==================== lucas_seq_engine
lucas_seq_engine, routed metal per tile:
The bar under the picture is 50 um long. The die is cut into 34 by 34 equal tiles; dark purple is low, yellow is high, scaled to the fullest tile. Values are wire area over tile area, all layers added.
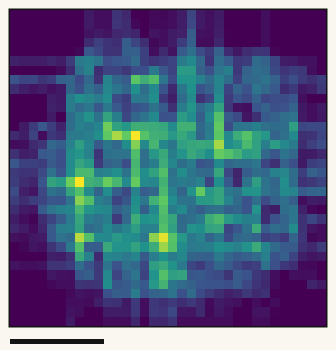

File: config.mk
export PLATFORM = sky130hd
export DESIGN_NAME = lucas_seq_engine
export DESIGN_NICKNAME = d
export VERILOG_FILES = /design/src/rtl/lucas_pkg.sv /design/src/rtl/lucas_add_sat.sv /design/src/rtl/lucas_seq_engine.sv
export SDC_FILE = /design/constraint.sdc
export NUM_CORES = 1
export LEC_CHECK = 0
export CAP_MARGIN = 40
export CORE_MARGIN = 5
export CORE_UTILIZATION = 32
export DETAILED_ROUTE_END_ITERATION = 8
export GPL_TIMING_DRIVEN = 0
export HOLD_SLACK_MARGIN = 0.03
export MAX_ROUTING_LAYER = met4
export PLACE_DENSITY = 0.52
export SLEW_MARGIN = 10
export SYNTH_ARGS = -nofsm -noshare
export SYNTH_HDL_FRONTEND = slang
export SYNTH_SLANG_ARGS = --single-unit
File: constraint.sdc
create_clock -name clk -period 6.7 [get_ports clk]
set_input_delay 1.34 -clock clk [delete_from_list [all_inputs] [get_ports clk]]
set_output_delay 1.34 -clock clk [all_outputs]
set_load 0.1 [all_outputs]
File: src/rtl/lucas_pkg.sv
// Shared types and default sizes for the second-order recurrence engine.
// Optional build macro: LUCAS_SAT_EN (saturating adder, see lucas_add_sat).
package lucas_pkg;

    typedef enum logic [1:0] {IDLE, CALC, DONE} lucas_state_e;

    localparam int DEF_WIDTH   = 32;
    localparam int DEF_N_WIDTH = 16;

endpackage

File: src/rtl/lucas_add_sat.sv
// Combinational adder for the recurrence step, returning the sum and its carry-out.
// Build macro LUCAS_SAT_EN: clamp the sum to all-ones on carry instead of wrapping.
module lucas_add_sat
    import lucas_pkg::*;
#(
    parameter int WIDTH = DEF_WIDTH
) (
    input  logic [WIDTH-1:0] i_a,
    input  logic [WIDTH-1:0] i_b,
    output logic [WIDTH-1:0] o_sum,
    output logic             o_carry
);

    logic [WIDTH:0] w_full;

    assign w_full  = {1'b0, i_a} + {1'b0, i_b};
    assign o_carry = w_full[WIDTH];

`ifdef LUCAS_SAT_EN
    // Once clamped, the operand stays all-ones, so every later term saturates too.
    assign o_sum = w_full[WIDTH] ? {WIDTH{1'b1}} : w_full[WIDTH-1:0];
`else
    assign o_sum = w_full[WIDTH-1:0];
`endif

endmodule

File: src/rtl/lucas_seq_engine.sv
// Programmable-seed x[k] = x[k-1] + x[k-2] engine with done/ack handshake, abort and sticky overflow.
// Build macro LUCAS_SAT_EN: saturating arithmetic (selected inside lucas_add_sat).
module lucas_seq_engine
    import lucas_pkg::*;
#(
    parameter int WIDTH   = DEF_WIDTH,
    parameter int N_WIDTH = DEF_N_WIDTH
) (
    input  logic               clk,
    input  logic               reset,
    input  logic               start,
    input  logic [N_WIDTH-1:0] n,
    input  logic [WIDTH-1:0]   seed0,
    input  logic [WIDTH-1:0]   seed1,
    input  logic               abort,
    input  logic               done_ack,
    output logic               busy,
    output logic               done,
    output logic [WIDTH-1:0]   dout,
    output logic               ovf
);

    localparam logic [N_WIDTH-1:0] CNT_ONE = N_WIDTH'(1);

    lucas_state_e       r_state;
    logic [WIDTH-1:0]   r_f0;
    logic [WIDTH-1:0]   r_f1;
    logic [N_WIDTH-1:0] r_cnt;
    logic               r_busy;
    logic               r_done;
    logic [WIDTH-1:0]   r_dout;
    logic               r_ovf;

    logic [WIDTH-1:0]   w_sum;
    logic               w_carry;

    lucas_add_sat #(.WIDTH(WIDTH)) u_add (
        .i_a     (r_f0),
        .i_b     (r_f1),
        .o_sum   (w_sum),
        .o_carry (w_carry)
    );

    always_ff @(posedge clk or posedge reset) begin
        if (reset) begin
            r_state <= IDLE;
            r_f0    <= '0;
            r_f1    <= '0;
            r_cnt   <= '0;
            r_busy  <= 1'b0;
            r_done  <= 1'b0;
            r_dout  <= '0;
            r_ovf   <= 1'b0;
        end else begin
            case (r_state)
                IDLE: begin
                    if (start) begin
                        r_ovf  <= 1'b0;
                        r_busy <= 1'b1;
                        if (n == '0) begin
                            r_dout  <= seed0;
                            r_done  <= 1'b1;
                            r_state <= DONE;
                        end else if (n == CNT_ONE) begin
                            r_dout  <= seed1;
                            r_done  <= 1'b1;
                            r_state <= DONE;
                        end else begin
                            r_f0    <= seed0;
                            r_f1    <= seed1;
                            r_cnt   <= n - CNT_ONE;
                            r_state <= CALC;
                        end
                    end
                end
                CALC: begin
                    // abort outranks completion on the same edge; dout is left untouched
                    if (abort) begin
                        r_state <= IDLE;
                        r_busy  <= 1'b0;
                        r_done  <= 1'b0;
                        r_ovf   <= 1'b0;
                    end else begin
                        r_f0  <= r_f1;
                        r_f1  <= w_sum;
                        r_cnt <= r_cnt - CNT_ONE;
                        if (w_carry) begin
                            r_ovf <= 1'b1;
                        end
                        if (r_cnt == CNT_ONE) begin
                            r_dout  <= w_sum;
                            r_done  <= 1'b1;
                            r_state <= DONE;
                        end
                    end
                end
                DONE: begin
                    if (abort) begin
                        r_state <= IDLE;
                        r_busy  <= 1'b0;
                        r_done  <= 1'b0;
                        r_ovf   <= 1'b0;
                    end else if (done_ack) begin
                        r_state <= IDLE;
                        r_busy  <= 1'b0;
                        r_done  <= 1'b0;
                    end
                end
                default: begin
                    r_state <= IDLE;
                    r_busy  <= 1'b0;
                    r_done  <= 1'b0;
                end
            endcase
        end
    end

    assign busy = r_busy;
    assign done = r_done;
    assign dout = r_dout;
    assign ovf  = r_ovf;

endmodule
==================== bta_serial_ctrl
$ cat config.mk
export PLATFORM = sky130hd
export DESIGN_NAME = bta_serial_ctrl
export DESIGN_NICKNAME = d
export VERILOG_FILES = /design/src/rtl/bta_serial_ctrl.sv
export SDC_FILE = /design/constraint.sdc
export NUM_CORES = 1
export LEC_CHECK = 0
export CAP_MARGIN = 10
export CORE_ASPECT_RATIO = 1.75
export CORE_MARGIN = 2
export CORE_UTILIZATION = 49
export CTS_CLUSTER_SIZE = 20
export DETAILED_ROUTE_END_ITERATION = 12
export PLACE_DENSITY = 0.77
export SLEW_MARGIN = 20
export SYNTH_ARGS = -nofsm -noshare
export SYNTH_HDL_FRONTEND = slang
export SYNTH_SLANG_ARGS = --single-unit
$ cat constraint.sdc
create_clock -name clk -period 4 [get_ports clk]
set_input_delay 0.8 -clock clk [delete_from_list [all_inputs] [get_ports clk]]
set_output_delay 0.8 -clock clk [all_outputs]
set_load 0.05 [all_outputs]
$ cat src/rtl/bta_serial_ctrl.sv
// Serial balanced-ternary adder: one 2-trit ripple slice is applied per cycle,
// LSB pair first, and the registered result appears together with a done pulse.
module bta_serial_ctrl #(
    parameter int NTRIT = 8
) (
    input  logic               clk,
    input  logic               rst_n,
    input  logic               start,
    input  logic [2*NTRIT-1:0] a,
    input  logic [2*NTRIT-1:0] b,
    output logic [2*NTRIT-1:0] sum,
    output logic [1:0]         carry_out,
    output logic               busy,
    output logic               done,
    output logic               err
);

    localparam int W     = 2 * NTRIT;
    localparam int NPAIR = NTRIT / 2;
    localparam int IW    = (NPAIR > 1) ? $clog2(NPAIR) : 1;

    localparam logic [1:0] T_NEG  = 2'b01;
    localparam logic [1:0] T_ZERO = 2'b11;
    localparam logic [1:0] T_POS  = 2'b10;

    typedef enum logic [1:0] {
        S_IDLE = 2'd0,
        S_ADD  = 2'd1,
        S_DONE = 2'd2
    } state_t;

    state_t        state;
    state_t        state_next;
    logic [IW-1:0] idx;
    logic [1:0]    carry_r;
    logic [W-1:0]  op_a;
    logic [W-1:0]  op_b;
    logic [W-1:0]  work;
    logic [W-1:0]  work_next;
    logic [3:0]    lo_res;
    logic [3:0]    hi_res;
    logic          last_pair;
    logic          start_bad;

    function automatic logic signed [2:0] trit_val(input logic [1:0] t);
        case (t)
            T_NEG:   trit_val = -3'sd1;
            T_POS:   trit_val = 3'sd1;
            default: trit_val = 3'sd0;
        endcase
    endfunction

    // Returns {carry, digit} for one trit position.
    function automatic logic [3:0] trit_add(input logic [1:0] x, input logic [1:0] y,
                                            input logic [1:0] c);
        logic signed [2:0] s;
        s = trit_val(x) + trit_val(y) + trit_val(c);
        case (s)
            3'sb101: trit_add = {T_NEG,  T_ZERO};
            3'sb110: trit_add = {T_NEG,  T_POS};
            3'sb111: trit_add = {T_ZERO, T_NEG};
            3'sb001: trit_add = {T_ZERO, T_POS};
            3'sb010: trit_add = {T_POS,  T_NEG};
            3'sb011: trit_add = {T_POS,  T_ZERO};
            default: trit_add = {T_ZERO, T_ZERO};
        endcase
    endfunction

    function automatic logic has_illegal(input logic [W-1:0] v);
        has_illegal = 1'b0;
        for (int i = 0; i < NTRIT; i++) begin
            if (v[2*i +: 2] == 2'b00) has_illegal = 1'b1;
        end
    endfunction

    // Ripple slice over the current lowest pair of the shifting operand registers.
    assign lo_res    = trit_add(op_a[1:0], op_b[1:0], carry_r);
    assign hi_res    = trit_add(op_a[3:2], op_b[3:2], lo_res[3:2]);
    assign last_pair = (idx == IW'(NPAIR - 1));
    assign start_bad = has_illegal(a) || has_illegal(b);

    generate
        if (W == 4) begin : g_work_one_pair
            assign work_next = {hi_res[1:0], lo_res[1:0]};
        end else begin : g_work_shift
            assign work_next = {hi_res[1:0], lo_res[1:0], work[W-1:4]};
        end
    endgenerate

    always_ff @(posedge clk or negedge rst_n) begin
        if (!rst_n) state <= S_IDLE;
        else        state <= state_next;
    end

    always_comb begin
        state_next = state;
        case (state)
            S_IDLE:  if (start) state_next = start_bad ? S_DONE : S_ADD;
            S_ADD:   if (last_pair) state_next = S_DONE;
            S_DONE:  state_next = S_IDLE;
            default: state_next = S_IDLE;
        endcase
    end

    always_comb begin
        busy = 1'b0;
        done = 1'b0;
        case (state)
            S_ADD:   busy = 1'b1;
            S_DONE:  begin busy = 1'b1; done = 1'b1; end
            default: ;
        endcase
    end

    // sum/carry_out only move on entry to DONE, so they stay stable between operations.
    always_ff @(posedge clk or negedge rst_n) begin
        if (!rst_n) begin
            idx       <= '0;
            carry_r   <= T_ZERO;
            op_a      <= '1;
            op_b      <= '1;
            work      <= '1;
            sum       <= '1;
            carry_out <= T_ZERO;
            err       <= 1'b0;
        end else begin
            case (state)
                S_IDLE: begin
                    if (start) begin
                        op_a    <= a;
                        op_b    <= b;
                        carry_r <= T_ZERO;
                        idx     <= '0;
                        if (start_bad) begin
                            err       <= 1'b1;
                            sum       <= '1;
                            carry_out <= T_ZERO;
                        end else begin
                            err <= 1'b0;
                        end
                    end
                end
                S_ADD: begin
                    op_a    <= op_a >> 4;
                    op_b    <= op_b >> 4;
                    carry_r <= hi_res[3:2];
                    work    <= work_next;
                    if (last_pair) begin
                        idx       <= '0;
                        sum       <= work_next;
                        carry_out <= hi_res[3:2];
                    end else begin
                        idx <= idx + IW'(1);
                    end
                end
                default: ;
            endcase
        end
    end

endmodule

bta_serial_ctrl, track usage over the die:
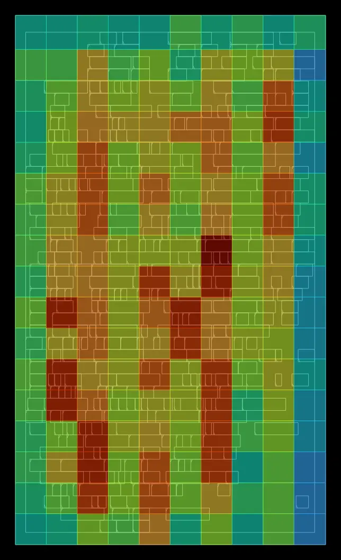
overall routing resource usage: 20.7%
met2 Resource Use GR: 37.2%

==> out/qor.yml, bta_serial_ctrl <==
clocking:
  cts_inserted_buffers: 9
  post-cts-setup-buffers: 1
  cts_sinks: 69
placement:
  port-buffer-count: 55
  place_inst: 454
route:
  ant_nets: 0
final_timing:
  final.setup_skew_ns: 0.00403
  fin_tns_setup_ns: 0
  timing.fmax_ghz: 0.256
  timing.final.ws_setup_ns: 0.0908
cells_and_area:
  clock_cell_area_share_pct: 6.59
  final_util_pct: 65.3
worst_setup_path:
  critical_path.max_fanout: 3
  arrival_ns: 4.17
  end_kind: "flip-flop"
floorplanning:
  coreArea_um2: 7180
logic_synthesis:
  fp_nets: 374
run_status:
  status: "finished, final reports clean"
-- bta_serial_ctrl: cell families after synthesis --
group,synth area share (%)
AOI/OAI and AO/OA,10.2
xor gates and xnor gates,1.44
adders and majority gates,6.33
buffers and inverters,5.12
DFF,49.7
muxes,17.1
and+or+nand+nor,10.1
-- bta_serial_ctrl: metal layers --
metal,track usage (%),wire length [um],vias to the layer above
met2,37.2,4500,75
met3,4.11,249,20
met4,11.8,300,0
met1,22.0,3070,1285
met5,0,0,-
li1,-,-,1217
-- bta_serial_ctrl: worst max-delay path by stage --
| stage | cells after the start | to | startpoint | slack, ns |
|---|---|---|---|---|
| finish | 16 | carry_r[0] | op_a[1] | 0.09 |
| CTS | 17 | sum[14] | carry_r[1] | 0.008 |
| global route | 17 | sum[14] | op_a[1] | -0.05 |
| detailed placement | 16 | sum[15] | op_b[1] | -0.03 |
| floorplan | 16 | sum[15] | op_a[1] | 0.04 |
| global placement | 16 | sum[15] | op_a[1] | 0.05 |
-- bta_serial_ctrl: sequential cells by signal (all words and copies together) (netlist names), 2 cells and up --
signal and count:
op_a 16, carry_r 2, state 2, idx 2, sum 16, carry_out 2, op_b 16, work 12
lucas_seq_engine, sizing map:
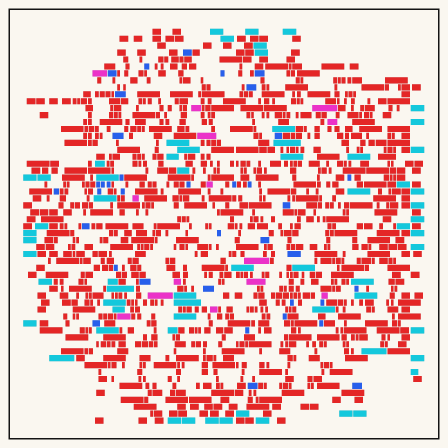
[x1 and smaller] red | cells: 1,048 | share: 90% | most used: nand2_1
[x3 and x4] magenta | cells: 14 | share: 1.2%
[x6 and larger] cyan | cells: 63 | share: 5.4% | most used: buf_8
[x2] blue | cells: 37 | share: 3.2% | most used: buf_2
Non-CTS buffers: 219
Area growth syn-to-layout: 35.2%
post-route worst setup slack: 2.66 ns
final instance area: 10,800 um2

lucas_seq_engine, cells coloured by class:
The bar under the picture is 50 um long.
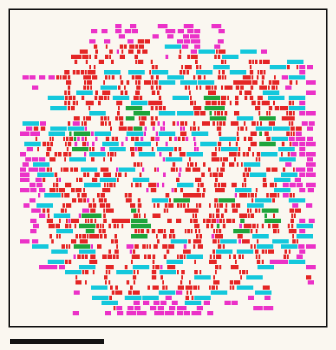
[remaining logic cells] red | cells: 795
[clock drivers and dummy loads] green | cells: 31
[remaining buffers and delay cells] magenta | cells: 219
[registers] cyan | cells: 117
core area: 24,400 um2
row count: 57
Final Util: 44.1%
flop share of the area: 27.2%

About 'routed metal per tile' of lucas_seq_engine:
tiles over half the peak: 13%
fullest tile: 0.71
densest ninth of the die: middle
mean over tiles: 0.18
routed wire length: 31,700 um
WL/cell: 21.3 um
via count: 8,084

==> out/qor.yml, lucas_seq_engine <==
clocking:
  cts_hold_buf: 0
  clkLatencyLatePin_ns: 0.43
  h-tree-depth: 4
route:
  met2_length_um: 14600
  drc: 0
global_routing:
  grt_usage_pct: 23.0
  grt_antenna_before_repair: 0
  busiest_layer: "met2"
cells_and_area:
  nFillCells: 2480
  dominant-cell-class: "multi-input combinational cells"
  nets: 1272
  regArea_um2: 2930
  seq_cells: 117
  antenna_cells: 0
worst_setup_path:
  critical_path.max_fanout: 10
  crit_family: "buffers and inverters"
  ff2ff_setup_slack_ns: 3.46
  path_cells: "clkdlybuf4s50_1 -> inv_1 -> ha_1 -> nor2_1 -> nor3_2 -> o21ai_1 -> clkbuf_1 -> clkbuf_1 -> o21ai_0 -> a22oi_1"
  startpoint_type: "input port"
logic_synthesis:
  fp_nets: 1095
  ys_cells: 973
  yosysWarnings: 0
  compound_area_share_pct: 23.8
  synth_top_cell_by_count: "nand2_1"
run_status:
  status: "finished, final reports clean"
worst_hold_path:
  hold_end: "dout[11]"
placement:
  dpl_cell_area_um2: 10100
  port-buffer-count: 118
floorplanning:
  fp.dieH_um: 168
pwr:
  p_leak_nw: 4.42
[lucas_seq_engine: layout by cell type (no fill, tap or decap), drive strengths merged, types with 3 or more instances in the layout]
master / netlist / layout
nor2: 104 / 104
clkinv: 0 / 5
mux2i: 22 / 22
inv: 13 / 13
o211ai: 5 / 5
or3: 12 / 12
a2111oi: 3 / 3
a31oi: 47 / 47
bufinv: 0 / 3
and3: 11 / 11
nand2: 159 / 159
clkdlybuf4s50: 0 / 118
or4: 3 / 3
or2: 3 / 3
nand3: 24 / 24
o31ai: 5 / 5
nor2b: 6 / 6
o22ai: 5 / 5
a211oi: 5 / 5
buf: 17 / 57
and2: 6 / 6
nor4: 5 / 5
ha: 36 / 36
xnor2: 13 / 13
nand4: 10 / 10
o21a: 14 / 14
clkbuf: 44 / 66
dfrtp: 117 / 117
nor3: 20 / 20
a21o: 12 / 12
xor2: 24 / 24
a21oi: 105 / 105
mux2: 11 / 11
nand2b: 4 / 4
o21bai: 4 / 4
o21ai: 76 / 76
a22oi: 3 / 3
[lucas_seq_engine: power breakdown]
group          internal, W  switching (W)  total, W  leakage [nW]
registers         0.000977       0.000222   0.00120          1.42
clock network     0.000610       0.000353  0.000964         0.296
logic              0.00123        0.00227   0.00351          2.71

==================== ram_arbiter
==> src/rtl/ram_arbiter.sv <==
// Two-client round-robin front end for a 64x8 synchronous RAM; read data comes back one cycle after acceptance.
// Define RAM_ARB_CLEAR_EN to zero-fill the RAM after every reset before any request is accepted.
module ram_arbiter #(
  parameter int DATA_WIDTH = 8,
  parameter int ADDR_WIDTH = 6
) (
  input  logic                  clk,
  input  logic                  rst_n,
  input  logic                  req0_valid,
  input  logic                  req0_we,
  input  logic [ADDR_WIDTH-1:0] req0_addr,
  input  logic [DATA_WIDTH-1:0] req0_wdata,
  output logic                  req0_ready,
  input  logic                  req1_valid,
  input  logic                  req1_we,
  input  logic [ADDR_WIDTH-1:0] req1_addr,
  input  logic [DATA_WIDTH-1:0] req1_wdata,
  output logic                  req1_ready,
  output logic                  rsp0_valid,
  output logic [DATA_WIDTH-1:0] rsp0_rdata,
  output logic                  rsp1_valid,
  output logic [DATA_WIDTH-1:0] rsp1_rdata,
  output logic                  ram_we,
  output logic [ADDR_WIDTH-1:0] ram_write_addr,
  output logic [ADDR_WIDTH-1:0] ram_read_addr,
  output logic [DATA_WIDTH-1:0] ram_data,
  input  logic [DATA_WIDTH-1:0] ram_q,
  output logic                  init_done
);

  logic [1:0] req_valid;
  logic [1:0] req_we;
  logic [1:0] ready;
  logic [1:0] rsp_valid_reg;
  logic       in_run;
  logic       grant_any;
  logic       grant_sel;
  logic       accept;
  logic       last_grant_reg;

  assign req_valid = {req1_valid, req0_valid};
  assign req_we    = {req1_we, req0_we};

`ifdef RAM_ARB_CLEAR_EN
  localparam logic [0:0] ST_CLEAR = 1'b0;
  localparam logic [0:0] ST_RUN   = 1'b1;

  logic [0:0]            state_reg, state_next;
  logic [ADDR_WIDTH-1:0] clr_addr_reg, clr_addr_next;

  // Leave CLEAR right after the edge that writes the last address.
  always_comb begin
    state_next    = state_reg;
    clr_addr_next = clr_addr_reg;
    if (state_reg == ST_CLEAR) begin
      clr_addr_next = clr_addr_reg + 1'b1;
      if (&clr_addr_reg) state_next = ST_RUN;
    end
  end

  always_ff @(posedge clk or negedge rst_n) begin
    if (!rst_n) begin
      state_reg    <= ST_CLEAR;
      clr_addr_reg <= '0;
    end else begin
      state_reg    <= state_next;
      clr_addr_reg <= clr_addr_next;
    end
  end

  assign in_run = (state_reg == ST_RUN);
`else
  assign in_run = 1'b1;
`endif

  assign init_done = in_run;

  // On a tie the client that did not win the last accepted transfer goes first.
  always_comb begin
    grant_sel = 1'b0;
    case (req_valid)
      2'b10:   grant_sel = 1'b1;
      2'b11:   grant_sel = ~last_grant_reg;
      default: grant_sel = 1'b0;
    endcase
  end

  assign grant_any  = |req_valid;
  assign accept     = in_run && grant_any;
  assign ready      = {accept && grant_sel, accept && !grant_sel};
  assign req0_ready = ready[0];
  assign req1_ready = ready[1];

  always_comb begin
    ram_we         = 1'b0;
    ram_write_addr = '0;
    ram_read_addr  = '0;
    ram_data       = '0;
    if (accept) begin
      ram_we         = grant_sel ? req1_we    : req0_we;
      ram_write_addr = grant_sel ? req1_addr  : req0_addr;
      ram_read_addr  = grant_sel ? req1_addr  : req0_addr;
      ram_data       = grant_sel ? req1_wdata : req0_wdata;
    end
`ifdef RAM_ARB_CLEAR_EN
    if (!in_run) begin
      ram_we         = 1'b1;
      ram_write_addr = clr_addr_reg;
    end
`endif
  end

  always_ff @(posedge clk or negedge rst_n) begin
    if (!rst_n) begin
      last_grant_reg <= 1'b1;
      rsp_valid_reg  <= 2'b00;
    end else begin
      if (accept) last_grant_reg <= grant_sel;
      rsp_valid_reg <= ready & ~req_we;
    end
  end

  // ram_q is only meaningful in the cycle after an accepted read.
  assign rsp0_valid = rsp_valid_reg[0];
  assign rsp1_valid = rsp_valid_reg[1];
  assign rsp0_rdata = rsp_valid_reg[0] ? ram_q : '0;
  assign rsp1_rdata = rsp_valid_reg[1] ? ram_q : '0;

endmodule

==> config.mk <==
export PLATFORM = sky130hd
export DESIGN_NAME = ram_arbiter
export DESIGN_NICKNAME = d
export VERILOG_FILES = /design/src/rtl/ram_arbiter.sv
export SDC_FILE = /design/constraint.sdc
export NUM_CORES = 1
export LEC_CHECK = 0
export ABC_AREA = 0
export CAP_MARGIN = 20
export CORE_MARGIN = 8
export CORE_UTILIZATION = 22
export DETAILED_ROUTE_END_ITERATION = 12
export PLACE_DENSITY_LB_ADDON = 0.12
export SYNTH_ARGS = -nofsm -noshare
export SYNTH_HDL_FRONTEND = slang
export SYNTH_SLANG_ARGS = --single-unit
==> constraint.sdc <==
create_clock -name clk -period 3.1 [get_ports clk]
set_clock_uncertainty 0.15 [all_clocks]
set_input_delay 0.465 -clock clk [delete_from_list [all_inputs] [get_ports clk]]
set_output_delay 0.465 -clock clk [all_outputs]
set_load 0.05 [all_outputs]
==================== axil_apb_front
==> src/rtl/axil_apb_front.sv <==
// rtl/axil_apb_front.sv - AXI4-Lite slave front end that buffers one write and one read
// and hands them, one at a time, to the APB master stage as a held-level request.
module axil_apb_front #(
    parameter int dataWidth = 32,
    parameter int addrWidth = 32
) (
    input  logic                   clk,
    input  logic                   rst,
    input  logic                   awvalid,
    output logic                   awready,
    input  logic [addrWidth-1:0]   awaddr,
    input  logic [2:0]             awprot,
    input  logic                   wvalid,
    output logic                   wready,
    input  logic [dataWidth-1:0]   wdata,
    input  logic [dataWidth/8-1:0] wstrb,
    output logic                   bvalid,
    input  logic                   bready,
    output logic [1:0]             bresp,
    input  logic                   arvalid,
    output logic                   arready,
    input  logic [addrWidth-1:0]   araddr,
    input  logic [2:0]             arprot,
    output logic                   rvalid,
    input  logic                   rready,
    output logic [dataWidth-1:0]   rdata,
    output logic [1:0]             rresp,
    output logic                   req_sel,
    output logic                   req_write,
    output logic [addrWidth-1:0]   req_addr,
    output logic [2:0]             req_prot,
    output logic [dataWidth-1:0]   req_wdata,
    output logic [dataWidth/8-1:0] req_strb,
    input  logic                   rsp_done,
    input  logic [dataWidth-1:0]   rsp_rdata,
    input  logic                   rsp_slverr
);
    localparam int StrbW = dataWidth / 8;

    typedef enum logic [2:0] {IDLE, WR_REQ, RD_REQ, WR_RSP, RD_RSP} state_t;

    state_t               state_q, state_d;
    logic                 aw_full_q, aw_full_d, w_full_q, w_full_d, ar_full_q, ar_full_d;
    logic [addrWidth-1:0] aw_addr_q, aw_addr_d, ar_addr_q, ar_addr_d;
    logic [2:0]           aw_prot_q, aw_prot_d, ar_prot_q, ar_prot_d;
    logic [dataWidth-1:0] w_data_q, w_data_d;
    logic [StrbW-1:0]     w_strb_q, w_strb_d;
    logic                 awready_q, awready_d, wready_q, wready_d, arready_q, arready_d;
    logic                 bvalid_q, bvalid_d, rvalid_q, rvalid_d;
    logic [1:0]           bresp_q, bresp_d, rresp_q, rresp_d;
    logic [dataWidth-1:0] rdata_q, rdata_d;
    logic                 req_sel_q, req_sel_d, req_write_q, req_write_d;
    logic [addrWidth-1:0] req_addr_q, req_addr_d;
    logic [2:0]           req_prot_q, req_prot_d;
    logic [dataWidth-1:0] req_wdata_q, req_wdata_d;
    logic [StrbW-1:0]     req_strb_q, req_strb_d;
    logic                 last_wr_q, last_wr_d;
    logic                 wr_pend, rd_pend;

    always_comb begin
        state_d     = state_q;
        aw_full_d   = aw_full_q;
        w_full_d    = w_full_q;
        ar_full_d   = ar_full_q;
        aw_addr_d   = aw_addr_q;
        aw_prot_d   = aw_prot_q;
        ar_addr_d   = ar_addr_q;
        ar_prot_d   = ar_prot_q;
        w_data_d    = w_data_q;
        w_strb_d    = w_strb_q;
        bvalid_d    = bvalid_q;
        rvalid_d    = rvalid_q;
        bresp_d     = bresp_q;
        rresp_d     = rresp_q;
        rdata_d     = rdata_q;
        req_sel_d   = req_sel_q;
        req_write_d = req_write_q;
        req_addr_d  = req_addr_q;
        req_prot_d  = req_prot_q;
        req_wdata_d = req_wdata_q;
        req_strb_d  = req_strb_q;
        last_wr_d   = last_wr_q;
        wr_pend     = aw_full_q & w_full_q;
        rd_pend     = ar_full_q;

        if (awvalid && awready_q) begin
            aw_full_d = 1'b1;
            aw_addr_d = awaddr;
            aw_prot_d = awprot;
        end
        if (wvalid && wready_q) begin
            w_full_d = 1'b1;
            w_data_d = wdata;
            w_strb_d = wstrb;
        end
        if (arvalid && arready_q) begin
            ar_full_d = 1'b1;
            ar_addr_d = araddr;
            ar_prot_d = arprot;
        end

        // Pending status comes from registered buffer flags, so a capture waits one edge before issue
        case (state_q)
            IDLE: begin
                if (wr_pend && (!rd_pend || !last_wr_q)) begin
                    state_d     = WR_REQ;
                    req_sel_d   = 1'b1;
                    req_write_d = 1'b1;
                    req_addr_d  = aw_addr_q;
                    req_prot_d  = aw_prot_q;
                    req_wdata_d = w_data_q;
                    req_strb_d  = w_strb_q;
                end else if (rd_pend) begin
                    state_d     = RD_REQ;
                    req_sel_d   = 1'b1;
                    req_write_d = 1'b0;
                    req_addr_d  = ar_addr_q;
                    req_prot_d  = ar_prot_q;
                    req_wdata_d = '0;
                    req_strb_d  = '0;
                end
            end
            WR_REQ: begin
                if (rsp_done) begin
                    state_d   = WR_RSP;
                    req_sel_d = 1'b0;
                    bvalid_d  = 1'b1;
                    bresp_d   = rsp_slverr ? 2'b10 : 2'b00;
                    last_wr_d = 1'b1;
                end
            end
            RD_REQ: begin
                if (rsp_done) begin
                    state_d   = RD_RSP;
                    req_sel_d = 1'b0;
                    rvalid_d  = 1'b1;
                    rresp_d   = rsp_slverr ? 2'b10 : 2'b00;
                    rdata_d   = rsp_rdata;
                    last_wr_d = 1'b0;
                end
            end
            WR_RSP: begin
                if (bready) begin
                    state_d   = IDLE;
                    bvalid_d  = 1'b0;
                    aw_full_d = 1'b0;
                    w_full_d  = 1'b0;
                end
            end
            RD_RSP: begin
                if (rready) begin
                    state_d   = IDLE;
                    rvalid_d  = 1'b0;
                    ar_full_d = 1'b0;
                end
            end
            default: state_d = IDLE;
        endcase

        awready_d = ~aw_full_d;
        wready_d  = ~w_full_d;
        arready_d = ~ar_full_d;
    end

    always_ff @(posedge clk) begin
        if (rst) begin
            state_q     <= IDLE;
            aw_full_q   <= 1'b0;
            w_full_q    <= 1'b0;
            ar_full_q   <= 1'b0;
            aw_addr_q   <= '0;
            aw_prot_q   <= '0;
            ar_addr_q   <= '0;
            ar_prot_q   <= '0;
            w_data_q    <= '0;
            w_strb_q    <= '0;
            awready_q   <= 1'b0;
            wready_q    <= 1'b0;
            arready_q   <= 1'b0;
            bvalid_q    <= 1'b0;
            rvalid_q    <= 1'b0;
            bresp_q     <= '0;
            rresp_q     <= '0;
            rdata_q     <= '0;
            req_sel_q   <= 1'b0;
            req_write_q <= 1'b0;
            req_addr_q  <= '0;
            req_prot_q  <= '0;
            req_wdata_q <= '0;
            req_strb_q  <= '0;
            last_wr_q   <= 1'b0;
        end else begin
            state_q     <= state_d;
            aw_full_q   <= aw_full_d;
            w_full_q    <= w_full_d;
            ar_full_q   <= ar_full_d;
            aw_addr_q   <= aw_addr_d;
            aw_prot_q   <= aw_prot_d;
            ar_addr_q   <= ar_addr_d;
            ar_prot_q   <= ar_prot_d;
            w_data_q    <= w_data_d;
            w_strb_q    <= w_strb_d;
            awready_q   <= awready_d;
            wready_q    <= wready_d;
            arready_q   <= arready_d;
            bvalid_q    <= bvalid_d;
            rvalid_q    <= rvalid_d;
            bresp_q     <= bresp_d;
            rresp_q     <= rresp_d;
            rdata_q     <= rdata_d;
            req_sel_q   <= req_sel_d;
            req_write_q <= req_write_d;
            req_addr_q  <= req_addr_d;
            req_prot_q  <= req_prot_d;
            req_wdata_q <= req_wdata_d;
            req_strb_q  <= req_strb_d;
            last_wr_q   <= last_wr_d;
        end
    end

    assign awready   = awready_q;
    assign wready    = wready_q;
    assign arready   = arready_q;
    assign bvalid    = bvalid_q;
    assign bresp     = bresp_q;
    assign rvalid    = rvalid_q;
    assign rresp     = rresp_q;
    assign rdata     = rdata_q;
    assign req_sel   = req_sel_q;
    assign req_write = req_write_q;
    assign req_addr  = req_addr_q;
    assign req_prot  = req_prot_q;
    assign req_wdata = req_wdata_q;
    assign req_strb  = req_strb_q;
endmodule
==> config.mk <==
export PLATFORM = sky130hd
export DESIGN_NAME = axil_apb_front
export DESIGN_NICKNAME = d
export VERILOG_FILES = /design/src/rtl/axil_apb_front.sv
export SDC_FILE = /design/constraint.sdc
export NUM_CORES = 1
export LEC_CHECK = 0
export CAP_MARGIN = 20
export CORE_ASPECT_RATIO = 1.4
export CORE_MARGIN = 10
export CORE_UTILIZATION = 42
export DETAILED_ROUTE_END_ITERATION = 7
export HOLD_SLACK_MARGIN = 0.1
export PLACE_DENSITY = 0.83
export SYNTH_ARGS = -nofsm -noshare
export SYNTH_HDL_FRONTEND = slang
export SYNTH_SLANG_ARGS = --single-unit
==> constraint.sdc <==
create_clock -name clk -period 1.5 [get_ports clk]
set_clock_uncertainty 0.2 [all_clocks]
set_input_delay 0.375 -clock clk [delete_from_list [all_inputs] [get_ports clk]]
set_output_delay 0.375 -clock clk [all_outputs]
set_load 0.02 [all_outputs]
==================== inst_buffer
===== config.mk =====
export PLATFORM = sky130hd
export DESIGN_NAME = inst_buffer
export DESIGN_NICKNAME = d
export VERILOG_FILES = /design/src/rtl/inst_buffer_pkg.sv /design/src/rtl/inst_buffer.sv
export SDC_FILE = /design/constraint.sdc
export NUM_CORES = 2
export LEC_CHECK = 0
export ABC_AREA = 1
export CELL_PAD_IN_SITES_DETAIL_PLACEMENT = 2
export CELL_PAD_IN_SITES_GLOBAL_PLACEMENT = 2
export CORE_MARGIN = 1.5
export CORE_UTILIZATION = 30
export DETAILED_ROUTE_END_ITERATION = 6
export PLACE_DENSITY = 0.76
export SETUP_SLACK_MARGIN = 0.05
export SLEW_MARGIN = 20
export SYNTH_ARGS = -nofsm -noshare
export SYNTH_HDL_FRONTEND = slang
export SYNTH_SLANG_ARGS = --single-unit
export TNS_END_PERCENT = 30

===== constraint.sdc =====
create_clock -name clock -period 4.5 [get_ports clock]
set_clock_uncertainty 0.15 [all_clocks]
set_input_delay 0.45 -clock clock [delete_from_list [all_inputs] [get_ports clock]]
set_output_delay 0.45 -clock clock [all_outputs]
set_load 0.01 [all_outputs]

===== src/rtl/inst_buffer_pkg.sv =====
// Shared fetch/dispatch types and defaults for the instruction buffer.
// The packet carries one fetched instruction with its PC and predicted next PC.
package inst_buffer_pkg;

  localparam int unsigned XLEN  = 32;
  localparam int unsigned IB_SZ = 8;
  localparam logic [31:0] NOP   = 32'h0000_0013;

  typedef struct packed {
    logic [31:0]     inst;
    logic [XLEN-1:0] pc;
    logic [XLEN-1:0] npc;
    logic            valid;
  } if_dp_packet_t;

endpackage


===== src/rtl/inst_buffer.sv =====
// 2-wide in-order instruction FIFO between fetch and dispatch.
// Stalls fetch whenever fewer than two free entries remain, so a pair always fits.
module inst_buffer
  import inst_buffer_pkg::*;
#(
  parameter int unsigned IB_DEPTH = IB_SZ
) (
  input  logic                          clock,
  input  logic                          reset,
  input  logic                          squash_valid,
  input  if_dp_packet_t [1:0]           if_ib_packet,
  input  logic [1:0]                    dp_num_take,
  output if_dp_packet_t [1:0]           ib_dp_packet,
  output logic [$clog2(IB_DEPTH):0]     ib_count,
  output logic                          stall_dp
);

  localparam int unsigned PtrW = $clog2(IB_DEPTH);
  localparam int unsigned CntW = PtrW + 1;

  if_dp_packet_t       mem [IB_DEPTH];
  logic [PtrW-1:0]     head, tail, slot1_ptr;
  logic [CntW-1:0]     count, n_enq, n_deq;
  logic [1:0]          n_take;
  logic                do_enq, v0, v1;

  assign v0       = if_ib_packet[0].valid;
  assign v1       = if_ib_packet[1].valid;
  assign stall_dp = count >= CntW'(IB_DEPTH - 1);
  assign ib_count = count;

  always_comb begin
    n_take    = (dp_num_take == 2'd3) ? 2'd2 : dp_num_take;
    n_deq     = (CntW'(n_take) > count) ? count : CntW'(n_take);
    do_enq    = !squash_valid && !stall_dp;
    n_enq     = do_enq ? (CntW'(v0) + CntW'(v1)) : '0;
    // A lone slot-1 instruction lands at tail, keeping the queue compact.
    slot1_ptr = tail + PtrW'(v0);
  end

  always_ff @(posedge clock) begin
    if (reset) begin
      head  <= '0;
      tail  <= '0;
      count <= '0;
    end else if (squash_valid) begin
      head  <= '0;
      tail  <= '0;
      count <= '0;
    end else begin
      head  <= head + PtrW'(n_deq);
      tail  <= tail + PtrW'(n_enq);
      count <= count + n_enq - n_deq;
    end
  end

  // Storage is never cleared; occupancy alone decides what is live.
  always_ff @(posedge clock) begin
    if (!reset && do_enq) begin
      if (v0) mem[tail] <= if_ib_packet[0];
      if (v1) mem[slot1_ptr] <= if_ib_packet[1];
    end
  end

  always_ff @(posedge clock) begin
    if (!reset) assert (dp_num_take != 2'd3);
  end

  always_comb begin
    for (int i = 0; i < 2; i++) begin
      ib_dp_packet[i] = '{inst: NOP, pc: '0, npc: '0, valid: 1'b0};
      if (CntW'(i) < count) begin
        ib_dp_packet[i]       = mem[head + PtrW'(i)];
        ib_dp_packet[i].valid = 1'b1;
      end
    end
  end

endmodule


==================== nor_cmd_seq_flat
`config.mk`:
```
export PLATFORM = sky130hd
export DESIGN_NAME = nor_cmd_seq_flat
export DESIGN_NICKNAME = d
export VERILOG_FILES = /design/src/rtl/nor_cmd_seq_if.sv /design/src/rtl/nor_cmd_seq.sv /design/src/flat_wrapper.sv
export SDC_FILE = /design/constraint.sdc
export NUM_CORES = 1
export LEC_CHECK = 0
export CORE_UTILIZATION = 50
export CTS_CLUSTER_DIAMETER = 150
export DETAILED_ROUTE_END_ITERATION = 10
export PLACE_DENSITY = 0.83
export SYNTH_ARGS = -nofsm -noshare
export SYNTH_HDL_FRONTEND = slang
export SYNTH_SLANG_ARGS = --single-unit
```
`constraint.sdc`:
```
create_clock -name clk_i -period 4.2 [get_ports clk_i]
set_input_delay 0.84 -clock clk_i [delete_from_list [all_inputs] [get_ports clk_i]]
set_output_delay 0.84 -clock clk_i [all_outputs]
set_load 0.005 [all_outputs]
```
`src/rtl/nor_cmd_seq_if.sv`:
```
// rtl/nor_cmd_seq_if.sv - command request and wishbone master signal bundle for nor_cmd_seq
interface nor_cmd_seq_if #(
  parameter int ADDRBITS = 26,
  parameter int DATABITS = 16
);
  logic                cmd_valid_i;
  logic                cmd_ready_o;
  logic [1:0]          cmd_op_i;
  logic [ADDRBITS-1:0] cmd_adr_i;
  logic [DATABITS-1:0] cmd_dat_i;
  logic                busy_o;
  logic                done_o;
  logic [1:0]          status_o;
  logic                wb_cyc_o;
  logic                wb_stb_o;
  logic                wb_we_o;
  logic [ADDRBITS-1:0] wb_adr_o;
  logic [DATABITS-1:0] wb_dat_o;
  logic [DATABITS-1:0] wb_dat_i;
  logic                wb_ack_i;
  logic                wb_err_i;
  logic                wb_stall_i;

  modport master (
    input  cmd_valid_i, cmd_op_i, cmd_adr_i, cmd_dat_i,
    input  wb_dat_i, wb_ack_i, wb_err_i, wb_stall_i,
    output cmd_ready_o, busy_o, done_o, status_o,
    output wb_cyc_o, wb_stb_o, wb_we_o, wb_adr_o, wb_dat_o
  );

  modport slave (
    output cmd_valid_i, cmd_op_i, cmd_adr_i, cmd_dat_i,
    output wb_dat_i, wb_ack_i, wb_err_i, wb_stall_i,
    input  cmd_ready_o, busy_o, done_o, status_o,
    input  wb_cyc_o, wb_stb_o, wb_we_o, wb_adr_o, wb_dat_o
  );
endinterface

```
`src/rtl/nor_cmd_seq.sv`:
```
// rtl/nor_cmd_seq.sv - expands one JEDEC NOR command into wishbone unlock writes,
// then polls DQ6 toggle until the embedded operation completes, times out or errors.
module nor_cmd_seq #(
  parameter int ADDRBITS     = 26,
  parameter int DATABITS     = 16,
  parameter int TIMEOUT_BITS = 24
) (
  input logic            clk_i,
  input logic            reset_i,
  nor_cmd_seq_if.master  bus
);
  typedef enum logic [2:0] {
    S_IDLE, S_WR, S_WR_WAIT, S_RD, S_RD_WAIT, S_CHECK, S_DONE
  } state_t;

  localparam logic [1:0] OP_PROG = 2'b00, OP_SECT = 2'b01, OP_CHIP = 2'b10, OP_RST = 2'b11;
  localparam logic [1:0] ST_OK = 2'b00, ST_TMO = 2'b01, ST_ERR = 2'b10;

  localparam logic [ADDRBITS-1:0] A_555 = ADDRBITS'(12'h555);
  localparam logic [ADDRBITS-1:0] A_2AA = ADDRBITS'(12'h2AA);
  localparam logic [DATABITS-1:0] D_AA = DATABITS'(8'hAA);
  localparam logic [DATABITS-1:0] D_55 = DATABITS'(8'h55);
  localparam logic [DATABITS-1:0] D_A0 = DATABITS'(8'hA0);
  localparam logic [DATABITS-1:0] D_80 = DATABITS'(8'h80);
  localparam logic [DATABITS-1:0] D_30 = DATABITS'(8'h30);
  localparam logic [DATABITS-1:0] D_10 = DATABITS'(8'h10);
  localparam logic [DATABITS-1:0] D_F0 = DATABITS'(8'hF0);

  state_t                  state, state_n;
  logic [1:0]              op;
  logic [ADDRBITS-1:0]     adr;
  logic [DATABITS-1:0]     dat;
  logic [2:0]              step;
  logic [TIMEOUT_BITS-1:0] timer;
  logic                    primed, last_dq6, match;
  logic [1:0]              status, fin_status;
  logic [ADDRBITS-1:0]     list_adr, poll_adr;
  logic [DATABITS-1:0]     list_dat;
  logic                    list_last;
  logic                    wr_phase, rd_phase, in_poll, timed_out;

  // Unlock write table indexed by the latched op and current step.
  always_comb begin
    list_adr  = A_555;
    list_dat  = D_AA;
    list_last = 1'b0;
    case (op)
      OP_RST: begin
        list_adr  = adr;
        list_dat  = D_F0;
        list_last = 1'b1;
      end
      OP_PROG: begin
        case (step)
          3'd0: ;
          3'd1: begin list_adr = A_2AA; list_dat = D_55; end
          3'd2: list_dat = D_A0;
          default: begin list_adr = adr; list_dat = dat; list_last = 1'b1; end
        endcase
      end
      default: begin
        case (step)
          3'd0, 3'd3: ;
          3'd1, 3'd4: begin list_adr = A_2AA; list_dat = D_55; end
          3'd2: list_dat = D_80;
          default: begin
            list_last = 1'b1;
            if (op == OP_SECT) begin
              list_adr = adr;
              list_dat = D_30;
            end else begin
              list_dat = D_10;
            end
          end
        endcase
      end
    endcase
  end

  assign poll_adr  = (op == OP_CHIP) ? '0 : adr;
  assign wr_phase  = (state == S_WR) || (state == S_WR_WAIT);
  assign rd_phase  = (state == S_RD) || (state == S_RD_WAIT);
  assign in_poll   = rd_phase || (state == S_CHECK);
  assign timed_out = &timer;

  always_comb begin
    state_n    = state;
    fin_status = ST_OK;
    case (state)
      S_IDLE:    if (bus.cmd_valid_i) state_n = S_WR;
      S_WR:      if (!bus.wb_stall_i) state_n = S_WR_WAIT;
      S_WR_WAIT: begin
        if (bus.wb_err_i) begin
          state_n    = S_DONE;
          fin_status = ST_ERR;
        end else if (bus.wb_ack_i) begin
          if (!list_last)        state_n = S_WR;
          else if (op == OP_RST) state_n = S_DONE;
          else                   state_n = S_RD;
        end
      end
      S_RD:      if (!bus.wb_stall_i) state_n = S_RD_WAIT;
      S_RD_WAIT: begin
        if (bus.wb_err_i) begin
          state_n    = S_DONE;
          fin_status = ST_ERR;
        end else if (bus.wb_ack_i) begin
          state_n = S_CHECK;
        end
      end
      // Completion is tested before timeout so a finishing read reports ok.
      S_CHECK: begin
        if (match)          state_n = S_DONE;
        else if (timed_out) begin
          state_n    = S_DONE;
          fin_status = ST_TMO;
        end else            state_n = S_RD;
      end
      S_DONE:  state_n = S_IDLE;
      default: state_n = S_IDLE;
    endcase
  end

  always_ff @(posedge clk_i) begin
    if (reset_i) begin
      state    <= S_IDLE;
      op       <= 2'b00;
      adr      <= '0;
      dat      <= '0;
      step     <= 3'd0;
      timer    <= '0;
      primed   <= 1'b0;
      last_dq6 <= 1'b0;
      match    <= 1'b0;
      status   <= ST_OK;
    end else begin
      state <= state_n;
      if (state == S_IDLE && bus.cmd_valid_i) begin
        op   <= bus.cmd_op_i;
        adr  <= bus.cmd_adr_i;
        dat  <= bus.cmd_dat_i;
        step <= 3'd0;
      end
      if (state == S_WR_WAIT && bus.wb_ack_i && !bus.wb_err_i && !list_last)
        step <= step + 3'd1;
      if (!in_poll) begin
        timer    <= '0;
        primed   <= 1'b0;
        last_dq6 <= 1'b0;
        match    <= 1'b0;
      end else begin
        if (!timed_out) timer <= timer + 1'b1;
        // First read only primes the DQ6 history.
        if (state == S_RD_WAIT && bus.wb_ack_i && !bus.wb_err_i) begin
          match    <= primed && (bus.wb_dat_i[6] == last_dq6);
          last_dq6 <= bus.wb_dat_i[6];
          primed   <= 1'b1;
        end
      end
      if (state_n == S_DONE) status <= fin_status;
    end
  end

  assign bus.cmd_ready_o = (state == S_IDLE);
  assign bus.busy_o      = (state != S_IDLE);
  assign bus.done_o      = (state == S_DONE);
  assign bus.status_o    = status;
  assign bus.wb_cyc_o    = wr_phase || rd_phase;
  assign bus.wb_stb_o    = (state == S_WR) || (state == S_RD);
  assign bus.wb_we_o     = wr_phase;
  assign bus.wb_adr_o    = wr_phase ? list_adr : (rd_phase ? poll_adr : '0);
  assign bus.wb_dat_o    = wr_phase ? list_dat : '0;
endmodule

```
`src/flat_wrapper.sv`:
```
// flat-port wrapper written by rule: the top's interface ports become plain ports
module nor_cmd_seq_flat 
#(
  parameter int ADDRBITS     = 26,
  parameter int DATABITS     = 16,
  parameter int TIMEOUT_BITS = 24
)
  (clk_i, reset_i, bus_cmd_valid_i, bus_cmd_op_i, bus_cmd_adr_i, bus_cmd_dat_i, bus_wb_dat_i, bus_wb_ack_i, bus_wb_err_i, bus_wb_stall_i, bus_cmd_ready_o, bus_busy_o, bus_done_o, bus_status_o, bus_wb_cyc_o, bus_wb_stb_o, bus_wb_we_o, bus_wb_adr_o, bus_wb_dat_o);
  nor_cmd_seq_if #(.ADDRBITS(ADDRBITS), .DATABITS(DATABITS)) bus_i ();
  input logic clk_i;
  input logic reset_i;
  input wire logic [$bits(bus_i.cmd_valid_i)-1:0] bus_cmd_valid_i;
  input wire logic [$bits(bus_i.cmd_op_i)-1:0] bus_cmd_op_i;
  input wire logic [$bits(bus_i.cmd_adr_i)-1:0] bus_cmd_adr_i;
  input wire logic [$bits(bus_i.cmd_dat_i)-1:0] bus_cmd_dat_i;
  input wire logic [$bits(bus_i.wb_dat_i)-1:0] bus_wb_dat_i;
  input wire logic [$bits(bus_i.wb_ack_i)-1:0] bus_wb_ack_i;
  input wire logic [$bits(bus_i.wb_err_i)-1:0] bus_wb_err_i;
  input wire logic [$bits(bus_i.wb_stall_i)-1:0] bus_wb_stall_i;
  output wire logic [$bits(bus_i.cmd_ready_o)-1:0] bus_cmd_ready_o;
  output wire logic [$bits(bus_i.busy_o)-1:0] bus_busy_o;
  output wire logic [$bits(bus_i.done_o)-1:0] bus_done_o;
  output wire logic [$bits(bus_i.status_o)-1:0] bus_status_o;
  output wire logic [$bits(bus_i.wb_cyc_o)-1:0] bus_wb_cyc_o;
  output wire logic [$bits(bus_i.wb_stb_o)-1:0] bus_wb_stb_o;
  output wire logic [$bits(bus_i.wb_we_o)-1:0] bus_wb_we_o;
  output wire logic [$bits(bus_i.wb_adr_o)-1:0] bus_wb_adr_o;
  output wire logic [$bits(bus_i.wb_dat_o)-1:0] bus_wb_dat_o;
  assign bus_i.cmd_valid_i = bus_cmd_valid_i;
  assign bus_i.cmd_op_i = bus_cmd_op_i;
  assign bus_i.cmd_adr_i = bus_cmd_adr_i;
  assign bus_i.cmd_dat_i = bus_cmd_dat_i;
  assign bus_i.wb_dat_i = bus_wb_dat_i;
  assign bus_i.wb_ack_i = bus_wb_ack_i;
  assign bus_i.wb_err_i = bus_wb_err_i;
  assign bus_i.wb_stall_i = bus_wb_stall_i;
  assign bus_cmd_ready_o = bus_i.cmd_ready_o;
  assign bus_busy_o = bus_i.busy_o;
  assign bus_done_o = bus_i.done_o;
  assign bus_status_o = bus_i.status_o;
  assign bus_wb_cyc_o = bus_i.wb_cyc_o;
  assign bus_wb_stb_o = bus_i.wb_stb_o;
  assign bus_wb_we_o = bus_i.wb_we_o;
  assign bus_wb_adr_o = bus_i.wb_adr_o;
  assign bus_wb_dat_o = bus_i.wb_dat_o;
  nor_cmd_seq #(.ADDRBITS(ADDRBITS), .DATABITS(DATABITS), .TIMEOUT_BITS(TIMEOUT_BITS)) u_core (.clk_i(clk_i), .reset_i(reset_i), .bus(bus_i));
endmodule
```
nor_cmd_seq_flat, track usage over the die:
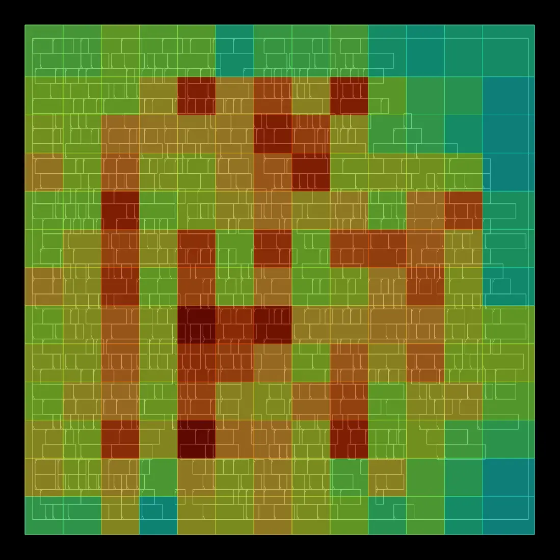
M3 GR Usage: 8.54%
overall routing resource usage: 25.1%
Final Util: 67.8%
met2 Resource Use GR: 43.7%

nor_cmd_seq_flat, cells coloured by class:
The bar under the picture is 20 um long.
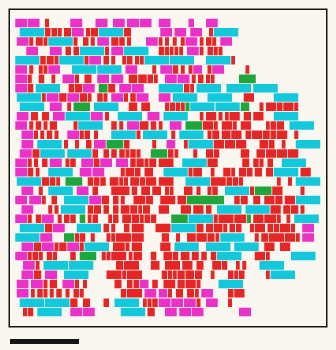
[registers] cyan | cells: 79
[remaining logic cells] red | cells: 425
[remaining buffers and delay cells] magenta | cells: 104
[clock drivers and dummy loads] green | cells: 16
final instance area: 5290 um2
flop share of the area: 29.9%
row count: 32

==> out/qor.yml, nor_cmd_seq_flat <==
placement:
  dpl_cell_area_um2: 5100
clocking:
  clkLatencyLatePin_ns: 0.36
  post-cts-setup-buffers: 0
  cts_tree: "done"
global_routing:
  grt_pass1_wl_um: 17300
  grt_max_degree: 53
run_status:
  status: "finished, final reports clean"
worst_setup_path:
  arrival_ns: 3.09
  critPathBufInv: 2
  cp-startpoint: "u_core.step[0]"
  reg2reg_depth: 7
logic_synthesis:
  synth-main-ff-cell: "dfxtp_1"
  synthAdderAreaFrac_pct: 3.69
final_timing:
  period_needed_ns: 3.93
route:
  route.vias.total: 3961
nor_cmd_seq_flat: power breakdown:
group | total (W) | switching [W] | leakage (nW) | internal, W
Clock | 0.000556 | 0.000280 | 0.0895 | 0.000275
Sequential | 0.000823 | 0.0000319 | 0.643 | 0.000791
Combinational | 0.000404 | 0.000202 | 1.09 | 0.000203
Total | 0.00178 | 0.000514 | 1.82 | 0.00127
nor_cmd_seq_flat: state kept, by name, summed over array words and instances (netlist names):
signal	flops
u_core.match	1
u_core.op	2
u_core.adr	26
u_core.last_dq6	1
u_core.state	3
u_core.timer	24
u_core.step	3
u_core.dat	16
u_core.primed	1
u_core.bus.status_o	2
nor_cmd_seq_flat: final cells by class:
cell class / instances / area [um2]
fill: 654 / 2520
clock inverter: 5 / 58.8
timing repair buffer: 104 / 1030
inverter: 11 / 41.3
sequential: 79 / 1580
clock buffer: 11 / 131
multi-input combinational: 414 / 2320
tap: 102 / 128
nor_cmd_seq_flat: routing by layer:
layer | GRT usage, % | share of wire, % | vias up
met3 | 8.54 | 7.4 | 14
met2 | 43.7 | 49 | 109
li1 | - | - | 1988
met4 | 8.72 | 1.5 | 0
met5 | 0 | 0 | -
met1 | 28.5 | 42 | 1850
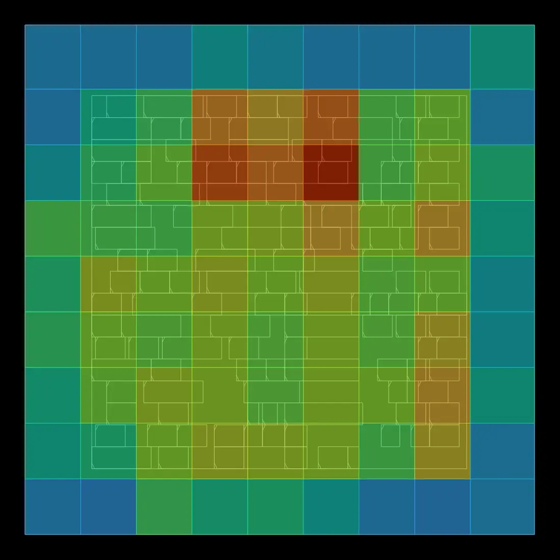
ram_arbiter: track usage over the die
met2 Resource Use GR: 22.0%
Final Util: 70.2%
WL/cell: 16.4 um
overall routing resource usage: 12.3%

==> out/qor.yml, ram_arbiter <==
final_timing:
  finalHoldViolations: 0
  period_needed_ns: 2.58
  finalCritPeriodShare_pct: 83.1
  timing.final.ws_setup_ns: 0.525
  worst_pin_slew_ns: 0.621
  rsz0062_at_grt: "no"
  maxSlewViolCount: 0
placement:
  dpl_cell_area_um2: 1480
clocking:
  cts_tree: "done"
  cts_buffer_depth: 2
  root_buffer: "clkbuf_4"
  post-cts-setup-buffers: 0
logic_synthesis:
  postSynthAreaPerCell_um2: 9.06
  yosysWarnings: 0
  ys_ff: 3
global_routing:
  overflow: 0
  grt_antenna_before_repair: 0
floorplanning:
  num_rows: 17
  coreArea_um2: 2150
  n_tap_cell: 28
cells_and_area:
  seq_cells: 3
  antenna_cells: 0
worst_setup_path:
  crit_slowest_cell: "clkdlybuf4s50_1"
run_status:
  status: "finished, final reports clean"
pwr:
  p_leak_nw: 0.595
==> ram_arbiter: metal layers <==
metal / share of wire, % / routed length, um / vias up / GRT usage, %
met2: 51 / 1300 / 54 / 22.0
met1: 35 / 901 / 333 / 11.8
met5: 0 / 0 / - / 0
li1: - / - / 348 / -
met3: 13 / 341 / 2 / 6.71
met4: 1.1 / 27 / 0 / 3.70
==> ram_arbiter: worst reg2reg max path, stage by stage (launching register included) <==
cell and delay, ns:
dfstp_2 0.56, nand2b_1 0.52, and3b_2 0.29
==> ram_arbiter: placed cells by master (no fill, tap or decap), types with 2 or more instances in the layout <==
| master | instances |
|---|---|
| dfrtp_1 | 2 |
| and2_1 | 16 |
| clkdlybuf4s50_1 | 59 |
| clkbuf_4 | 3 |
| a32o_1 | 15 |
| buf_12 | 23 |
==> ram_arbiter: kinds of logic (layout without fill, tap and decap cells) <==
group	Yosys count	after routing	synth area share, %
DFF	3	3	15.6
other	1	1	0.767
and+or+nand+nor	21	21	27.4
buffers and inverters	12	87	20.7
AOI/OAI and AO/OA	17	17	35.5
==> ram_arbiter: report_power, final <==
part           internal [W]  switching [W]
logic              0.000198       0.000218
registers         0.0000445     0.00000554
clock network     0.0000482      0.0000189
total              0.000291       0.000243
axil_apb_front, track usage over the die:
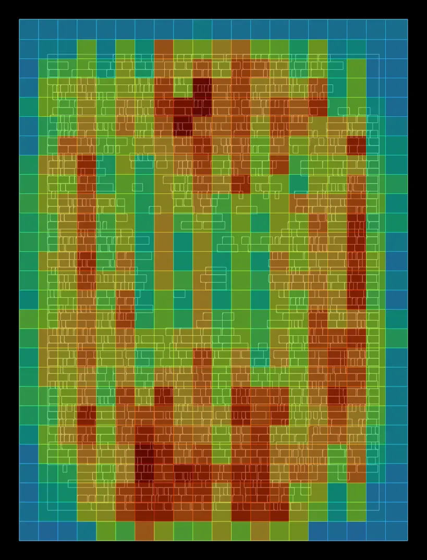
overall routing resource usage: 19.3%
Final Util: 70.2%

axil_apb_front, cells coloured by class:
The bar under the picture is 50 um long.
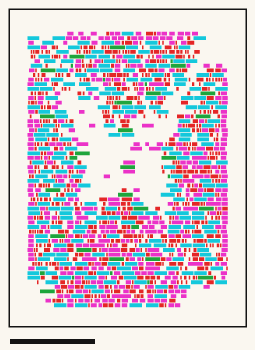
[registers] cyan | cells: 225
[remaining logic cells] red | cells: 655
[clock drivers and dummy loads] green | cells: 35
[remaining buffers and delay cells] magenta | cells: 375
flop share of the area: 34.3%
core area: 19,400 um2
row count: 60

==> out/qor.yml, axil_apb_front <==
worst_hold_path:
  hold-path-cell-count: 3
  hp-class: "input port to flip-flop"
pwr:
  power_switching_share_pct: 28.5
  p_leak_nw: 5.49
  pwr-share-comb_pct: 26.1
  ir_drop_mv: 0.817
  seq_power_share_pct: 42.1
  clkPwrFrac_pct: 31.8
  seq_power_w: 0.00682
final_timing:
  setup_violations: 222
  rsz0062_at_grt: "yes"
  timing.final.ws_setup_ns: -0.209
floorplanning:
  dieArea_um2: 25900
clocking:
  root_buffer: "clkbuf_16"
cells_and_area:
  regArea_um2: 4660
  comb_share_pct: 28.1
  antenna_cells: 2
  layout_top_cells: "253 x nand2_1, 145 x clkdlybuf4s50_1, 133 x buf_6"
worst_setup_path:
  path_cells: "buf_6 -> nor2b_4 -> and3b_2 -> buf_12 -> clkbuf_16 -> nand2_4 -> a21oi_2"
  critPathCapture: "rdata[13]"
  arrival_ns: 1.94
  crit_required_ns: 1.73
  startpoint_type: "flip-flop"
  reg2reg_to: "rdata[13]"
logic_synthesis:
  synthAdderAreaFrac_pct: 0
  synth_area_um2: 8330
  ys_ff: 225
  synth_seq_share_pct: 54.1
run_status:
  violations: "negative setup slack"
  status: "finished, violations left"
route:
  ant_nets: 0
placement:
  dp_hpwl_um: 17700
global_routing:
  grt_pass1_wl_um: 42200
[axil_apb_front: registers in the layout, summed over array words and instances, names as in the netlist, 4 cells and up]
| signal | count |
|---|---|
| req_addr | 32 |
| rdata | 32 |
| ar_addr_q | 32 |
| w_data_q | 32 |
| req_strb | 4 |
| aw_addr_q | 32 |
| req_wdata | 32 |
| w_strb_q | 4 |
[axil_apb_front: logic make-up (layout without fill, tap and decap cells)]
| group | after synthesis | after routing |
|---|---|---|
| buffers and inverters | 77 | 410 |
| other | 1 | 4 |
| XOR/XNOR | 1 | 1 |
| flip-flops | 225 | 225 |
| AND/OR/NAND/NOR | 390 | 390 |
| multiplexers | 37 | 37 |
| AND-OR/OR-AND | 225 | 225 |
[axil_apb_front: metal layers]
| layer | GRT usage [%] | up-vias | share of wire, % |
|---|---|---|---|
| met3 | 6.88 | 78 | 8.3 |
| met2 | 33.8 | 289 | 52 |
| met4 | 8.00 | 0 | 4.3 |
| met5 | 0 | - | 0 |
| li1 | - | 3837 | - |
| met1 | 20.5 | 3849 | 36 |
inst_buffer, routed metal per tile:
The bar under the picture is 100 um long. The die is cut into 21 by 21 equal tiles; dark purple is low, yellow is high, scaled to the fullest tile. Values are wire area over tile area, all layers added.
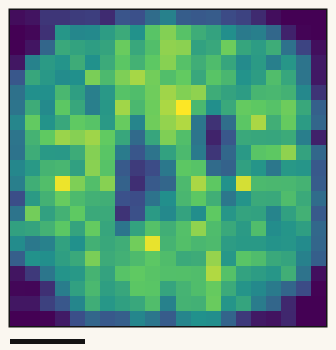
nearly empty tiles: 4.1%
fullest tile: 0.44
mean over tiles: 0.23
WL/cell: 24.9 um
overall routing resource usage: 28.1%
via count: 54.3k

inst_buffer, track usage over the die:
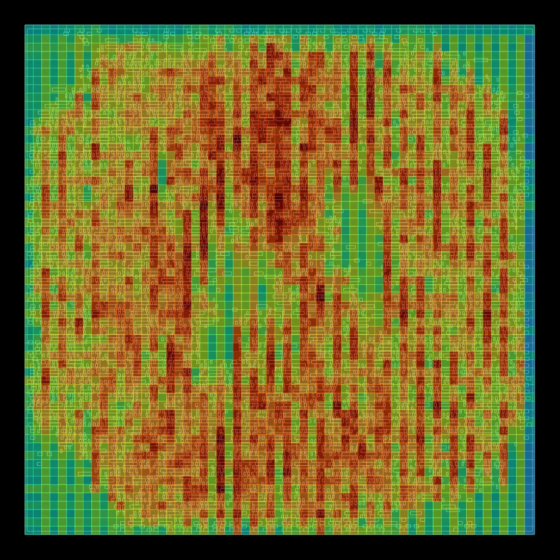
grt peak-use layer: met2
met2 Resource Use GR: 49.9%
GR Util met1: 34.0%
M3 GR Usage: 3.13%

==> out/qor.yml, inst_buffer <==
worst_setup_path:
  path_class: "flip-flop to output pin"
  critical_path.max_fanout: 198
  crit_cells: 8
final_timing:
  maxSlewViolCount: 0
  setup_violations: 0
  rsz0062_at_grt: "yes"
  finalHoldViolations: 0
  slew_headroom_pct: 24.2
route:
  wl_met3_um: 11500
  drtPass1Iterations: 6
  drc: 0
cells_and_area:
  nFillCells: 20700
  layout_top_cell: "nand2_1"
pwr:
  ir_drop_mv: 0.480
  p_total_w: 0.0314
  p_leak_nw: 29.0
clocking:
  post-cts-setup-buffers: 0
  clkLatencyLatePin_ns: 0.74
  cts_sinks: 778
  cts_resized: 0
  cts_tree: "done"
  cts_hold_buf: 0
worst_hold_path:
  hold-path-cell-count: 4
  hold_end: "head[2]"
logic_synthesis:
  synth_area_um2: 52700
  synth_cells: 7941
  synth-edff-count: 768
  ys_ff: 778
placement:
  post-place-ws_ns: 0.773
  place.gp.congestion: 0.782
  dpl_cell_area_um2: 58200
floorplanning:
  ios: 398
  num_rows: 153
global_routing:
  grt_antenna_before_repair: 18
run_status:
  status: "finished, final reports clean"
[inst_buffer: worst max path at each step]
stage | startpoint | endpoint | slack, ns
after CTS | head[0] | ib_dp_packet[140] | 0.05
after global routing | head[0] | ib_dp_packet[26] | 0.008
final | head[0] | ib_dp_packet[78] | 0.16
after detailed placement | squash_valid | mem[3][33] | 0.77
after global placement | head[1] | ib_dp_packet[122] | 0.87
after floorplan | if_ib_packet[0] | mem[1][10] | 0.17
[inst_buffer: cells by family after synthesis]
group / after synthesis
AOI/OAI and AO/OA: 5
xor gates and xnor gates: 4
adders and majority gates: 18
buffers and inverters: 1498
DFF: 778
and+or+nand+nor: 5638
[inst_buffer: power breakdown]
group / total [W] / switching (W) / internal (W)
clock: 0.00787 / 0.00348 / 0.00439
combinational: 0.0152 / 0.0102 / 0.00503
sequential: 0.00827 / 0.0000900 / 0.00818
total: 0.0314 / 0.0138 / 0.0176
[inst_buffer: cell type report]
type / count / area share (%)
Clock buffer: 137 / 4.52
Clock inverter: 50 / 0.486
Inverter: 784 / 4.84
Multi-Input combinational cell: 5665 / 38.3
Sequential cell: 778 / 38.0
Tap cell: 2325 / 4.75
Antenna cell: 10 / 0.0408
Timing Repair Buffer: 506 / 9.07

==> screenshots <==
Wires at chosen ports, followed through buffers.
shot_01.png
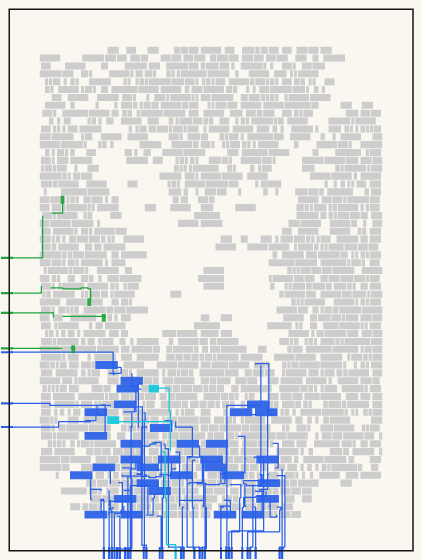
shot_02.png
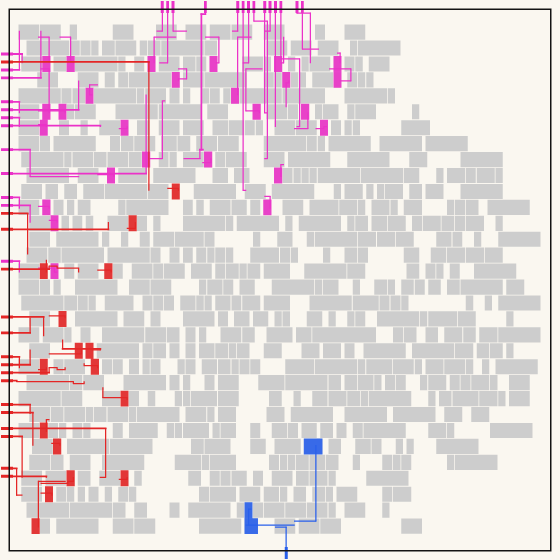
shot_03.png
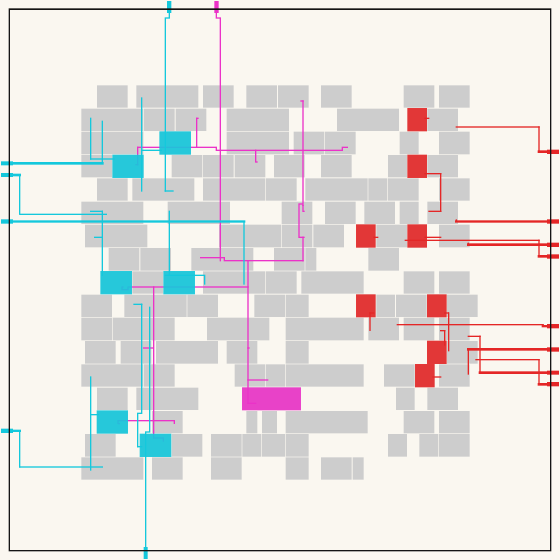
shot_04.png
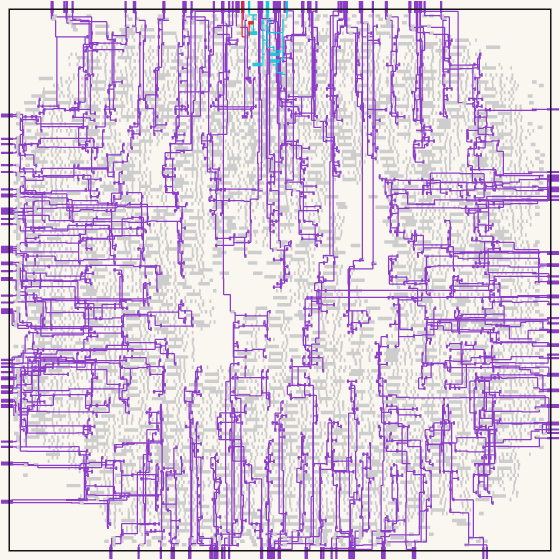
- inst_buffer = shot_04.png
- axil_apb_front = shot_01.png
- ram_arbiter = shot_03.png
- nor_cmd_seq_flat = shot_02.png
The one with the fewest cells is shot_03.png.


==================== ntt_bitrev_reorder
ntt_bitrev_reorder, wires at chosen ports, followed through buffers:
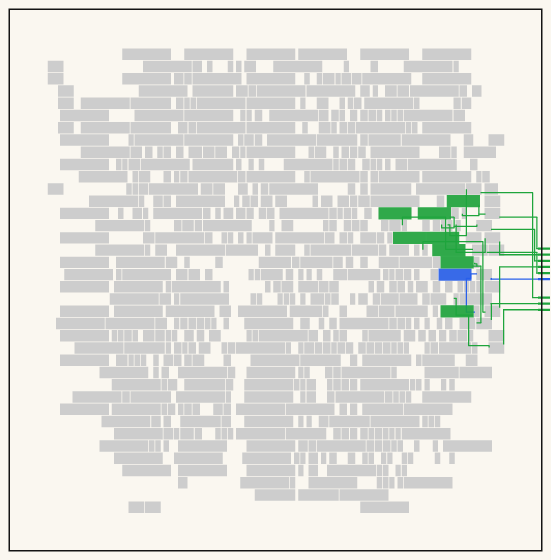

[src/rtl/ntt_bitrev_reorder.sv]
// Ping-pong reorder buffer: collects N = 2^LOG_N coefficients per frame and replays them
// in bit-reversed (or natural) order while the other bank fills.
module ntt_bitrev_reorder #(
  parameter int unsigned DATA_W = 8,
  parameter int unsigned LOG_N  = 3
) (
  input  logic              clk,
  input  logic              rst,
  input  logic              s_valid,
  output logic              s_ready,
  input  logic [DATA_W-1:0] s_data,
  input  logic              s_last,
  input  logic              rev_en,
  output logic              m_valid,
  input  logic              m_ready,
  output logic [DATA_W-1:0] m_data,
  output logic              m_last,
  output logic              frame_err
);

  localparam int unsigned N = 1 << LOG_N;
  localparam logic [LOG_N-1:0] CntLast = {LOG_N{1'b1}};
  localparam logic [LOG_N-1:0] CntZero = '0;

  function automatic logic [LOG_N-1:0] bitrev(input logic [LOG_N-1:0] v);
    logic [LOG_N-1:0] r;
    for (int unsigned i = 0; i < LOG_N; i++) begin
      r[i] = v[LOG_N-1-i];
    end
    return r;
  endfunction

  logic [DATA_W-1:0] mem_q [2][N];

  logic              wr_bank_q, wr_bank_d;
  logic              rd_bank_q, rd_bank_d;
  logic [LOG_N-1:0]  wr_cnt_q, wr_cnt_d;
  logic [LOG_N-1:0]  rd_cnt_q, rd_cnt_d;
  logic [1:0]        full_q, full_d;
  logic [1:0]        mode_q, mode_d;
  logic              m_valid_q, m_valid_d;
  logic              m_last_q, m_last_d;
  logic [DATA_W-1:0] m_data_q, m_data_d;
  logic              frame_err_q, frame_err_d;

  logic             wr_fire, wr_wrap;
  logic             rd_load, rd_wrap;
  logic [LOG_N-1:0] rd_addr;

  always_comb begin
    s_ready = !full_q[wr_bank_q];
    wr_fire = s_valid && s_ready;
    wr_wrap = (wr_cnt_q == CntLast);
    rd_load = full_q[rd_bank_q] && (!m_valid_q || m_ready);
    rd_wrap = (rd_cnt_q == CntLast);
    rd_addr = mode_q[rd_bank_q] ? bitrev(rd_cnt_q) : rd_cnt_q;

    wr_bank_d   = wr_bank_q;
    rd_bank_d   = rd_bank_q;
    wr_cnt_d    = wr_cnt_q;
    rd_cnt_d    = rd_cnt_q;
    full_d      = full_q;
    mode_d      = mode_q;
    m_valid_d   = m_valid_q;
    m_last_d    = m_last_q;
    m_data_d    = m_data_q;
    frame_err_d = frame_err_q;

    if (wr_fire) begin
      if (wr_cnt_q == CntZero) begin
        mode_d[wr_bank_q] = rev_en;
      end
      // The internal count defines the frame boundary; s_last is only cross-checked.
      if (s_last != wr_wrap) begin
        frame_err_d = 1'b1;
      end
      if (wr_wrap) begin
        full_d[wr_bank_q] = 1'b1;
        wr_bank_d         = ~wr_bank_q;
        wr_cnt_d          = '0;
      end else begin
        wr_cnt_d = wr_cnt_q + LOG_N'(1);
      end
    end

    // A clear here targets the read bank; a set above targets the write bank, and the
    // same bank can never be both full and empty, so the two updates never collide.
    if (rd_load) begin
      m_data_d  = mem_q[rd_bank_q][rd_addr];
      m_valid_d = 1'b1;
      m_last_d  = rd_wrap;
      if (rd_wrap) begin
        full_d[rd_bank_q] = 1'b0;
        rd_bank_d         = ~rd_bank_q;
        rd_cnt_d          = '0;
      end else begin
        rd_cnt_d = rd_cnt_q + LOG_N'(1);
      end
    end else if (m_ready) begin
      m_valid_d = 1'b0;
    end
  end

  always_ff @(posedge clk) begin
    if (rst) begin
      wr_bank_q   <= 1'b0;
      rd_bank_q   <= 1'b0;
      wr_cnt_q    <= '0;
      rd_cnt_q    <= '0;
      full_q      <= '0;
      mode_q      <= '0;
      m_valid_q   <= 1'b0;
      m_last_q    <= 1'b0;
      m_data_q    <= '0;
      frame_err_q <= 1'b0;
    end else begin
      wr_bank_q   <= wr_bank_d;
      rd_bank_q   <= rd_bank_d;
      wr_cnt_q    <= wr_cnt_d;
      rd_cnt_q    <= rd_cnt_d;
      full_q      <= full_d;
      mode_q      <= mode_d;
      m_valid_q   <= m_valid_d;
      m_last_q    <= m_last_d;
      m_data_q    <= m_data_d;
      frame_err_q <= frame_err_d;
    end
  end

  // Bank storage is left unreset; the full flags guard against reading stale words.
  always_ff @(posedge clk) begin
    if (wr_fire) begin
      mem_q[wr_bank_q][wr_cnt_q] <= s_data;
    end
  end

  assign m_valid   = m_valid_q;
  assign m_last    = m_last_q;
  assign m_data    = m_data_q;
  assign frame_err = frame_err_q;

endmodule

[config.mk]
export PLATFORM = sky130hd
export DESIGN_NAME = ntt_bitrev_reorder
export DESIGN_NICKNAME = d
export VERILOG_FILES = /design/src/rtl/ntt_bitrev_reorder.sv
export SDC_FILE = /design/constraint.sdc
export NUM_CORES = 1
export LEC_CHECK = 0
export ABC_AREA = 1
export CORE_AREA = 8 8 110 112
export CTS_CLUSTER_SIZE = 14
export DETAILED_ROUTE_END_ITERATION = 6
export DIE_AREA = 0 0 118 120
export PLACE_DENSITY = 0.87
export SYNTH_ARGS = -nofsm -noshare
export SYNTH_HDL_FRONTEND = slang
export SYNTH_SLANG_ARGS = --single-unit
[constraint.sdc]
create_clock -name clk -period 3.42 [get_ports clk]
set_input_delay 0.684 -clock clk [delete_from_list [all_inputs] [get_ports clk]]
set_output_delay 0.684 -clock clk [all_outputs]
set_load 0.005 [all_outputs]
==================== simd_mem_arbiter
[config.mk]
export PLATFORM = sky130hd
export DESIGN_NAME = simd_mem_arbiter
export DESIGN_NICKNAME = d
export VERILOG_FILES = /design/src/rtl/simd_mem_arbiter_pkg.sv /design/src/rtl/simd_mem_arbiter_rr_picker.sv /design/src/rtl/simd_mem_arbiter.sv
export SDC_FILE = /design/constraint.sdc
export NUM_CORES = 1
export LEC_CHECK = 0
export ABC_AREA = 1
export CAP_MARGIN = 20
export CORE_UTILIZATION = 30
export DETAILED_ROUTE_END_ITERATION = 16
export GPL_ROUTABILITY_DRIVEN = 0
export PLACE_DENSITY = 0.52
export SYNTH_ARGS = -nofsm -noshare
export SYNTH_HDL_FRONTEND = slang
export SYNTH_SLANG_ARGS = --single-unit
[constraint.sdc]
create_clock -name i_clk -period 3.15 [get_ports i_clk]
set_input_delay 0.945 -clock i_clk [delete_from_list [all_inputs] [get_ports i_clk]]
set_output_delay 0.945 -clock i_clk [all_outputs]
set_load 0.05 [all_outputs]
[src/rtl/simd_mem_arbiter_pkg.sv]
// Shared definitions for the SIMD memory-port arbiter and the units that use it.
// The unit count lives here so the issuer and the arbiter always agree on it.
package simd_mem_arbiter_pkg;

    // Number of SIMD units sharing the memory port.
    localparam int SIMD_N_UNITS = 4;

    // Default number of cycles a grant may be held while others are waiting.
    localparam int ARB_MAX_HOLD = 16;

    // Width of a grant owner index for the default unit count.
    localparam int GNT_ID_W = $clog2(SIMD_N_UNITS);

    // Grant owner index for the default configuration.
    typedef logic [GNT_ID_W-1:0] gnt_id_t;

    // Arbiter control states.
    typedef enum logic [1:0] {
        S_IDLE  = 2'd0,
        S_GRANT = 2'd1,
        S_GAP   = 2'd2
    } arb_state_t;

endpackage : simd_mem_arbiter_pkg

[src/rtl/simd_mem_arbiter_rr_picker.sv]
// Round-robin picker: rotates the request vector so that position 'ptr' becomes
// bit 0, priority-encodes the lowest set bit, and maps the offset back to an
// absolute unit index. Purely combinational.
module simd_mem_arbiter_rr_picker #(
    parameter int N_REQ = 4,
    parameter int ID_W  = $clog2(N_REQ)
) (
    input  logic [N_REQ-1:0] req,
    input  logic [ID_W-1:0]  ptr,
    output logic             found,
    output logic [ID_W-1:0]  idx
);

    // N_REQ expressed at the width of the ptr+offset sum, for the wrap step.
    localparam logic [ID_W:0] N_REQ_W = (ID_W+1)'(N_REQ);

    logic [2*N_REQ-1:0] dbl_s;
    logic [N_REQ-1:0]   rot_s;
    logic [ID_W-1:0]    off_s;
    logic [ID_W:0]      sum_s;
    logic [ID_W:0]      wrap_s;

    // Rotate, find the lowest set bit, then convert the offset to an absolute index.
    always_comb begin
        dbl_s  = {req, req} >> ptr;
        rot_s  = dbl_s[N_REQ-1:0];
        found  = 1'b0;
        off_s  = '0;
        // Scan high to low so the lowest set bit is the last one written.
        for (int i = N_REQ - 1; i >= 0; i--) begin
            if (rot_s[i]) begin
                found = 1'b1;
                off_s = ID_W'(i);
            end else begin
                off_s = off_s;
            end
        end
        sum_s  = {1'b0, ptr} + {1'b0, off_s};
        wrap_s = sum_s - N_REQ_W;
        if (sum_s >= N_REQ_W) begin
            idx = wrap_s[ID_W-1:0];
        end else begin
            idx = sum_s[ID_W-1:0];
        end
    end

endmodule : simd_mem_arbiter_rr_picker

[src/rtl/simd_mem_arbiter.sv]
// Round-robin arbiter for the single SIMD memory port. A grant is held while
// its owner keeps requesting, is pre-empted after MAX_HOLD cycles when another
// unit waits, is never removed while memory is busy, and is always followed by
// one dead S_GAP turnaround cycle before the next arbitration.
module simd_mem_arbiter
    import simd_mem_arbiter_pkg::*;
#(
    parameter int N_REQ    = SIMD_N_UNITS,
    parameter int MAX_HOLD = ARB_MAX_HOLD,
    parameter int ID_W     = $clog2(N_REQ)
) (
    input  logic             i_clk,
    input  logic             i_rstn,
    input  logic             i_en,
    input  logic [N_REQ-1:0] i_req,
    input  logic             i_mem_busy,
    output logic [N_REQ-1:0] o_grant,
    output logic             o_gnt_valid,
    output logic [ID_W-1:0]  o_gnt_id,
    output logic             o_preempt
);

    localparam int HOLD_W = (MAX_HOLD > 2) ? $clog2(MAX_HOLD) : 1;
    localparam logic [HOLD_W-1:0] HOLD_MAX = HOLD_W'(MAX_HOLD - 1);
    localparam logic [HOLD_W-1:0] HOLD_ONE = HOLD_W'(1);
    localparam logic [ID_W-1:0]   ID_LAST  = ID_W'(N_REQ - 1);
    localparam logic [ID_W-1:0]   ID_ONE   = ID_W'(1);
    localparam logic [N_REQ-1:0]  GNT_ONE  = N_REQ'(1);

    arb_state_t        state_q, state_d;
    logic [N_REQ-1:0]  grant_q, grant_d;
    logic              gnt_valid_q, gnt_valid_d;
    logic [ID_W-1:0]   gnt_id_q, gnt_id_d;
    logic              preempt_q, preempt_d;
    logic [ID_W-1:0]   rr_ptr_q, rr_ptr_d;
    logic [HOLD_W-1:0] hold_cnt_q, hold_cnt_d;

    logic              pick_found_s;
    logic [ID_W-1:0]   pick_idx_s;
    logic              owner_req_s;
    logic              others_s;
    logic              expired_s;
    logic [HOLD_W-1:0] hold_inc_s;

    simd_mem_arbiter_rr_picker #(
        .N_REQ (N_REQ),
        .ID_W  (ID_W)
    ) u_picker (
        .req   (i_req),
        .ptr   (rr_ptr_q),
        .found (pick_found_s),
        .idx   (pick_idx_s)
    );

    // Grant bookkeeping shared by the state machine.
    always_comb begin
        owner_req_s = i_req[gnt_id_q];
        others_s    = |(i_req & ~grant_q);
        expired_s   = (hold_cnt_q == HOLD_MAX);
        if (expired_s) begin
            hold_inc_s = hold_cnt_q;
        end else begin
            hold_inc_s = hold_cnt_q + HOLD_ONE;
        end
    end

    // Next-state and next-output logic for the arbitration FSM.
    always_comb begin
        state_d    = state_q;
        grant_d    = grant_q;
        gnt_id_d   = gnt_id_q;
        rr_ptr_d   = rr_ptr_q;
        hold_cnt_d = hold_cnt_q;
        preempt_d  = 1'b0;

        case (state_q)
            S_IDLE: begin
                // Only the live request level is considered; nothing is latched.
                if (i_en && pick_found_s) begin
                    grant_d    = GNT_ONE << pick_idx_s;
                    gnt_id_d   = pick_idx_s;
                    hold_cnt_d = '0;
                    state_d    = S_GRANT;
                end else begin
                    state_d = S_IDLE;
                end
            end

            S_GRANT: begin
                if (i_mem_busy) begin
                    // Memory mid-transaction: the grant is frozen.
                    hold_cnt_d = hold_inc_s;
                end else if (!owner_req_s) begin
                    // Voluntary release wins over a simultaneous expiry.
                    grant_d = '0;
                    state_d = S_GAP;
                end else if (expired_s && others_s) begin
                    grant_d   = '0;
                    preempt_d = 1'b1;
                    state_d   = S_GAP;
                end else begin
                    hold_cnt_d = hold_inc_s;
                end
            end

            S_GAP: begin
                // Next search starts just past the unit that was served.
                if (gnt_id_q == ID_LAST) begin
                    rr_ptr_d = '0;
                end else begin
                    rr_ptr_d = gnt_id_q + ID_ONE;
                end
                hold_cnt_d = '0;
                state_d    = S_IDLE;
            end

            default: begin
                grant_d    = '0;
                hold_cnt_d = '0;
                state_d    = S_IDLE;
            end
        endcase

        gnt_valid_d = |grant_d;
    end

    // State and registered outputs; reset drops any grant immediately.
    always_ff @(posedge i_clk or negedge i_rstn) begin
        if (!i_rstn) begin
            state_q     <= S_IDLE;
            grant_q     <= '0;
            gnt_valid_q <= 1'b0;
            gnt_id_q    <= '0;
            preempt_q   <= 1'b0;
            rr_ptr_q    <= '0;
            hold_cnt_q  <= '0;
        end else begin
            state_q     <= state_d;
            grant_q     <= grant_d;
            gnt_valid_q <= gnt_valid_d;
            gnt_id_q    <= gnt_id_d;
            preempt_q   <= preempt_d;
            rr_ptr_q    <= rr_ptr_d;
            hold_cnt_q  <= hold_cnt_d;
        end
    end

    assign o_grant     = grant_q;
    assign o_gnt_valid = gnt_valid_q;
    assign o_gnt_id    = gnt_id_q;
    assign o_preempt   = preempt_q;

endmodule : simd_mem_arbiter


==> layout pictures side by side <==
Sizing map.
panel A
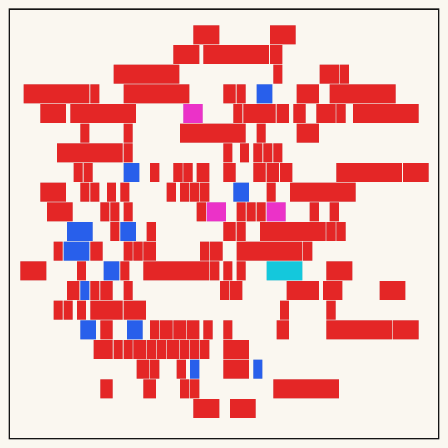
panel B
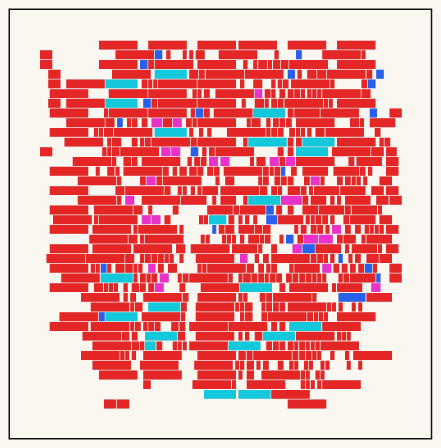
- panel A = simd_mem_arbiter
- panel B = ntt_bitrev_reorder
- most cells: panel B

simd_mem_arbiter, track usage over the die:
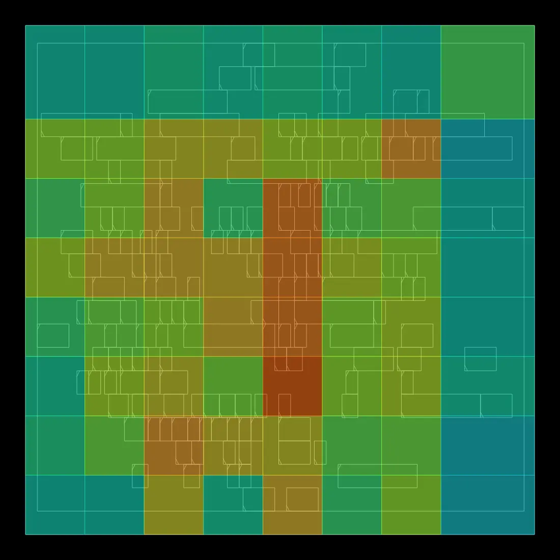
met2 Resource Use GR: 21.5%
overall routing resource usage: 14.4%
grt peak-use layer: met2

==> out/qor.yml, simd_mem_arbiter <==
run_status:
  status: "finished, final reports clean"
final_timing:
  maxSlewViolCount: 0
  worst_pin_slew_ns: 0.727
  hold_ws_ns: 0.543
  period_needed_ns: 2.72
  final.setup_skew_ns: 0.000733
global_routing:
  grt_max_degree: 17
  grt_antenna_before_repair: 0
  use_met1_pct: 19.7
  grt_pass1_wl_um: 3700
clocking:
  root_buffer: "clkbuf_4"
  cts_resized: 0
  cts_sinks: 16
  post-cts-setup-buffers: 0
  cts_hold_buf: 0
placement:
  dpl_cell_area_um2: 1190
  dp_hpwl_um: 1750
route:
  drt-wirelength-per-cell_um: 10.7
  ant_nets: 0
worst_setup_path:
  critPathBufInv: 2
  crit_cells: 15
  path_class: "input port to flip-flop"
  end_kind: "flip-flop"
  crit_family: "simple AND/OR/NAND/NOR gates"
  crit_required_ns: 3.33
  reg2reg_to: "o_gnt_valid"
  ff2ff_setup_slack_ns: 1.03
  r2r_start: "rr_ptr_q[0]"
logic_synthesis:
  top_logic_kind: "simple AND/OR/NAND/NOR gates"
  synth_area_um2: 981
  ys_sh_xor_pct: 2.68
  fp_nets: 150
  ys_cells: 139
  async_reset_ff_share_pct: 100
  synth-main-ff-cell: "dfrtp_1"
pwr:
  p_leak_nw: 0.625
worst_hold_path:
  hold-path-cell-count: 2
  min_from: "hold_cnt_q[1]"
cells_and_area:
  antenna_cells: 0
  area_growth_pct: 24.6
  buffers_excl_clock: 15
floorplanning:
  ios: 16
  die_w_um: 59.2
  coreArea_um2: 3080
[simd_mem_arbiter: sequential cells by signal, summed over array words and instances, names as in the netlist]
| signal | flops |
|---|---|
| hold_cnt_q | 4 |
| rr_ptr_q | 2 |
| o_gnt_valid | 1 |
| o_preempt | 1 |
| o_gnt_id | 2 |
| state_q | 2 |
| o_grant | 4 |
[simd_mem_arbiter: power by group]
group / switching [W] / internal, W
clock: 0.0000658 / 0.0000704
sequential: 0.0000716 / 0.000274
combinational: 0.000464 / 0.000232
[simd_mem_arbiter: cells in the final DEF (no fill, tap or decap)]
cell type	Yosys	routed
nand2_1	51	51
inv_1	17	17
nand3_1	16	16
dfrtp_1	16	16
clkdlybuf4s50_1	0	15
nor2_1	7	7
o21ai_0	6	6
nand2_2	5	5
inv_2	3	3
o31ai_1	3	3
ha_1	3	3
clkbuf_4	0	3
xor2_1	2	2
a21oi_1	2	2
a21boi_0	1	1
o21ai_1	1	1
nand3_2	1	1
nor2_2	1	1
nor3_2	1	1
nor3_1	1	1
xnor2_1	1	1
or2_2	1	1
clkbuf_8	0	1
ntt_bitrev_reorder, routed metal per tile:
The bar under the picture is 20 um long. The die is cut into 24 by 24 equal tiles; dark purple is low, yellow is high, scaled to the fullest tile. Values are wire area over tile area, all layers added.
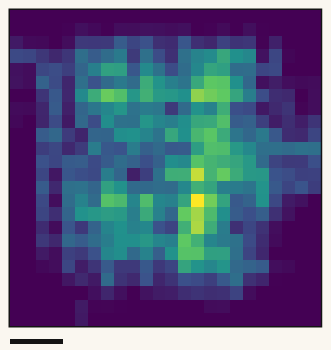
fullest tile: 0.74
tiles over half the peak: 15%
mean over tiles: 0.17
nearly empty tiles: 27%
densest ninth of the die: middle
WL/cell: 18.7 um
routed wire length: 14,700 um
overall routing resource usage: 21.3%

ntt_bitrev_reorder, cells coloured by class:
The bar under the picture is 20 um long.
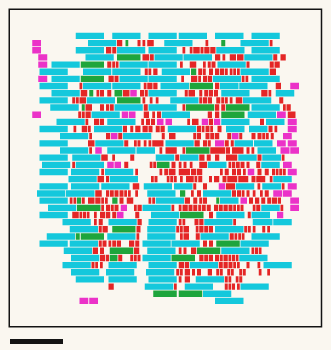
[registers] cyan | cells: 152
[remaining logic cells] red | cells: 419
[clock drivers and dummy loads] green | cells: 32
[remaining buffers and delay cells] magenta | cells: 43
Final Util: 71.3%
final instance area: 7490 um2
row count: 38
core area: 10,500 um2
flop share of the area: 57.8%

## Picture notes: 'wires at chosen ports, followed through buffers' of ntt_bitrev_reorder
[`m_data`] green | bits: 8 | direction: output | edge: right | end cells: 8 | buffers: 8 | wire: 287 um
[`m_last`] blue | bits: 1 | direction: output | edge: right | end cells: 1 | buffers: 1 | wire: 23.2 um
Port Buffer Count: 25
Top Ports: 26

==> out/qor.yml, ntt_bitrev_reorder <==
placement:
  post-place-ws_ns: 0.865
global_routing:
  first_global_vias: 4510
  overflow: 0
logic_synthesis:
  ys_chip_area_um2: 6540
  async_reset_ff_share_pct: 0
  yosysWarnings: 0
  postSynthAreaPerCell_um2: 10.9
  ys_ff: 152
cells_and_area:
  n_all_inverters: 38
  clock_cell_area_share_pct: 7.50
  area_growth_pct: 14.4
  comb_area_um2: 1900
  nMultiInputCombCells: 381
  antenna_cells: 0
  regArea_um2: 4330
worst_setup_path:
  path_class: "flip-flop to output pin"
  cp-startpoint: "wr_bank_q"
  crit_family: "buffers and inverters"
  arrival_ns: 2.31
pwr:
  clkPwrFrac_pct: 44.1
  power_switching_w: 0.000849
  power_switching_share_pct: 21.2
clocking:
  cts_hold_buf: 0
  root_buffer: "clkbuf_8"
  cts_tree: "done"
  h-tree-depth: 4
  cts_buffer_depth: 2
flow_run:
  maxCapViolCount: 0
final_timing:
  maxSlewViolCount: 0
  timing.fmax_ghz: 0.334
worst_hold_path:
  hold_end: "m_data[5]"
run_status:
  status: "finished, final reports clean"
## ntt_bitrev_reorder: layer usage
| metal | track usage, % | vias up | share of wire, % |
|---|---|---|---|
| li1 | - | 2127 | - |
| met1 | 28.1 | 2169 | 42 |
| met2 | 32.8 | 248 | 46 |
| met3 | 6.11 | 29 | 11 |
| met4 | 8.89 | 0 | 2.1 |
| met5 | 0 | - | 0 |
## ntt_bitrev_reorder: sequential cells by signal, indices dropped and copies added, names as in the netlist, named ones only
signal,count
wr_bank_q,1
m_valid,1
m_last,1
mode_q,2
rd_cnt_q,3
mem_q,128
frame_err,1
full_q,2
rd_bank_q,1
wr_cnt_q,3
m_data,8
## ntt_bitrev_reorder: cells in the final DEF, fill, tap and decap left out, types with 12 or more instances in the layout
cell / Yosys / routed
inv_1: 33 / 33
buf_4: 2 / 18
a21boi_0: 15 / 15
edfxtp_1: 128 / 128
nand3_1: 90 / 90
and2_0: 15 / 15
clkdlybuf4s50_1: 0 / 25
clkbuf_16: 0 / 18
dfxtp_1: 24 / 23
nor3_1: 12 / 12
a21oi_1: 21 / 21
nand2_1: 136 / 136
nor2_1: 28 / 28
o21ai_0: 17 / 17

==================== sn74ls148_seq
### src/rtl/sn74ls148_seq.sv
// sn74ls148_seq: synchronized 8-to-3 priority encoder with a valid/ack handshake, modelled on the '148.
// Define LS148_EDGE_CAPTURE_EN for sticky falling-edge request capture; the default is level capture.
module sn74ls148_seq #(
   parameter int SYNC_STAGES = 2
) (
   input  logic       clk,
   input  logic       rst_n,
   input  logic       EI_n,
   input  logic       I0_n,
   input  logic       I1_n,
   input  logic       I2_n,
   input  logic       I3_n,
   input  logic       I4_n,
   input  logic       I5_n,
   input  logic       I6_n,
   input  logic       I7_n,
   input  logic       ack,
   output logic       A0_n,
   output logic       A1_n,
   output logic       A2_n,
   output logic       GS_n,
   output logic       EO_n,
   output logic       valid,
   output logic [7:0] pending
);
   typedef enum logic {IDLE, HOLD} state_t;
   state_t state, state_nx;
   logic [SYNC_STAGES-1:0][8:0] sr;
   logic [8:0] sync_v;
   logic       ei_s;
   logic [7:0] req, pend_nx;
   logic [2:0] code, top;
   // bit 8 carries EI_n so enable and requests see identical latency
   always_ff @(posedge clk or negedge rst_n)
      if (!rst_n) sr <= '1;
      else        sr <= {sr[SYNC_STAGES-2:0], {EI_n, I7_n, I6_n, I5_n, I4_n, I3_n, I2_n, I1_n, I0_n}};
   assign sync_v = sr[SYNC_STAGES-1];
   assign ei_s   = sync_v[8];
   assign req    = ~sync_v[7:0];
`ifdef LS148_EDGE_CAPTURE_EN
   logic [7:0] prev;
   always_ff @(posedge clk or negedge rst_n)
      if (!rst_n) prev <= '1;
      else        prev <= sync_v[7:0];
   // set is OR'd after the clear so a coincident new request survives the ack
   always_comb
      pend_nx = (pending & ~((state == HOLD && ack) ? (8'b1 << code) : 8'h00)) | (prev & req);
`else
   always_comb pend_nx = req;
`endif
   always_comb begin
      top = 3'd0;
      for (int b = 0; b < 8; b++) if (pending[b]) top = 3'(b);
   end
   always_ff @(posedge clk or negedge rst_n)
      if (!rst_n) state <= IDLE;
      else        state <= state_nx;
   always_comb
      state_nx = (state == IDLE) ? ((!ei_s && |pending) ? HOLD : IDLE) : (ack ? IDLE : HOLD);
   always_ff @(posedge clk or negedge rst_n)
      if (!rst_n) begin
         pending <= 8'h00;
         code    <= 3'd0;
      end else begin
         pending <= pend_nx;
         code    <= (state == IDLE && state_nx == HOLD) ? top : code;
      end
   always_comb begin
      valid              = (state == HOLD);
      {A2_n, A1_n, A0_n} = valid ? ~code : 3'b111;
      GS_n               = ~valid;
      EO_n               = valid | ei_s | (|pending);
   end
endmodule
### config.mk
export PLATFORM = sky130hd
export DESIGN_NAME = sn74ls148_seq
export DESIGN_NICKNAME = d
export VERILOG_FILES = /design/src/rtl/sn74ls148_seq.sv
export SDC_FILE = /design/constraint.sdc
export NUM_CORES = 1
export LEC_CHECK = 0
export CAP_MARGIN = 0
export CORE_MARGIN = 5
export CORE_UTILIZATION = 45
export CTS_CLUSTER_SIZE = 16
export DETAILED_ROUTE_END_ITERATION = 12
export DONT_BUFFER_PORTS = 1
export GPL_ROUTABILITY_DRIVEN = 0
export PLACE_DENSITY_LB_ADDON = 0.2
export SYNTH_ARGS = -nofsm -noshare
export SYNTH_HDL_FRONTEND = slang
export SYNTH_SLANG_ARGS = --single-unit
### constraint.sdc
create_clock -name clk -period 1.41 [get_ports clk]
set_clock_uncertainty 0.15 [all_clocks]
set_input_delay 0.282 -clock clk [delete_from_list [all_inputs] [get_ports clk]]
set_output_delay 0.282 -clock clk [all_outputs]
set_load 0.05 [all_outputs]
==================== seven_seg_scanner
`config.mk`:
```
export PLATFORM = sky130hd
export DESIGN_NAME = seven_seg_scanner
export DESIGN_NICKNAME = d
export VERILOG_FILES = /design/src/rtl/seven_seg_scanner.sv
export SDC_FILE = /design/constraint.sdc
export NUM_CORES = 1
export LEC_CHECK = 0
export ABC_AREA = 1
export CORE_MARGIN = 10
export CORE_UTILIZATION = 59
export DETAILED_ROUTE_END_ITERATION = 10
export PLACE_DENSITY_LB_ADDON = 0.1
export SYNTH_ARGS = -nofsm -noshare
export SYNTH_HDL_FRONTEND = slang
export SYNTH_SLANG_ARGS = --single-unit
```
`constraint.sdc`:
```
create_clock -name clk -period 3.55 [get_ports clk]
set_clock_uncertainty 0.2 [all_clocks]
set_input_delay 0.71 -clock clk [delete_from_list [all_inputs] [get_ports clk]]
set_output_delay 0.71 -clock clk [all_outputs]
set_load 0.01 [all_outputs]
```
`src/rtl/seven_seg_scanner.sv`:
```
// 4-digit common-anode 7-segment scanner: per-frame digit snapshot, BCD decode,
// optional leading-zero blanking and an all-anodes-off guard at each slot start.
module seven_seg_scanner #(
    parameter int unsigned REFRESH_DIV = 100000,
    parameter int unsigned GUARD       = 1000
) (
    input  logic       clk,
    input  logic       reset,
    input  logic [3:0] thos,
    input  logic [3:0] huns,
    input  logic [3:0] tens,
    input  logic [3:0] ones,
    input  logic [3:0] dp_en,
    input  logic       blank_lead,
    output logic [3:0] an,
    output logic [6:0] seg,
    output logic       dp,
    output logic       frame_start
);

    localparam int unsigned DivW = (REFRESH_DIV > 1) ? $clog2(REFRESH_DIV) : 1;
    localparam logic [DivW-1:0] DivMax   = DivW'(REFRESH_DIV - 1);
    localparam logic [DivW-1:0] GuardEnd = DivW'(GUARD);

    logic [DivW-1:0]  div_q, div_d;
    logic [1:0]       idx_q, idx_d;
    logic [3:0][3:0]  snap_dig_q, snap_dig_d;
    logic [3:0]       snap_dp_q, snap_dp_d;

    logic       slot_end;
    logic       frame_end;
    logic [3:0] digit;
    logic       blank;
    logic [6:0] seg_raw;

    logic [3:0] an_d;
    logic [6:0] seg_d;
    logic       dp_d;
    logic       frame_start_d;

    always_comb begin
        slot_end   = (div_q == DivMax);
        frame_end  = slot_end && (idx_q == 2'd3);
        div_d      = slot_end ? '0 : div_q + 1'b1;
        idx_d      = slot_end ? idx_q + 2'd1 : idx_q;
        snap_dig_d = snap_dig_q;
        snap_dp_d  = snap_dp_q;
        // Latch a whole frame's worth of inputs at once so a display never tears.
        if (frame_end) begin
            snap_dig_d = {thos, huns, tens, ones};
            snap_dp_d  = dp_en;
        end
    end

    always_comb begin
        digit = snap_dig_q[idx_q];
        case (idx_q)
            2'd3:    blank = (snap_dig_q[3] == 4'd0);
            2'd2:    blank = (snap_dig_q[3] == 4'd0) && (snap_dig_q[2] == 4'd0);
            2'd1:    blank = (snap_dig_q[3] == 4'd0) && (snap_dig_q[2] == 4'd0) &&
                             (snap_dig_q[1] == 4'd0);
            default: blank = 1'b0;
        endcase
        blank = blank && blank_lead;

        case (digit)
            4'd0:    seg_raw = 7'h40;
            4'd1:    seg_raw = 7'h79;
            4'd2:    seg_raw = 7'h24;
            4'd3:    seg_raw = 7'h30;
            4'd4:    seg_raw = 7'h19;
            4'd5:    seg_raw = 7'h12;
            4'd6:    seg_raw = 7'h02;
            4'd7:    seg_raw = 7'h78;
            4'd8:    seg_raw = 7'h00;
            4'd9:    seg_raw = 7'h10;
            default: seg_raw = 7'h7F;
        endcase
    end

    always_comb begin
        an_d          = 4'hF;
        seg_d         = 7'h7F;
        dp_d          = 1'b1;
        frame_start_d = (div_q == '0) && (idx_q == 2'd0);
        if (div_q >= GuardEnd) begin
            an_d  = ~(4'b0001 << idx_q);
            seg_d = blank ? 7'h7F : seg_raw;
            dp_d  = ~snap_dp_q[idx_q];
        end
    end

    always_ff @(posedge clk) begin
        if (reset) begin
            div_q       <= '0;
            idx_q       <= 2'd0;
            snap_dig_q  <= '0;
            snap_dp_q   <= 4'd0;
            an          <= 4'hF;
            seg         <= 7'h7F;
            dp          <= 1'b1;
            frame_start <= 1'b0;
        end else begin
            div_q       <= div_d;
            idx_q       <= idx_d;
            snap_dig_q  <= snap_dig_d;
            snap_dp_q   <= snap_dp_d;
            an          <= an_d;
            seg         <= seg_d;
            dp          <= dp_d;
            frame_start <= frame_start_d;
        end
    end

endmodule

```
==================== step_clock_controller
[src/rtl/step_clock_controller.sv]
// Processor clock source: debounced single-step pulses or a free-running divider,
// gated by halt, with a rising-edge strobe and a wrapping edge counter.
module step_clock_controller #(
    parameter int DEBOUNCE_CYCLES = 500000,
    parameter int PULSE_CYCLES    = 25,
    parameter int RUN_DIVIDER     = 25000000
) (
    input  logic        clock,
    input  logic        reset,
    input  logic        button_in,
    input  logic        run_mode,
    input  logic        halt,
    output logic        cpu_clock,
    output logic        step_pulse,
    output logic [31:0] step_count
);

    localparam int DB_W   = $clog2(DEBOUNCE_CYCLES + 1);
    localparam int PC_MAX = (PULSE_CYCLES > RUN_DIVIDER) ? PULSE_CYCLES : RUN_DIVIDER;
    localparam int PC_W   = $clog2(PC_MAX + 1);

    localparam logic [DB_W-1:0] DB_ONE    = DB_W'(1);
    localparam logic [DB_W-1:0] DB_LAST   = DB_W'(DEBOUNCE_CYCLES - 1);
    localparam bit              DB_SINGLE = (DEBOUNCE_CYCLES == 1);
    localparam logic [PC_W-1:0] PC_ONE    = PC_W'(1);
    localparam logic [PC_W-1:0] PC_STEP   = PC_W'(PULSE_CYCLES);
    localparam logic [PC_W-1:0] PC_RUN    = PC_W'(RUN_DIVIDER);

    typedef enum logic [1:0] {
        DB_IDLE,
        DB_PRESS_WAIT,
        DB_HELD,
        DB_RELEASE_WAIT
    } db_state_t;

    typedef enum logic {
        GEN_LOW,
        GEN_HIGH
    } gen_state_t;

    logic            r_sync1;
    logic            r_sync2;
    db_state_t       r_db_state;
    logic [DB_W-1:0] r_db_cnt;
    logic            r_press_accept;

    gen_state_t      r_gen_state;
    logic [PC_W-1:0] r_pc_cnt;
    logic            r_mode_hi;
    logic            r_cpu_clock;
    logic            r_step_pulse;
    logic [31:0]     r_step_count;

    logic            w_run_due;
    logic            w_rise;
    logic [PC_W-1:0] w_hi_limit;

    always_ff @(posedge clock) begin
        if (reset) begin
            r_sync1 <= 1'b0;
            r_sync2 <= 1'b0;
        end else begin
            r_sync1 <= button_in;
            r_sync2 <= r_sync1;
        end
    end

    // Debounce: a press or release must hold for DEBOUNCE_CYCLES consecutive samples.
    always_ff @(posedge clock) begin
        if (reset) begin
            r_db_state     <= DB_IDLE;
            r_db_cnt       <= '0;
            r_press_accept <= 1'b0;
        end else begin
            r_press_accept <= 1'b0;
            case (r_db_state)
                DB_IDLE: begin
                    if (r_sync2) begin
                        if (DB_SINGLE) begin
                            r_db_state     <= DB_HELD;
                            r_db_cnt       <= '0;
                            r_press_accept <= 1'b1;
                        end else begin
                            r_db_state <= DB_PRESS_WAIT;
                            r_db_cnt   <= DB_ONE;
                        end
                    end
                end
                DB_PRESS_WAIT: begin
                    if (!r_sync2) begin
                        r_db_state <= DB_IDLE;
                        r_db_cnt   <= '0;
                    end else if (r_db_cnt == DB_LAST) begin
                        r_db_state     <= DB_HELD;
                        r_db_cnt       <= '0;
                        r_press_accept <= 1'b1;
                    end else begin
                        r_db_cnt <= r_db_cnt + DB_ONE;
                    end
                end
                DB_HELD: begin
                    if (!r_sync2) begin
                        if (DB_SINGLE) begin
                            r_db_state <= DB_IDLE;
                            r_db_cnt   <= '0;
                        end else begin
                            r_db_state <= DB_RELEASE_WAIT;
                            r_db_cnt   <= DB_ONE;
                        end
                    end
                end
                DB_RELEASE_WAIT: begin
                    if (r_sync2) begin
                        r_db_state <= DB_HELD;
                        r_db_cnt   <= '0;
                    end else if (r_db_cnt == DB_LAST) begin
                        r_db_state <= DB_IDLE;
                        r_db_cnt   <= '0;
                    end else begin
                        r_db_cnt <= r_db_cnt + DB_ONE;
                    end
                end
                default: begin
                    r_db_state <= DB_IDLE;
                    r_db_cnt   <= '0;
                end
            endcase
        end
    end

    // In LOW the phase counter saturates at RUN_DIVIDER, so a halted run resumes on the next edge.
    assign w_run_due  = (r_pc_cnt >= PC_RUN);
    assign w_rise     = (r_gen_state == GEN_LOW) && !halt && (run_mode ? w_run_due : r_press_accept);
    assign w_hi_limit = r_mode_hi ? PC_RUN : PC_STEP;

    always_ff @(posedge clock) begin
        if (reset) begin
            r_gen_state  <= GEN_LOW;
            r_pc_cnt     <= '0;
            r_mode_hi    <= 1'b0;
            r_cpu_clock  <= 1'b0;
            r_step_pulse <= 1'b0;
            r_step_count <= '0;
        end else begin
            r_step_pulse <= w_rise;
            case (r_gen_state)
                GEN_LOW: begin
                    if (w_rise) begin
                        r_gen_state  <= GEN_HIGH;
                        r_pc_cnt     <= PC_ONE;
                        r_mode_hi    <= run_mode;
                        r_cpu_clock  <= 1'b1;
                        r_step_count <= r_step_count + 32'd1;
                    end else if (!w_run_due) begin
                        r_pc_cnt <= r_pc_cnt + PC_ONE;
                    end
                end
                GEN_HIGH: begin
                    // halt is ignored here: a started high phase always runs to length.
                    if (r_pc_cnt >= w_hi_limit) begin
                        r_gen_state <= GEN_LOW;
                        r_pc_cnt    <= PC_ONE;
                        r_cpu_clock <= 1'b0;
                    end else begin
                        r_pc_cnt <= r_pc_cnt + PC_ONE;
                    end
                end
                default: begin
                    r_gen_state <= GEN_LOW;
                    r_cpu_clock <= 1'b0;
                end
            endcase
        end
    end

    assign cpu_clock  = r_cpu_clock;
    assign step_pulse = r_step_pulse;
    assign step_count = r_step_count;

endmodule

[config.mk]
export PLATFORM = sky130hd
export DESIGN_NAME = step_clock_controller
export DESIGN_NICKNAME = d
export VERILOG_FILES = /design/src/rtl/step_clock_controller.sv
export SDC_FILE = /design/constraint.sdc
export NUM_CORES = 1
export LEC_CHECK = 0
export ABC_CLOCK_PERIOD_IN_PS = 5300
export CAP_MARGIN = 10
export CORE_MARGIN = 10
export CORE_UTILIZATION = 57
export CTS_BUF_LIST = sky130_fd_sc_hd__clkbuf_4 sky130_fd_sc_hd__clkbuf_8
export DETAILED_ROUTE_END_ITERATION = 6
export PLACE_DENSITY = 0.86
export SKIP_LAST_GASP = 1
export SLEW_MARGIN = 20
export SYNTH_ARGS = -nofsm -noshare
export SYNTH_HDL_FRONTEND = slang
export SYNTH_SLANG_ARGS = --single-unit
[constraint.sdc]
create_clock -name clock -period 5.3 [get_ports clock]
set_input_delay 0.795 -clock clock [delete_from_list [all_inputs] [get_ports clock]]
set_output_delay 0.795 -clock clock [all_outputs]
set_load 0.02 [all_outputs]
==================== rr_arbiter_2ph_clk
==> config.mk <==
export PLATFORM = sky130hd
export DESIGN_NAME = rr_arbiter_2ph_clk
export DESIGN_NICKNAME = d
export VERILOG_FILES = /design/src/rtl/async_2ph_pkg.sv /design/src/rtl/rr_pick.sv /design/src/rtl/rr_arbiter_2ph_clk.sv
export SDC_FILE = /design/constraint.sdc
export NUM_CORES = 1
export LEC_CHECK = 0
export CORE_UTILIZATION = 44
export CTS_CLUSTER_SIZE = 40
export DETAILED_ROUTE_END_ITERATION = 7
export PLACE_DENSITY = 0.85
export SETUP_SLACK_MARGIN = 0.5
export SYNTH_ARGS = -nofsm -noshare
export SYNTH_HDL_FRONTEND = slang
export SYNTH_SLANG_ARGS = --single-unit
==> constraint.sdc <==
create_clock -name clk -period 4.83 [get_ports clk]
set_input_delay 0.966 -clock clk [delete_from_list [all_inputs] [get_ports clk]]
set_output_delay 0.966 -clock clk [all_outputs]
set_load 0.01 [all_outputs]
==> src/rtl/async_2ph_pkg.sv <==
// -----------------------------------------------------------------------------
// async_2ph_pkg
// Shared definitions for the 2-phase (transition-signalling) channel blocks:
//   state_t  - arbiter FSM encoding (ST_IDLE, ST_BUSY)
//   clog2    - ceiling log2 used to size index ports (minimum result 1)
// -----------------------------------------------------------------------------
package async_2ph_pkg;

  typedef enum logic {
    ST_IDLE = 1'b0,
    ST_BUSY = 1'b1
  } state_t;

  function automatic int clog2(input int v);
    int r;
    r = 0;
    while ((1 << r) < v) r++;
    return (r < 1) ? 1 : r;
  endfunction

endpackage

==> src/rtl/rr_pick.sv <==
// -----------------------------------------------------------------------------
// rr_pick
// Combinational rotating-priority encoder. Finds the first set bit of
// pending_i at or after position ptr_i, wrapping from N-1 to 0.
// Ports:
//   pending_i [N]   requests to choose from
//   ptr_i     [GW]  highest-priority position
//   pick_o    [GW]  chosen index (0 when nothing is pending)
//   valid_o         1 when any bit of pending_i is set
// -----------------------------------------------------------------------------
module rr_pick #(
  parameter int N  = 4,
  parameter int GW = 2
) (
  input  logic [N-1:0]  pending_i,
  input  logic [GW-1:0] ptr_i,
  output logic [GW-1:0] pick_o,
  output logic          valid_o
);

  int idx;

  // Scan offsets from farthest to nearest so the nearest pending port,
  // written last, wins.
  always_comb begin
    pick_o  = '0;
    valid_o = 1'b0;
    idx     = 0;
    for (int i = N - 1; i >= 0; i--) begin
      idx = int'(ptr_i) + i;
      if (idx >= N) idx = idx - N;
      if (pending_i[idx]) begin
        pick_o  = GW'(idx);
        valid_o = 1'b1;
      end
    end
  end

endmodule

==> src/rtl/rr_arbiter_2ph_clk.sv <==
// -----------------------------------------------------------------------------
// rr_arbiter_2ph_clk
// Clocked round-robin arbiter sharing one 2-phase output channel (r/a) among
// N 2-phase requesters. Each req_i transition is one transaction; one
// transaction at a time is outstanding downstream, carrying the granted port's
// data word.
// Ports:
//   clk, rst          clock, asynchronous active-high reset
//   req_i  [N]        2-phase requests (transition = new transaction)
//   ack_o  [N]        2-phase acks (toggle once per completed transaction)
//   data_i [N*DW]     port k data at [k*DW +: DW]
//   r                 2-phase output request
//   a                 2-phase output ack from downstream
//   data_o [DW]       registered data of the granted port
//   grant_o[GW]       index of current/last granted port
//   busy_o            1 while a transaction is outstanding downstream
// Build option: define INPUT_SYNC_EN to pass req_i and a through 2-flop
// synchronizers (adds 2 cycles to each latency; inputs may be asynchronous).
// -----------------------------------------------------------------------------
module rr_arbiter_2ph_clk
  import async_2ph_pkg::*;
#(
  parameter int N  = 4,
  parameter int DW = 8,
  localparam int GW = clog2(N)
) (
  input  logic            clk,
  input  logic            rst,
  input  logic [N-1:0]    req_i,
  output logic [N-1:0]    ack_o,
  input  logic [N*DW-1:0] data_i,
  output logic            r,
  input  logic            a,
  output logic [DW-1:0]   data_o,
  output logic [GW-1:0]   grant_o,
  output logic            busy_o
);

  logic [N-1:0] req_s;
  logic         a_s;

`ifdef INPUT_SYNC_EN
  logic [N-1:0] req_s1_q, req_s2_q;
  logic         a_s1_q, a_s2_q;

  always_ff @(posedge clk or posedge rst) begin
    if (rst) begin
      req_s1_q <= '0;
      req_s2_q <= '0;
      a_s1_q   <= 1'b0;
      a_s2_q   <= 1'b0;
    end else begin
      req_s1_q <= req_i;
      req_s2_q <= req_s1_q;
      a_s1_q   <= a;
      a_s2_q   <= a_s1_q;
    end
  end

  assign req_s = req_s2_q;
  assign a_s   = a_s2_q;
`else
  assign req_s = req_i;
  assign a_s   = a;
`endif

  state_t          state_q, state_d;
  logic [N-1:0]    ack_q, ack_d;
  logic            r_q, r_d;
  logic [DW-1:0]   data_q, data_d;
  logic [GW-1:0]   grant_q, grant_d;
  logic            busy_q, busy_d;
  logic [GW-1:0]   ptr_q, ptr_d;

  logic [N-1:0]    pending;
  logic [GW-1:0]   pick;
  logic            pick_valid;

  // A port has work outstanding while its req and ack phases differ.
  assign pending = req_s ^ ack_q;

  rr_pick #(.N(N), .GW(GW)) u_pick (
    .pending_i (pending),
    .ptr_i     (ptr_q),
    .pick_o    (pick),
    .valid_o   (pick_valid)
  );

  always_comb begin
    state_d = state_q;
    ack_d   = ack_q;
    r_d     = r_q;
    data_d  = data_q;
    grant_d = grant_q;
    busy_d  = busy_q;
    ptr_d   = ptr_q;
    case (state_q)
      ST_IDLE: begin
        if (pick_valid) begin
          r_d     = ~r_q;
          data_d  = data_i[pick*DW +: DW];
          grant_d = pick;
          busy_d  = 1'b1;
          state_d = ST_BUSY;
        end
      end
      ST_BUSY: begin
        // Downstream has answered once its ack phase catches up with r.
        if (a_s == r_q) begin
          ack_d[grant_q] = ~ack_q[grant_q];
          ptr_d   = (grant_q == GW'(N - 1)) ? '0 : grant_q + GW'(1);
          busy_d  = 1'b0;
          state_d = ST_IDLE;
        end
      end
      default: state_d = ST_IDLE;
    endcase
  end

  always_ff @(posedge clk or posedge rst) begin
    if (rst) begin
      state_q <= ST_IDLE;
      ack_q   <= '0;
      r_q     <= 1'b0;
      data_q  <= '0;
      grant_q <= '0;
      busy_q  <= 1'b0;
      ptr_q   <= '0;
    end else begin
      state_q <= state_d;
      ack_q   <= ack_d;
      r_q     <= r_d;
      data_q  <= data_d;
      grant_q <= grant_d;
      busy_q  <= busy_d;
      ptr_q   <= ptr_d;
    end
  end

  assign ack_o   = ack_q;
  assign r       = r_q;
  assign data_o  = data_q;
  assign grant_o = grant_q;
  assign busy_o  = busy_q;

endmodule

step_clock_controller, routed metal per tile:
The bar under the picture is 20 um long. The die is cut into 22 by 22 equal tiles; dark purple is low, yellow is high, scaled to the fullest tile. Values are wire area over tile area, all layers added.
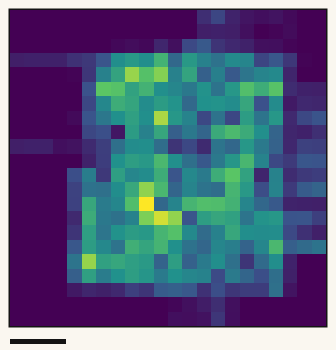
nearly empty tiles: 31%
mean over tiles: 0.15
tiles over half the peak: 18%
emptiest ninth of the die: top left
densest ninth of the die: middle
routed wire length: 11,600 um
via count: 4,646
WL/cell: 16.9 um
overall routing resource usage: 17.4%

==> out/qor.yml, step_clock_controller <==
pwr:
  seq_power_share_pct: 57.6
  p_leak_nw: 1.61
  clkPwrFrac_pct: 38.0
  top_power_group: "registers"
cells_and_area:
  nFillCells: 672
route:
  viasPerCell: 6.74
  top_layer: "met4"
final_timing:
  worst_pin_slew_ns: 0.868
  setup_violations: 0
  finalCritPeriodShare_pct: 58.3
  fin_tns_setup_ns: 0
run_status:
  status: "finished, final reports clean"
floorplanning:
  fp.dieH_um: 112
clocking:
  h-tree-depth: 3
  cts_tree: "done"
worst_setup_path:
  path_cells: "inv_1 -> ha_1 -> and4b_1 -> a21boi_0 -> o311ai_0 -> a31oi_2 -> buf_4 -> a211oi_1"
logic_synthesis:
  async_reset_ff_share_pct: 0
-- step_clock_controller: stage by stage --
step	setup slack (ns)	instance area (um2)	instances
6_report	2.21	5390	689
3_5_place_dp	2.05	5190	673
4_1_cts	2.23	5380	689
3_3_place_gp	2.16	5190	673
5_1_grt	2.07	5390	689
2_1_floorplan	2.95	4830	564
-- step_clock_controller: synth_stat cells (9+ instances only) --
master / n / area, um2
a211oi_1: 26 / 195
or3_1: 18 / 113
o31ai_1: 25 / 188
nor2b_1: 11 / 68.8
a21oi_1: 31 / 155
dfxtp_1: 85 / 1700
nor4_1: 9 / 56.3
or4_1: 28 / 210
inv_1: 11 / 41.3
o21ai_0: 21 / 105
clkbuf_1: 23 / 86.3
nor2_1: 28 / 105
nand2_1: 42 / 158
buf_2: 10 / 50.1
ha_1: 19 / 238
a311oi_1: 14 / 123
nand4_1: 19 / 119
nand3_1: 29 / 145
-- step_clock_controller: worst max-delay path: cells and delay by family, from the launching register on --
kind	cells	cell delay (ns)
AND-OR/OR-AND	4	1.39
buffers and inverters	2	0.68
flip-flops	1	0.34
adder cells (fa/ha/maj)	1	0.34
AND/OR/NAND/NOR	1	0.23
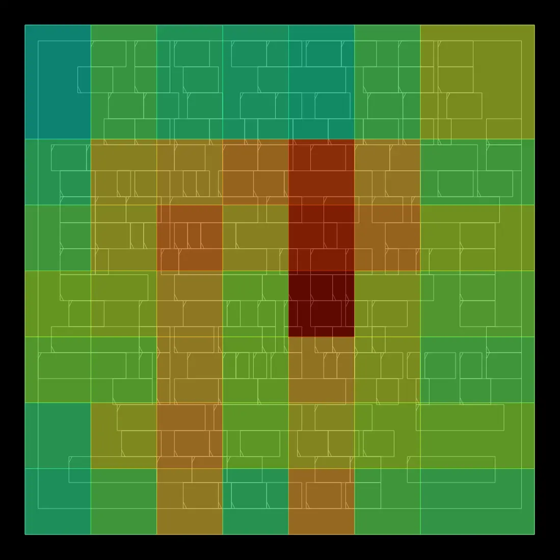
rr_arbiter_2ph_clk: track usage over the die
GR Util met1: 25.8%
WL/cell: 14.6 um
Final Util: 69.4%

==> out/qor.yml, rr_arbiter_2ph_clk <==
logic_synthesis:
  async_reset_ff_share_pct: 100
  ys_sh_mux_pct: 19.5
  synthAdderAreaFrac_pct: 4.31
  synth_seq_share_pct: 41.0
  top_cells_by_area: "dfrtp_1 41%, mux2i_1 15%, o221ai_1 6.0%"
  ys_cells: 113
global_routing:
  grt_antenna_before_repair: 0
final_timing:
  timing.fmax_ghz: 0.340
  slew_headroom_pct: 36.8
  fin_tns_setup_ns: 0
  finalCritPeriodShare_pct: 60.8
worst_setup_path:
  cp-startpoint: "req_i[1]"
  critical_path.max_fanout: 17
  crit_cells: 6
  path_cells: "clkdlybuf4s50_1 -> xor2_2 -> a211oi_1 -> a221o_1 -> mux2i_1 -> o221ai_1"
cells_and_area:
  nets: 209
  design_area_um2: 1720
  drive_gt1_share_pct: 6.67
run_status:
  status: "finished, final reports clean"
flow_run:
  warnings: 29
  maxCapViolCount: 0
floorplanning:
  num_rows: 18
clocking:
  root_buffer: "clkbuf_4"
route:
  route.vias.total: 1043
pwr:
  pg_comb_w: 0.000682
rr_arbiter_2ph_clk: registers in the layout, indices dropped and copies added, names as in the netlist:
name and cells:
data_o 8, ack_o 4, grant_o 2, ptr_q 2
busy_o 1, r 1, state_q 1
rr_arbiter_2ph_clk: area by class of cell:
type	instances	area [um2]	area share [%]
clock inverters	1	5.00	0.291
clock buffers	3	22.5	1.31
well taps	30	37.5	2.18
inverters	6	22.5	1.31
multi-input cells	82	616	35.8
flip-flops and latches	19	475	27.7
repair buffers	54	541	31.4
rr_arbiter_2ph_clk: placed cells by master, fill, tap and decap left out:
cell and count:
nand2_1 18, xor2_2 1, nand4_1 1, o22ai_1 1
and2_1 2, inv_1 6, a211oi_1 2, clkbuf_4 3
or2_2 1, o21ai_0 5, xor2_1 1, mux2i_1 17
dfrtp_1 19, xnor2_1 6, a21oi_1 2, nand2b_1 2
o21ai_1 1, mux2_2 5, clkdlybuf4s50_1 54, clkinv_2 1
ha_1 4, o221ai_1 8, nor2_1 4, a221o_1 1
rr_arbiter_2ph_clk: layer usage:
metal	share of wire, %	up-vias	GRT usage [%]
li1	-	498	-
met1	41	517	25.8
met2	54	21	37.9
met3	2.5	7	3.45
met4	1.9	0	10.1
met5	0	-	0
sn74ls148_seq, routed metal per tile:
The bar under the picture is 20 um long. The die is cut into 11 by 11 equal tiles; dark purple is low, yellow is high, scaled to the fullest tile. Values are wire area over tile area, all layers added.
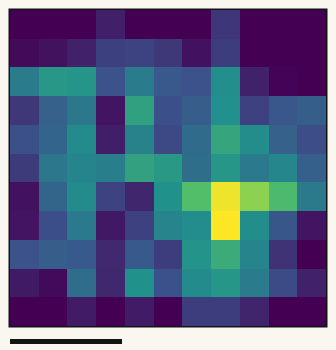
densest ninth of the die: right middle
mean over tiles: 0.086
fullest tile: 0.33
tiles over half the peak: 13%
via count: 590
overall routing resource usage: 12.6%
WL/cell: 13.0 um
routed wire length: 1680 um

==> out/qor.yml, sn74ls148_seq <==
run_status:
  status: "finished, violations left"
  violations: "negative setup slack"
route:
  drc: 0
  drtPass1Iterations: 4
cells_and_area:
  nFillCells: 126
  comb_share_pct: 14.0
  regArea_um2: 785
  buffers_excl_clock: 33
worst_setup_path:
  reg2reg_to: "code[0]"
  cp-startpoint: "pending[1]"
logic_synthesis:
  postSynthAreaPerCell_um2: 15.6
  top_cells_by_count: "18 x dfstp_2, 12 x dfrtp_1, 11 x inv_1"
  async_reset_ff_share_pct: 100
  ys_chip_area_um2: 965
  synth_seq_share_pct: 80.2
final_timing:
  timing.final.ws_setup_ns: -0.383
  setup_violations: 10
floorplanning:
  dieArea_um2: 3170
  fp.dieH_um: 56.3
global_routing:
  busiest_layer: "met2"
  grtUsageMet3_pct: 6.19
pwr:
  cellPowerDensity_nw_per_um2: 1290
  p_total_w: 0.00193
placement:
  place_inst: 103
  post-place-ws_ns: -0.154
==> sn74ls148_seq: worst max-delay path, delay by kind of cell (launching register included) <==
kind             cells  cell delay [ns]
and+or+nand+nor      3             0.62
DFF                  1             0.43
==> sn74ls148_seq: flip-flops by register name, indices dropped and copies added, names as in the netlist <==
signal / flops
code: 3
pending: 8
valid: 1
sr: 9
sync_v: 9
==> sn74ls148_seq: kinds of logic (layout without fill, tap and decap cells) <==
logic type             after synthesis  count (layout)  synth area share (%)
buffers and inverters               12              52                  4.80
AOI/OAI and AO/OA                    7               7                  4.93
muxes                                2               2                  3.11
and+or+nand+nor                     11              11                  7.00
DFF                                 30              30                  80.2
==> sn74ls148_seq: worst min path at each step <==
stage,startpoint,end
3_5_place_dp,rst_n,pending[6]
3_3_place_gp,rst_n,pending[6]
5_1_grt,sr[2],sync_v[2]
4_1_cts,sr[5],sync_v[5]
6_report,sr[2],sync_v[2]
2_1_floorplan,rst_n,code[0]
==> sn74ls148_seq: where the power goes <==
group,switching (W),internal (W)
Sequential,0.0000469,0.000944
Combinational,0.000239,0.000190
Clock,0.000267,0.000241
Total,0.000553,0.00138
seven_seg_scanner, routed metal per tile:
The bar under the picture is 20 um long. The die is cut into 18 by 18 equal tiles; dark purple is low, yellow is high, scaled to the fullest tile. Values are wire area over tile area, all layers added.
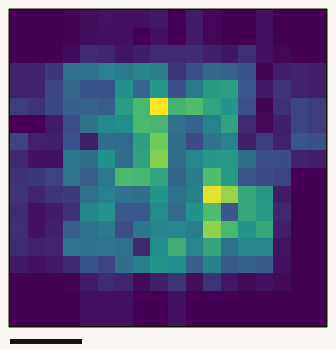
tiles over half the peak: 13%
densest ninth of the die: middle
fullest tile: 0.58
nearly empty tiles: 25%
overall routing resource usage: 16.5%
WL/cell: 12.2 um

seven_seg_scanner, track usage over the die:
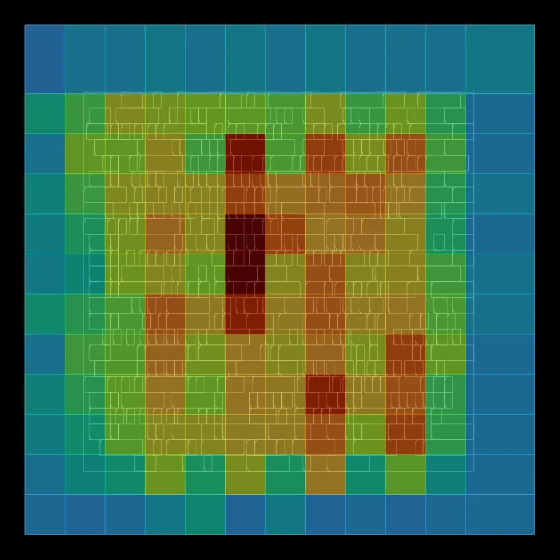
Final Util: 72.8%
grt peak-use layer: met2
M3 GR Usage: 4.27%
GR Util met1: 19.7%
met2 Resource Use GR: 27.9%

==> out/qor.yml, seven_seg_scanner <==
run_status:
  status: "finished, final reports clean"
final_timing:
  timing.fmax_ghz: 0.415
  worst_pin_slew_ns: 0.541
  maxSlewViolCount: 0
worst_hold_path:
  min_from: "div_q[0]"
  hold_end: "div_q[0]"
  hold-path-cell-count: 1
worst_setup_path:
  startpoint_type: "flip-flop"
  crit_slowest_cell: "dfxtp_1"
  reg2reg_depth: 11
  cp-startpoint: "idx_q[0]"
  arrival_ns: 2.41
  crit_required_ns: 3.55
global_routing:
  grt_pass1_wl_um: 10600
  overflow: 0
pwr:
  p_leak_nw: 1.46
  powerClk_w: 0.000464
  seq_power_share_pct: 53.6
  clkPwrFrac_pct: 42.2
  p_total_w: 0.00110
  power_switching_share_pct: 18.8
cells_and_area:
  buf_share_pct: 11.2
  antenna_cells: 0
  n_all_inverters: 51
  layout_top_cells: "117 x nand2_1, 83 x nor2_1, 52 x dfxtp_1"
  nFillCells: 386
  comb_area_um2: 1410
  nMultiInputCombCells: 290
placement:
  dp_hpwl_um: 4410
  place_inst: 481
floorplanning:
  die_w_um: 87.7
  fp.dieH_um: 87.7
  fp_util_pct: 61.7
  n_tap_cell: 52
  num_rows: 24
logic_synthesis:
  synth_area_um2: 2710
  synth_cells: 402
  fp_nets: 436
  synth_seq_share_pct: 38.5
clocking:
  cts_buffer_depth: 2
  cts_sinks: 52
  post-cts-setup-buffers: 0
route:
  top_layer: "met4"
  ant_nets: 0
  drtPass1Iterations: 4
-- seven_seg_scanner: flip-flops by register name, summed over array words and instances, names as in the netlist --
name         count
snap_dp_q        4
div_q           17
seg              7
idx_q            2
dp               1
frame_start      1
an               4
snap_dig_q      16
-- seven_seg_scanner: cells in the mapped netlist (all sizes together) --
| cell type | n | area (um2) |
|---|---|---|
| nand3b | 4 | 30.0 |
| nor3 | 5 | 30.0 |
| dfxtp | 52 | 1040 |
| nand2 | 121 | 464 |
| a31oi | 1 | 6.26 |
| nor3b | 1 | 7.51 |
| buf | 7 | 60.1 |
| nor4 | 1 | 6.26 |
| a21oi | 10 | 50.1 |
| xor2 | 7 | 61.3 |
| nand4 | 7 | 58.8 |
| o21ai | 4 | 20.0 |
| clkbuf | 2 | 7.51 |
| ha | 11 | 138 |
| nor2 | 87 | 357 |
| xnor2 | 2 | 17.5 |
| clkinv | 1 | 3.75 |
| inv | 50 | 188 |
| nand3 | 29 | 160 |
-- seven_seg_scanner: kinds of logic after synthesis --
family,share of synthesized area [%]
AND-OR/OR-AND,2.82
buffers and inverters,9.57
adder cells (fa/ha/maj),5.09
AND/OR/NAND/NOR,41.1
flip-flops,38.5
XOR/XNOR,2.91

==> screenshots <==
Wires at chosen ports, followed through buffers.
Plate I
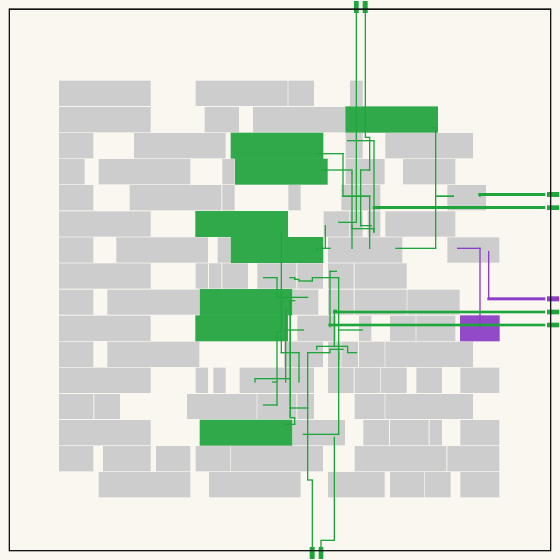
Plate II
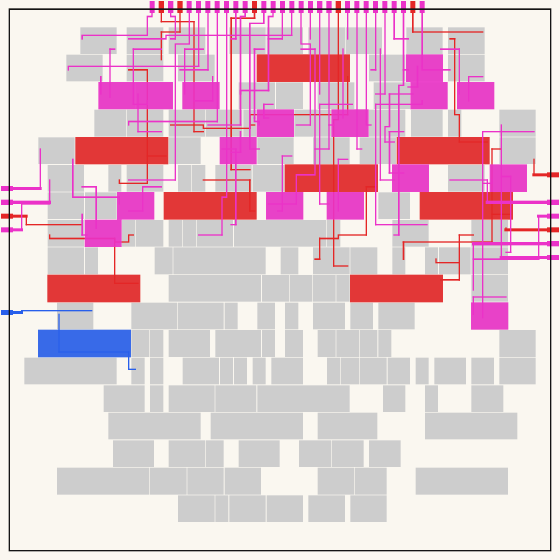
Plate III
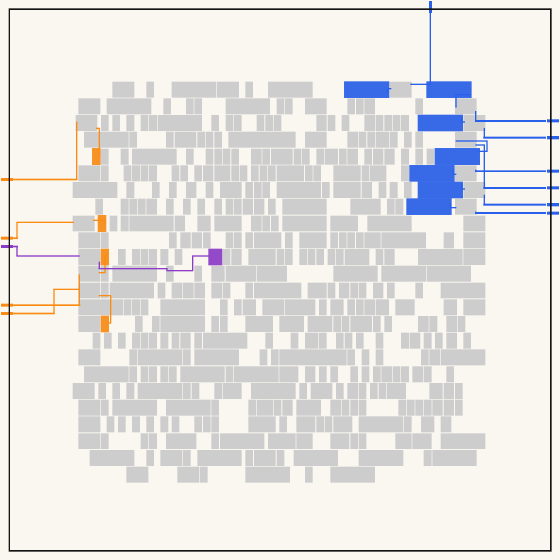
Plate IV
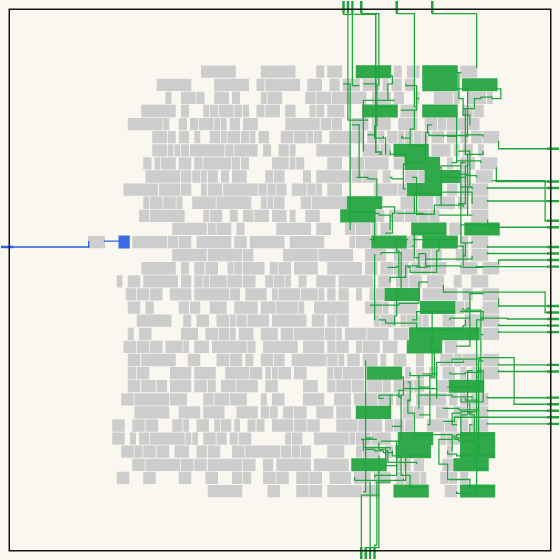
seven_seg_scanner is Plate III.
step_clock_controller is Plate IV.
rr_arbiter_2ph_clk is Plate II.
sn74ls148_seq is Plate I.


==================== expr_vec_sched
--- src/rtl/expr_vec_sched.sv ---
// expr_vec_sched: drives pseudo-random operand vectors to an external expression
// datapath and folds its results into a 32-bit MISR signature.
//
// Ports:
//   clk        in   1   rising-edge clock
//   rst        in   1   synchronous active-high reset
//   start      in   1   run request, accepted only while idle
//   seed       in  32   operand LFSR seed (zero maps to 1), sampled on accepted start
//   num_vec    in  16   number of vectors in the run, sampled on accepted start
//   stall      in   1   freezes all run-time state while high
//   op_bus     out 60   operand vector for the datapath, zero outside RUN
//   dut_y      in  90   datapath result for op_bus
//   busy       out  1   high while running
//   done       out  1   one-cycle completion pulse
//   signature  out 32   MISR value, held until the next accepted start
//   vec_cnt    out 16   vectors sampled in the current or last run
module expr_vec_sched #(
   parameter int unsigned SETTLE    = 0,
   parameter logic [31:0] LFSR_POLY = 32'hB4BC_D35C,
   parameter logic [31:0] MISR_POLY = 32'h04C1_1DB7
) (
   input  logic        clk,
   input  logic        rst,
   input  logic        start,
   input  logic [31:0] seed,
   input  logic [15:0] num_vec,
   input  logic        stall,
   output logic [59:0] op_bus,
   input  logic [89:0] dut_y,
   output logic        busy,
   output logic        done,
   output logic [31:0] signature,
   output logic [15:0] vec_cnt
);

   localparam logic [1:0] StIdle   = 2'd0;
   localparam logic [1:0] StRun    = 2'd1;
   localparam logic [1:0] StFinish = 2'd2;

   localparam logic [3:0] SettleMax = 4'(SETTLE);

   logic [1:0]  state_q, state_d;
   logic [31:0] lfsr_q, lfsr_d;
   logic [31:0] sig_q, sig_d;
   logic [15:0] vec_cnt_q, vec_cnt_d;
   logic [15:0] num_q, num_d;
   logic [3:0]  settle_q, settle_d;

   function automatic logic [31:0] lfsr_step(input logic [31:0] l);
      return (l >> 1) ^ (l[0] ? LFSR_POLY : 32'h0);
   endfunction

   // Result is compressed to 32 bits by XOR-folding the three result slices.
   function automatic logic [31:0] misr_next(input logic [31:0] s, input logic [89:0] y);
      return {s[30:0], 1'b0} ^ (s[31] ? MISR_POLY : 32'h0)
             ^ y[31:0] ^ y[63:32] ^ {6'b0, y[89:64]};
   endfunction

   always_comb begin
      state_d   = state_q;
      lfsr_d    = lfsr_q;
      sig_d     = sig_q;
      vec_cnt_d = vec_cnt_q;
      num_d     = num_q;
      settle_d  = settle_q;
      case (state_q)
         StIdle: begin
            if (start) begin
               lfsr_d    = (seed == 32'h0) ? 32'h1 : seed;
               sig_d     = 32'hFFFF_FFFF;
               vec_cnt_d = 16'h0;
               settle_d  = 4'h0;
               num_d     = num_vec;
               state_d   = (num_vec == 16'h0) ? StFinish : StRun;
            end
         end
         StRun: begin
            if (!stall) begin
               if (settle_q != SettleMax) begin
                  settle_d = settle_q + 4'h1;
               end else begin
                  sig_d     = misr_next(sig_q, dut_y);
                  lfsr_d    = lfsr_step(lfsr_q);
                  vec_cnt_d = vec_cnt_q + 16'h1;
                  settle_d  = 4'h0;
                  // Leave RUN on the same edge the last vector is sampled.
                  if (vec_cnt_d == num_q) begin
                     state_d = StFinish;
                  end
               end
            end
         end
         StFinish: state_d = StIdle;
         default:  state_d = StIdle;
      endcase
   end

   always_ff @(posedge clk) begin
      if (rst) begin
         state_q   <= StIdle;
         lfsr_q    <= 32'h0;
         sig_q     <= 32'h0;
         vec_cnt_q <= 16'h0;
         num_q     <= 16'h0;
         settle_q  <= 4'h0;
      end else begin
         state_q   <= state_d;
         lfsr_q    <= lfsr_d;
         sig_q     <= sig_d;
         vec_cnt_q <= vec_cnt_d;
         num_q     <= num_d;
         settle_q  <= settle_d;
      end
   end

   assign busy      = (state_q == StRun);
   assign done      = (state_q == StFinish);
   assign signature = sig_q;
   assign vec_cnt   = vec_cnt_q;
   assign op_bus    = busy ? {lfsr_q[27:0], lfsr_q} : 60'h0;

endmodule

--- config.mk ---
export PLATFORM = sky130hd
export DESIGN_NAME = expr_vec_sched
export DESIGN_NICKNAME = d
export VERILOG_FILES = /design/src/rtl/expr_vec_sched.sv
export SDC_FILE = /design/constraint.sdc
export NUM_CORES = 1
export LEC_CHECK = 0
export CORE_AREA = 2 2 112 135
export DETAILED_ROUTE_END_ITERATION = 10
export DIE_AREA = 0 0 114 137
export GPL_ROUTABILITY_DRIVEN = 0
export PLACE_DENSITY_LB_ADDON = 0.25
export SETUP_SLACK_MARGIN = 0.4
export SYNTH_ARGS = -nofsm -noshare
export SYNTH_HDL_FRONTEND = slang
export SYNTH_SLANG_ARGS = --single-unit
--- constraint.sdc ---
create_clock -name clk -period 2.95 [get_ports clk]
set_clock_uncertainty 0.15 [all_clocks]
set_input_delay 0.59 -clock clk [delete_from_list [all_inputs] [get_ports clk]]
set_output_delay 0.59 -clock clk [all_outputs]
set_load 0.01 [all_outputs]
==================== iir_out_stage_flat
<file path="config.mk">
export PLATFORM = sky130hd
export DESIGN_NAME = iir_out_stage_flat
export DESIGN_NICKNAME = d
export VERILOG_FILES = /design/src/rtl/iir_pkg.sv /design/src/rtl/iir_out_stage_if.sv /design/src/rtl/iir_sync_fifo.sv /design/src/rtl/iir_out_stage.sv /design/src/flat_wrapper.sv
export SDC_FILE = /design/constraint.sdc
export NUM_CORES = 1
export LEC_CHECK = 0
export CORE_UTILIZATION = 30
export CTS_BUF_LIST = sky130_fd_sc_hd__clkbuf_8 sky130_fd_sc_hd__clkbuf_16
export DETAILED_ROUTE_END_ITERATION = 16
export PLACE_DENSITY_LB_ADDON = 0.1
export SLEW_MARGIN = 20
export SYNTH_ARGS = -nofsm -noshare
export SYNTH_HDL_FRONTEND = slang
export SYNTH_SLANG_ARGS = --single-unit
</file>
<file path="constraint.sdc">
create_clock -name clk -period 3.2 [get_ports clk]
set_input_delay 0.48 -clock clk [delete_from_list [all_inputs] [get_ports clk]]
set_output_delay 0.48 -clock clk [all_outputs]
set_load 0.05 [all_outputs]
</file>
<file path="src/rtl/iir_pkg.sv">
// Shared constants and the saturating power-of-two gain used by IIR output stages.
package iir_pkg;

  localparam int DATA_W = 24;

  localparam logic signed [DATA_W-1:0] SAT_MAX = {1'b0, {(DATA_W-1){1'b1}}};
  localparam logic signed [DATA_W-1:0] SAT_MIN = {1'b1, {(DATA_W-1){1'b0}}};

  // Shift at DATA_W+3 bits so a gain of up to 8x never wraps before the clamp.
  function automatic logic signed [DATA_W-1:0] sat_shl(
    input logic signed [DATA_W-1:0] x,
    input logic        [1:0]        sh
  );
    logic signed [DATA_W+2:0] s;
    logic signed [DATA_W+2:0] hi;
    logic signed [DATA_W+2:0] lo;
    s  = {{3{x[DATA_W-1]}}, x};
    s  = s <<< sh;
    hi = {3'b000, SAT_MAX};
    lo = {3'b111, SAT_MIN};
    if (s > hi)      return SAT_MAX;
    else if (s < lo) return SAT_MIN;
    else             return s[DATA_W-1:0];
  endfunction

endpackage

</file>
<file path="src/rtl/iir_out_stage_if.sv">
// Consumer-side valid/ready stream of the IIR output stage.
interface iir_out_stage_if #(
  parameter int DATA_W = 24
);
  logic [DATA_W-1:0] m_data;
  logic              m_valid;
  logic              m_ready;

  modport master (output m_data, output m_valid, input m_ready);
  modport slave  (input m_data, input m_valid, output m_ready);
endinterface

</file>
<file path="src/rtl/iir_sync_fifo.sv">
// First-word-fall-through synchronous FIFO; a write into a full FIFO is taken only alongside a pop.
module iir_sync_fifo #(
  parameter int DEPTH  = 16,
  parameter int DATA_W = 24
) (
  input  logic                     clk,
  input  logic                     rst_n,
  input  logic                     clr_i,
  input  logic                     wr_en_i,
  input  logic [DATA_W-1:0]        wr_data_i,
  input  logic                     rd_en_i,
  output logic [DATA_W-1:0]        rd_data_o,
  output logic [$clog2(DEPTH):0]   level_o,
  output logic                     empty_o,
  output logic                     wr_acc_o
);
  import iir_pkg::*;

  localparam int AW = $clog2(DEPTH);

  logic [DATA_W-1:0] mem_q [DEPTH];
  logic [AW-1:0]     wr_ptr_q, rd_ptr_q;
  logic [AW:0]       level_q, level_d;
  logic              full, push, pop;

  assign empty_o = (level_q == '0);
  assign full    = (level_q == (AW+1)'(DEPTH));
  assign pop     = rd_en_i && !empty_o && !clr_i;
  assign push    = wr_en_i && (!full || pop) && !clr_i;

  always_comb begin
    level_d = level_q;
    case ({push, pop})
      2'b10:   level_d = level_q + (AW+1)'(1);
      2'b01:   level_d = level_q - (AW+1)'(1);
      default: level_d = level_q;
    endcase
  end

  always_ff @(posedge clk or negedge rst_n) begin
    if (!rst_n) begin
      wr_ptr_q <= '0;
      rd_ptr_q <= '0;
      level_q  <= '0;
    end else if (clr_i) begin
      wr_ptr_q <= '0;
      rd_ptr_q <= '0;
      level_q  <= '0;
    end else begin
      if (push) wr_ptr_q <= wr_ptr_q + AW'(1);
      if (pop)  rd_ptr_q <= rd_ptr_q + AW'(1);
      level_q <= level_d;
    end
  end

  // Storage is never reset or cleared; only the pointers define what is valid.
  always_ff @(posedge clk) begin
    if (push) mem_q[wr_ptr_q] <= wr_data_i;
  end

  assign rd_data_o = empty_o ? '0 : mem_q[rd_ptr_q];
  assign level_o   = level_q;
  assign wr_acc_o  = push;

endmodule

</file>
<file path="src/rtl/iir_out_stage.sv">
// Gain/saturation register feeding a FIFO with drop accounting for a non-stallable filter.
// Optional peak-magnitude tracker enabled by defining IIR_OUT_PEAK_EN.
module iir_out_stage #(
  parameter int DATA_W = iir_pkg::DATA_W,
  parameter int DEPTH  = 16,
  parameter int CNT_W  = 16
) (
  input  logic                     clk,
  input  logic                     rst_n,
  input  logic signed [DATA_W-1:0] data_in,
  input  logic                     data_valid_in,
  input  logic [1:0]               gain_sh,
  input  logic                     clr,
  iir_out_stage_if.master          m_if,
  output logic [$clog2(DEPTH):0]   level,
  output logic                     ovf,
  output logic [CNT_W-1:0]         drop_cnt
`ifdef IIR_OUT_PEAK_EN
  ,
  output logic [DATA_W-1:0]        peak_abs
`endif
);
  import iir_pkg::*;

  logic signed [DATA_W-1:0] sat_d, sat_q;
  logic                     v1_q;
  logic                     ovf_q;
  logic [CNT_W-1:0]         drop_cnt_q, drop_cnt_d;
  logic                     fifo_empty, wr_acc, drop;
  logic [DATA_W-1:0]        fifo_rd;

  // Stage 1: scale and clamp; gain is captured with the sample it applies to.
  assign sat_d = sat_shl(data_in, gain_sh);

  always_ff @(posedge clk) begin
    if (data_valid_in) sat_q <= sat_d;
  end

  always_ff @(posedge clk or negedge rst_n) begin
    if (!rst_n)     v1_q <= 1'b0;
    else if (clr)   v1_q <= 1'b0;
    else            v1_q <= data_valid_in;
  end

  // Stage 2: FIFO write
  iir_sync_fifo #(
    .DEPTH  (DEPTH),
    .DATA_W (DATA_W)
  ) u_fifo (
    .clk       (clk),
    .rst_n     (rst_n),
    .clr_i     (clr),
    .wr_en_i   (v1_q),
    .wr_data_i (sat_q),
    .rd_en_i   (m_if.m_ready),
    .rd_data_o (fifo_rd),
    .level_o   (level),
    .empty_o   (fifo_empty),
    .wr_acc_o  (wr_acc)
  );

  assign m_if.m_data  = fifo_rd;
  assign m_if.m_valid = !fifo_empty;

  assign drop       = v1_q && !clr && !wr_acc;
  assign drop_cnt_d = (&drop_cnt_q) ? drop_cnt_q : drop_cnt_q + CNT_W'(1);

  always_ff @(posedge clk or negedge rst_n) begin
    if (!rst_n) begin
      ovf_q      <= 1'b0;
      drop_cnt_q <= '0;
    end else if (clr) begin
      ovf_q      <= 1'b0;
      drop_cnt_q <= '0;
    end else if (drop) begin
      ovf_q      <= 1'b1;
      drop_cnt_q <= drop_cnt_d;
    end
  end

  assign ovf      = ovf_q;
  assign drop_cnt = drop_cnt_q;

`ifdef IIR_OUT_PEAK_EN
  logic [DATA_W-1:0] abs_d, peak_q;

  // Negating SAT_MIN wraps to 1000..0, which read unsigned is exactly its magnitude.
  assign abs_d = sat_q[DATA_W-1] ? $unsigned(-sat_q) : $unsigned(sat_q);

  always_ff @(posedge clk or negedge rst_n) begin
    if (!rst_n)                         peak_q <= '0;
    else if (clr)                       peak_q <= '0;
    else if (v1_q && (abs_d > peak_q))  peak_q <= abs_d;
  end

  assign peak_abs = peak_q;
`endif

endmodule

</file>
<file path="src/flat_wrapper.sv">
// flat-port wrapper written by rule: the top's interface ports become plain ports
module iir_out_stage_flat import iir_pkg::*;
#(
  parameter int DATA_W = iir_pkg::DATA_W,
  parameter int DEPTH  = 16,
  parameter int CNT_W  = 16
)
  (clk, rst_n, data_in, data_valid_in, gain_sh, clr, level, ovf, drop_cnt, m_if_m_data, m_if_m_valid, m_if_m_ready);
  iir_out_stage_if #(.DATA_W(DATA_W)) m_if_i ();
  input  logic clk;
  input  logic rst_n;
  input  logic signed [DATA_W-1:0] data_in;
  input  logic data_valid_in;
  input  logic [1:0] gain_sh;
  input  logic clr;
  output logic [$clog2(DEPTH):0] level;
  output logic ovf;
  output logic [CNT_W-1:0] drop_cnt;
  output wire logic [$bits(m_if_i.m_data)-1:0] m_if_m_data;
  output wire logic [$bits(m_if_i.m_valid)-1:0] m_if_m_valid;
  input wire logic [$bits(m_if_i.m_ready)-1:0] m_if_m_ready;
  assign m_if_m_data = m_if_i.m_data;
  assign m_if_m_valid = m_if_i.m_valid;
  assign m_if_i.m_ready = m_if_m_ready;
  iir_out_stage #(.DATA_W(DATA_W), .DEPTH(DEPTH), .CNT_W(CNT_W)) u_core (.clk(clk), .rst_n(rst_n), .data_in(data_in), .data_valid_in(data_valid_in), .gain_sh(gain_sh), .clr(clr), .m_if(m_if_i), .level(level), .ovf(ovf), .drop_cnt(drop_cnt));
endmodule
</file>
==================== tx_scheduler_flat
File: config.mk
export PLATFORM = sky130hd
export DESIGN_NAME = tx_scheduler_flat
export DESIGN_NICKNAME = d
export VERILOG_FILES = /design/src/rtl/tx_scheduler_if.sv /design/src/rtl/tx_scheduler.sv /design/src/flat_wrapper.sv
export SDC_FILE = /design/constraint.sdc
export NUM_CORES = 1
export LEC_CHECK = 0
export CORE_AREA = 4 4 271 273
export CTS_CLUSTER_SIZE = 16
export DETAILED_ROUTE_END_ITERATION = 10
export DIE_AREA = 0 0 275 277
export HOLD_SLACK_MARGIN = 0.05
export PLACE_DENSITY = 0.47
export SYNTH_ARGS = -nofsm -noshare
export SYNTH_HDL_FRONTEND = slang
export SYNTH_SLANG_ARGS = --single-unit
File: constraint.sdc
create_clock -name clk -period 4.1 [get_ports clk]
set_clock_uncertainty 0.2 [all_clocks]
set_input_delay 0.41 -clock clk [delete_from_list [all_inputs] [get_ports clk]]
set_output_delay 0.41 -clock clk [all_outputs]
set_load 0.02 [all_outputs]
File: src/rtl/tx_scheduler_if.sv
// Scheduler-side bundle: requester handshake plus the frame transmitter hand-off.
// The slave modport is the scheduler; the master modport is the sources/transmitter side.
interface tx_scheduler_if #(
    parameter int NUM_REQ = 4
);
    logic                       sched_en;
    logic [NUM_REQ-1:0]         req;
    logic [136*NUM_REQ-1:0]     req_packet;
    logic [NUM_REQ-1:0]         req_test_mode;
    logic [NUM_REQ-1:0]         ack;
    logic [NUM_REQ-1:0]         done;
    logic                       tx_start;
    logic [135:0]               tx_packet;
    logic                       tx_test_mode;
    logic                       busy;
    logic [2:0]                 owner;

    modport master (
        output sched_en, req, req_packet, req_test_mode,
        input  ack, done, tx_start, tx_packet, tx_test_mode, busy, owner
    );

    modport slave (
        input  sched_en, req, req_packet, req_test_mode,
        output ack, done, tx_start, tx_packet, tx_test_mode, busy, owner
    );
endinterface

File: src/rtl/tx_scheduler.sv
// Round-robin sharing of one serial frame transmitter between NUM_REQ packet sources.
// Latches the winner's packet, starts the frame, times it from the header length, then forces a gap.
module tx_scheduler #(
    parameter int NUM_REQ    = 4,
    parameter int GAP_CYCLES = 2
) (
    input  logic          clk,
    input  logic          rst_n,
    tx_scheduler_if.slave bus
);
    localparam int IDX_W = (NUM_REQ > 1) ? $clog2(NUM_REQ) : 1;

    typedef enum logic [1:0] {S_IDLE, S_START, S_BUSY, S_GAP} state_t;

    state_t            state;
    logic [IDX_W-1:0]  ptr;
    logic [IDX_W-1:0]  win;
    logic [7:0]        cnt;
    logic [3:0]        gap_cnt;
    logic              done_pend;
    logic              grant;
    logic [135:0]      pkt_arr [NUM_REQ];

    // First set request scanning ptr+1, ptr+2, ... wrapping modulo NUM_REQ.
    function automatic logic [IDX_W-1:0] rr_pick(input logic [NUM_REQ-1:0] r,
                                                  input logic [IDX_W-1:0]   p);
        logic [IDX_W-1:0]   w;
        logic [NUM_REQ-1:0] sh;
        logic               found;
        int                 idx;
        w     = p;
        found = 1'b0;
        for (int k = 1; k <= NUM_REQ; k++) begin
            idx = (int'(p) + k) % NUM_REQ;
            sh  = r >> idx;
            if (!found && sh[0]) begin
                w     = IDX_W'(idx);
                found = 1'b1;
            end
        end
        return w;
    endfunction

    always_comb begin
        for (int i = 0; i < NUM_REQ; i++) begin
            pkt_arr[i] = bus.req_packet[136*i +: 136];
        end
    end

    assign win   = rr_pick(bus.req, ptr);
    assign grant = (state == S_IDLE) && bus.sched_en && (|bus.req);

    always_ff @(posedge clk or negedge rst_n) begin
        if (!rst_n) begin
            state            <= S_IDLE;
            ptr              <= IDX_W'(NUM_REQ - 1);
            cnt              <= '0;
            gap_cnt          <= '0;
            done_pend        <= 1'b0;
            bus.ack          <= '0;
            bus.done         <= '0;
            bus.tx_start     <= 1'b0;
            bus.tx_packet    <= '0;
            bus.tx_test_mode <= 1'b0;
            bus.busy         <= 1'b0;
            bus.owner        <= '0;
        end else begin
            bus.ack      <= '0;
            bus.done     <= '0;
            bus.tx_start <= 1'b0;
            done_pend    <= 1'b0;
            // done trails the end of the busy count by one cycle so it lands at tx_start + 49 + 8L
            if (done_pend) begin
                bus.done[ptr] <= 1'b1;
            end

            case (state)
                S_IDLE: begin
                    if (grant) begin
                        bus.tx_packet    <= pkt_arr[win];
                        bus.tx_test_mode <= bus.req_test_mode[win];
                        bus.ack[win]     <= 1'b1;
                        bus.owner        <= 3'(win);
                        ptr              <= win;
                        bus.busy         <= 1'b1;
                        state            <= S_START;
                    end
                end
                S_START: begin
                    bus.tx_start <= 1'b1;
                    cnt          <= 8'd47 + {1'b0, bus.tx_packet[131:128], 3'b000};
                    state        <= S_BUSY;
                end
                S_BUSY: begin
                    if (cnt == 8'd0) begin
                        done_pend <= 1'b1;
                        gap_cnt   <= 4'(GAP_CYCLES - 1);
                        state     <= S_GAP;
                    end else begin
                        cnt <= cnt - 8'd1;
                    end
                end
                S_GAP: begin
                    if (gap_cnt == 4'd0) begin
                        bus.busy <= 1'b0;
                        state    <= S_IDLE;
                    end else begin
                        gap_cnt <= gap_cnt - 4'd1;
                    end
                end
                default: state <= S_IDLE;
            endcase
        end
    end
endmodule
File: src/flat_wrapper.sv
// flat-port wrapper written by rule: the top's interface ports become plain ports
module tx_scheduler_flat 
#(
    parameter int NUM_REQ    = 4,
    parameter int GAP_CYCLES = 2
)
  (clk, rst_n, bus_sched_en, bus_req, bus_req_packet, bus_req_test_mode, bus_ack, bus_done, bus_tx_start, bus_tx_packet, bus_tx_test_mode, bus_busy, bus_owner);
  tx_scheduler_if #(.NUM_REQ(NUM_REQ)) bus_i ();
  input  logic clk;
  input  logic rst_n;
  input wire logic [$bits(bus_i.sched_en)-1:0] bus_sched_en;
  input wire logic [$bits(bus_i.req)-1:0] bus_req;
  input wire logic [$bits(bus_i.req_packet)-1:0] bus_req_packet;
  input wire logic [$bits(bus_i.req_test_mode)-1:0] bus_req_test_mode;
  output wire logic [$bits(bus_i.ack)-1:0] bus_ack;
  output wire logic [$bits(bus_i.done)-1:0] bus_done;
  output wire logic [$bits(bus_i.tx_start)-1:0] bus_tx_start;
  output wire logic [$bits(bus_i.tx_packet)-1:0] bus_tx_packet;
  output wire logic [$bits(bus_i.tx_test_mode)-1:0] bus_tx_test_mode;
  output wire logic [$bits(bus_i.busy)-1:0] bus_busy;
  output wire logic [$bits(bus_i.owner)-1:0] bus_owner;
  assign bus_i.sched_en = bus_sched_en;
  assign bus_i.req = bus_req;
  assign bus_i.req_packet = bus_req_packet;
  assign bus_i.req_test_mode = bus_req_test_mode;
  assign bus_ack = bus_i.ack;
  assign bus_done = bus_i.done;
  assign bus_tx_start = bus_i.tx_start;
  assign bus_tx_packet = bus_i.tx_packet;
  assign bus_tx_test_mode = bus_i.tx_test_mode;
  assign bus_busy = bus_i.busy;
  assign bus_owner = bus_i.owner;
  tx_scheduler #(.NUM_REQ(NUM_REQ), .GAP_CYCLES(GAP_CYCLES)) u_core (.clk(clk), .rst_n(rst_n), .bus(bus_i));
endmodule

==> notes/layouts.md <==
Pictures saved along the way, in no particular order.

Sizing map.
image #1
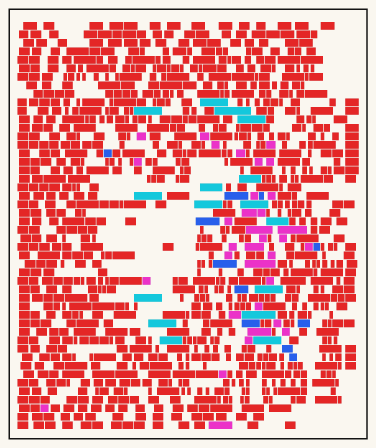
image #2
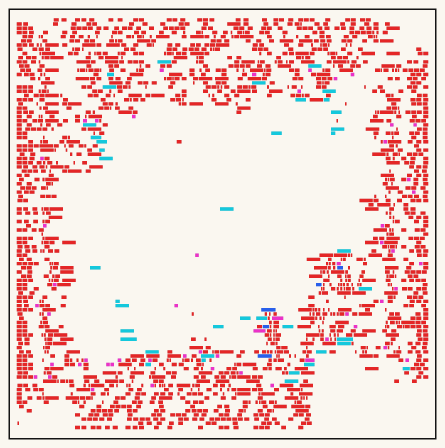
image #3
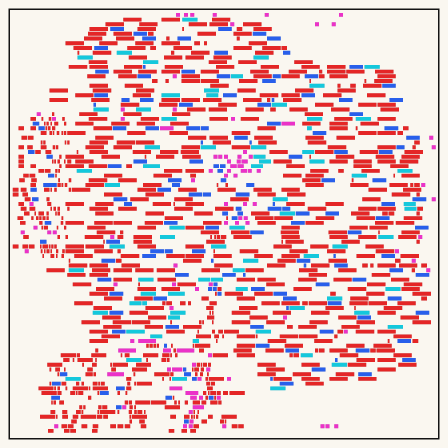
image #3 -> iir_out_stage_flat
image #2 -> tx_scheduler_flat
image #1 -> expr_vec_sched

iir_out_stage_flat, routed metal per tile:
The bar under the picture is 50 um long. The die is cut into 25 by 25 equal tiles; dark purple is low, yellow is high, scaled to the fullest tile. Values are wire area over tile area, all layers added.
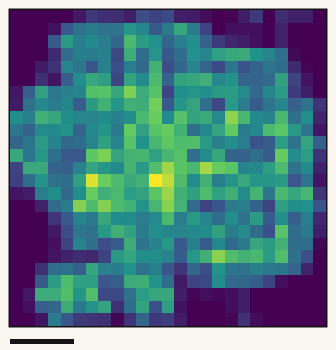
nearly empty tiles: 15%
tiles over half the peak: 30%
densest ninth of the die: middle
mean over tiles: 0.11
via count: 9,094
routed wire length: 44,200 um
WL/cell: 23.2 um
overall routing resource usage: 15.0%

==> out/qor.yml, iir_out_stage_flat <==
floorplanning:
  ios: 78
  n_tap_cell: 773
  die_w_um: 246
clocking:
  cts_buffer_depth: 3
  cts_tree: "done"
  clkLatencyLatePin_ns: 0.58
cells_and_area:
  nFillCells: 5517
  dominant-cell-class: "flip-flops and latches"
  n_all_inverters: 19
route:
  drt-met1-wl_um: 19600
  met2_length_um: 22100
  top_layer: "met4"
  drc: 0
logic_synthesis:
  yosysWarnings: 0
  fp_nets: 982
  synth-main-ff-cell: "edfxtp_1"
global_routing:
  grt_antenna_before_repair: 0
  first_global_vias: 9843
  grt_pass1_wl_um: 65900
  met2_usage_pct: 25.3
placement:
  place_inst: 1807
  post-place-ws_ns: 0.116
  port-buffer-count: 77
worst_setup_path:
  arrival_ns: 2.63
  path_class: "flip-flop to output pin"
  crit_required_ns: 2.72
  crit_slowest_cell: "mux4_2"
run_status:
  status: "finished, final reports clean"
final_timing:
  fin_tns_setup_ns: 0
-- iir_out_stage_flat: cell usage in the layout, fill, tap and decap left out, types with 3 or more instances in the layout --
cell / netlist / routed
clkinv_2: 0 / 13
dfrtp_1: 31 / 28
nor2_4: 0 / 4
a211oi_1: 3 / 3
xnor2_1: 16 / 16
mux2i_1: 64 / 52
buf_12: 0 / 16
ha_1: 8 / 8
edfxtp_1: 408 / 408
o21ai_0: 23 / 23
nand4_1: 4 / 4
nor2_1: 44 / 40
and2_2: 0 / 4
mux2i_2: 0 / 10
a31oi_1: 3 / 3
nand2_1: 26 / 25
nor3_2: 0 / 9
clkinv_1: 0 / 10
clkdlybuf4s50_1: 0 / 53
nor4_1: 4 / 4
o22ai_1: 24 / 23
mux2_2: 10 / 10
mux4_2: 97 / 97
a21oi_1: 24 / 24
clkbuf_16: 0 / 49
o31ai_1: 4 / 4
buf_4: 0 / 81
nand2b_1: 6 / 4
nand3_1: 12 / 12
nor2b_1: 6 / 6
xor2_1: 5 / 5
inv_1: 19 / 31
dfrtp_4: 0 / 3
a2111oi_2: 4 / 4
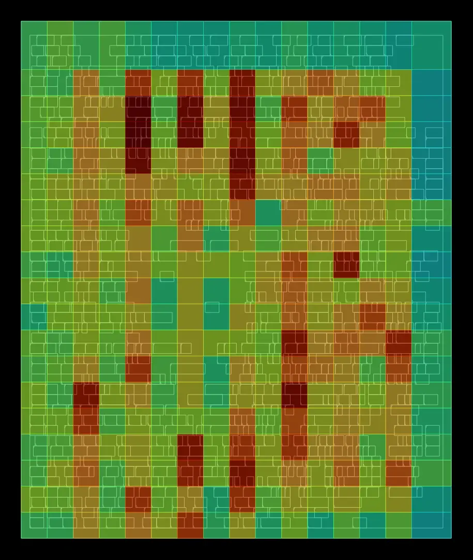
expr_vec_sched: track usage over the die
Final Util: 64.2%
M3 GR Usage: 4.78%
met2 Resource Use GR: 38.3%
grt peak-use layer: met2

==> out/qor.yml, expr_vec_sched <==
run_status:
  status: "finished, final reports clean"
worst_hold_path:
  min_from: "lfsr_q[14]"
route:
  drc: 0
  drtPass1Iterations: 4
  drt-wirelength-per-cell_um: 16.1
  viasPerCell: 5.30
clocking:
  cts_inserted_buffers: 9
  root_buffer: "clkbuf_16"
  cts_sinks: 102
floorplanning:
  coreArea_um2: 14300
  fp_util_pct: 43.3
  num_rows: 48
  n_tap_cell: 175
global_routing:
  grt_max_degree: 92
  overflow: 0
  grt_pass1_wl_um: 28800
placement:
  post-place-ws_ns: 0.243
  place_inst: 1138
  dp_hpwl_um: 13400
logic_synthesis:
  ys_chip_area_um2: 6190
  ys_sh_xor_pct: 19.7
  yosysTopAreaCell: "dfxtp_1"
  synth_area_um2: 6190
  synth_cells: 773
  async_reset_ff_share_pct: 0
  synthAdderAreaFrac_pct: 0.606
worst_setup_path:
  startpoint_type: "flip-flop"
  ff2ff_setup_slack_ns: 0.48
  critPathCapture: "op_bus[34]"
  crit_required_ns: 2.21
  reg2reg_to: "state_q[0]"
  reg2reg_depth: 6
  crit_cells: 5
  max_stage_delay_ns: 0.54
  path_class: "flip-flop to output pin"
cells_and_area:
  dominant-cell-class: "multi-input combinational cells"
  nClkBuffers: 13
  area_growth_pct: 48.2
  comb_share_pct: 40.5
final_timing:
  finalCritPeriodShare_pct: 87.3
  maxSlewViolCount: 0
  fin_tns_setup_ns: 0
  slew_headroom_pct: 53.7
expr_vec_sched: kinds of logic (layout without fill, tap and decap cells):
group | after synthesis | in the layout
and+or+nand+nor | 267 | 267
AOI/OAI and AO/OA | 167 | 167
xor gates and xnor gates | 138 | 138
DFF | 102 | 102
buffers and inverters | 94 | 302
adders and majority gates | 3 | 3
muxes | 2 | 2
expr_vec_sched: sequential cells by signal (all words and copies together) (netlist names):
register	cells
settle_q	4
num_q	16
vec_cnt	16
signature	32
state_q	2
lfsr_q	32
expr_vec_sched: report_power, final:
part / internal, W / leakage, nW / switching [W]
registers: 0.00152 / 0.843 / 0.000126
logic: 0.000818 / 2.96 / 0.000698
clock network: 0.000660 / 0.130 / 0.000512
total: 0.00300 / 3.93 / 0.00134
expr_vec_sched: routing by layer:
| metal | vias up | part of all wire (%) | track usage [%] |
|---|---|---|---|
| met4 | 0 | 2.3 | 10.1 |
| met3 | 33 | 7.3 | 4.78 |
| met2 | 238 | 49 | 38.3 |
| li1 | 3041 | - | - |
| met1 | 2819 | 41 | 29.0 |
| met5 | - | 0 | 0 |
expr_vec_sched: repair_timing:
item	CTS	global route
gates resized	27	46
gates cloned	1	1
pin swaps	0	1
endpoints found under the setup margin	61	51
tx_scheduler_flat, wires at chosen ports, followed through buffers:
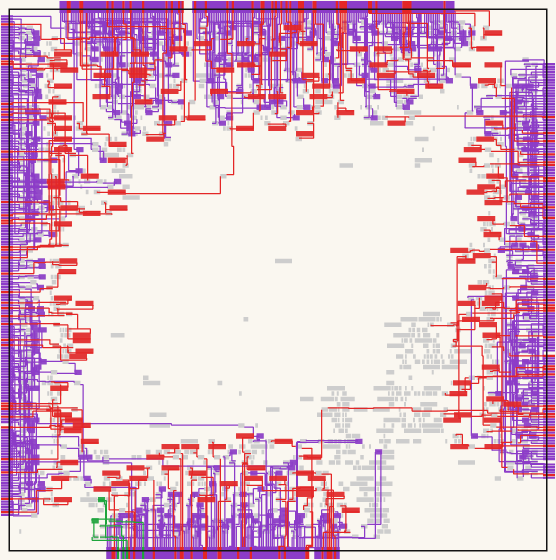
[`bus_req_test_mode`] green | bits: 4 | direction: input | edge: bottom | end cells: 2 | buffers: 4 | wire: 159 um
[`bus_req_packet`] purple | bits: 544 | direction: input | edge: 171 top, 154 left, 121 right, 98 bottom | end cells: 272 | buffers: 544 | wire: 19,200 um
[`bus_tx_packet`] red | bits: 136 | direction: output | edge: 44 top, 34 left, 34 right, 24 bottom | end cells: 136 | buffers: 136 | wire: 7,620 um
Top Ports: 705
Port Buffer Count: 703

==> out/qor.yml, tx_scheduler_flat <==
logic_synthesis:
  synth_area_um2: 11100
  top_logic_kind: "multiplexers"
  top_cells_by_area: "dfrtp_1 37%, mux2i_1 25%, a221o_1 12%"
  yosysTopAreaCell: "dfrtp_1"
  synth.distinct_cells: 47
  ys_sh_mux_pct: 25.9
  compound_area_share_pct: 14.7
  top_cells_by_count: "279 x mux2i_1, 164 x dfrtp_1, 152 x nor2_1"
  postSynthAreaPerCell_um2: 9.95
  async_reset_ff_share_pct: 100
  yosys.area_share.simple_pct: 13.8
final_timing:
  period_needed_ns: 3.76
  maxSlewViolCount: 0
  setup_violations: 0
  timing.final.ws_setup_ns: 0.338
  hold_ws_ns: 0.297
  timing.fmax_ghz: 0.266
  rsz0062_at_grt: "no"
placement:
  place.gp.congestion: 0.821
  post-place-ws_ns: 0.283
  place_inst: 2708
  dp_hpwl_um: 41700
floorplanning:
  fp_util_pct: 15.6
global_routing:
  grt_max_degree: 108
  grt_antenna_before_repair: 1
  grt_usage_pct: 13.0
  overflow: 0
  use_met1_pct: 14.6
  grt_pass1_wl_um: 75400
worst_setup_path:
  reg2reg_to: "u_core.bus.tx_packet[13]"
  path_cells: "inv_1 -> ha_1 -> mux2_1 -> o221a_1 -> a31oi_4 -> buf_12 -> buf_12 -> mux2i_1 -> nor3_1 -> a221o_1"
  arrival_ns: 3.93
  critical_path.max_fanout: 40
  cp-startpoint: "u_core.ptr[0]"
  ff2ff_setup_slack_ns: 0.34
  critPathCapture: "u_core.bus.tx_packet[13]"
  critPathMostFrequentCell: "buf_12"
cells_and_area:
  comb_area_um2: 6250
  largest_reg_flops: 136
  top_regs: "u_core.bus.tx_packet x136, u_core.cnt x8"
route:
  drt-wirelength-per-cell_um: 19.0
  drc: 0
run_status:
  status: "finished, final reports clean"
## tx_scheduler_flat: final cells by class
| cell class | count | area share, % |
|---|---|---|
| clock buffer | 19 | 2.23 |
| multi-input combinational | 818 | 31.4 |
| timing repair buffer | 762 | 38.4 |
| sequential | 166 | 20.9 |
| clock inverter | 13 | 0.817 |
| tap | 950 | 5.97 |
| inverter | 13 | 0.245 |
## tx_scheduler_flat: metal layers
layer	wire length (um)	vias up	part of all wire, %
met1	20300	5353	39
met4	733	0	1.4
met3	4070	36	7.8
li1	-	5533	-
met5	0	-	0
met2	26900	445	52
## tx_scheduler_flat: how the worst min path moves through the flow
stage / cells past startpoint / to / from
after floorplan: 0 / u_core.bus.ack[0] / rst_n
after global placement: 2 / u_core.bus.owner[0] / u_core.bus.owner[0]
after detailed placement: 2 / u_core.bus.owner[0] / u_core.bus.owner[0]
after CTS: 1 / u_core.cnt[3] / u_core.cnt[3]
after global routing: 1 / u_core.bus.tx_packet[124] / u_core.bus.tx_packet[124]
final: 1 / u_core.cnt[3] / u_core.cnt[3]

==================== hazard_unit
hazard_unit, sizing map:
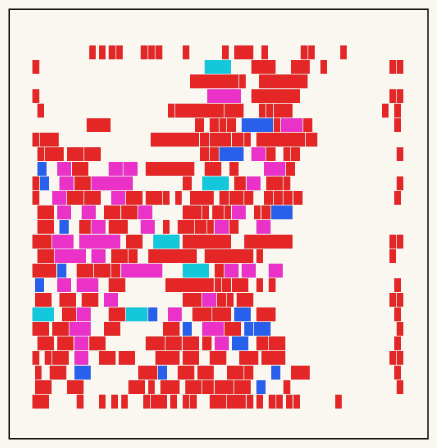

`config.mk`:
```
export PLATFORM = sky130hd
export DESIGN_NAME = hazard_unit
export DESIGN_NICKNAME = d
export VERILOG_FILES = /design/src/rtl/core_types_pkg.sv /design/src/rtl/hazard_fwd.sv /design/src/rtl/hazard_unit.sv
export SDC_FILE = /design/constraint.sdc
export NUM_CORES = 1
export LEC_CHECK = 0
export CAP_MARGIN = 0
export CORE_AREA = 4 4 74 76
export CTS_CLUSTER_SIZE = 40
export DETAILED_ROUTE_END_ITERATION = 8
export DIE_AREA = 0 0 78 80
export PLACE_DENSITY = 0.79
export SLEW_MARGIN = 20
export SYNTH_ARGS = -nofsm -noshare
export SYNTH_HDL_FRONTEND = slang
export SYNTH_SLANG_ARGS = --single-unit
```
`constraint.sdc`:
```
create_clock -name Clock -period 2.1 [get_ports Clock]
set_input_delay 0.315 -clock Clock [delete_from_list [all_inputs] [get_ports Clock]]
set_output_delay 0.315 -clock Clock [all_outputs]
set_load 0.005 [all_outputs]
```
`src/rtl/core_types_pkg.sv`:
```
// core_types_pkg: shared pipeline types for the hazard/forwarding control.
//   hz_state_t  - hazard controller states
//   fwd_sel_t   - ALU operand source select
//   DEC_out_t   - ID/EX register fields consumed by hazard logic
//   reg_match() - "destination writes a nonzero register equal to src" test
package core_types_pkg;

   localparam int unsigned REG_W  = 5;
   localparam int unsigned WAIT_W = 8;
   localparam int unsigned CNT_W  = 32;

   typedef enum logic [1:0] {
      HZ_RUN      = 2'd0,
      HZ_REDIRECT = 2'd1,
      HZ_MEM_WAIT = 2'd2
   } hz_state_t;

   typedef enum logic [1:0] {
      FWD_RF  = 2'd0,
      FWD_EXM = 2'd1,
      FWD_WB  = 2'd2
   } fwd_sel_t;

   typedef struct packed {
      logic [REG_W-1:0] rd;
      logic [REG_W-1:0] addr1;
      logic [REG_W-1:0] addr2;
      logic             Rmem;
   } DEC_out_t;

   // x0 is hardwired zero, so it never matches as a dependency.
   function automatic logic reg_match(input logic             wen,
                                      input logic [REG_W-1:0] dst,
                                      input logic [REG_W-1:0] src);
      return wen && (dst != '0) && (dst == src);
   endfunction

endpackage

```
`src/rtl/hazard_fwd.sv`:
```
// hazard_fwd: operand forwarding select for one ALU source register.
// Ports:
//   i_src_addr          - source register of the instruction in EX
//   i_exm_rd/i_exm_Wreg - EX/MEM destination and write enable
//   i_wb_rd/i_wb_Wreg   - MEM/WB destination and write enable
//   o_fwd_sel           - FWD_EXM / FWD_WB / FWD_RF (combinational)
module hazard_fwd
   import core_types_pkg::*;
(
   input  logic [REG_W-1:0] i_src_addr,
   input  logic [REG_W-1:0] i_exm_rd,
   input  logic             i_exm_Wreg,
   input  logic [REG_W-1:0] i_wb_rd,
   input  logic             i_wb_Wreg,
   output fwd_sel_t         o_fwd_sel
);

   // Younger result (EX/MEM) takes precedence over MEM/WB.
   always_comb begin
      o_fwd_sel = FWD_RF;
      if (reg_match(i_exm_Wreg, i_exm_rd, i_src_addr)) begin
         o_fwd_sel = FWD_EXM;
      end else if (reg_match(i_wb_Wreg, i_wb_rd, i_src_addr)) begin
         o_fwd_sel = FWD_WB;
      end
   end

endmodule

```
`src/rtl/hazard_unit.sv`:
```
// hazard_unit: pipeline stall/flush control, operand forwarding and
// memory-wait timeout detection.
// Ports:
//   Clock, nReset                 - core clock, async active-low reset
//   DEC_out                       - ID/EX contents (rd, addr1, addr2, Rmem)
//   id_addr1/2, id_use1/2         - decode-stage source registers and usage
//   branch_taken                  - taken branch/jump resolved in EX
//   mem_busy                      - data memory not ready
//   exm_rd/Wreg, wb_rd/Wreg       - later-stage destinations
//   stall_pc/ifid/dec             - hold PC, IF/ID, ID/EX (combinational)
//   flush_ifid, flush             - bubble IF/ID, ID/EX (combinational)
//   fwd1_sel, fwd2_sel            - ALU operand sources (combinational)
//   mem_timeout                   - sticky memory-wait timeout flag
//   stall_cnt, flush_cnt          - performance counters
// Build option: HAZARD_PERF_EN enables the performance counters; without
// it both counters read 0.
module hazard_unit
   import core_types_pkg::*;
#(
   parameter int unsigned MEM_TIMEOUT = 255
) (
   input  logic             Clock,
   input  logic             nReset,
   input  DEC_out_t         DEC_out,
   input  logic [REG_W-1:0] id_addr1,
   input  logic [REG_W-1:0] id_addr2,
   input  logic             id_use1,
   input  logic             id_use2,
   input  logic             branch_taken,
   input  logic             mem_busy,
   input  logic [REG_W-1:0] exm_rd,
   input  logic [REG_W-1:0] wb_rd,
   input  logic             exm_Wreg,
   input  logic             wb_Wreg,
   output logic             stall_pc,
   output logic             stall_ifid,
   output logic             stall_dec,
   output logic             flush_ifid,
   output logic             flush,
   output fwd_sel_t         fwd1_sel,
   output fwd_sel_t         fwd2_sel,
   output logic             mem_timeout,
   output logic [CNT_W-1:0] stall_cnt,
   output logic [CNT_W-1:0] flush_cnt
);

   localparam logic [WAIT_W-1:0] WAIT_LIMIT = WAIT_W'(MEM_TIMEOUT);

   hz_state_t         r_state;
   hz_state_t         w_next_state;
   logic              r_pending;
   logic              w_pending_next;
   logic [WAIT_W-1:0] r_wait_cnt;
   logic [WAIT_W-1:0] w_wait_next;
   logic              r_timeout;
   logic              w_timeout_hit;
   logic              w_load_use;

   // Load in EX whose destination the decode instruction reads.
   assign w_load_use = DEC_out.Rmem &&
                       (reg_match(id_use1, DEC_out.rd, id_addr1) ||
                        reg_match(id_use2, DEC_out.rd, id_addr2));

   // Next state and stall/flush outputs; priority mem_busy > branch > load-use.
   always_comb begin
      w_next_state   = r_state;
      w_pending_next = r_pending;
      stall_pc       = 1'b0;
      stall_ifid     = 1'b0;
      stall_dec      = 1'b0;
      flush_ifid     = 1'b0;
      flush          = 1'b0;

      if (mem_busy) begin
         stall_pc     = 1'b1;
         stall_ifid   = 1'b1;
         stall_dec    = 1'b1;
         w_next_state = HZ_MEM_WAIT;
         // A branch masked by the memory hold is remembered, not dropped.
         if (branch_taken) begin
            w_pending_next = 1'b1;
         end
      end else begin
         case (r_state)
            HZ_REDIRECT: begin
               // Synchronous instruction memory: one more wrong-path fetch.
               flush_ifid   = 1'b1;
               w_next_state = HZ_RUN;
            end
            HZ_RUN, HZ_MEM_WAIT: begin
               w_next_state = HZ_RUN;
               if (branch_taken || r_pending) begin
                  flush_ifid     = 1'b1;
                  flush          = 1'b1;
                  w_pending_next = 1'b0;
                  w_next_state   = HZ_REDIRECT;
               end else if (w_load_use) begin
                  stall_pc   = 1'b1;
                  stall_ifid = 1'b1;
                  flush      = 1'b1;
               end
            end
            default: begin
               w_next_state = HZ_RUN;
            end
         endcase
      end

      if (!nReset) begin
         stall_pc   = 1'b0;
         stall_ifid = 1'b0;
         stall_dec  = 1'b0;
         flush_ifid = 1'b0;
         flush      = 1'b0;
      end
   end

   // Busy-cycle counter: restarts at 1 on the first busy cycle of a wait.
   always_comb begin
      w_wait_next = r_wait_cnt;
      if (mem_busy) begin
         if (r_state != HZ_MEM_WAIT) begin
            w_wait_next = WAIT_W'(1);
         end else if (r_wait_cnt != '1) begin
            w_wait_next = r_wait_cnt + WAIT_W'(1);
         end
      end
      w_timeout_hit = mem_busy && (w_wait_next >= WAIT_LIMIT);
   end

   // State register and sticky timeout.
   always_ff @(posedge Clock or negedge nReset) begin
      if (!nReset) begin
         r_state    <= HZ_RUN;
         r_pending  <= 1'b0;
         r_wait_cnt <= '0;
         r_timeout  <= 1'b0;
      end else begin
         r_state    <= w_next_state;
         r_pending  <= w_pending_next;
         r_wait_cnt <= w_wait_next;
         r_timeout  <= r_timeout | w_timeout_hit;
      end
   end

   assign mem_timeout = r_timeout;

`ifdef HAZARD_PERF_EN
   logic [CNT_W-1:0] r_stall_cnt;
   logic [CNT_W-1:0] r_flush_cnt;

   // Free-running event counters, wrapping naturally.
   always_ff @(posedge Clock or negedge nReset) begin
      if (!nReset) begin
         r_stall_cnt <= '0;
         r_flush_cnt <= '0;
      end else begin
         if (stall_pc) begin
            r_stall_cnt <= r_stall_cnt + CNT_W'(1);
         end
         if (flush) begin
            r_flush_cnt <= r_flush_cnt + CNT_W'(1);
         end
      end
   end

   assign stall_cnt = r_stall_cnt;
   assign flush_cnt = r_flush_cnt;
`else
   assign stall_cnt = '0;
   assign flush_cnt = '0;
`endif

   hazard_fwd u_fwd1 (
      .i_src_addr (DEC_out.addr1),
      .i_exm_rd   (exm_rd),
      .i_exm_Wreg (exm_Wreg),
      .i_wb_rd    (wb_rd),
      .i_wb_Wreg  (wb_Wreg),
      .o_fwd_sel  (fwd1_sel)
   );

   hazard_fwd u_fwd2 (
      .i_src_addr (DEC_out.addr2),
      .i_exm_rd   (exm_rd),
      .i_exm_Wreg (exm_Wreg),
      .i_wb_rd    (wb_rd),
      .i_wb_Wreg  (wb_Wreg),
      .o_fwd_sel  (fwd2_sel)
   );

endmodule

```
==================== regfile_mp
[config.mk]
export PLATFORM = sky130hd
export DESIGN_NAME = regfile_mp
export DESIGN_NICKNAME = d
export VERILOG_FILES = /design/src/rtl/regfile_pkg.sv /design/src/rtl/regfile_scoreboard.sv /design/src/rtl/regfile_mp.sv
export SDC_FILE = /design/constraint.sdc
export NUM_CORES = 2
export LEC_CHECK = 0
export CAP_MARGIN = 30
export CELL_PAD_IN_SITES_DETAIL_PLACEMENT = 1
export CELL_PAD_IN_SITES_GLOBAL_PLACEMENT = 2
export CORE_MARGIN = 10
export CORE_UTILIZATION = 45
export DETAILED_ROUTE_END_ITERATION = 16
export PLACE_DENSITY_LB_ADDON = 0.1
export RECOVER_POWER = 50
export SYNTH_ARGS = -nofsm -noshare
export SYNTH_HDL_FRONTEND = slang
export SYNTH_HIERARCHICAL = 1
export SYNTH_SLANG_ARGS = --single-unit
[constraint.sdc]
create_clock -name clk -period 5.46 [get_ports clk]
set_input_delay 0.819 -clock clk [delete_from_list [all_inputs] [get_ports clk]]
set_output_delay 0.819 -clock clk [all_outputs]
set_load 0.03 [all_outputs]
[src/rtl/regfile_pkg.sv]
// Shared defaults and helpers for the multi-port register file and its scoreboard.
package regfile_pkg;

  localparam int DATA_W_DEF = 32;
  localparam int DEPTH_DEF  = 32;
  localparam int NUM_RD_DEF = 2;
  localparam int ZERO_ADDR  = 0;

  // Low bit of packed port slice idx when each slice is width bits wide.
  function automatic int slice_lo(input int idx, input int width);
    return idx * width;
  endfunction

endpackage

[src/rtl/regfile_scoreboard.sv]
// Per-register busy flags: issue sets, long-latency writeback clears, set beats clear.
module regfile_scoreboard
  import regfile_pkg::*;
#(
  parameter int DEPTH    = DEPTH_DEF,
  parameter int ADDR_W   = $clog2(DEPTH),
  parameter int ZERO_REG = 1
) (
  input  logic              clk,
  input  logic              reg_reset,
  input  logic              iss_valid_i,
  input  logic [ADDR_W-1:0] iss_addr_i,
  input  logic              clr_valid_i,
  input  logic [ADDR_W-1:0] clr_addr_i,
  output logic [DEPTH-1:0]  busy_o
);

  logic [DEPTH-1:0] busy_q;
  logic [DEPTH-1:0] busy_d;

  for (genvar gi = 0; gi < DEPTH; gi++) begin : g_bit
    if (ZERO_REG != 0 && gi == ZERO_ADDR) begin : g_zero
      assign busy_d[gi] = 1'b0;
    end else begin : g_live
      logic set_hit;
      logic clr_hit;
      assign set_hit    = iss_valid_i && (iss_addr_i == ADDR_W'(gi));
      assign clr_hit    = clr_valid_i && (clr_addr_i == ADDR_W'(gi));
      // A fresh issue means a new producer is outstanding, so it overrides the clear.
      assign busy_d[gi] = set_hit | (busy_q[gi] & ~clr_hit);
    end
  end

  always_ff @(posedge clk or negedge reg_reset) begin
    if (!reg_reset) begin
      busy_q <= '0;
    end else begin
      busy_q <= busy_d;
    end
  end

  assign busy_o = busy_q;

endmodule

[src/rtl/regfile_mp.sv]
// Multi-port GPR file: NUM_RD combinational reads, two write ports, optional bypass, busy scoreboard.
module regfile_mp
  import regfile_pkg::*;
#(
  parameter int DATA_W   = DATA_W_DEF,
  parameter int DEPTH    = DEPTH_DEF,
  parameter int ADDR_W   = $clog2(DEPTH),
  parameter int NUM_RD   = NUM_RD_DEF,
  parameter int BYPASS   = 1,
  parameter int ZERO_REG = 1
) (
  input  logic                     clk,
  input  logic                     reg_reset,
  input  logic [NUM_RD*ADDR_W-1:0] ra,
  output logic [NUM_RD*DATA_W-1:0] rd,
  output logic [NUM_RD-1:0]        rd_busy,
  input  logic                     we0,
  input  logic [ADDR_W-1:0]        wa0,
  input  logic [DATA_W-1:0]        wd0,
  input  logic                     we1,
  input  logic [ADDR_W-1:0]        wa1,
  input  logic [DATA_W-1:0]        wd1,
  input  logic                     iss_valid,
  input  logic [ADDR_W-1:0]        iss_addr,
  output logic                     busy_any
);

  logic [DATA_W-1:0] mem_q [DEPTH];
  logic [DATA_W-1:0] mem_d [DEPTH];
  logic [DEPTH-1:0]  busy;
  logic              wr0_act;
  logic              wr1_act;

  assign wr0_act = we0 && !(ZERO_REG != 0 && wa0 == ADDR_W'(ZERO_ADDR));
  assign wr1_act = we1 && !(ZERO_REG != 0 && wa1 == ADDR_W'(ZERO_ADDR));

  for (genvar gi = 0; gi < DEPTH; gi++) begin : g_reg
    if (ZERO_REG != 0 && gi == ZERO_ADDR) begin : g_zero
      assign mem_d[gi] = '0;
    end else begin : g_live
      assign mem_d[gi] = (wr1_act && wa1 == ADDR_W'(gi)) ? wd1 :
                         (wr0_act && wa0 == ADDR_W'(gi)) ? wd0 : mem_q[gi];
    end
  end

  always_ff @(posedge clk or negedge reg_reset) begin
    if (!reg_reset) begin
      for (int i = 0; i < DEPTH; i++) mem_q[i] <= '0;
    end else begin
      for (int i = 0; i < DEPTH; i++) mem_q[i] <= mem_d[i];
    end
  end

  regfile_scoreboard #(
    .DEPTH   (DEPTH),
    .ADDR_W  (ADDR_W),
    .ZERO_REG(ZERO_REG)
  ) u_sb (
    .clk        (clk),
    .reg_reset  (reg_reset),
    .iss_valid_i(iss_valid),
    .iss_addr_i (iss_addr),
    .clr_valid_i(we1),
    .clr_addr_i (wa1),
    .busy_o     (busy)
  );

  assign busy_any = |busy;

  for (genvar gi = 0; gi < NUM_RD; gi++) begin : g_rd
    localparam int ALO = slice_lo(gi, ADDR_W);
    localparam int DLO = slice_lo(gi, DATA_W);
    logic [ADDR_W-1:0] addr;
    logic [DATA_W-1:0] rdata;

    assign addr = ra[ALO +: ADDR_W];

    // Port 1 is checked last so it takes priority, matching the storage update.
    always_comb begin
      rdata = mem_q[addr];
      if (BYPASS != 0) begin
        if (wr0_act && wa0 == addr) rdata = wd0;
        if (wr1_act && wa1 == addr) rdata = wd1;
      end
      if (ZERO_REG != 0 && addr == ADDR_W'(ZERO_ADDR)) rdata = '0;
    end

    assign rd[DLO +: DATA_W] = rdata;
    assign rd_busy[gi]       = busy[addr];
  end

endmodule

regfile_mp, track usage over the die:
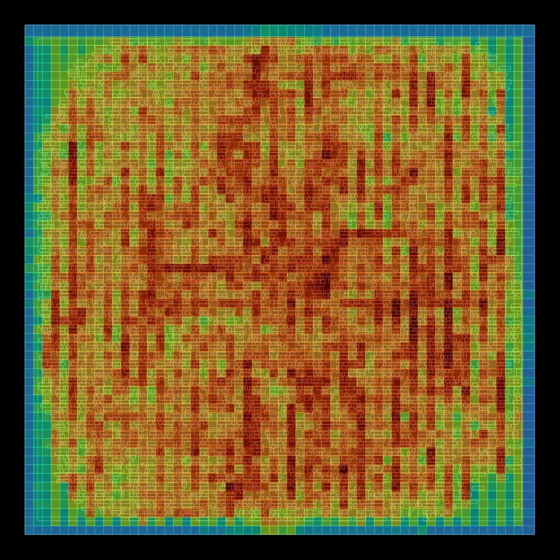
WL/cell: 36.8 um
Final Util: 51.3%

regfile_mp, wires at chosen ports, followed through buffers:
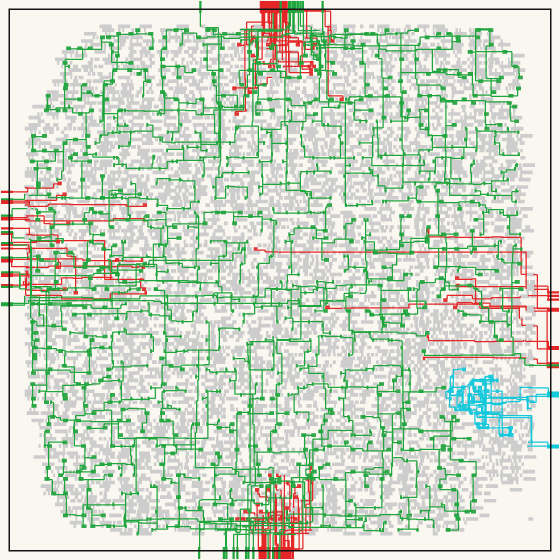
[`rd`] red | bits: 64 | direction: output | edge: 21 top, 20 bottom, 14 left, 9 right | end cells: 64 | buffers: 79 | wire: 4,680 um
[`wa1`] cyan | bits: 5 | direction: input | edge: right | end cells: 45 | buffers: 11 | wire: 1,160 um
[`wd1`] green | bits: 32 | direction: input | edge: 11 bottom, 11 top, 9 left, 1 right | end cells: 1,056 | buffers: 60 | wire: 17,900 um
Top Ports: 161
Port Buffer Count: 160

==> out/qor.yml, regfile_mp <==
worst_setup_path:
  arrival_ns: 4.34
  crit_required_ns: 4.64
  critPathCapture: "rd[38]"
  cp-startpoint: "ra[8]"
  crit_cells: 10
logic_synthesis:
  synth.distinct_cells: 62
  synth_cells: 6551
  ys_cells: 6551
  synth_area_um2: 65900
  ys_chip_area_um2: 65900
  synth_seq_share_pct: 38.9
  top_cells_by_count: "1,324 x mux2i_1, 1,023 x dfrtp_1, 645 x nor2_1"
global_routing:
  grt_max_degree: 153
pwr:
  powerClk_w: 0.00853
  cellPowerDensity_nw_per_um2: 368
  p_leak_nw: 30.5
  power_switching_share_pct: 33.6
run_status:
  violations: "max-capacitance violations, max-slew violations"
  status: "finished, violations left"
route:
  drt_iter0_drc: 6220
  viasPerCell: 6.88
  routed_wl_um: 307000
final_timing:
  timing.final.ws_setup_ns: 0.299
  slew_headroom_pct: -210
  finalCritPeriodShare_pct: 94.5
  maxSlewViolCount: 79
cells_and_area:
  area_growth_pct: 13.4
  drive_gt1_share_pct: 17.1
clocking:
  cts_hold_buf: 0
  cts_sinks: 1023
placement:
  place_inst: 8119
flow_run:
  maxCapViolCount: 2
## regfile_mp: per-layer routing
layer	vias to the layer above	wire (um)
met2	3035	131000
met4	12	16300
met5	-	321
met3	778	32200
met1	30100	127000
li1	23600	-
## regfile_mp: logic make-up after synthesis
group	after synthesis	synth area share, %
other	1	0.00569
AOI/OAI and AO/OA	1580	14.0
muxes	1745	32.6
and+or+nand+nor	1363	8.84
DFF	1023	38.9
buffers and inverters	819	5.41
xor gates and xnor gates	20	0.266
## regfile_mp: worst min path at each step
stage / startpoint / to / cells after the start
after global routing: mem_q[49] / mem_q[49] / 2
after floorplan: mem_q[62] / mem_q[62] / 2
after CTS: reg_reset / u_sb/busy_o[23] / 1
after detailed placement: mem_q[56] / mem_q[56] / 2
after global placement: mem_q[506] / mem_q[506] / 2
final: mem_q[56] / mem_q[56] / 2
## regfile_mp: layout make-up
class | count | share of cell area [%]
Sequential cell | 1023 | 34.3
Clock buffer | 199 | 5.09
Antenna cell | 7 | 0.0235
Multi-Input combinational cell | 4709 | 50.0
Clock inverter | 24 | 0.406
Timing Repair Buffer | 474 | 6.98
Tap cell | 1917 | 3.21
hazard_unit, routed metal per tile:
The bar under the picture is 20 um long. The die is cut into 16 by 16 equal tiles; dark purple is low, yellow is high, scaled to the fullest tile. Values are wire area over tile area, all layers added.
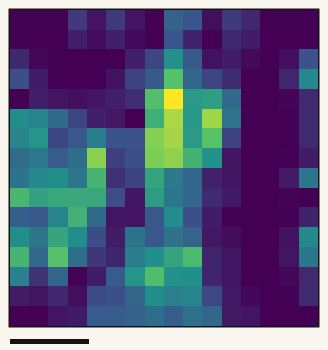
nearly empty tiles: 25%
emptiest ninth of the die: top left
mean over tiles: 0.11
fullest tile: 0.47
tiles over half the peak: 14%
via count: 1,472
routed wire length: 4040 um
overall routing resource usage: 11.9%
WL/cell: 11.7 um

Notes on 'sizing map' of hazard_unit above:
[x2] blue | cells: 18 | share: 6.5% | most used: buf_2
[x1 and smaller] red | cells: 216 | share: 77% | most used: conb_1
[x3 and x4] magenta | cells: 39 | share: 14% | most used: buf_4
[x6 and larger] cyan | cells: 6 | share: 2.2% | most used: clkbuf_8
final instance area: 2250 um2
Non-CTS buffers: 82
post-route worst setup slack: 0.0349 ns
Area growth syn-to-layout: 38.9%

==> out/qor.yml, hazard_unit <==
final_timing:
  final.setup_skew_ns: 0.00384
cells_and_area:
  seq-cell-share_pct: 13.3
  comb_share_pct: 48.9
  nMultiInputCombCells: 174
  nets: 325
  seq_cells: 12
worst_hold_path:
  hp-class: "input port to flip-flop"
  hold-path-cell-count: 1
clocking:
  cts_hold_buf: 0
  post-cts-setup-buffers: 2
  cts_inserted_buffers: 3
worst_setup_path:
  startpoint_type: "input port"
  ff2ff_setup_slack_ns: 0.20
  cp-startpoint: "exm_rd[1]"
logic_synthesis:
  ys_sh_xor_pct: 17.3
  postSynthAreaPerCell_um2: 8.15
floorplanning:
  fp.dieH_um: 80
  fp_util_pct: 34.4
route:
  drtPass1Iterations: 4
run_status:
  status: "finished, final reports clean"
## hazard_unit: cells in the final DEF, fill, tap and decap left out, types with 2 or more instances in the layout
cell type         n
clkdlybuf4s50_1  15
buf_6             2
nor3_1            6
nand2_1           5
nand3_1          10
nor2_1            9
buf_4            28
xor2_1           23
or4_4             5
conb_1           64
nor4_4            3
clkbuf_8          4
a21oi_1           6
dfrtp_1          12
clkbuf_2          3
dlymetal6s2s_1    5
mux2i_1           2
inv_1             7
buf_2             8
o21ai_2           2
nor4_1            3
a31oi_1           3
dlygate4sd2_1    20
o21ai_0           5
xnor2_1           9
## hazard_unit: power groups by stage
stage                     sequential [W]  clock [W]  combinational [W]
final                           0.000301   0.000250           0.000389
after global routing            0.000309   0.000271           0.000433
after CTS                       0.000301   0.000259           0.000372
after detailed placement        0.000305          0           0.000383
after global placement          0.000301          0           0.000377
after floorplan                 0.000281          0           0.000297
## hazard_unit: state kept, by name, indices dropped and copies added, names as in the netlist
| signal | count |
|---|---|
| r_wait_cnt | 8 |
| mem_timeout | 1 |
| r_state | 2 |
| r_pending | 1 |

==================== nanorv32_gpio
nanorv32_gpio, routed metal per tile:
The bar under the picture is 50 um long. The die is cut into 31 by 29 equal tiles; dark purple is low, yellow is high, scaled to the fullest tile. Values are wire area over tile area, all layers added.
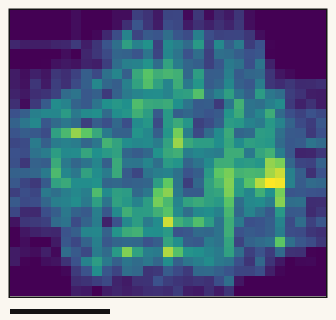

**src/rtl/nanorv32_gpio_pkg.sv**
```systemverilog
// rtl/nanorv32_gpio_pkg.sv - register offsets, bus FSM encoding and lane helper for the GPIO block
package nanorv32_gpio_pkg;

  localparam logic [2:0] GPIO_DATA_OUT = 3'd0;
  localparam logic [2:0] GPIO_DATA_IN  = 3'd1;
  localparam logic [2:0] GPIO_DIR      = 3'd2;
  localparam logic [2:0] GPIO_OUT_SET  = 3'd3;
  localparam logic [2:0] GPIO_OUT_CLR  = 3'd4;
  localparam logic [2:0] GPIO_IRQ_EN   = 3'd5;
  localparam logic [2:0] GPIO_IRQ_STAT = 3'd6;
  localparam logic [2:0] GPIO_RSVD     = 3'd7;

  typedef enum logic {
    S_IDLE    = 1'b0,
    S_RD_DONE = 1'b1
  } gpio_state_e;

  // Expand the four byte-lane selects into a 32-bit bit mask.
  function automatic logic [31:0] lane_mask(input logic [3:0] bytesel);
    return {{8{bytesel[3]}}, {8{bytesel[2]}}, {8{bytesel[1]}}, {8{bytesel[0]}}};
  endfunction

endpackage

```
**src/rtl/nanorv32_gpio_sync.sv**
```systemverilog
// rtl/nanorv32_gpio_sync.sv - per-pin two-flop synchroniser with rising-edge detect
module nanorv32_gpio_sync #(
  parameter int NB_GPIO = 32
) (
  input  logic               clk_i,
  input  logic               rst_i,
  input  logic [NB_GPIO-1:0] async_i,
  output logic [NB_GPIO-1:0] sync_o,
  output logic [NB_GPIO-1:0] rise_o
);

  logic [NB_GPIO-1:0] meta_q;
  logic [NB_GPIO-1:0] sync_q;
  logic [NB_GPIO-1:0] prev_q;

  // Two metastability stages, then one cycle of history so a rise is seen exactly once.
  always_ff @(posedge clk_i or posedge rst_i) begin
    if (rst_i) begin
      meta_q <= '0;
      sync_q <= '0;
      prev_q <= '0;
    end else begin
      meta_q <= async_i;
      sync_q <= meta_q;
      prev_q <= sync_q;
    end
  end

  assign sync_o = sync_q;
  assign rise_o = sync_q & ~prev_q;

endmodule

```
**src/rtl/nanorv32_gpio.sv**
```systemverilog
// rtl/nanorv32_gpio.sv - register-mapped GPIO with bus FSM, set/clear aliases and edge interrupts
module nanorv32_gpio
  import nanorv32_gpio_pkg::*;
#(
  parameter int NB_GPIO = 32,
  parameter int ADDR_W  = 32
) (
  input  logic               clk_in,
  input  logic               rst,
  input  logic [ADDR_W-1:0]  bus_gpio_addr,
  input  logic [3:0]         bus_gpio_bytesel,
  input  logic [31:0]        bus_gpio_din,
  input  logic               bus_gpio_en,
  output logic [31:0]        gpio_bus_dout,
  output logic               gpio_bus_ready_nxt,
  input  logic [NB_GPIO-1:0] gpio_in,
  output logic [NB_GPIO-1:0] gpio_out,
  output logic [NB_GPIO-1:0] gpio_oe,
  output logic               gpio_irq
);

  gpio_state_e        state_q, state_d;
  logic [NB_GPIO-1:0] data_out_q, data_out_d;
  logic [NB_GPIO-1:0] dir_q, dir_d;
  logic [NB_GPIO-1:0] irq_en_q, irq_en_d;
  logic [NB_GPIO-1:0] irq_stat_q, irq_stat_d;
  logic [31:0]        rdata_q, rdata_d;
  logic               irq_q, irq_d;

  logic [NB_GPIO-1:0] in_sync, in_rise;
  logic [2:0]         reg_sel;
  logic [31:0]        mask32;
  logic [NB_GPIO-1:0] wmask, wbits;
  logic               wr_en, rd_cap;
  logic               unused_bits;

  nanorv32_gpio_sync #(.NB_GPIO(NB_GPIO)) u_sync (
    .clk_i  (clk_in),
    .rst_i  (rst),
    .async_i(gpio_in),
    .sync_o (in_sync),
    .rise_o (in_rise)
  );

  // Only addr[4:2] decode; everything above aliases onto the eight registers.
  assign reg_sel     = bus_gpio_addr[4:2];
  assign mask32      = lane_mask(bus_gpio_bytesel);
  assign wmask       = mask32[NB_GPIO-1:0];
  assign wbits       = bus_gpio_din[NB_GPIO-1:0] & wmask;
  assign wr_en       = (state_q == S_IDLE) && bus_gpio_en && (bus_gpio_bytesel != 4'b0000);
  assign rd_cap      = (state_q == S_IDLE) && bus_gpio_en && (bus_gpio_bytesel == 4'b0000);
  assign unused_bits = ^{bus_gpio_addr, bus_gpio_din, mask32};

  // Bus FSM state register.
  always_ff @(posedge clk_in or posedge rst) begin
    if (rst) state_q <= S_IDLE;
    else     state_q <= state_d;
  end

  // Bus FSM next state: a read spends one extra cycle in S_RD_DONE, en is ignored there.
  always_comb begin
    state_d = S_IDLE;
    if (rd_cap) state_d = S_RD_DONE;
  end

  // Bus FSM output: only the capture cycle of a read stalls the bus.
  always_comb begin
    gpio_bus_ready_nxt = 1'b1;
    if (!rst && rd_cap) gpio_bus_ready_nxt = 1'b0;
  end

  // Register next state; an incoming rise overrides a same-cycle w1c of that bit.
  always_comb begin
    data_out_d = data_out_q;
    dir_d      = dir_q;
    irq_en_d   = irq_en_q;
    irq_stat_d = irq_stat_q;
    if (wr_en) begin
      case (reg_sel)
        GPIO_DATA_OUT: data_out_d = (data_out_q & ~wmask) | wbits;
        GPIO_DIR:      dir_d      = (dir_q & ~wmask) | wbits;
        GPIO_OUT_SET:  data_out_d = data_out_q | wbits;
        GPIO_OUT_CLR:  data_out_d = data_out_q & ~wbits;
        GPIO_IRQ_EN:   irq_en_d   = (irq_en_q & ~wmask) | wbits;
        GPIO_IRQ_STAT: irq_stat_d = irq_stat_q & ~wbits;
        default:       ;
      endcase
    end
    irq_stat_d = irq_stat_d | in_rise;
  end

  // Read mux sees pre-write state; the captured value is held until the next read.
  always_comb begin
    rdata_d = rdata_q;
    if (rd_cap) begin
      rdata_d = '0;
      case (reg_sel)
        GPIO_DATA_OUT: rdata_d[NB_GPIO-1:0] = data_out_q;
        GPIO_DATA_IN:  rdata_d[NB_GPIO-1:0] = in_sync;
        GPIO_DIR:      rdata_d[NB_GPIO-1:0] = dir_q;
        GPIO_IRQ_EN:   rdata_d[NB_GPIO-1:0] = irq_en_q;
        GPIO_IRQ_STAT: rdata_d[NB_GPIO-1:0] = irq_stat_q;
        default:       rdata_d = '0;
      endcase
    end
  end

  // Interrupt level tracks pending-and-enabled status one cycle late.
  assign irq_d = |(irq_stat_q & irq_en_q);

  // Register file, read-data and interrupt flops.
  always_ff @(posedge clk_in or posedge rst) begin
    if (rst) begin
      data_out_q <= '0;
      dir_q      <= '0;
      irq_en_q   <= '0;
      irq_stat_q <= '0;
      rdata_q    <= '0;
      irq_q      <= 1'b0;
    end else begin
      data_out_q <= data_out_d;
      dir_q      <= dir_d;
      irq_en_q   <= irq_en_d;
      irq_stat_q <= irq_stat_d;
      rdata_q    <= rdata_d;
      irq_q      <= irq_d;
    end
  end

  assign gpio_bus_dout = rdata_q;
  assign gpio_out      = data_out_q;
  assign gpio_oe       = dir_q;
  assign gpio_irq      = irq_q;

endmodule

```
**config.mk**
```make
export PLATFORM = sky130hd
export DESIGN_NAME = nanorv32_gpio
export DESIGN_NICKNAME = d
export VERILOG_FILES = /design/src/rtl/nanorv32_gpio_pkg.sv /design/src/rtl/nanorv32_gpio_sync.sv /design/src/rtl/nanorv32_gpio.sv
export SDC_FILE = /design/constraint.sdc
export NUM_CORES = 1
export LEC_CHECK = 0
export CORE_ASPECT_RATIO = 0.9
export CORE_MARGIN = 5
export CORE_UTILIZATION = 52
export CTS_CLUSTER_SIZE = 10
export DETAILED_ROUTE_END_ITERATION = 16
export PLACE_DENSITY = 0.8
export SLEW_MARGIN = 40
export SYNTH_ARGS = -nofsm -noshare
export SYNTH_HDL_FRONTEND = slang
export SYNTH_SLANG_ARGS = --single-unit
```
**constraint.sdc**
```tcl
create_clock -name clk_in -period 11.65 [get_ports clk_in]
set_input_delay 1.7475 -clock clk_in [delete_from_list [all_inputs] [get_ports clk_in]]
set_output_delay 1.7475 -clock clk_in [all_outputs]
set_load 0.005 [all_outputs]
```
==================== imm_gen_pipe
==> src/rtl/imm_gen_pipe.sv <==
// LEGv8 immediate generator feeding a 2-entry output FIFO of {imm, imm_err}.
// Illegal formats are passed through as flagged zero entries and tallied in a saturating counter.
module imm_gen_pipe #(
   parameter int DATA_W    = 64,
   parameter int ERR_CNT_W = 8
) (
   input  logic                 clk,
   input  logic                 rst_n,
   input  logic                 flush,
   input  logic                 in_valid,
   output logic                 in_ready,
   input  logic [31:0]          instr,
   input  logic [2:0]           fmt,
   output logic                 out_valid,
   input  logic                 out_ready,
   output logic [DATA_W-1:0]    imm,
   output logic                 imm_err,
   output logic [ERR_CNT_W-1:0] err_cnt
);

   // Entry layout: {imm, imm_err}; DATA_W must be 32 or 64.
   function automatic logic [DATA_W:0] gen_entry(input logic [31:0] w, input logic [2:0] f);
      logic [DATA_W-1:0] v;
      logic              e;
      logic [5:0]        sh;
      v  = '0;
      e  = 1'b0;
      sh = {w[22:21], 4'b0000};
      case (f)
         3'd0:    v = {{(DATA_W-12){1'b0}}, w[21:10]};
         3'd1:    v = {{(DATA_W-9){w[20]}}, w[20:12]};
         3'd2:    v = {{(DATA_W-28){w[25]}}, w[25:0], 2'b00};
         3'd3:    v = {{(DATA_W-21){w[23]}}, w[23:5], 2'b00};
         3'd4:    v = {{(DATA_W-16){1'b0}}, w[20:5]} << sh;
         default: e = 1'b1;
      endcase
      return {v, e};
   endfunction

   logic [1:0]           cnt_q, cnt_d;
   logic [DATA_W:0]      ent0_q, ent0_d;
   logic [DATA_W:0]      ent1_q, ent1_d;
   logic                 out_valid_q, out_valid_d;
   logic                 in_ready_q, in_ready_d;
   logic [ERR_CNT_W-1:0] err_cnt_q, err_cnt_d;
   logic                 push, pop;
   logic [DATA_W:0]      new_ent;

   always_comb begin
      push        = in_valid && in_ready_q;
      pop         = out_valid_q && out_ready;
      new_ent     = gen_entry(instr, fmt);
      cnt_d       = cnt_q;
      ent0_d      = ent0_q;
      ent1_d      = ent1_q;
      err_cnt_d   = err_cnt_q;
      // Unused slots are kept at zero so an empty FIFO presents imm=0, imm_err=0.
      if (flush) begin
         cnt_d  = 2'd0;
         ent0_d = '0;
         ent1_d = '0;
      end else begin
         if (pop) begin
            ent0_d = ent1_q;
            ent1_d = '0;
            cnt_d  = cnt_q - 2'd1;
         end
         if (push) begin
            if (cnt_d == 2'd0) ent0_d = new_ent;
            else               ent1_d = new_ent;
            cnt_d = cnt_d + 2'd1;
         end
      end
      out_valid_d = (cnt_d != 2'd0);
      in_ready_d  = (cnt_d != 2'd2);
      if (push && (fmt > 3'd4) && (err_cnt_q != {ERR_CNT_W{1'b1}}))
         err_cnt_d = err_cnt_q + 1'b1;
   end

   always_ff @(posedge clk or negedge rst_n) begin
      if (!rst_n) begin
         cnt_q       <= 2'd0;
         ent0_q      <= '0;
         ent1_q      <= '0;
         out_valid_q <= 1'b0;
         in_ready_q  <= 1'b0;
         err_cnt_q   <= '0;
      end else begin
         cnt_q       <= cnt_d;
         ent0_q      <= ent0_d;
         ent1_q      <= ent1_d;
         out_valid_q <= out_valid_d;
         in_ready_q  <= in_ready_d;
         err_cnt_q   <= err_cnt_d;
      end
   end

   assign in_ready  = in_ready_q;
   assign out_valid = out_valid_q;
   assign imm       = ent0_q[DATA_W:1];
   assign imm_err   = ent0_q[0];
   assign err_cnt   = err_cnt_q;

endmodule

==> config.mk <==
export PLATFORM = sky130hd
export DESIGN_NAME = imm_gen_pipe
export DESIGN_NICKNAME = d
export VERILOG_FILES = /design/src/rtl/imm_gen_pipe.sv
export SDC_FILE = /design/constraint.sdc
export NUM_CORES = 1
export LEC_CHECK = 0
export CAP_MARGIN = 20
export CORE_MARGIN = 2
export CORE_UTILIZATION = 39
export CTS_CLUSTER_DIAMETER = 120
export DETAILED_ROUTE_END_ITERATION = 7
export GPL_ROUTABILITY_DRIVEN = 1
export PLACE_DENSITY = 0.63
export SYNTH_ARGS = -nofsm -noshare
export SYNTH_HDL_FRONTEND = slang
export SYNTH_SLANG_ARGS = --single-unit
export TNS_END_PERCENT = 5
==> constraint.sdc <==
create_clock -name clk -period 6.5 [get_ports clk]
set_input_delay 0.975 -clock clk [delete_from_list [all_inputs] [get_ports clk]]
set_output_delay 0.975 -clock clk [all_outputs]
set_load 0.01 [all_outputs]
==================== uart_rx_param_flat
**config.mk**
```make
export PLATFORM = sky130hd
export DESIGN_NAME = uart_rx_param_flat
export DESIGN_NICKNAME = d
export VERILOG_FILES = /design/src/rtl/uart_rx_param_if.sv /design/src/rtl/uart_rx_param.sv /design/src/flat_wrapper.sv
export SDC_FILE = /design/constraint.sdc
export NUM_CORES = 1
export LEC_CHECK = 0
export CORE_UTILIZATION = 55
export DETAILED_ROUTE_END_ITERATION = 10
export MAX_ROUTING_LAYER = met4
export PLACE_DENSITY = 0.78
export SETUP_SLACK_MARGIN = 0.2
export SYNTH_ARGS = -nofsm -noshare
export SYNTH_HDL_FRONTEND = slang
export SYNTH_SLANG_ARGS = --single-unit
```
**constraint.sdc**
```tcl
create_clock -name clk -period 2.6 [get_ports clk]
set_input_delay 0.65 -clock clk [delete_from_list [all_inputs] [get_ports clk]]
set_output_delay 0.65 -clock clk [all_outputs]
set_load 0.05 [all_outputs]
```
**src/rtl/uart_rx_param_if.sv**
```systemverilog
// rtl/uart_rx_param_if.sv - receive-side host handshake bundle for uart_rx_param
interface uart_rx_param_if #(
    parameter int DATA_BITS = 8
);
    logic                 rx_rd;
    logic [DATA_BITS-1:0] rx_data;
    logic                 rx_empty;
    logic                 rx_valid;
    logic                 rx_ferror;
    logic                 rx_perror;
    logic                 rx_overrun;

    modport master (
        input  rx_rd,
        output rx_data, rx_empty, rx_valid, rx_ferror, rx_perror, rx_overrun
    );

    modport slave (
        output rx_rd,
        input  rx_data, rx_empty, rx_valid, rx_ferror, rx_perror, rx_overrun
    );
endinterface

```
**src/rtl/uart_rx_param.sv**
```systemverilog
// rtl/uart_rx_param.sv - oversampling UART receiver with majority vote and output buffer (UART_RX_FIFO_EN selects FIFO)
module uart_rx_param #(
    parameter int DATA_BITS  = 8,
    parameter int PARITY     = 1,
    parameter int STOP_BITS  = 1,
    parameter int OVERSAMPLE = 16,
    parameter int FIFO_DEPTH = 4
) (
    input  logic              clk,
    input  logic              reset,
    input  logic              sample_en,
    input  logic              rx_en,
    input  logic              rxd,
    uart_rx_param_if.master   bus
);
    localparam int M  = OVERSAMPLE / 2;
    localparam int CW = $clog2(OVERSAMPLE);
    localparam int BW = $clog2(DATA_BITS);

    localparam logic [CW-1:0] CNT_M1   = CW'(M - 1);
    localparam logic [CW-1:0] CNT_M    = CW'(M);
    localparam logic [CW-1:0] CNT_DEC  = CW'(M + 1);
    localparam logic [CW-1:0] CNT_LAST = CW'(OVERSAMPLE - 1);
    localparam logic [BW-1:0] BIT_LAST = BW'(DATA_BITS - 1);
    localparam logic          STOP_LAST = (STOP_BITS == 2);

    // Reject configurations the datapath is not built for.
    if (DATA_BITS < 5 || DATA_BITS > 9 || PARITY < 0 || PARITY > 2 ||
        STOP_BITS < 1 || STOP_BITS > 2 || OVERSAMPLE < 8 || (OVERSAMPLE % 2) != 0 ||
        FIFO_DEPTH < 2 || (FIFO_DEPTH & (FIFO_DEPTH - 1)) != 0) begin : g_bad_cfg
        $error("uart_rx_param: unsupported parameter set");
    end

    typedef enum logic [2:0] {
        S_IDLE,
        S_START,
        S_DATA,
        S_PARITY,
        S_STOP
    } state_t;

    state_t               state_q, state_d;
    logic                 sync1_q, rxs_q, prev_q;
    logic [CW-1:0]        cnt_q, cnt_d;
    logic [BW-1:0]        bit_q, bit_d;
    logic                 stop_q, stop_d;
    logic                 s0_q, s0_d, s1_q, s1_d;
    logic [DATA_BITS-1:0] shift_q, shift_d;
    logic                 perr_q, perr_d, ferr_q, ferr_d;
    logic                 frame_end, frame_ferr;
    logic                 vote, exp_par, at_dec, at_end;
    logic                 rd_acc, good, wr_en, overrun, buf_full, buf_empty;

    // Third vote sample is the live synchronised line at the decision tick.
    assign vote    = (s0_q & s1_q) | (s0_q & rxs_q) | (s1_q & rxs_q);
    assign exp_par = (PARITY == 2) ? ~^shift_q : ^shift_q;
    assign at_dec  = (cnt_q == CNT_DEC);
    assign at_end  = (cnt_q == CNT_LAST);

    // Two-flop synchroniser for the asynchronous serial line; idles high.
    always_ff @(posedge clk) begin
        if (reset) begin
            sync1_q <= 1'b1;
            rxs_q   <= 1'b1;
        end else begin
            sync1_q <= rxd;
            rxs_q   <= sync1_q;
        end
    end

    // Line value at the previous oversample tick, for start-edge detection.
    always_ff @(posedge clk) begin
        if (reset) begin
            prev_q <= 1'b1;
        end else if (sample_en) begin
            prev_q <= rxs_q;
        end
    end

    // Frame state register.
    always_ff @(posedge clk) begin
        if (reset) begin
            state_q <= S_IDLE;
            cnt_q   <= '0;
            bit_q   <= '0;
            stop_q  <= 1'b0;
            s0_q    <= 1'b0;
            s1_q    <= 1'b0;
            shift_q <= '0;
            perr_q  <= 1'b0;
            ferr_q  <= 1'b0;
        end else begin
            state_q <= state_d;
            cnt_q   <= cnt_d;
            bit_q   <= bit_d;
            stop_q  <= stop_d;
            s0_q    <= s0_d;
            s1_q    <= s1_d;
            shift_q <= shift_d;
            perr_q  <= perr_d;
            ferr_q  <= ferr_d;
        end
    end

    // Frame sequencing; everything advances only on an oversample tick.
    always_comb begin
        state_d    = state_q;
        cnt_d      = cnt_q;
        bit_d      = bit_q;
        stop_d     = stop_q;
        s0_d       = s0_q;
        s1_d       = s1_q;
        shift_d    = shift_q;
        perr_d     = perr_q;
        ferr_d     = ferr_q;
        frame_end  = 1'b0;
        frame_ferr = 1'b0;
        if (sample_en) begin
            if (state_q == S_IDLE) begin
                // Only a 1->0 transition starts a frame, so a stuck-low line never retriggers.
                if (rx_en && prev_q && !rxs_q) begin
                    state_d = S_START;
                    cnt_d   = '0;
                    bit_d   = '0;
                    stop_d  = 1'b0;
                    perr_d  = 1'b0;
                    ferr_d  = 1'b0;
                end
            end else if (!rx_en) begin
                state_d = S_IDLE;
                cnt_d   = '0;
            end else begin
                cnt_d = at_end ? '0 : cnt_q + 1'b1;
                if (cnt_q == CNT_M1) s0_d = rxs_q;
                if (cnt_q == CNT_M)  s1_d = rxs_q;
                case (state_q)
                    S_START: begin
                        if (at_dec && vote) begin
                            state_d = S_IDLE;
                            cnt_d   = '0;
                        end else if (at_end) begin
                            state_d = S_DATA;
                        end
                    end
                    S_DATA: begin
                        if (at_dec) shift_d = {vote, shift_q[DATA_BITS-1:1]};
                        if (at_end) begin
                            bit_d = bit_q + 1'b1;
                            if (bit_q == BIT_LAST) state_d = (PARITY == 0) ? S_STOP : S_PARITY;
                        end
                    end
                    S_PARITY: begin
                        if (at_dec) perr_d = (vote != exp_par);
                        if (at_end) state_d = S_STOP;
                    end
                    S_STOP: begin
                        if (at_dec) begin
                            if (!vote) ferr_d = 1'b1;
                            // Finish mid-bit so a start edge right after the stop bit is not missed.
                            if (stop_q == STOP_LAST) begin
                                frame_end  = 1'b1;
                                frame_ferr = ferr_q | ~vote;
                                state_d    = S_IDLE;
                                cnt_d      = '0;
                            end
                        end
                        if (at_end) stop_d = stop_q + 1'b1;
                    end
                    default: begin
                        state_d = S_IDLE;
                        cnt_d   = '0;
                    end
                endcase
            end
        end
    end

    assign rd_acc  = bus.rx_rd & ~buf_empty;
    assign good    = frame_end & ~frame_ferr & ~perr_q;
    assign wr_en   = good & (~buf_full | rd_acc);
    assign overrun = good & buf_full & ~rd_acc;

    assign bus.rx_valid   = wr_en;
    assign bus.rx_ferror  = frame_end & frame_ferr;
    assign bus.rx_perror  = frame_end & perr_q;
    assign bus.rx_overrun = overrun;
    assign bus.rx_empty   = buf_empty;

`ifdef UART_RX_FIFO_EN
    localparam int PW = $clog2(FIFO_DEPTH);

    logic [DATA_BITS-1:0] mem_q [FIFO_DEPTH];
    logic [DATA_BITS-1:0] data_q;
    logic [PW-1:0]        wr_ptr_q, rd_ptr_q, rd_ptr_d;
    logic [PW:0]          count_q;

    assign buf_full    = (count_q == (PW + 1)'(FIFO_DEPTH));
    assign buf_empty   = (count_q == '0);
    assign rd_ptr_d    = rd_ptr_q + {{(PW - 1){1'b0}}, rd_acc};
    assign bus.rx_data = data_q;

    // Circular FIFO; the head register bypasses a write that lands at the new head.
    always_ff @(posedge clk) begin
        if (reset) begin
            for (int i = 0; i < FIFO_DEPTH; i++) mem_q[i] <= '0;
            wr_ptr_q <= '0;
            rd_ptr_q <= '0;
            count_q  <= '0;
            data_q   <= '0;
        end else begin
            if (wr_en) begin
                mem_q[wr_ptr_q] <= shift_q;
                wr_ptr_q        <= wr_ptr_q + 1'b1;
            end
            rd_ptr_q <= rd_ptr_d;
            count_q  <= count_q + {{PW{1'b0}}, wr_en} - {{PW{1'b0}}, rd_acc};
            data_q   <= (wr_en && (wr_ptr_q == rd_ptr_d)) ? shift_q : mem_q[rd_ptr_d];
        end
    end
`else
    logic [DATA_BITS-1:0] hold_q;
    logic                 full_q;

    assign buf_full    = full_q;
    assign buf_empty   = ~full_q;
    assign bus.rx_data = hold_q;

    // Single holding register; a pop in the write cycle frees it for the new frame.
    always_ff @(posedge clk) begin
        if (reset) begin
            hold_q <= '0;
            full_q <= 1'b0;
        end else if (wr_en) begin
            hold_q <= shift_q;
            full_q <= 1'b1;
        end else if (rd_acc) begin
            full_q <= 1'b0;
        end
    end
`endif

endmodule

```
**src/flat_wrapper.sv**
```systemverilog
// flat-port wrapper written by rule: the top's interface ports become plain ports
module uart_rx_param_flat 
#(
    parameter int DATA_BITS  = 8,
    parameter int PARITY     = 1,
    parameter int STOP_BITS  = 1,
    parameter int OVERSAMPLE = 16,
    parameter int FIFO_DEPTH = 4
)
  (clk, reset, sample_en, rx_en, rxd, bus_rx_rd, bus_rx_data, bus_rx_empty, bus_rx_valid, bus_rx_ferror, bus_rx_perror, bus_rx_overrun);
  uart_rx_param_if #(.DATA_BITS(DATA_BITS)) bus_i ();
  input  logic clk;
  input  logic reset;
  input  logic sample_en;
  input  logic rx_en;
  input  logic rxd;
  input wire logic [$bits(bus_i.rx_rd)-1:0] bus_rx_rd;
  output wire logic [$bits(bus_i.rx_data)-1:0] bus_rx_data;
  output wire logic [$bits(bus_i.rx_empty)-1:0] bus_rx_empty;
  output wire logic [$bits(bus_i.rx_valid)-1:0] bus_rx_valid;
  output wire logic [$bits(bus_i.rx_ferror)-1:0] bus_rx_ferror;
  output wire logic [$bits(bus_i.rx_perror)-1:0] bus_rx_perror;
  output wire logic [$bits(bus_i.rx_overrun)-1:0] bus_rx_overrun;
  assign bus_i.rx_rd = bus_rx_rd;
  assign bus_rx_data = bus_i.rx_data;
  assign bus_rx_empty = bus_i.rx_empty;
  assign bus_rx_valid = bus_i.rx_valid;
  assign bus_rx_ferror = bus_i.rx_ferror;
  assign bus_rx_perror = bus_i.rx_perror;
  assign bus_rx_overrun = bus_i.rx_overrun;
  uart_rx_param #(.DATA_BITS(DATA_BITS), .PARITY(PARITY), .STOP_BITS(STOP_BITS), .OVERSAMPLE(OVERSAMPLE), .FIFO_DEPTH(FIFO_DEPTH)) u_core (.clk(clk), .reset(reset), .sample_en(sample_en), .rx_en(rx_en), .rxd(rxd), .bus(bus_i));
endmodule
```
uart_rx_param_flat, routed metal per tile:
The bar under the picture is 20 um long. The die is cut into 12 by 12 equal tiles; dark purple is low, yellow is high, scaled to the fullest tile. Values are wire area over tile area, all layers added.
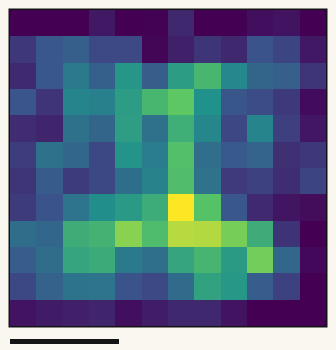
mean over tiles: 0.19
densest ninth of the die: middle
nearly empty tiles: 9.7%
via count: 1,541
routed wire length: 4010 um
overall routing resource usage: 25.7%
WL/cell: 14.5 um

==> out/qor.yml, uart_rx_param_flat <==
logic_synthesis:
  async_reset_ff_share_pct: 0
  synth_top_area_share_pct: 40.5
worst_setup_path:
  arrival_ns: 2.19
  critPathMostFrequentCell: "buf_4"
  reg2reg_to: "u_core.bus.rx_data[3]"
run_status:
  status: "finished, violations left"
  violations: "negative setup slack"
placement:
  port-buffer-count: 18
  dpl_cell_area_um2: 2090
  post-place-ws_ns: -0.446
final_timing:
  hold_ws_ns: 0.417
  fin_tns_setup_ns: -0.824
  timing.final.ws_setup_ns: -0.242
  final.setup_skew_ns: 0.0109
  setup_violations: 4
floorplanning:
  fp.dieH_um: 58.1
  dieArea_um2: 3380
  ios: 19
  n_tap_cell: 42
cells_and_area:
  nMultiInputCombCells: 136
  drive_gt1_share_pct: 28.5
  regArea_um2: 703
route:
  drtPass1Iterations: 5
  ant_nets: 0
  drt_iter0_drc: 46
pwr:
  seq_power_w: 0.000541
  intPower_w: 0.000703
global_routing:
  grt_antenna_before_repair: 0
  overflow: 0
  grt_pass1_wl_um: 6310
clocking:
  root_buffer: "clkbuf_4"
  cts_sinks: 35
[uart_rx_param_flat: kinds of logic (layout without fill, tap and decap cells)]
group	after synthesis	in the layout	share of synthesized area, %
mux	20	20	11.6
fa+ha+maj	6	6	4.26
xor+xnor	8	8	4.84
simple gates	73	73	23.4
compound gates	29	29	11.5
buf+inv	16	64	3.97
flops	35	35	40.5
[uart_rx_param_flat: critical path, delay by kind of cell (launching register included)]
family,cells,cell delay [ns]
adders and majority gates,1,0.12
and+or+nand+nor,3,0.87
DFF,1,0.34
buffers and inverters,4,0.52
[uart_rx_param_flat: what timing repair did]
| item | 4_1_cts | 5_1_grt |
|---|---|---|
| pin swaps | 10 | 4 |
| gates resized | 17 | 8 |
| endpoints found under the setup margin | 5 | 17 |
| buffers inserted | 13 | 2 |
[uart_rx_param_flat: metrics by stage]
stage | instances | power, W
after floorplan | 187 | 0.000582
after global placement | 254 | 0.000602
after detailed placement | 254 | 0.000604
after CTS | 275 | 0.000928
after global routing | 277 | 0.000961
final | 277 | 0.000934
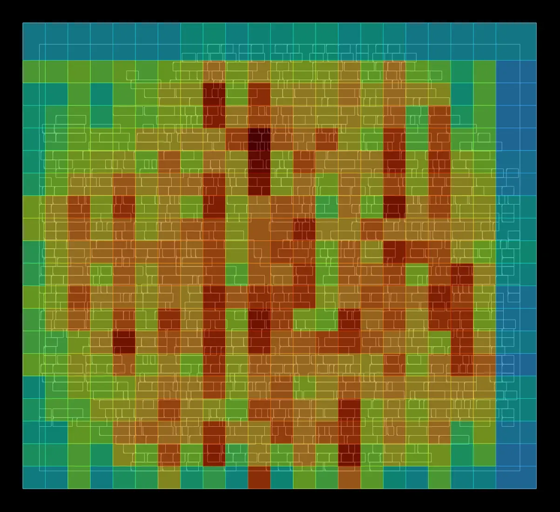
nanorv32_gpio: track usage over the die
M3 GR Usage: 5.02%
Final Util: 67.2%
met2 Resource Use GR: 39.9%
WL/cell: 24.3 um
grt peak-use layer: met2

About 'routed metal per tile' of nanorv32_gpio:
emptiest ninth of the die: top left
tiles over half the peak: 18%
nearly empty tiles: 14%
mean over tiles: 0.21
overall routing resource usage: 25.5%
routed wire length: 28,500 um
via count: 7,303

==> out/qor.yml, nanorv32_gpio <==
floorplanning:
  fp_util_pct: 52.8
  coreArea_um2: 19200
worst_setup_path:
  critical_path.max_fanout: 111
  cp-startpoint: "rst"
cells_and_area:
  buffers_excl_clock: 184
  nMultiInputCombCells: 410
  clock_cell_area_share_pct: 5.74
logic_synthesis:
  synth-edff-count: 0
  ys_sh_xor_pct: 0
  compound_area_share_pct: 18.4
pwr:
  top_power_group: "registers"
  p_leak_nw: 5.59
placement:
  dp_hpwl_um: 18100
  post-place-ws_ns: 6.32
route:
  drc: 0
  drt-met1-wl_um: 11800
final_timing:
  finalHoldViolations: 0
run_status:
  status: "finished, final reports clean"
global_routing:
  grt_antenna_before_repair: 1
-- nanorv32_gpio: cells in the final DEF, fill, tap and decap left out, types with 2 or more instances in the layout --
cell and n:
a22oi_1 16, buf_6 5, mux2_1 4, clkbuf_16 29, nor2b_4 2, a32o_1 31, clkdlybuf4s50_1 168, mux2i_1 32
a21oi_1 32, buf_2 3, a22o_1 65, o21ai_0 62, nor4_4 8, nand4_1 7, clkbuf_1 2, nand2_2 4
inv_1 37, a211oi_2 4, nand2_1 34, a221o_1 31, buf_4 7, dfrtp_1 258, mux2_2 61
-- nanorv32_gpio: critical path, delay by kind of cell --
kind	cells	cell delay, ns
buffers and inverters	3	1.55
AND/OR/NAND/NOR	1	0.25
-- nanorv32_gpio: how the worst min path moves through the flow --
stage | from | endpoint | cells after the start
6_report | u_sync.meta_q[10] | u_sync.sync_o[10] | 0
5_1_grt | u_sync.meta_q[0] | u_sync.sync_o[0] | 0
4_1_cts | u_sync.meta_q[13] | u_sync.sync_o[13] | 0
3_5_place_dp | u_sync.meta_q[0] | u_sync.sync_o[0] | 0
3_3_place_gp | u_sync.meta_q[16] | u_sync.sync_o[16] | 0
2_1_floorplan | u_sync.meta_q[0] | u_sync.sync_o[0] | 0
imm_gen_pipe, track usage over the die:
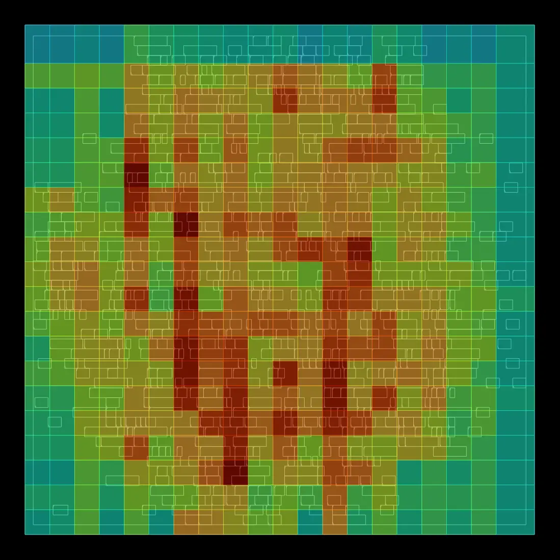
Final Util: 48.9%
met2 Resource Use GR: 35.1%
GR Util met1: 32.3%
M3 GR Usage: 5.84%

==> out/qor.yml, imm_gen_pipe <==
cells_and_area:
  buf_share_pct: 12.7
  antenna_cells: 0
  seq-cell-share_pct: 39.0
  n_all_inverters: 5
  seq_cells: 142
final_timing:
  period_needed_ns: 3.71
  finalHoldViolations: 0
  maxSlewViolCount: 0
  timing.fmax_ghz: 0.269
  slew_headroom_pct: 24.7
  final.setup_skew_ns: 0.00593
worst_hold_path:
  hold-path-cell-count: 1
route:
  drc: 0
  drtPass1Iterations: 5
  wl_met3_um: 1860
pwr:
  cellPowerDensity_nw_per_um2: 469
  ir_drop_mv: 0.214
worst_setup_path:
  crit_required_ns: 6.76
  crit_cells: 9
  path_class: "input port to flip-flop"
  path_cells: "clkdlybuf4s50_1 -> and2_4 -> xnor2_1 -> ha_1 -> and3_1 -> o311a_1 -> buf_4 -> nor2b_1 -> a211oi_1"
  crit_family: "simple AND/OR/NAND/NOR gates"
  critPathCapture: "ent0_q[63]"
  r2r_start: "out_valid"
global_routing:
  overflow: 0
  grt_antenna_before_repair: 0
placement:
  dp_hpwl_um: 13800
  place.gp.congestion: 0.844
logic_synthesis:
  synthAdderAreaFrac_pct: 0.338
  synth_seq_share_pct: 48.0
  synth_top_cell_by_count: "dfrtp_1"
  ys_sh_xor_pct: 1.06
  top_cells_by_area: "dfrtp_1 48%, mux2i_1 8.2%, a221oi_1 6.6%"
  yosysWarnings: 0
  ys_cells: 707
  synth-edff-count: 0
clocking:
  cts_buffer_depth: 2
run_status:
  status: "finished, final reports clean"
floorplanning:
  coreArea_um2: 18600
  fp_util_pct: 39.7
[imm_gen_pipe: power breakdown]
| group | internal [W] | switching (W) | total [W] |
|---|---|---|---|
| Clock | 0.000644 | 0.000365 | 0.00101 |
| Sequential | 0.00121 | 0.000216 | 0.00143 |
| Combinational | 0.000832 | 0.00101 | 0.00184 |
| Total | 0.00269 | 0.00159 | 0.00427 |
[imm_gen_pipe: cell families after synthesis]
logic type,Yosys count
simple gates,157
buf+inv,86
xor+xnor,9
compound gates,236
flops,142
fa+ha+maj,2
mux,75
[imm_gen_pipe: stage by stage]
stage	cells	area [um2]	total power, W
after floorplan	707	7400	0.00251
after CTS	1011	9120	0.00428
after global routing	1011	9120	0.00454
final	1011	9120	0.00427
after global placement	979	8510	0.00321
after detailed placement	979	8510	0.00327
[imm_gen_pipe: layout by cell type (no fill, tap or decap), types with 13 or more instances in the layout]
master / synthesis / routed
a211oi_1: 35 / 35
a21oi_1: 66 / 66
a221oi_1: 56 / 56
a311oi_1: 39 / 39
clkbuf_16: 0 / 17
clkdlybuf4s50_1: 0 / 106
dfrtp_1: 142 / 142
mux2i_1: 61 / 61
nand2_1: 77 / 76
nor2_1: 26 / 26
nor3_1: 13 / 13

## Gallery

Cells coloured by class.
picture 1
The bar under the picture is 50 um long.
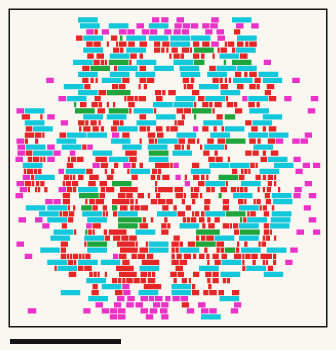
picture 2
The bar under the picture is 20 um long.
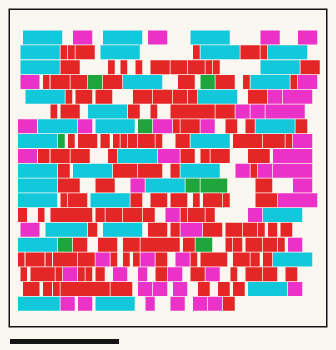
picture 3
The bar under the picture is 50 um long.
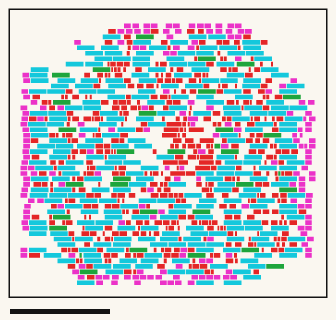
Of these, lowest utilization: picture 1
Of these, most cells: picture 3
| from | picture |
|---|---|
| uart_rx_param_flat | picture 2 |
| imm_gen_pipe | picture 1 |
| nanorv32_gpio | picture 3 |

Key to picture 3:
[remaining buffers and delay cells] magenta | cells: 184
[clock drivers and dummy loads] green | cells: 32
[remaining logic cells] red | cells: 449
[registers] cyan | cells: 258


==================== pwm_capture
pwm_capture, routed metal per tile:
The bar under the picture is 20 um long. The die is cut into 23 by 23 equal tiles; dark purple is low, yellow is high, scaled to the fullest tile. Values are wire area over tile area, all layers added.
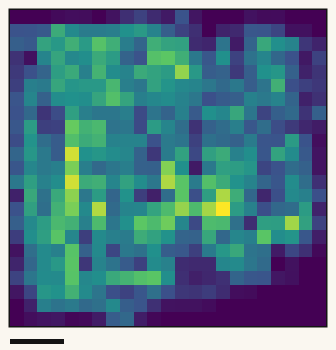

`src/rtl/pwm_capture.sv`:
```
// pwm_capture
//   Input-capture block for an external PWM/pulse signal. Measures the high
//   time and the period (rising edge to rising edge) in clock cycles. It then
//   converts them into an 8-bit duty value on the same scale as the
//   pwm_generator duty_cycle input: min(255, floor(high*256/period)).
//   A line that shows no rising edge for TIMEOUT cycles is reported as stuck.
//   In that case duty reads 0 or 255 depending on the static level.
//
// Parameters
//   CNT_W    width of the high-time / period counters and result registers
//   TIMEOUT  cycles without a rising edge before stuck is declared
//            (2 <= TIMEOUT <= 2^CNT_W-1, so the counters never wrap)
//
// Ports
//   clock       system clock, all state on posedge
//   reset       asynchronous, active-high, clears all state
//   pwm_in      external signal, asynchronous to clock
//   high_cnt    high time of the last complete period
//   period_cnt  last complete period
//   duty        8-bit duty, 0/255 when stuck
//   valid       one-cycle pulse when duty/stuck are updated
//   busy        divider running
//   stuck       no rising edge within TIMEOUT cycles
//   irq/irq_clr sticky interrupt and its clear, only when the macro
//               PWM_CAPTURE_IRQ_EN is defined
module pwm_capture #(
  parameter int CNT_W   = 16,
  parameter int TIMEOUT = 65535
) (
  input  logic             clock,
  input  logic             reset,
  input  logic             pwm_in,
  output logic [CNT_W-1:0] high_cnt,
  output logic [CNT_W-1:0] period_cnt,
  output logic [7:0]       duty,
  output logic             valid,
  output logic             busy,
  output logic             stuck
`ifdef PWM_CAPTURE_IRQ_EN
  ,
  output logic             irq,
  input  logic             irq_clr
`endif
);

  localparam int               DW        = CNT_W + 8;
  localparam logic [CNT_W-1:0] TIMEOUT_V = CNT_W'(TIMEOUT);
  localparam logic [CNT_W-1:0] ONE_V     = CNT_W'(1'b1);

  typedef enum logic [1:0] {
    ST_IDLE = 2'd0,
    ST_DIV  = 2'd1,
    ST_FIN  = 2'd2
  } state_t;

  logic             sync_a_r;
  logic             sync_b_r;
  logic             sync_d_r;
  logic             rise_s;
  logic             timeout_s;
  logic             latch_s;
  logic             fin_s;
  logic             report_s;
  logic [CNT_W-1:0] run_cnt_r;
  logic [CNT_W-1:0] high_run_r;
  logic             armed_r;
  state_t           state_r;
  state_t           state_nxt_s;
  logic [DW-1:0]    rem_r;
  logic [DW-1:0]    div_r;
  logic [8:0]       quot_r;
  logic [3:0]       iter_r;
  logic             ge_s;
  logic [7:0]       duty_div_s;

  assign rise_s    = sync_b_r & ~sync_d_r;
  // A rise in the same cycle as the timeout wins.
  assign timeout_s = (run_cnt_r == TIMEOUT_V) & ~rise_s;
  assign latch_s   = rise_s & armed_r;
  // A rise in the finishing cycle relatches and discards the old quotient.
  assign fin_s     = (state_r == ST_FIN) & ~latch_s & ~timeout_s;
  assign report_s  = timeout_s | fin_s;
  assign ge_s      = (rem_r >= div_r);
  // The quotient reaches 256 only when high == period.
  assign duty_div_s = quot_r[8] ? 8'hFF : quot_r[7:0];

  // Two-flop synchroniser followed by the edge-detect flop.
  always_ff @(posedge clock or posedge reset) begin
    if (reset) begin
      sync_a_r <= 1'b0;
      sync_b_r <= 1'b0;
      sync_d_r <= 1'b0;
    end else begin
      sync_a_r <= pwm_in;
      sync_b_r <= sync_a_r;
      sync_d_r <= sync_b_r;
    end
  end

  // Free-running period counter, high-time counter and arm flag.
  always_ff @(posedge clock or posedge reset) begin
    if (reset) begin
      run_cnt_r  <= '0;
      high_run_r <= '0;
      armed_r    <= 1'b0;
    end else if (rise_s) begin
      run_cnt_r  <= ONE_V;
      high_run_r <= ONE_V;
      armed_r    <= 1'b1;
    end else if (timeout_s) begin
      run_cnt_r  <= ONE_V;
      // Keeps high_run from wrapping on a line stuck high. The block is
      // disarmed, so the next rise reloads it before it is ever used.
      high_run_r <= '0;
      armed_r    <= 1'b0;
    end else begin
      run_cnt_r  <= run_cnt_r + ONE_V;
      high_run_r <= sync_b_r ? (high_run_r + ONE_V) : high_run_r;
    end
  end

  // Measurement registers: latched on an armed rise, cleared on timeout.
  always_ff @(posedge clock or posedge reset) begin
    if (reset) begin
      high_cnt   <= '0;
      period_cnt <= '0;
    end else if (latch_s) begin
      high_cnt   <= high_run_r;
      period_cnt <= run_cnt_r;
    end else if (timeout_s) begin
      high_cnt   <= '0;
      period_cnt <= '0;
    end
  end

  // Divider state register.
  always_ff @(posedge clock or posedge reset) begin
    if (reset) begin
      state_r <= ST_IDLE;
    end else begin
      state_r <= state_nxt_s;
    end
  end

  // Divider next state: timeout aborts, an armed rise (re)starts.
  always_comb begin
    state_nxt_s = state_r;
    if (timeout_s) begin
      state_nxt_s = ST_IDLE;
    end else if (latch_s) begin
      state_nxt_s = ST_DIV;
    end else begin
      case (state_r)
        ST_IDLE: state_nxt_s = ST_IDLE;
        ST_DIV: begin
          if (iter_r == 4'd8) begin
            state_nxt_s = ST_FIN;
          end else begin
            state_nxt_s = ST_DIV;
          end
        end
        ST_FIN:  state_nxt_s = ST_IDLE;
        default: state_nxt_s = ST_IDLE;
      endcase
    end
  end

  // Restoring divider datapath. Because high <= period, the quotient fits
  // in 9 bits. That is why the divisor starts shifted left by 8 and only
  // 9 trial subtractions are needed.
  always_ff @(posedge clock or posedge reset) begin
    if (reset) begin
      rem_r  <= '0;
      div_r  <= '0;
      quot_r <= 9'd0;
      iter_r <= 4'd0;
    end else if (latch_s) begin
      rem_r  <= {high_run_r, 8'h00};
      div_r  <= {run_cnt_r, 8'h00};
      quot_r <= 9'd0;
      iter_r <= 4'd0;
    end else if (state_r == ST_DIV) begin
      if (ge_s) begin
        rem_r <= rem_r - div_r;
      end
      quot_r <= {quot_r[7:0], ge_s};
      div_r  <= div_r >> 1;
      iter_r <= iter_r + 4'd1;
    end
  end

  // Result, status and handshake outputs.
  always_ff @(posedge clock or posedge reset) begin
    if (reset) begin
      duty  <= 8'h00;
      stuck <= 1'b0;
      valid <= 1'b0;
      busy  <= 1'b0;
    end else begin
      valid <= report_s;
      busy  <= (state_nxt_s == ST_DIV);
      if (timeout_s) begin
        duty  <= sync_b_r ? 8'hFF : 8'h00;
        stuck <= 1'b1;
      end else if (fin_s) begin
        duty  <= duty_div_s;
        stuck <= 1'b0;
      end
    end
  end

`ifdef PWM_CAPTURE_IRQ_EN
  // Sticky interrupt: set on every report, a same-cycle clear loses.
  always_ff @(posedge clock or posedge reset) begin
    if (reset) begin
      irq <= 1'b0;
    end else if (report_s) begin
      irq <= 1'b1;
    end else if (irq_clr) begin
      irq <= 1'b0;
    end
  end
`endif

endmodule

```
`config.mk`:
```
export PLATFORM = sky130hd
export DESIGN_NAME = pwm_capture
export DESIGN_NICKNAME = d
export VERILOG_FILES = /design/src/rtl/pwm_capture.sv
export SDC_FILE = /design/constraint.sdc
export NUM_CORES = 1
export LEC_CHECK = 0
export CAP_MARGIN = 30
export CORE_UTILIZATION = 56
export CTS_BUF_LIST = sky130_fd_sc_hd__clkbuf_4 sky130_fd_sc_hd__clkbuf_8
export DETAILED_ROUTE_END_ITERATION = 16
export PLACE_DENSITY = 0.79
export SLEW_MARGIN = 20
export SYNTH_ARGS = -nofsm -noshare
export SYNTH_HDL_FRONTEND = slang
export SYNTH_SLANG_ARGS = --single-unit
```
`constraint.sdc`:
```
create_clock -name clock -period 4.4 [get_ports clock]
set_input_delay 0.44 -clock clock [delete_from_list [all_inputs] [get_ports clock]]
set_output_delay 0.44 -clock clock [all_outputs]
set_load 0.01 [all_outputs]
```
==================== hilo_mdu_ctrl
**src/rtl/hilo_mdu_ctrl_pkg.sv**
```systemverilog
// Shared encodings for the HI/LO multiply/divide controller.
// Optional feature macro: MADD_ACC_EN (multiply-accumulate/subtract ops 9-12).
package hilo_mdu_ctrl_pkg;

  // Execute-stage request opcodes
  localparam logic [3:0] REQ_NOP   = 4'd0;
  localparam logic [3:0] REQ_MULT  = 4'd1;
  localparam logic [3:0] REQ_MULTU = 4'd2;
  localparam logic [3:0] REQ_DIV   = 4'd3;
  localparam logic [3:0] REQ_DIVU  = 4'd4;
  localparam logic [3:0] REQ_MTHI  = 4'd5;
  localparam logic [3:0] REQ_MTLO  = 4'd6;
  localparam logic [3:0] REQ_MFHI  = 4'd7;
  localparam logic [3:0] REQ_MFLO  = 4'd8;
  localparam logic [3:0] REQ_MADD  = 4'd9;
  localparam logic [3:0] REQ_MADDU = 4'd10;
  localparam logic [3:0] REQ_MSUB  = 4'd11;
  localparam logic [3:0] REQ_MSUBU = 4'd12;

  // Operation codes understood by the multiply/divide unit
  localparam logic [1:0] MD_IDLE = 2'b00;
  localparam logic [1:0] MD_MUL  = 2'b01;
  localparam logic [1:0] MD_DIV  = 2'b10;

  typedef enum logic [1:0] {
    IDLE  = 2'd0,
    ISSUE = 2'd1,
    WAIT  = 2'd2
  } state_t;

  // True for opcodes that start a transaction on the unit
  function automatic logic starts_md(input logic [3:0] op);
    logic r;
    r = (op >= REQ_MULT) && (op <= REQ_DIVU);
`ifdef MADD_ACC_EN
    r = r || ((op >= REQ_MADD) && (op <= REQ_MSUBU));
`endif
    return r;
  endfunction

  // True for opcodes that must wait while the unit is busy (anything but NOP-like codes)
  function automatic logic op_stalls(input logic [3:0] op);
    logic r;
    r = (op >= REQ_MULT) && (op <= REQ_MFLO);
`ifdef MADD_ACC_EN
    r = r || ((op >= REQ_MADD) && (op <= REQ_MSUBU));
`endif
    return r;
  endfunction

  // Unit operation for an issuing opcode
  function automatic logic [1:0] md_op_of(input logic [3:0] op);
    return ((op == REQ_DIV) || (op == REQ_DIVU)) ? MD_DIV : MD_MUL;
  endfunction

  // Signed variants: MULT, DIV, MADD, MSUB
  function automatic logic is_signed_op(input logic [3:0] op);
    return (op == REQ_MULT) || (op == REQ_DIV) || (op == REQ_MADD) || (op == REQ_MSUB);
  endfunction

endpackage

```
**src/rtl/hilo_mdu_ctrl_hilo_regfile.sv**
```systemverilog
// Architectural HI/LO storage: MT write port, result write-back and,
// with MADD_ACC_EN defined, the 64-bit accumulate/subtract adder.
module hilo_regfile
  import hilo_mdu_ctrl_pkg::*;
#(
  parameter int WIDTH = 32
) (
  input  logic             clk,
  input  logic             reset,
  input  logic             mt_hi,
  input  logic             mt_lo,
  input  logic [WIDTH-1:0] mt_data,
  input  logic             wb_en,
`ifdef MADD_ACC_EN
  input  logic             wb_acc,
  input  logic             wb_sub,
`endif
  input  logic [WIDTH-1:0] res0,
  input  logic [WIDTH-1:0] res1,
  output logic [WIDTH-1:0] hi,
  output logic [WIDTH-1:0] lo
);

  logic [2*WIDTH-1:0] wb_value;

  // Select the 64-bit value written on a response: raw result or accumulated
  always_comb begin
    wb_value = {res1, res0};
`ifdef MADD_ACC_EN
    if (wb_acc) begin
      if (wb_sub) wb_value = {hi, lo} - {res1, res0};
      else        wb_value = {hi, lo} + {res1, res0};
    end
`endif
  end

  // HI/LO update: unit write-back and MT writes never coincide (MT only in IDLE)
  always_ff @(posedge clk) begin
    if (reset) begin
      hi <= '0;
      lo <= '0;
    end else if (wb_en) begin
      {hi, lo} <= wb_value;
    end else begin
      if (mt_hi) hi <= mt_data;
      if (mt_lo) lo <= mt_data;
    end
  end

endmodule

```
**src/rtl/hilo_mdu_ctrl.sv**
```systemverilog
// Pipeline-side initiator for the multiply/divide unit: latches requests,
// runs the valid/ready request/response handshakes, owns HI/LO and stalls
// the pipeline while a mult/div is outstanding.
// Optional feature macro: MADD_ACC_EN (MADD/MADDU/MSUB/MSUBU accumulate).
module hilo_mdu_ctrl
  import hilo_mdu_ctrl_pkg::*;
#(
  parameter int WIDTH = 32
) (
  input  logic             clk,
  input  logic             reset,
  input  logic             req_valid,
  input  logic [3:0]       req_op,
  input  logic [WIDTH-1:0] req_a,
  input  logic [WIDTH-1:0] req_b,
  output logic             stall,
  output logic [WIDTH-1:0] hi,
  output logic [WIDTH-1:0] lo,
  output logic [WIDTH-1:0] md_src0,
  output logic [WIDTH-1:0] md_src1,
  output logic [1:0]       md_op,
  output logic             md_sign,
  output logic             md_in_valid,
  input  logic             md_in_ready,
  input  logic             md_out_valid,
  output logic             md_out_ready,
  input  logic [WIDTH-1:0] md_res0,
  input  logic [WIDTH-1:0] md_res1
);

  state_t state_reg;
  logic   idle_req;
  logic   mt_hi;
  logic   mt_lo;
  logic   wb_en;
`ifdef MADD_ACC_EN
  logic   acc_reg;
  logic   sub_reg;
`endif

  // Request/response side decodes; MT writes only happen when the request is accepted
  always_comb begin
    idle_req = req_valid && (state_reg == IDLE);
    mt_hi    = idle_req && (req_op == REQ_MTHI);
    mt_lo    = idle_req && (req_op == REQ_MTLO);
    wb_en    = (state_reg == WAIT) && md_out_valid && md_out_ready;
    stall    = req_valid && (state_reg != IDLE) && op_stalls(req_op);
  end

  // Handshake FSM with registered channel outputs; md_op is only non-idle in ISSUE
  always_ff @(posedge clk) begin
    if (reset) begin
      state_reg    <= IDLE;
      md_src0      <= '0;
      md_src1      <= '0;
      md_op        <= MD_IDLE;
      md_sign      <= 1'b0;
      md_in_valid  <= 1'b0;
      md_out_ready <= 1'b0;
`ifdef MADD_ACC_EN
      acc_reg      <= 1'b0;
      sub_reg      <= 1'b0;
`endif
    end else begin
      case (state_reg)
        IDLE: begin
          if (req_valid && starts_md(req_op)) begin
            state_reg   <= ISSUE;
            md_src0     <= req_a;
            md_src1     <= req_b;
            md_op       <= md_op_of(req_op);
            md_sign     <= is_signed_op(req_op);
            md_in_valid <= 1'b1;
`ifdef MADD_ACC_EN
            acc_reg     <= (req_op >= REQ_MADD);
            sub_reg     <= (req_op == REQ_MSUB) || (req_op == REQ_MSUBU);
`endif
          end
        end
        ISSUE: begin
          if (md_in_ready) begin
            state_reg    <= WAIT;
            md_in_valid  <= 1'b0;
            md_op        <= MD_IDLE;
            md_out_ready <= 1'b1;
          end
        end
        WAIT: begin
          if (md_out_valid) begin
            state_reg    <= IDLE;
            md_out_ready <= 1'b0;
          end
        end
        default: state_reg <= IDLE;
      endcase
    end
  end

  hilo_regfile #(.WIDTH(WIDTH)) u_hilo (
    .clk     (clk),
    .reset   (reset),
    .mt_hi   (mt_hi),
    .mt_lo   (mt_lo),
    .mt_data (req_a),
    .wb_en   (wb_en),
`ifdef MADD_ACC_EN
    .wb_acc  (acc_reg),
    .wb_sub  (sub_reg),
`endif
    .res0    (md_res0),
    .res1    (md_res1),
    .hi      (hi),
    .lo      (lo)
  );

endmodule

```
**config.mk**
```make
export PLATFORM = sky130hd
export DESIGN_NAME = hilo_mdu_ctrl
export DESIGN_NICKNAME = d
export VERILOG_FILES = /design/src/rtl/hilo_mdu_ctrl_pkg.sv /design/src/rtl/hilo_mdu_ctrl_hilo_regfile.sv /design/src/rtl/hilo_mdu_ctrl.sv
export SDC_FILE = /design/constraint.sdc
export NUM_CORES = 1
export LEC_CHECK = 0
export CAP_MARGIN = 20
export CELL_PAD_IN_SITES_DETAIL_PLACEMENT = 1
export CELL_PAD_IN_SITES_GLOBAL_PLACEMENT = 1
export CORE_UTILIZATION = 31
export CTS_CLUSTER_DIAMETER = 200
export DETAILED_ROUTE_END_ITERATION = 8
export GPL_ROUTABILITY_DRIVEN = 0
export GPL_TIMING_DRIVEN = 0
export PLACE_DENSITY_LB_ADDON = 0.1
export SLEW_MARGIN = 20
export SYNTH_ARGS = -nofsm -noshare
export SYNTH_HDL_FRONTEND = slang
export SYNTH_SLANG_ARGS = --single-unit
```
**constraint.sdc**
```tcl
create_clock -name clk -period 2.79 [get_ports clk]
set_clock_uncertainty 0.2 [all_clocks]
set_input_delay 0.558 -clock clk [delete_from_list [all_inputs] [get_ports clk]]
set_output_delay 0.558 -clock clk [all_outputs]
set_load 0.01 [all_outputs]
```
==================== dtm_jtag_dmi
[src/rtl/dtm_jtag_dmi.sv]
// RISC-V JTAG Debug Transport Module: IEEE 1149.1 TAP with IDCODE, DTMCS and
// DMI registers, plus a valid/ready request/response handshake toward the DM.
module dtm_jtag_dmi #(
   parameter int          IR_LEN       = 5,
   parameter logic [31:0] IDCODE_VALUE = 32'h1BEEF001,
   parameter int          ABITS        = 7
) (
   input  logic             tclk,
   input  logic             trst,
   input  logic             tms,
   input  logic             tdi,
   output logic             tdo,
   output logic             tdo_en,
   output logic             dmi_req_valid,
   input  logic             dmi_req_ready,
   output logic [ABITS-1:0] dmi_req_addr,
   output logic [31:0]      dmi_req_data,
   output logic [1:0]       dmi_req_op,
   input  logic             dmi_resp_valid,
   output logic             dmi_resp_ready,
   input  logic [31:0]      dmi_resp_data,
   input  logic [1:0]       dmi_resp_op
);
   localparam int DRW = ABITS + 34;
   localparam logic [IR_LEN-1:0] IR_IDCODE = IR_LEN'('h01);
   localparam logic [IR_LEN-1:0] IR_DTMCS  = IR_LEN'('h10);
   localparam logic [IR_LEN-1:0] IR_DMI    = IR_LEN'('h11);

   typedef enum logic [3:0] {
      TLR, RTI, SEL_DR, CAP_DR, SH_DR, EX1_DR, PAU_DR, EX2_DR, UPD_DR,
      SEL_IR, CAP_IR, SH_IR, EX1_IR, PAU_IR, EX2_IR, UPD_IR
   } tap_e;
   typedef enum logic [1:0] {SEL_BYP, SEL_IDC, SEL_DTMCS, SEL_DMI} dr_sel_e;

   tap_e              state_q, state_d;
   dr_sel_e           sel;
   logic [IR_LEN-1:0] ir_q, ir_sh_q;
   logic [DRW-1:0]    dr_q;
   logic              req_valid_q, resp_wait_q;
   logic [ABITS-1:0]  req_addr_q;
   logic [31:0]       req_data_q, resp_data_q;
   logic [1:0]        req_op_q, dmistat_q, cap_op;
   logic [31:0]       dtmcs_cap;
   logic              pending;
   logic [ABITS-1:0]  sh_addr;
   logic [31:0]       sh_data;
   logic [1:0]        sh_op;

   always_ff @(posedge tclk or negedge trst)
      if (!trst) state_q <= TLR;
      else       state_q <= state_d;

   always_comb begin
      state_d = state_q;
      case (state_q)
         TLR:    state_d = tms ? TLR    : RTI;
         RTI:    state_d = tms ? SEL_DR : RTI;
         SEL_DR: state_d = tms ? SEL_IR : CAP_DR;
         CAP_DR: state_d = tms ? EX1_DR : SH_DR;
         SH_DR:  state_d = tms ? EX1_DR : SH_DR;
         EX1_DR: state_d = tms ? UPD_DR : PAU_DR;
         PAU_DR: state_d = tms ? EX2_DR : PAU_DR;
         EX2_DR: state_d = tms ? UPD_DR : SH_DR;
         UPD_DR: state_d = tms ? SEL_DR : RTI;
         SEL_IR: state_d = tms ? TLR    : CAP_IR;
         CAP_IR: state_d = tms ? EX1_IR : SH_IR;
         SH_IR:  state_d = tms ? EX1_IR : SH_IR;
         EX1_IR: state_d = tms ? UPD_IR : PAU_IR;
         PAU_IR: state_d = tms ? EX2_IR : PAU_IR;
         EX2_IR: state_d = tms ? UPD_IR : SH_IR;
         UPD_IR: state_d = tms ? SEL_DR : RTI;
         default: state_d = TLR;
      endcase
   end

   always_comb begin
      sel = SEL_BYP;
      case (ir_q)
         IR_IDCODE: sel = SEL_IDC;
         IR_DTMCS:  sel = SEL_DTMCS;
         IR_DMI:    sel = SEL_DMI;
         default:   sel = SEL_BYP;
      endcase
   end

   assign pending   = req_valid_q | resp_wait_q;
   assign cap_op    = (dmistat_q != 2'd0) ? dmistat_q : (pending ? 2'd3 : 2'd0);
   assign dtmcs_cap = {17'd0, 3'd1, dmistat_q, 6'(ABITS), 4'd1};
   assign sh_addr   = dr_q[DRW-1:34];
   assign sh_data   = dr_q[33:2];
   assign sh_op     = dr_q[1:0];

   // Sitting in TLR keeps reloading IDCODE, which covers entry by TMS as well.
   always_ff @(posedge tclk or negedge trst)
      if (!trst) begin
         ir_q    <= IR_IDCODE;
         ir_sh_q <= '0;
      end else begin
         case (state_q)
            TLR:     ir_q    <= IR_IDCODE;
            CAP_IR:  ir_sh_q <= IR_LEN'(1);
            SH_IR:   ir_sh_q <= {tdi, ir_sh_q[IR_LEN-1:1]};
            UPD_IR:  ir_q    <= ir_sh_q;
            default: ;
         endcase
      end

   // One shared shift register; tdi enters at the MSB of the selected width.
   always_ff @(posedge tclk or negedge trst)
      if (!trst) dr_q <= '0;
      else begin
         case (state_q)
            CAP_DR:
               case (sel)
                  SEL_IDC:   dr_q <= DRW'(IDCODE_VALUE);
                  SEL_DTMCS: dr_q <= DRW'(dtmcs_cap);
                  SEL_DMI:   dr_q <= {req_addr_q, resp_data_q, cap_op};
                  default:   dr_q <= '0;
               endcase
            SH_DR:
               case (sel)
                  SEL_BYP: dr_q[0]    <= tdi;
                  SEL_DMI: dr_q       <= {tdi, dr_q[DRW-1:1]};
                  default: dr_q[31:0] <= {tdi, dr_q[31:1]};
               endcase
            default: ;
         endcase
      end

   // Later assignments win: scan-side updates override handshake completion.
   always_ff @(posedge tclk or negedge trst)
      if (!trst) begin
         req_valid_q <= 1'b0;
         resp_wait_q <= 1'b0;
         req_addr_q  <= '0;
         req_data_q  <= '0;
         req_op_q    <= '0;
         resp_data_q <= '0;
         dmistat_q   <= '0;
      end else begin
         if (req_valid_q && dmi_req_ready) begin
            req_valid_q <= 1'b0;
            resp_wait_q <= 1'b1;
         end
         if (resp_wait_q && dmi_resp_valid) begin
            resp_wait_q <= 1'b0;
            if (req_op_q == 2'd1) resp_data_q <= dmi_resp_data;
            if (dmi_resp_op == 2'd2) dmistat_q <= 2'd2;
         end
         if (state_q == CAP_DR && sel == SEL_DMI && dmistat_q == 2'd0 && pending)
            dmistat_q <= 2'd3;
         if (state_q == UPD_DR && sel == SEL_DMI && dmistat_q == 2'd0) begin
            if (pending) dmistat_q <= 2'd3;
            else if (sh_op == 2'd1 || sh_op == 2'd2) begin
               req_valid_q <= 1'b1;
               req_addr_q  <= sh_addr;
               req_data_q  <= sh_data;
               req_op_q    <= sh_op;
            end
         end
         if (state_q == UPD_DR && sel == SEL_DTMCS && (dr_q[16] || dr_q[17])) begin
            dmistat_q <= 2'd0;
            if (dr_q[17]) begin
               req_valid_q <= 1'b0;
               resp_wait_q <= 1'b0;
            end
         end
      end

   always_comb begin
      tdo = 1'b0;
      if (state_q == SH_IR)      tdo = ir_sh_q[0];
      else if (state_q == SH_DR) tdo = dr_q[0];
   end

   assign tdo_en         = (state_q == SH_IR) || (state_q == SH_DR);
   assign dmi_req_valid  = req_valid_q;
   assign dmi_req_addr   = req_addr_q;
   assign dmi_req_data   = req_data_q;
   assign dmi_req_op     = req_op_q;
   assign dmi_resp_ready = resp_wait_q;
endmodule

[config.mk]
export PLATFORM = sky130hd
export DESIGN_NAME = dtm_jtag_dmi
export DESIGN_NICKNAME = d
export VERILOG_FILES = /design/src/rtl/dtm_jtag_dmi.sv
export SDC_FILE = /design/constraint.sdc
export NUM_CORES = 1
export LEC_CHECK = 0
export ABC_CLOCK_PERIOD_IN_PS = 3830
export CELL_PAD_IN_SITES_DETAIL_PLACEMENT = 1
export CELL_PAD_IN_SITES_GLOBAL_PLACEMENT = 1
export CORE_MARGIN = 2
export CORE_UTILIZATION = 47
export DETAILED_ROUTE_END_ITERATION = 10
export PLACE_DENSITY_LB_ADDON = 0.05
export SLEW_MARGIN = 20
export SYNTH_ARGS = -nofsm -noshare
export SYNTH_HDL_FRONTEND = slang
export SYNTH_SLANG_ARGS = --single-unit
[constraint.sdc]
create_clock -name tclk -period 3.83 [get_ports tclk]
set_input_delay 0.766 -clock tclk [delete_from_list [all_inputs] [get_ports tclk]]
set_output_delay 0.766 -clock tclk [all_outputs]
set_load 0.02 [all_outputs]

## Gallery

Sizing map.
(a)
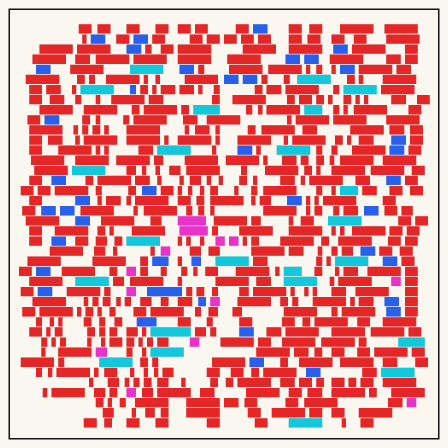
(b)
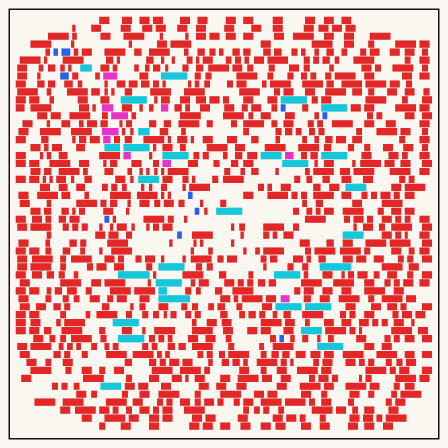
(c)
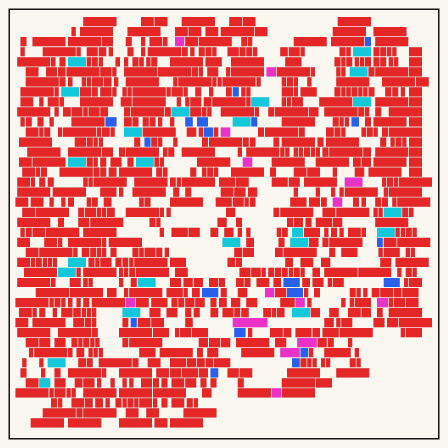
- (b) = hilo_mdu_ctrl
- (a) = dtm_jtag_dmi
- (c) = pwm_capture

Key to (a):
[x6 and larger] cyan | cells: 23 | share: 3.9% | most used: clkbuf_16
[x2] blue | cells: 41 | share: 7.0% | most used: mux2_2
[x3 and x4] magenta | cells: 13 | share: 2.2% | most used: buf_4
[x1 and smaller] red | cells: 509 | share: 87% | most used: dfrtp_1

dtm_jtag_dmi, wires at chosen ports, followed through buffers:
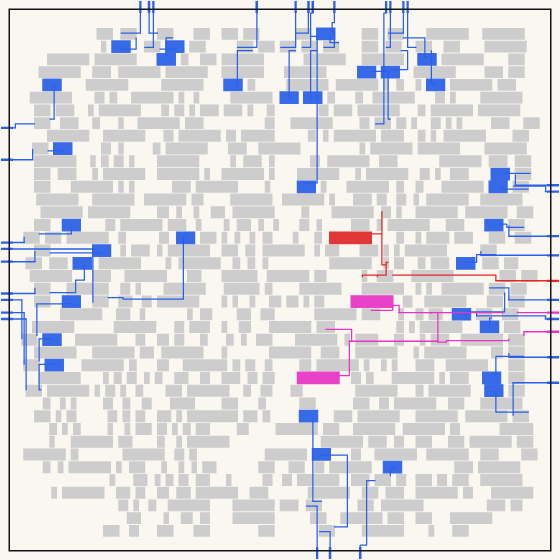
[`dmi_req_valid`] red | bits: 1 | direction: output | edge: right | end cells: 1 | buffers: 1 | wire: 57.6 um
[`dmi_req_op`] magenta | bits: 2 | direction: output | edge: right | end cells: 2 | buffers: 2 | wire: 102 um
[`dmi_resp_data`] blue | bits: 32 | direction: input | edge: 12 top, 9 left, 8 right, 3 bottom | end cells: 32 | buffers: 32 | wire: 702 um
Top Ports: 85
Port Buffer Count: 84

dtm_jtag_dmi, routed metal per tile:
The bar under the picture is 20 um long. The die is cut into 23 by 23 equal tiles; dark purple is low, yellow is high, scaled to the fullest tile. Values are wire area over tile area, all layers added.
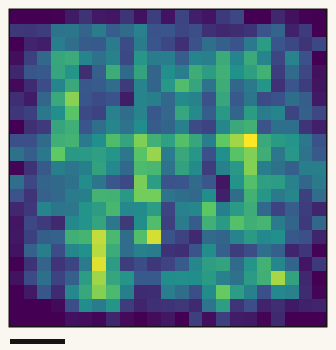
mean over tiles: 0.17
fullest tile: 0.48
nearly empty tiles: 6.0%
tiles over half the peak: 24%
routed wire length: 14,200 um
WL/cell: 18.8 um
overall routing resource usage: 23.4%

==> out/qor.yml, dtm_jtag_dmi <==
route:
  top_layer: "met4"
  wl_met3_um: 677
  drtPass1Iterations: 4
cells_and_area:
  area_growth_pct: 25.5
  largest_reg_flops: 41
  nClkBuffers: 24
  comb_area_um2: 2300
  buffers_excl_clock: 94
final_timing:
  fin_tns_setup_ns: 0
  timing.fmax_ghz: 0.318
  period_needed_ns: 3.15
  rsz0062_at_grt: "no"
run_status:
  status: "finished, final reports clean"
floorplanning:
  dieArea_um2: 13300
  fp.dieH_um: 115
worst_setup_path:
  crit_family: "simple AND/OR/NAND/NOR gates"
  reg2reg_depth: 5
  path_cells: "or4b_1 -> o21ai_0 -> clkdlybuf4s50_1"
  crit_cells: 3
  critPathBufInv: 1
  arrival_ns: 2.38
global_routing:
  busiest_layer: "met2"
  grt_antenna_before_repair: 0
logic_synthesis:
  synth-main-ff-cell: "dfrtp_1"
worst_hold_path:
  hp-class: "input port to async pin"
clocking:
  path_clk_slew_ns: 0.05
## dtm_jtag_dmi: worst max-delay path by stage
stage                  end  slack (ns)
finish              tdo_en        0.68
global route        tdo_en        0.58
CTS                 tdo_en        0.66
detailed placement  tdo_en        1.12
global placement    tdo_en        1.16
floorplan           tdo_en        1.37
## dtm_jtag_dmi: synth_stat cells, types with 4 or more instances
cell,n,area share (%)
dfrtp_1,131,56
nand2_1,53,3.4
nor2_1,40,2.6
mux2_1,39,7.5
mux2_2,35,6.8
a31oi_1,28,3.0
nand3_1,25,2.2
clkbuf_1,17,1.1
a21oi_1,13,1.1
and2_1,12,1.3
a221o_1,9,1.5
o21ai_0,9,0.77
buf_2,8,0.69
inv_1,5,0.32
buf_8,4,1.0
mux2i_1,4,0.69
nand2b_1,4,0.43
nor2b_1,4,0.43
o2111ai_1,4,0.60
o211ai_1,4,0.52
o22ai_1,4,0.43
## dtm_jtag_dmi: power by group
| part | internal, W | switching (W) | total (W) |
|---|---|---|---|
| clock | 0.000927 | 0.000557 | 0.00148 |
| sequential | 0.00161 | 0.000285 | 0.00190 |
| combinational | 0.000404 | 0.000596 | 0.00100 |
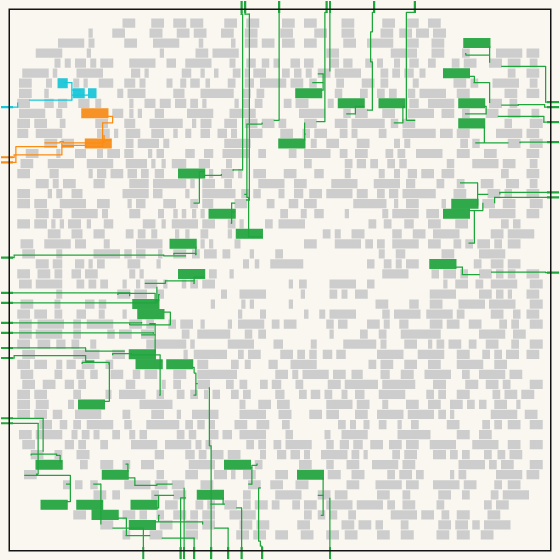
hilo_mdu_ctrl: wires at chosen ports, followed through buffers
[`md_src0`] green | bits: 32 | direction: output | edge: 9 left, 9 bottom, 7 right, 7 top | end cells: 32 | buffers: 32 | wire: 1,220 um
[`md_op`] orange | bits: 2 | direction: output | edge: left | end cells: 2 | buffers: 2 | wire: 81.1 um
[`md_in_ready`] cyan | bits: 1 | direction: input | edge: left | end cells: 3 | buffers: 1 | wire: 28.3 um
Port Buffer Count: 268
Top Ports: 271

==> out/qor.yml, hilo_mdu_ctrl <==
logic_synthesis:
  synth-main-ff-cell: "dfxtp_1"
  synth_area_um2: 6460
  yosysWarnings: 0
  top_cells_by_area: "dfxtp_1 42%, nand2b_1 12%, mux2i_1 9.9%"
  ys_ff: 135
  yosys.area_share.simple_pct: 20.9
  synth_top_area_share_pct: 41.9
route:
  drtPass1Iterations: 4
  viasPerCell: 5.14
  route.vias.total: 6535
  drt-met1-wl_um: 12200
  ant_nets: 0
  routed_wl_um: 26400
  drt-wirelength-per-cell_um: 20.8
final_timing:
  finalCritPeriodShare_pct: 92.6
  maxSlewViolCount: 0
  rsz0062_at_grt: "no"
  setup_violations: 0
worst_setup_path:
  crit_required_ns: 2.03
  end_kind: "output pin"
  cp-startpoint: "req_op[1]"
  startpoint_type: "input port"
clocking:
  h-tree-depth: 4
  cts_resized: 3
  cts_sinks: 135
  cts_buffer_depth: 2
  cts_hold_buf: 0
floorplanning:
  num_rows: 52
  fp_util_pct: 31.8
  die_w_um: 146
worst_hold_path:
  min_from: "md_src1[30]"
pwr:
  p_leak_nw: 3.30
global_routing:
  grt_max_degree: 17
  overflow: 0
cells_and_area:
  layout_top_cell: "clkdlybuf4s50_1"
  nFillCells: 2336
  antenna_cells: 0
run_status:
  status: "finished, final reports clean"
placement:
  dpl_cell_area_um2: 9480
flow_run:
  maxCapViolCount: 0
  warnings: 26
-- hilo_mdu_ctrl: critical path, stage by stage --
cell and delay [ns]:
clkdlybuf4s50_1 0.50, nor3_4 0.23, xor2_1 0.17, nor2_1 0.08, dlygate4sd2_1 0.28
-- hilo_mdu_ctrl: through the flow --
stage	cells	power, W
3_3_place_gp	1241	0.00281
5_1_grt	1272	0.00524
4_1_cts	1272	0.00512
3_5_place_dp	1241	0.00281
6_report	1272	0.00507
2_1_floorplan	703	0.00237
-- hilo_mdu_ctrl: power breakdown --
group	switching, W	internal (W)	leakage (nW)
registers	0.0000286	0.00198	1.09
logic	0.000352	0.000408	1.92
clock network	0.000902	0.00140	0.282
-- hilo_mdu_ctrl: worst paths after layout --
kind	to	slack, ns	cells past startpoint
max	stall	0.21	5
min	md_src1[30]	0.27	2
max reg2reg	u_hilo.hi[6]	0.43	6
min reg2reg	md_src1[30]	0.27	2
-- hilo_mdu_ctrl: final cells by class --
class                   instances  area share [%]
plain buffers                  80            4.27
clock buffers                  18            4.26
clock inverters                12            1.54
multi-input cells             488            33.1
flip-flops and latches        135            26.8
well taps                     270            3.35
repair buffers                269            26.7
pwm_capture, cells coloured by class:
The bar under the picture is 20 um long.
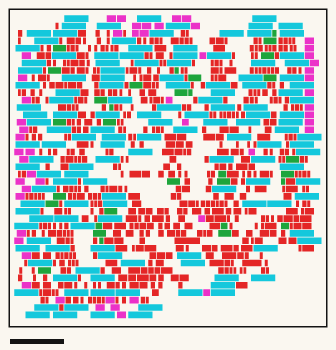
[remaining logic cells] red | cells: 602
[registers] cyan | cells: 142
[remaining buffers and delay cells] magenta | cells: 52
[clock drivers and dummy loads] green | cells: 31
core area: 12,700 um2
final instance area: 8160 um2
flop share of the area: 43.6%
Final Util: 64.4%
row count: 41

Notes on 'routed metal per tile' of pwm_capture above:
emptiest ninth of the die: bottom right
tiles over half the peak: 24%
fullest tile: 0.54
WL/cell: 16.5 um
overall routing resource usage: 26.5%
routed wire length: 16,500 um

==> out/qor.yml, pwm_capture <==
run_status:
  status: "finished, final reports clean"
global_routing:
  busiest_layer: "met2"
worst_setup_path:
  reg2reg_to: "rem_r[1]"
  max_stage_delay_ns: 0.72
  crit_slowest_cell: "and3_1"
  cp-startpoint: "div_r[13]"
clocking:
  cts_sinks: 142
  clkLatencyLatePin_ns: 0.46
pwr:
  top_power_group: "combinational cells"
  cellPowerDensity_nw_per_um2: 657
  powerClk_w: 0.000931
  seq_power_share_pct: 32.7
route:
  top_layer: "met4"
  viasPerCell: 5.68
  met2_length_um: 7950
logic_synthesis:
  async_reset_ff_share_pct: 100
  synthAdderAreaFrac_pct: 5.09
  ys_cells: 786
  synth_top_area_share_pct: 48.8
  synth_area_um2: 7280
cells_and_area:
  layout_top_cells: "142 x dfrtp_1, 127 x nand2_1, 75 x nor2_1"
floorplanning:
  ios: 46
  fp_util_pct: 57.5
placement:
  port-buffer-count: 45
worst_hold_path:
  min_from: "sync_a_r"
final_timing:
  setup_violations: 0
  finalHoldViolations: 0
## pwm_capture: worst max path at each step
stage	cells past startpoint	slack, ns	endpoint
final	11	0.98	rem_r[1]
after global routing	11	0.76	rem_r[16]
after CTS	11	0.98	rem_r[1]
after detailed placement	11	1.0	rem_r[1]
after global placement	11	1.08	rem_r[0]
after floorplan	1	0.15	armed_r
## pwm_capture: through the flow
stage | std cells | power, W | setup WS [ns] | instance area (um2) | hold slack, ns
finish | 999 | 0.00535 | 0.981 | 8160 | 0.358
global route | 999 | 0.00575 | 0.762 | 8160 | 0.363
CTS | 999 | 0.00537 | 0.977 | 8160 | 0.353
detailed placement | 968 | 0.00442 | 0.995 | 7800 | 0.336
global placement | 968 | 0.00434 | 1.08 | 7800 | 0.334
floorplan | 786 | 0.00394 | 0.150 | 7280 | 0.331
## pwm_capture: layout make-up
class | count | area [um2] | area share [%]
repair buffers | 52 | 503 | 6.17
multi-input cells | 569 | 3400 | 41.7
well taps | 172 | 215 | 2.64
inverters | 33 | 129 | 1.58
clock buffers | 21 | 289 | 3.54
clock inverters | 10 | 62.6 | 0.767
flip-flops and latches | 142 | 3550 | 43.6


==> screenshots <==
Routed metal per tile.
image #1
The bar under the picture is 20 um long. The die is cut into 14 by 24 equal tiles; dark purple is low, yellow is high, scaled to the fullest tile. Values are wire area over tile area, all layers added.
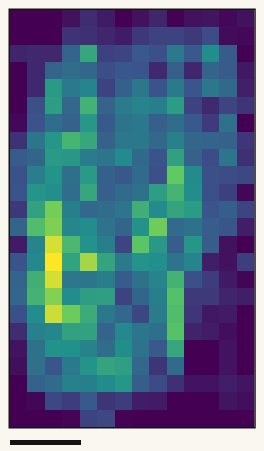
image #2
The bar under the picture is 100 um long. The die is cut into 20 by 20 equal tiles; dark purple is low, yellow is high, scaled to the fullest tile. Values are wire area over tile area, all layers added.
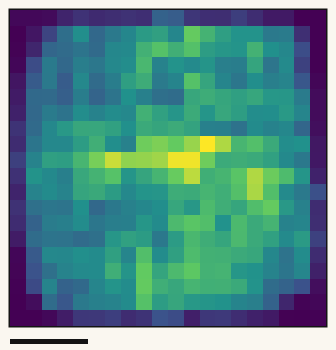
image #3
The bar under the picture is 50 um long. The die is cut into 29 by 29 equal tiles; dark purple is low, yellow is high, scaled to the fullest tile. Values are wire area over tile area, all layers added.
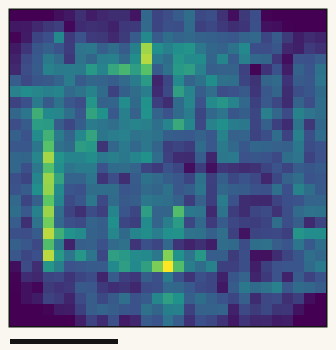
image #4
The bar under the picture is 20 um long. The die is cut into 13 by 13 equal tiles; dark purple is low, yellow is high, scaled to the fullest tile. Values are wire area over tile area, all layers added.
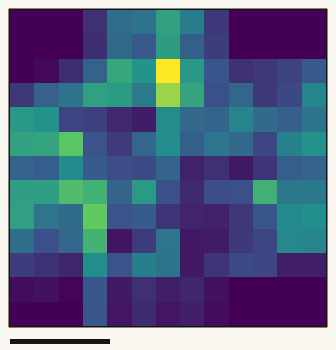
image #5
The bar under the picture is 20 um long. The die is cut into 11 by 11 equal tiles; dark purple is low, yellow is high, scaled to the fullest tile. Values are wire area over tile area, all layers added.
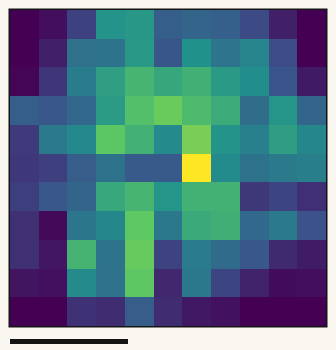
image #6
The bar under the picture is 20 um long. The die is cut into 12 by 12 equal tiles; dark purple is low, yellow is high, scaled to the fullest tile. Values are wire area over tile area, all layers added.
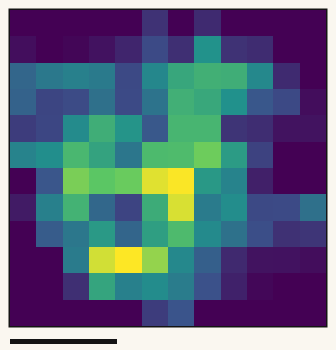
- largest die: image #2
- image #3 = hilo_mdu_ctrl
- image #1 = bta_serial_ctrl
- image #6 = simd_mem_arbiter
- image #5 = rr_arbiter_2ph_clk
- image #4 = ram_arbiter
- image #2 = regfile_mp

Key to image #1:
mean over tiles: 0.16
fullest tile: 0.52
densest ninth of the die: left middle
nearly empty tiles: 13%


==> layout pictures side by side <==
Sizing map.
image #1
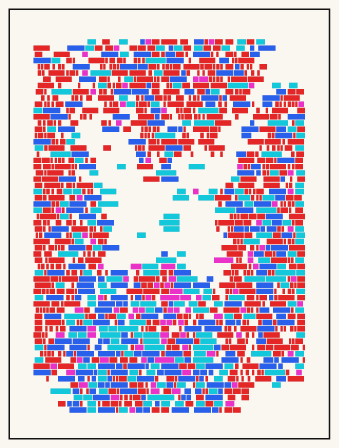
image #2
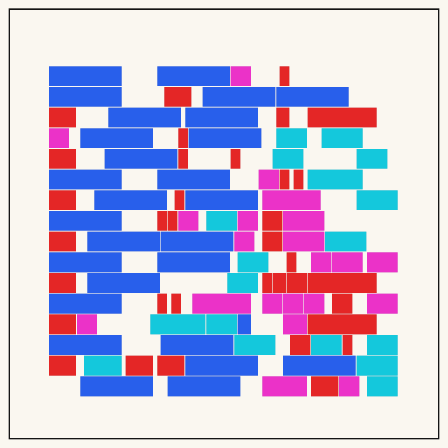
image #3
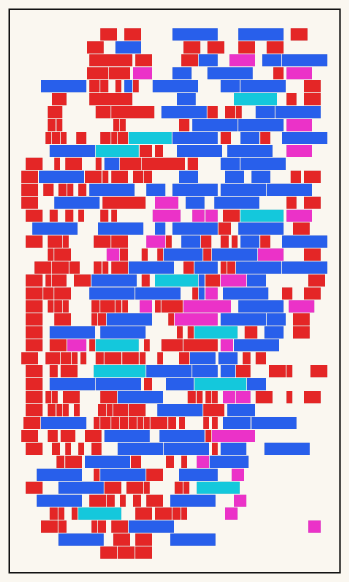
image #4
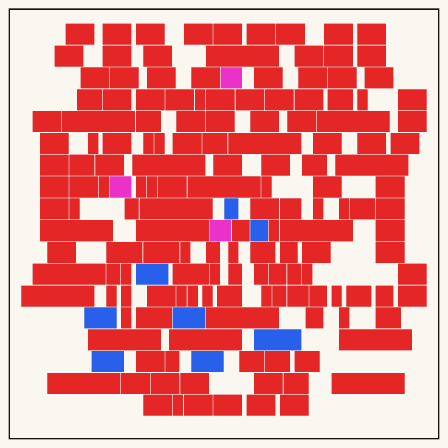
image #5
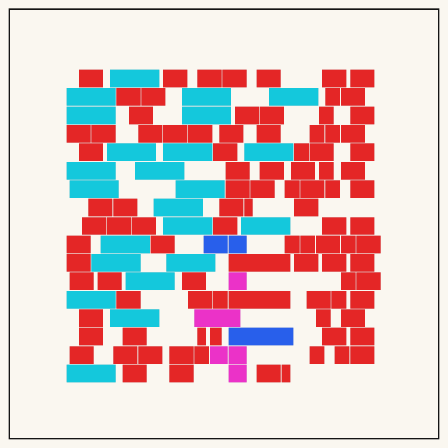
image #6
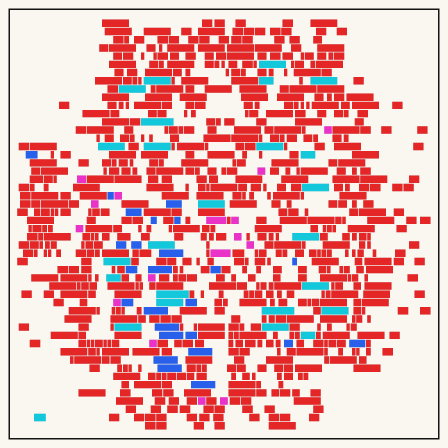
The one with the most cells is image #1.
The one with the fewest cells is image #2.
ram_arbiter: image #5
bta_serial_ctrl: image #3
rr_arbiter_2ph_clk: image #4
sn74ls148_seq: image #2
axil_apb_front: image #1
imm_gen_pipe: image #6

Key to image #4:
[x2] blue | cells: 8 | share: 4.8% | most used: mux2_2
[x1 and smaller] red | cells: 154 | share: 93% | most used: clkdlybuf4s50_1
[x3 and x4] magenta | cells: 3 | share: 1.8% | most used: clkbuf_4

Power is estimated from default activity; no workload was simulated.
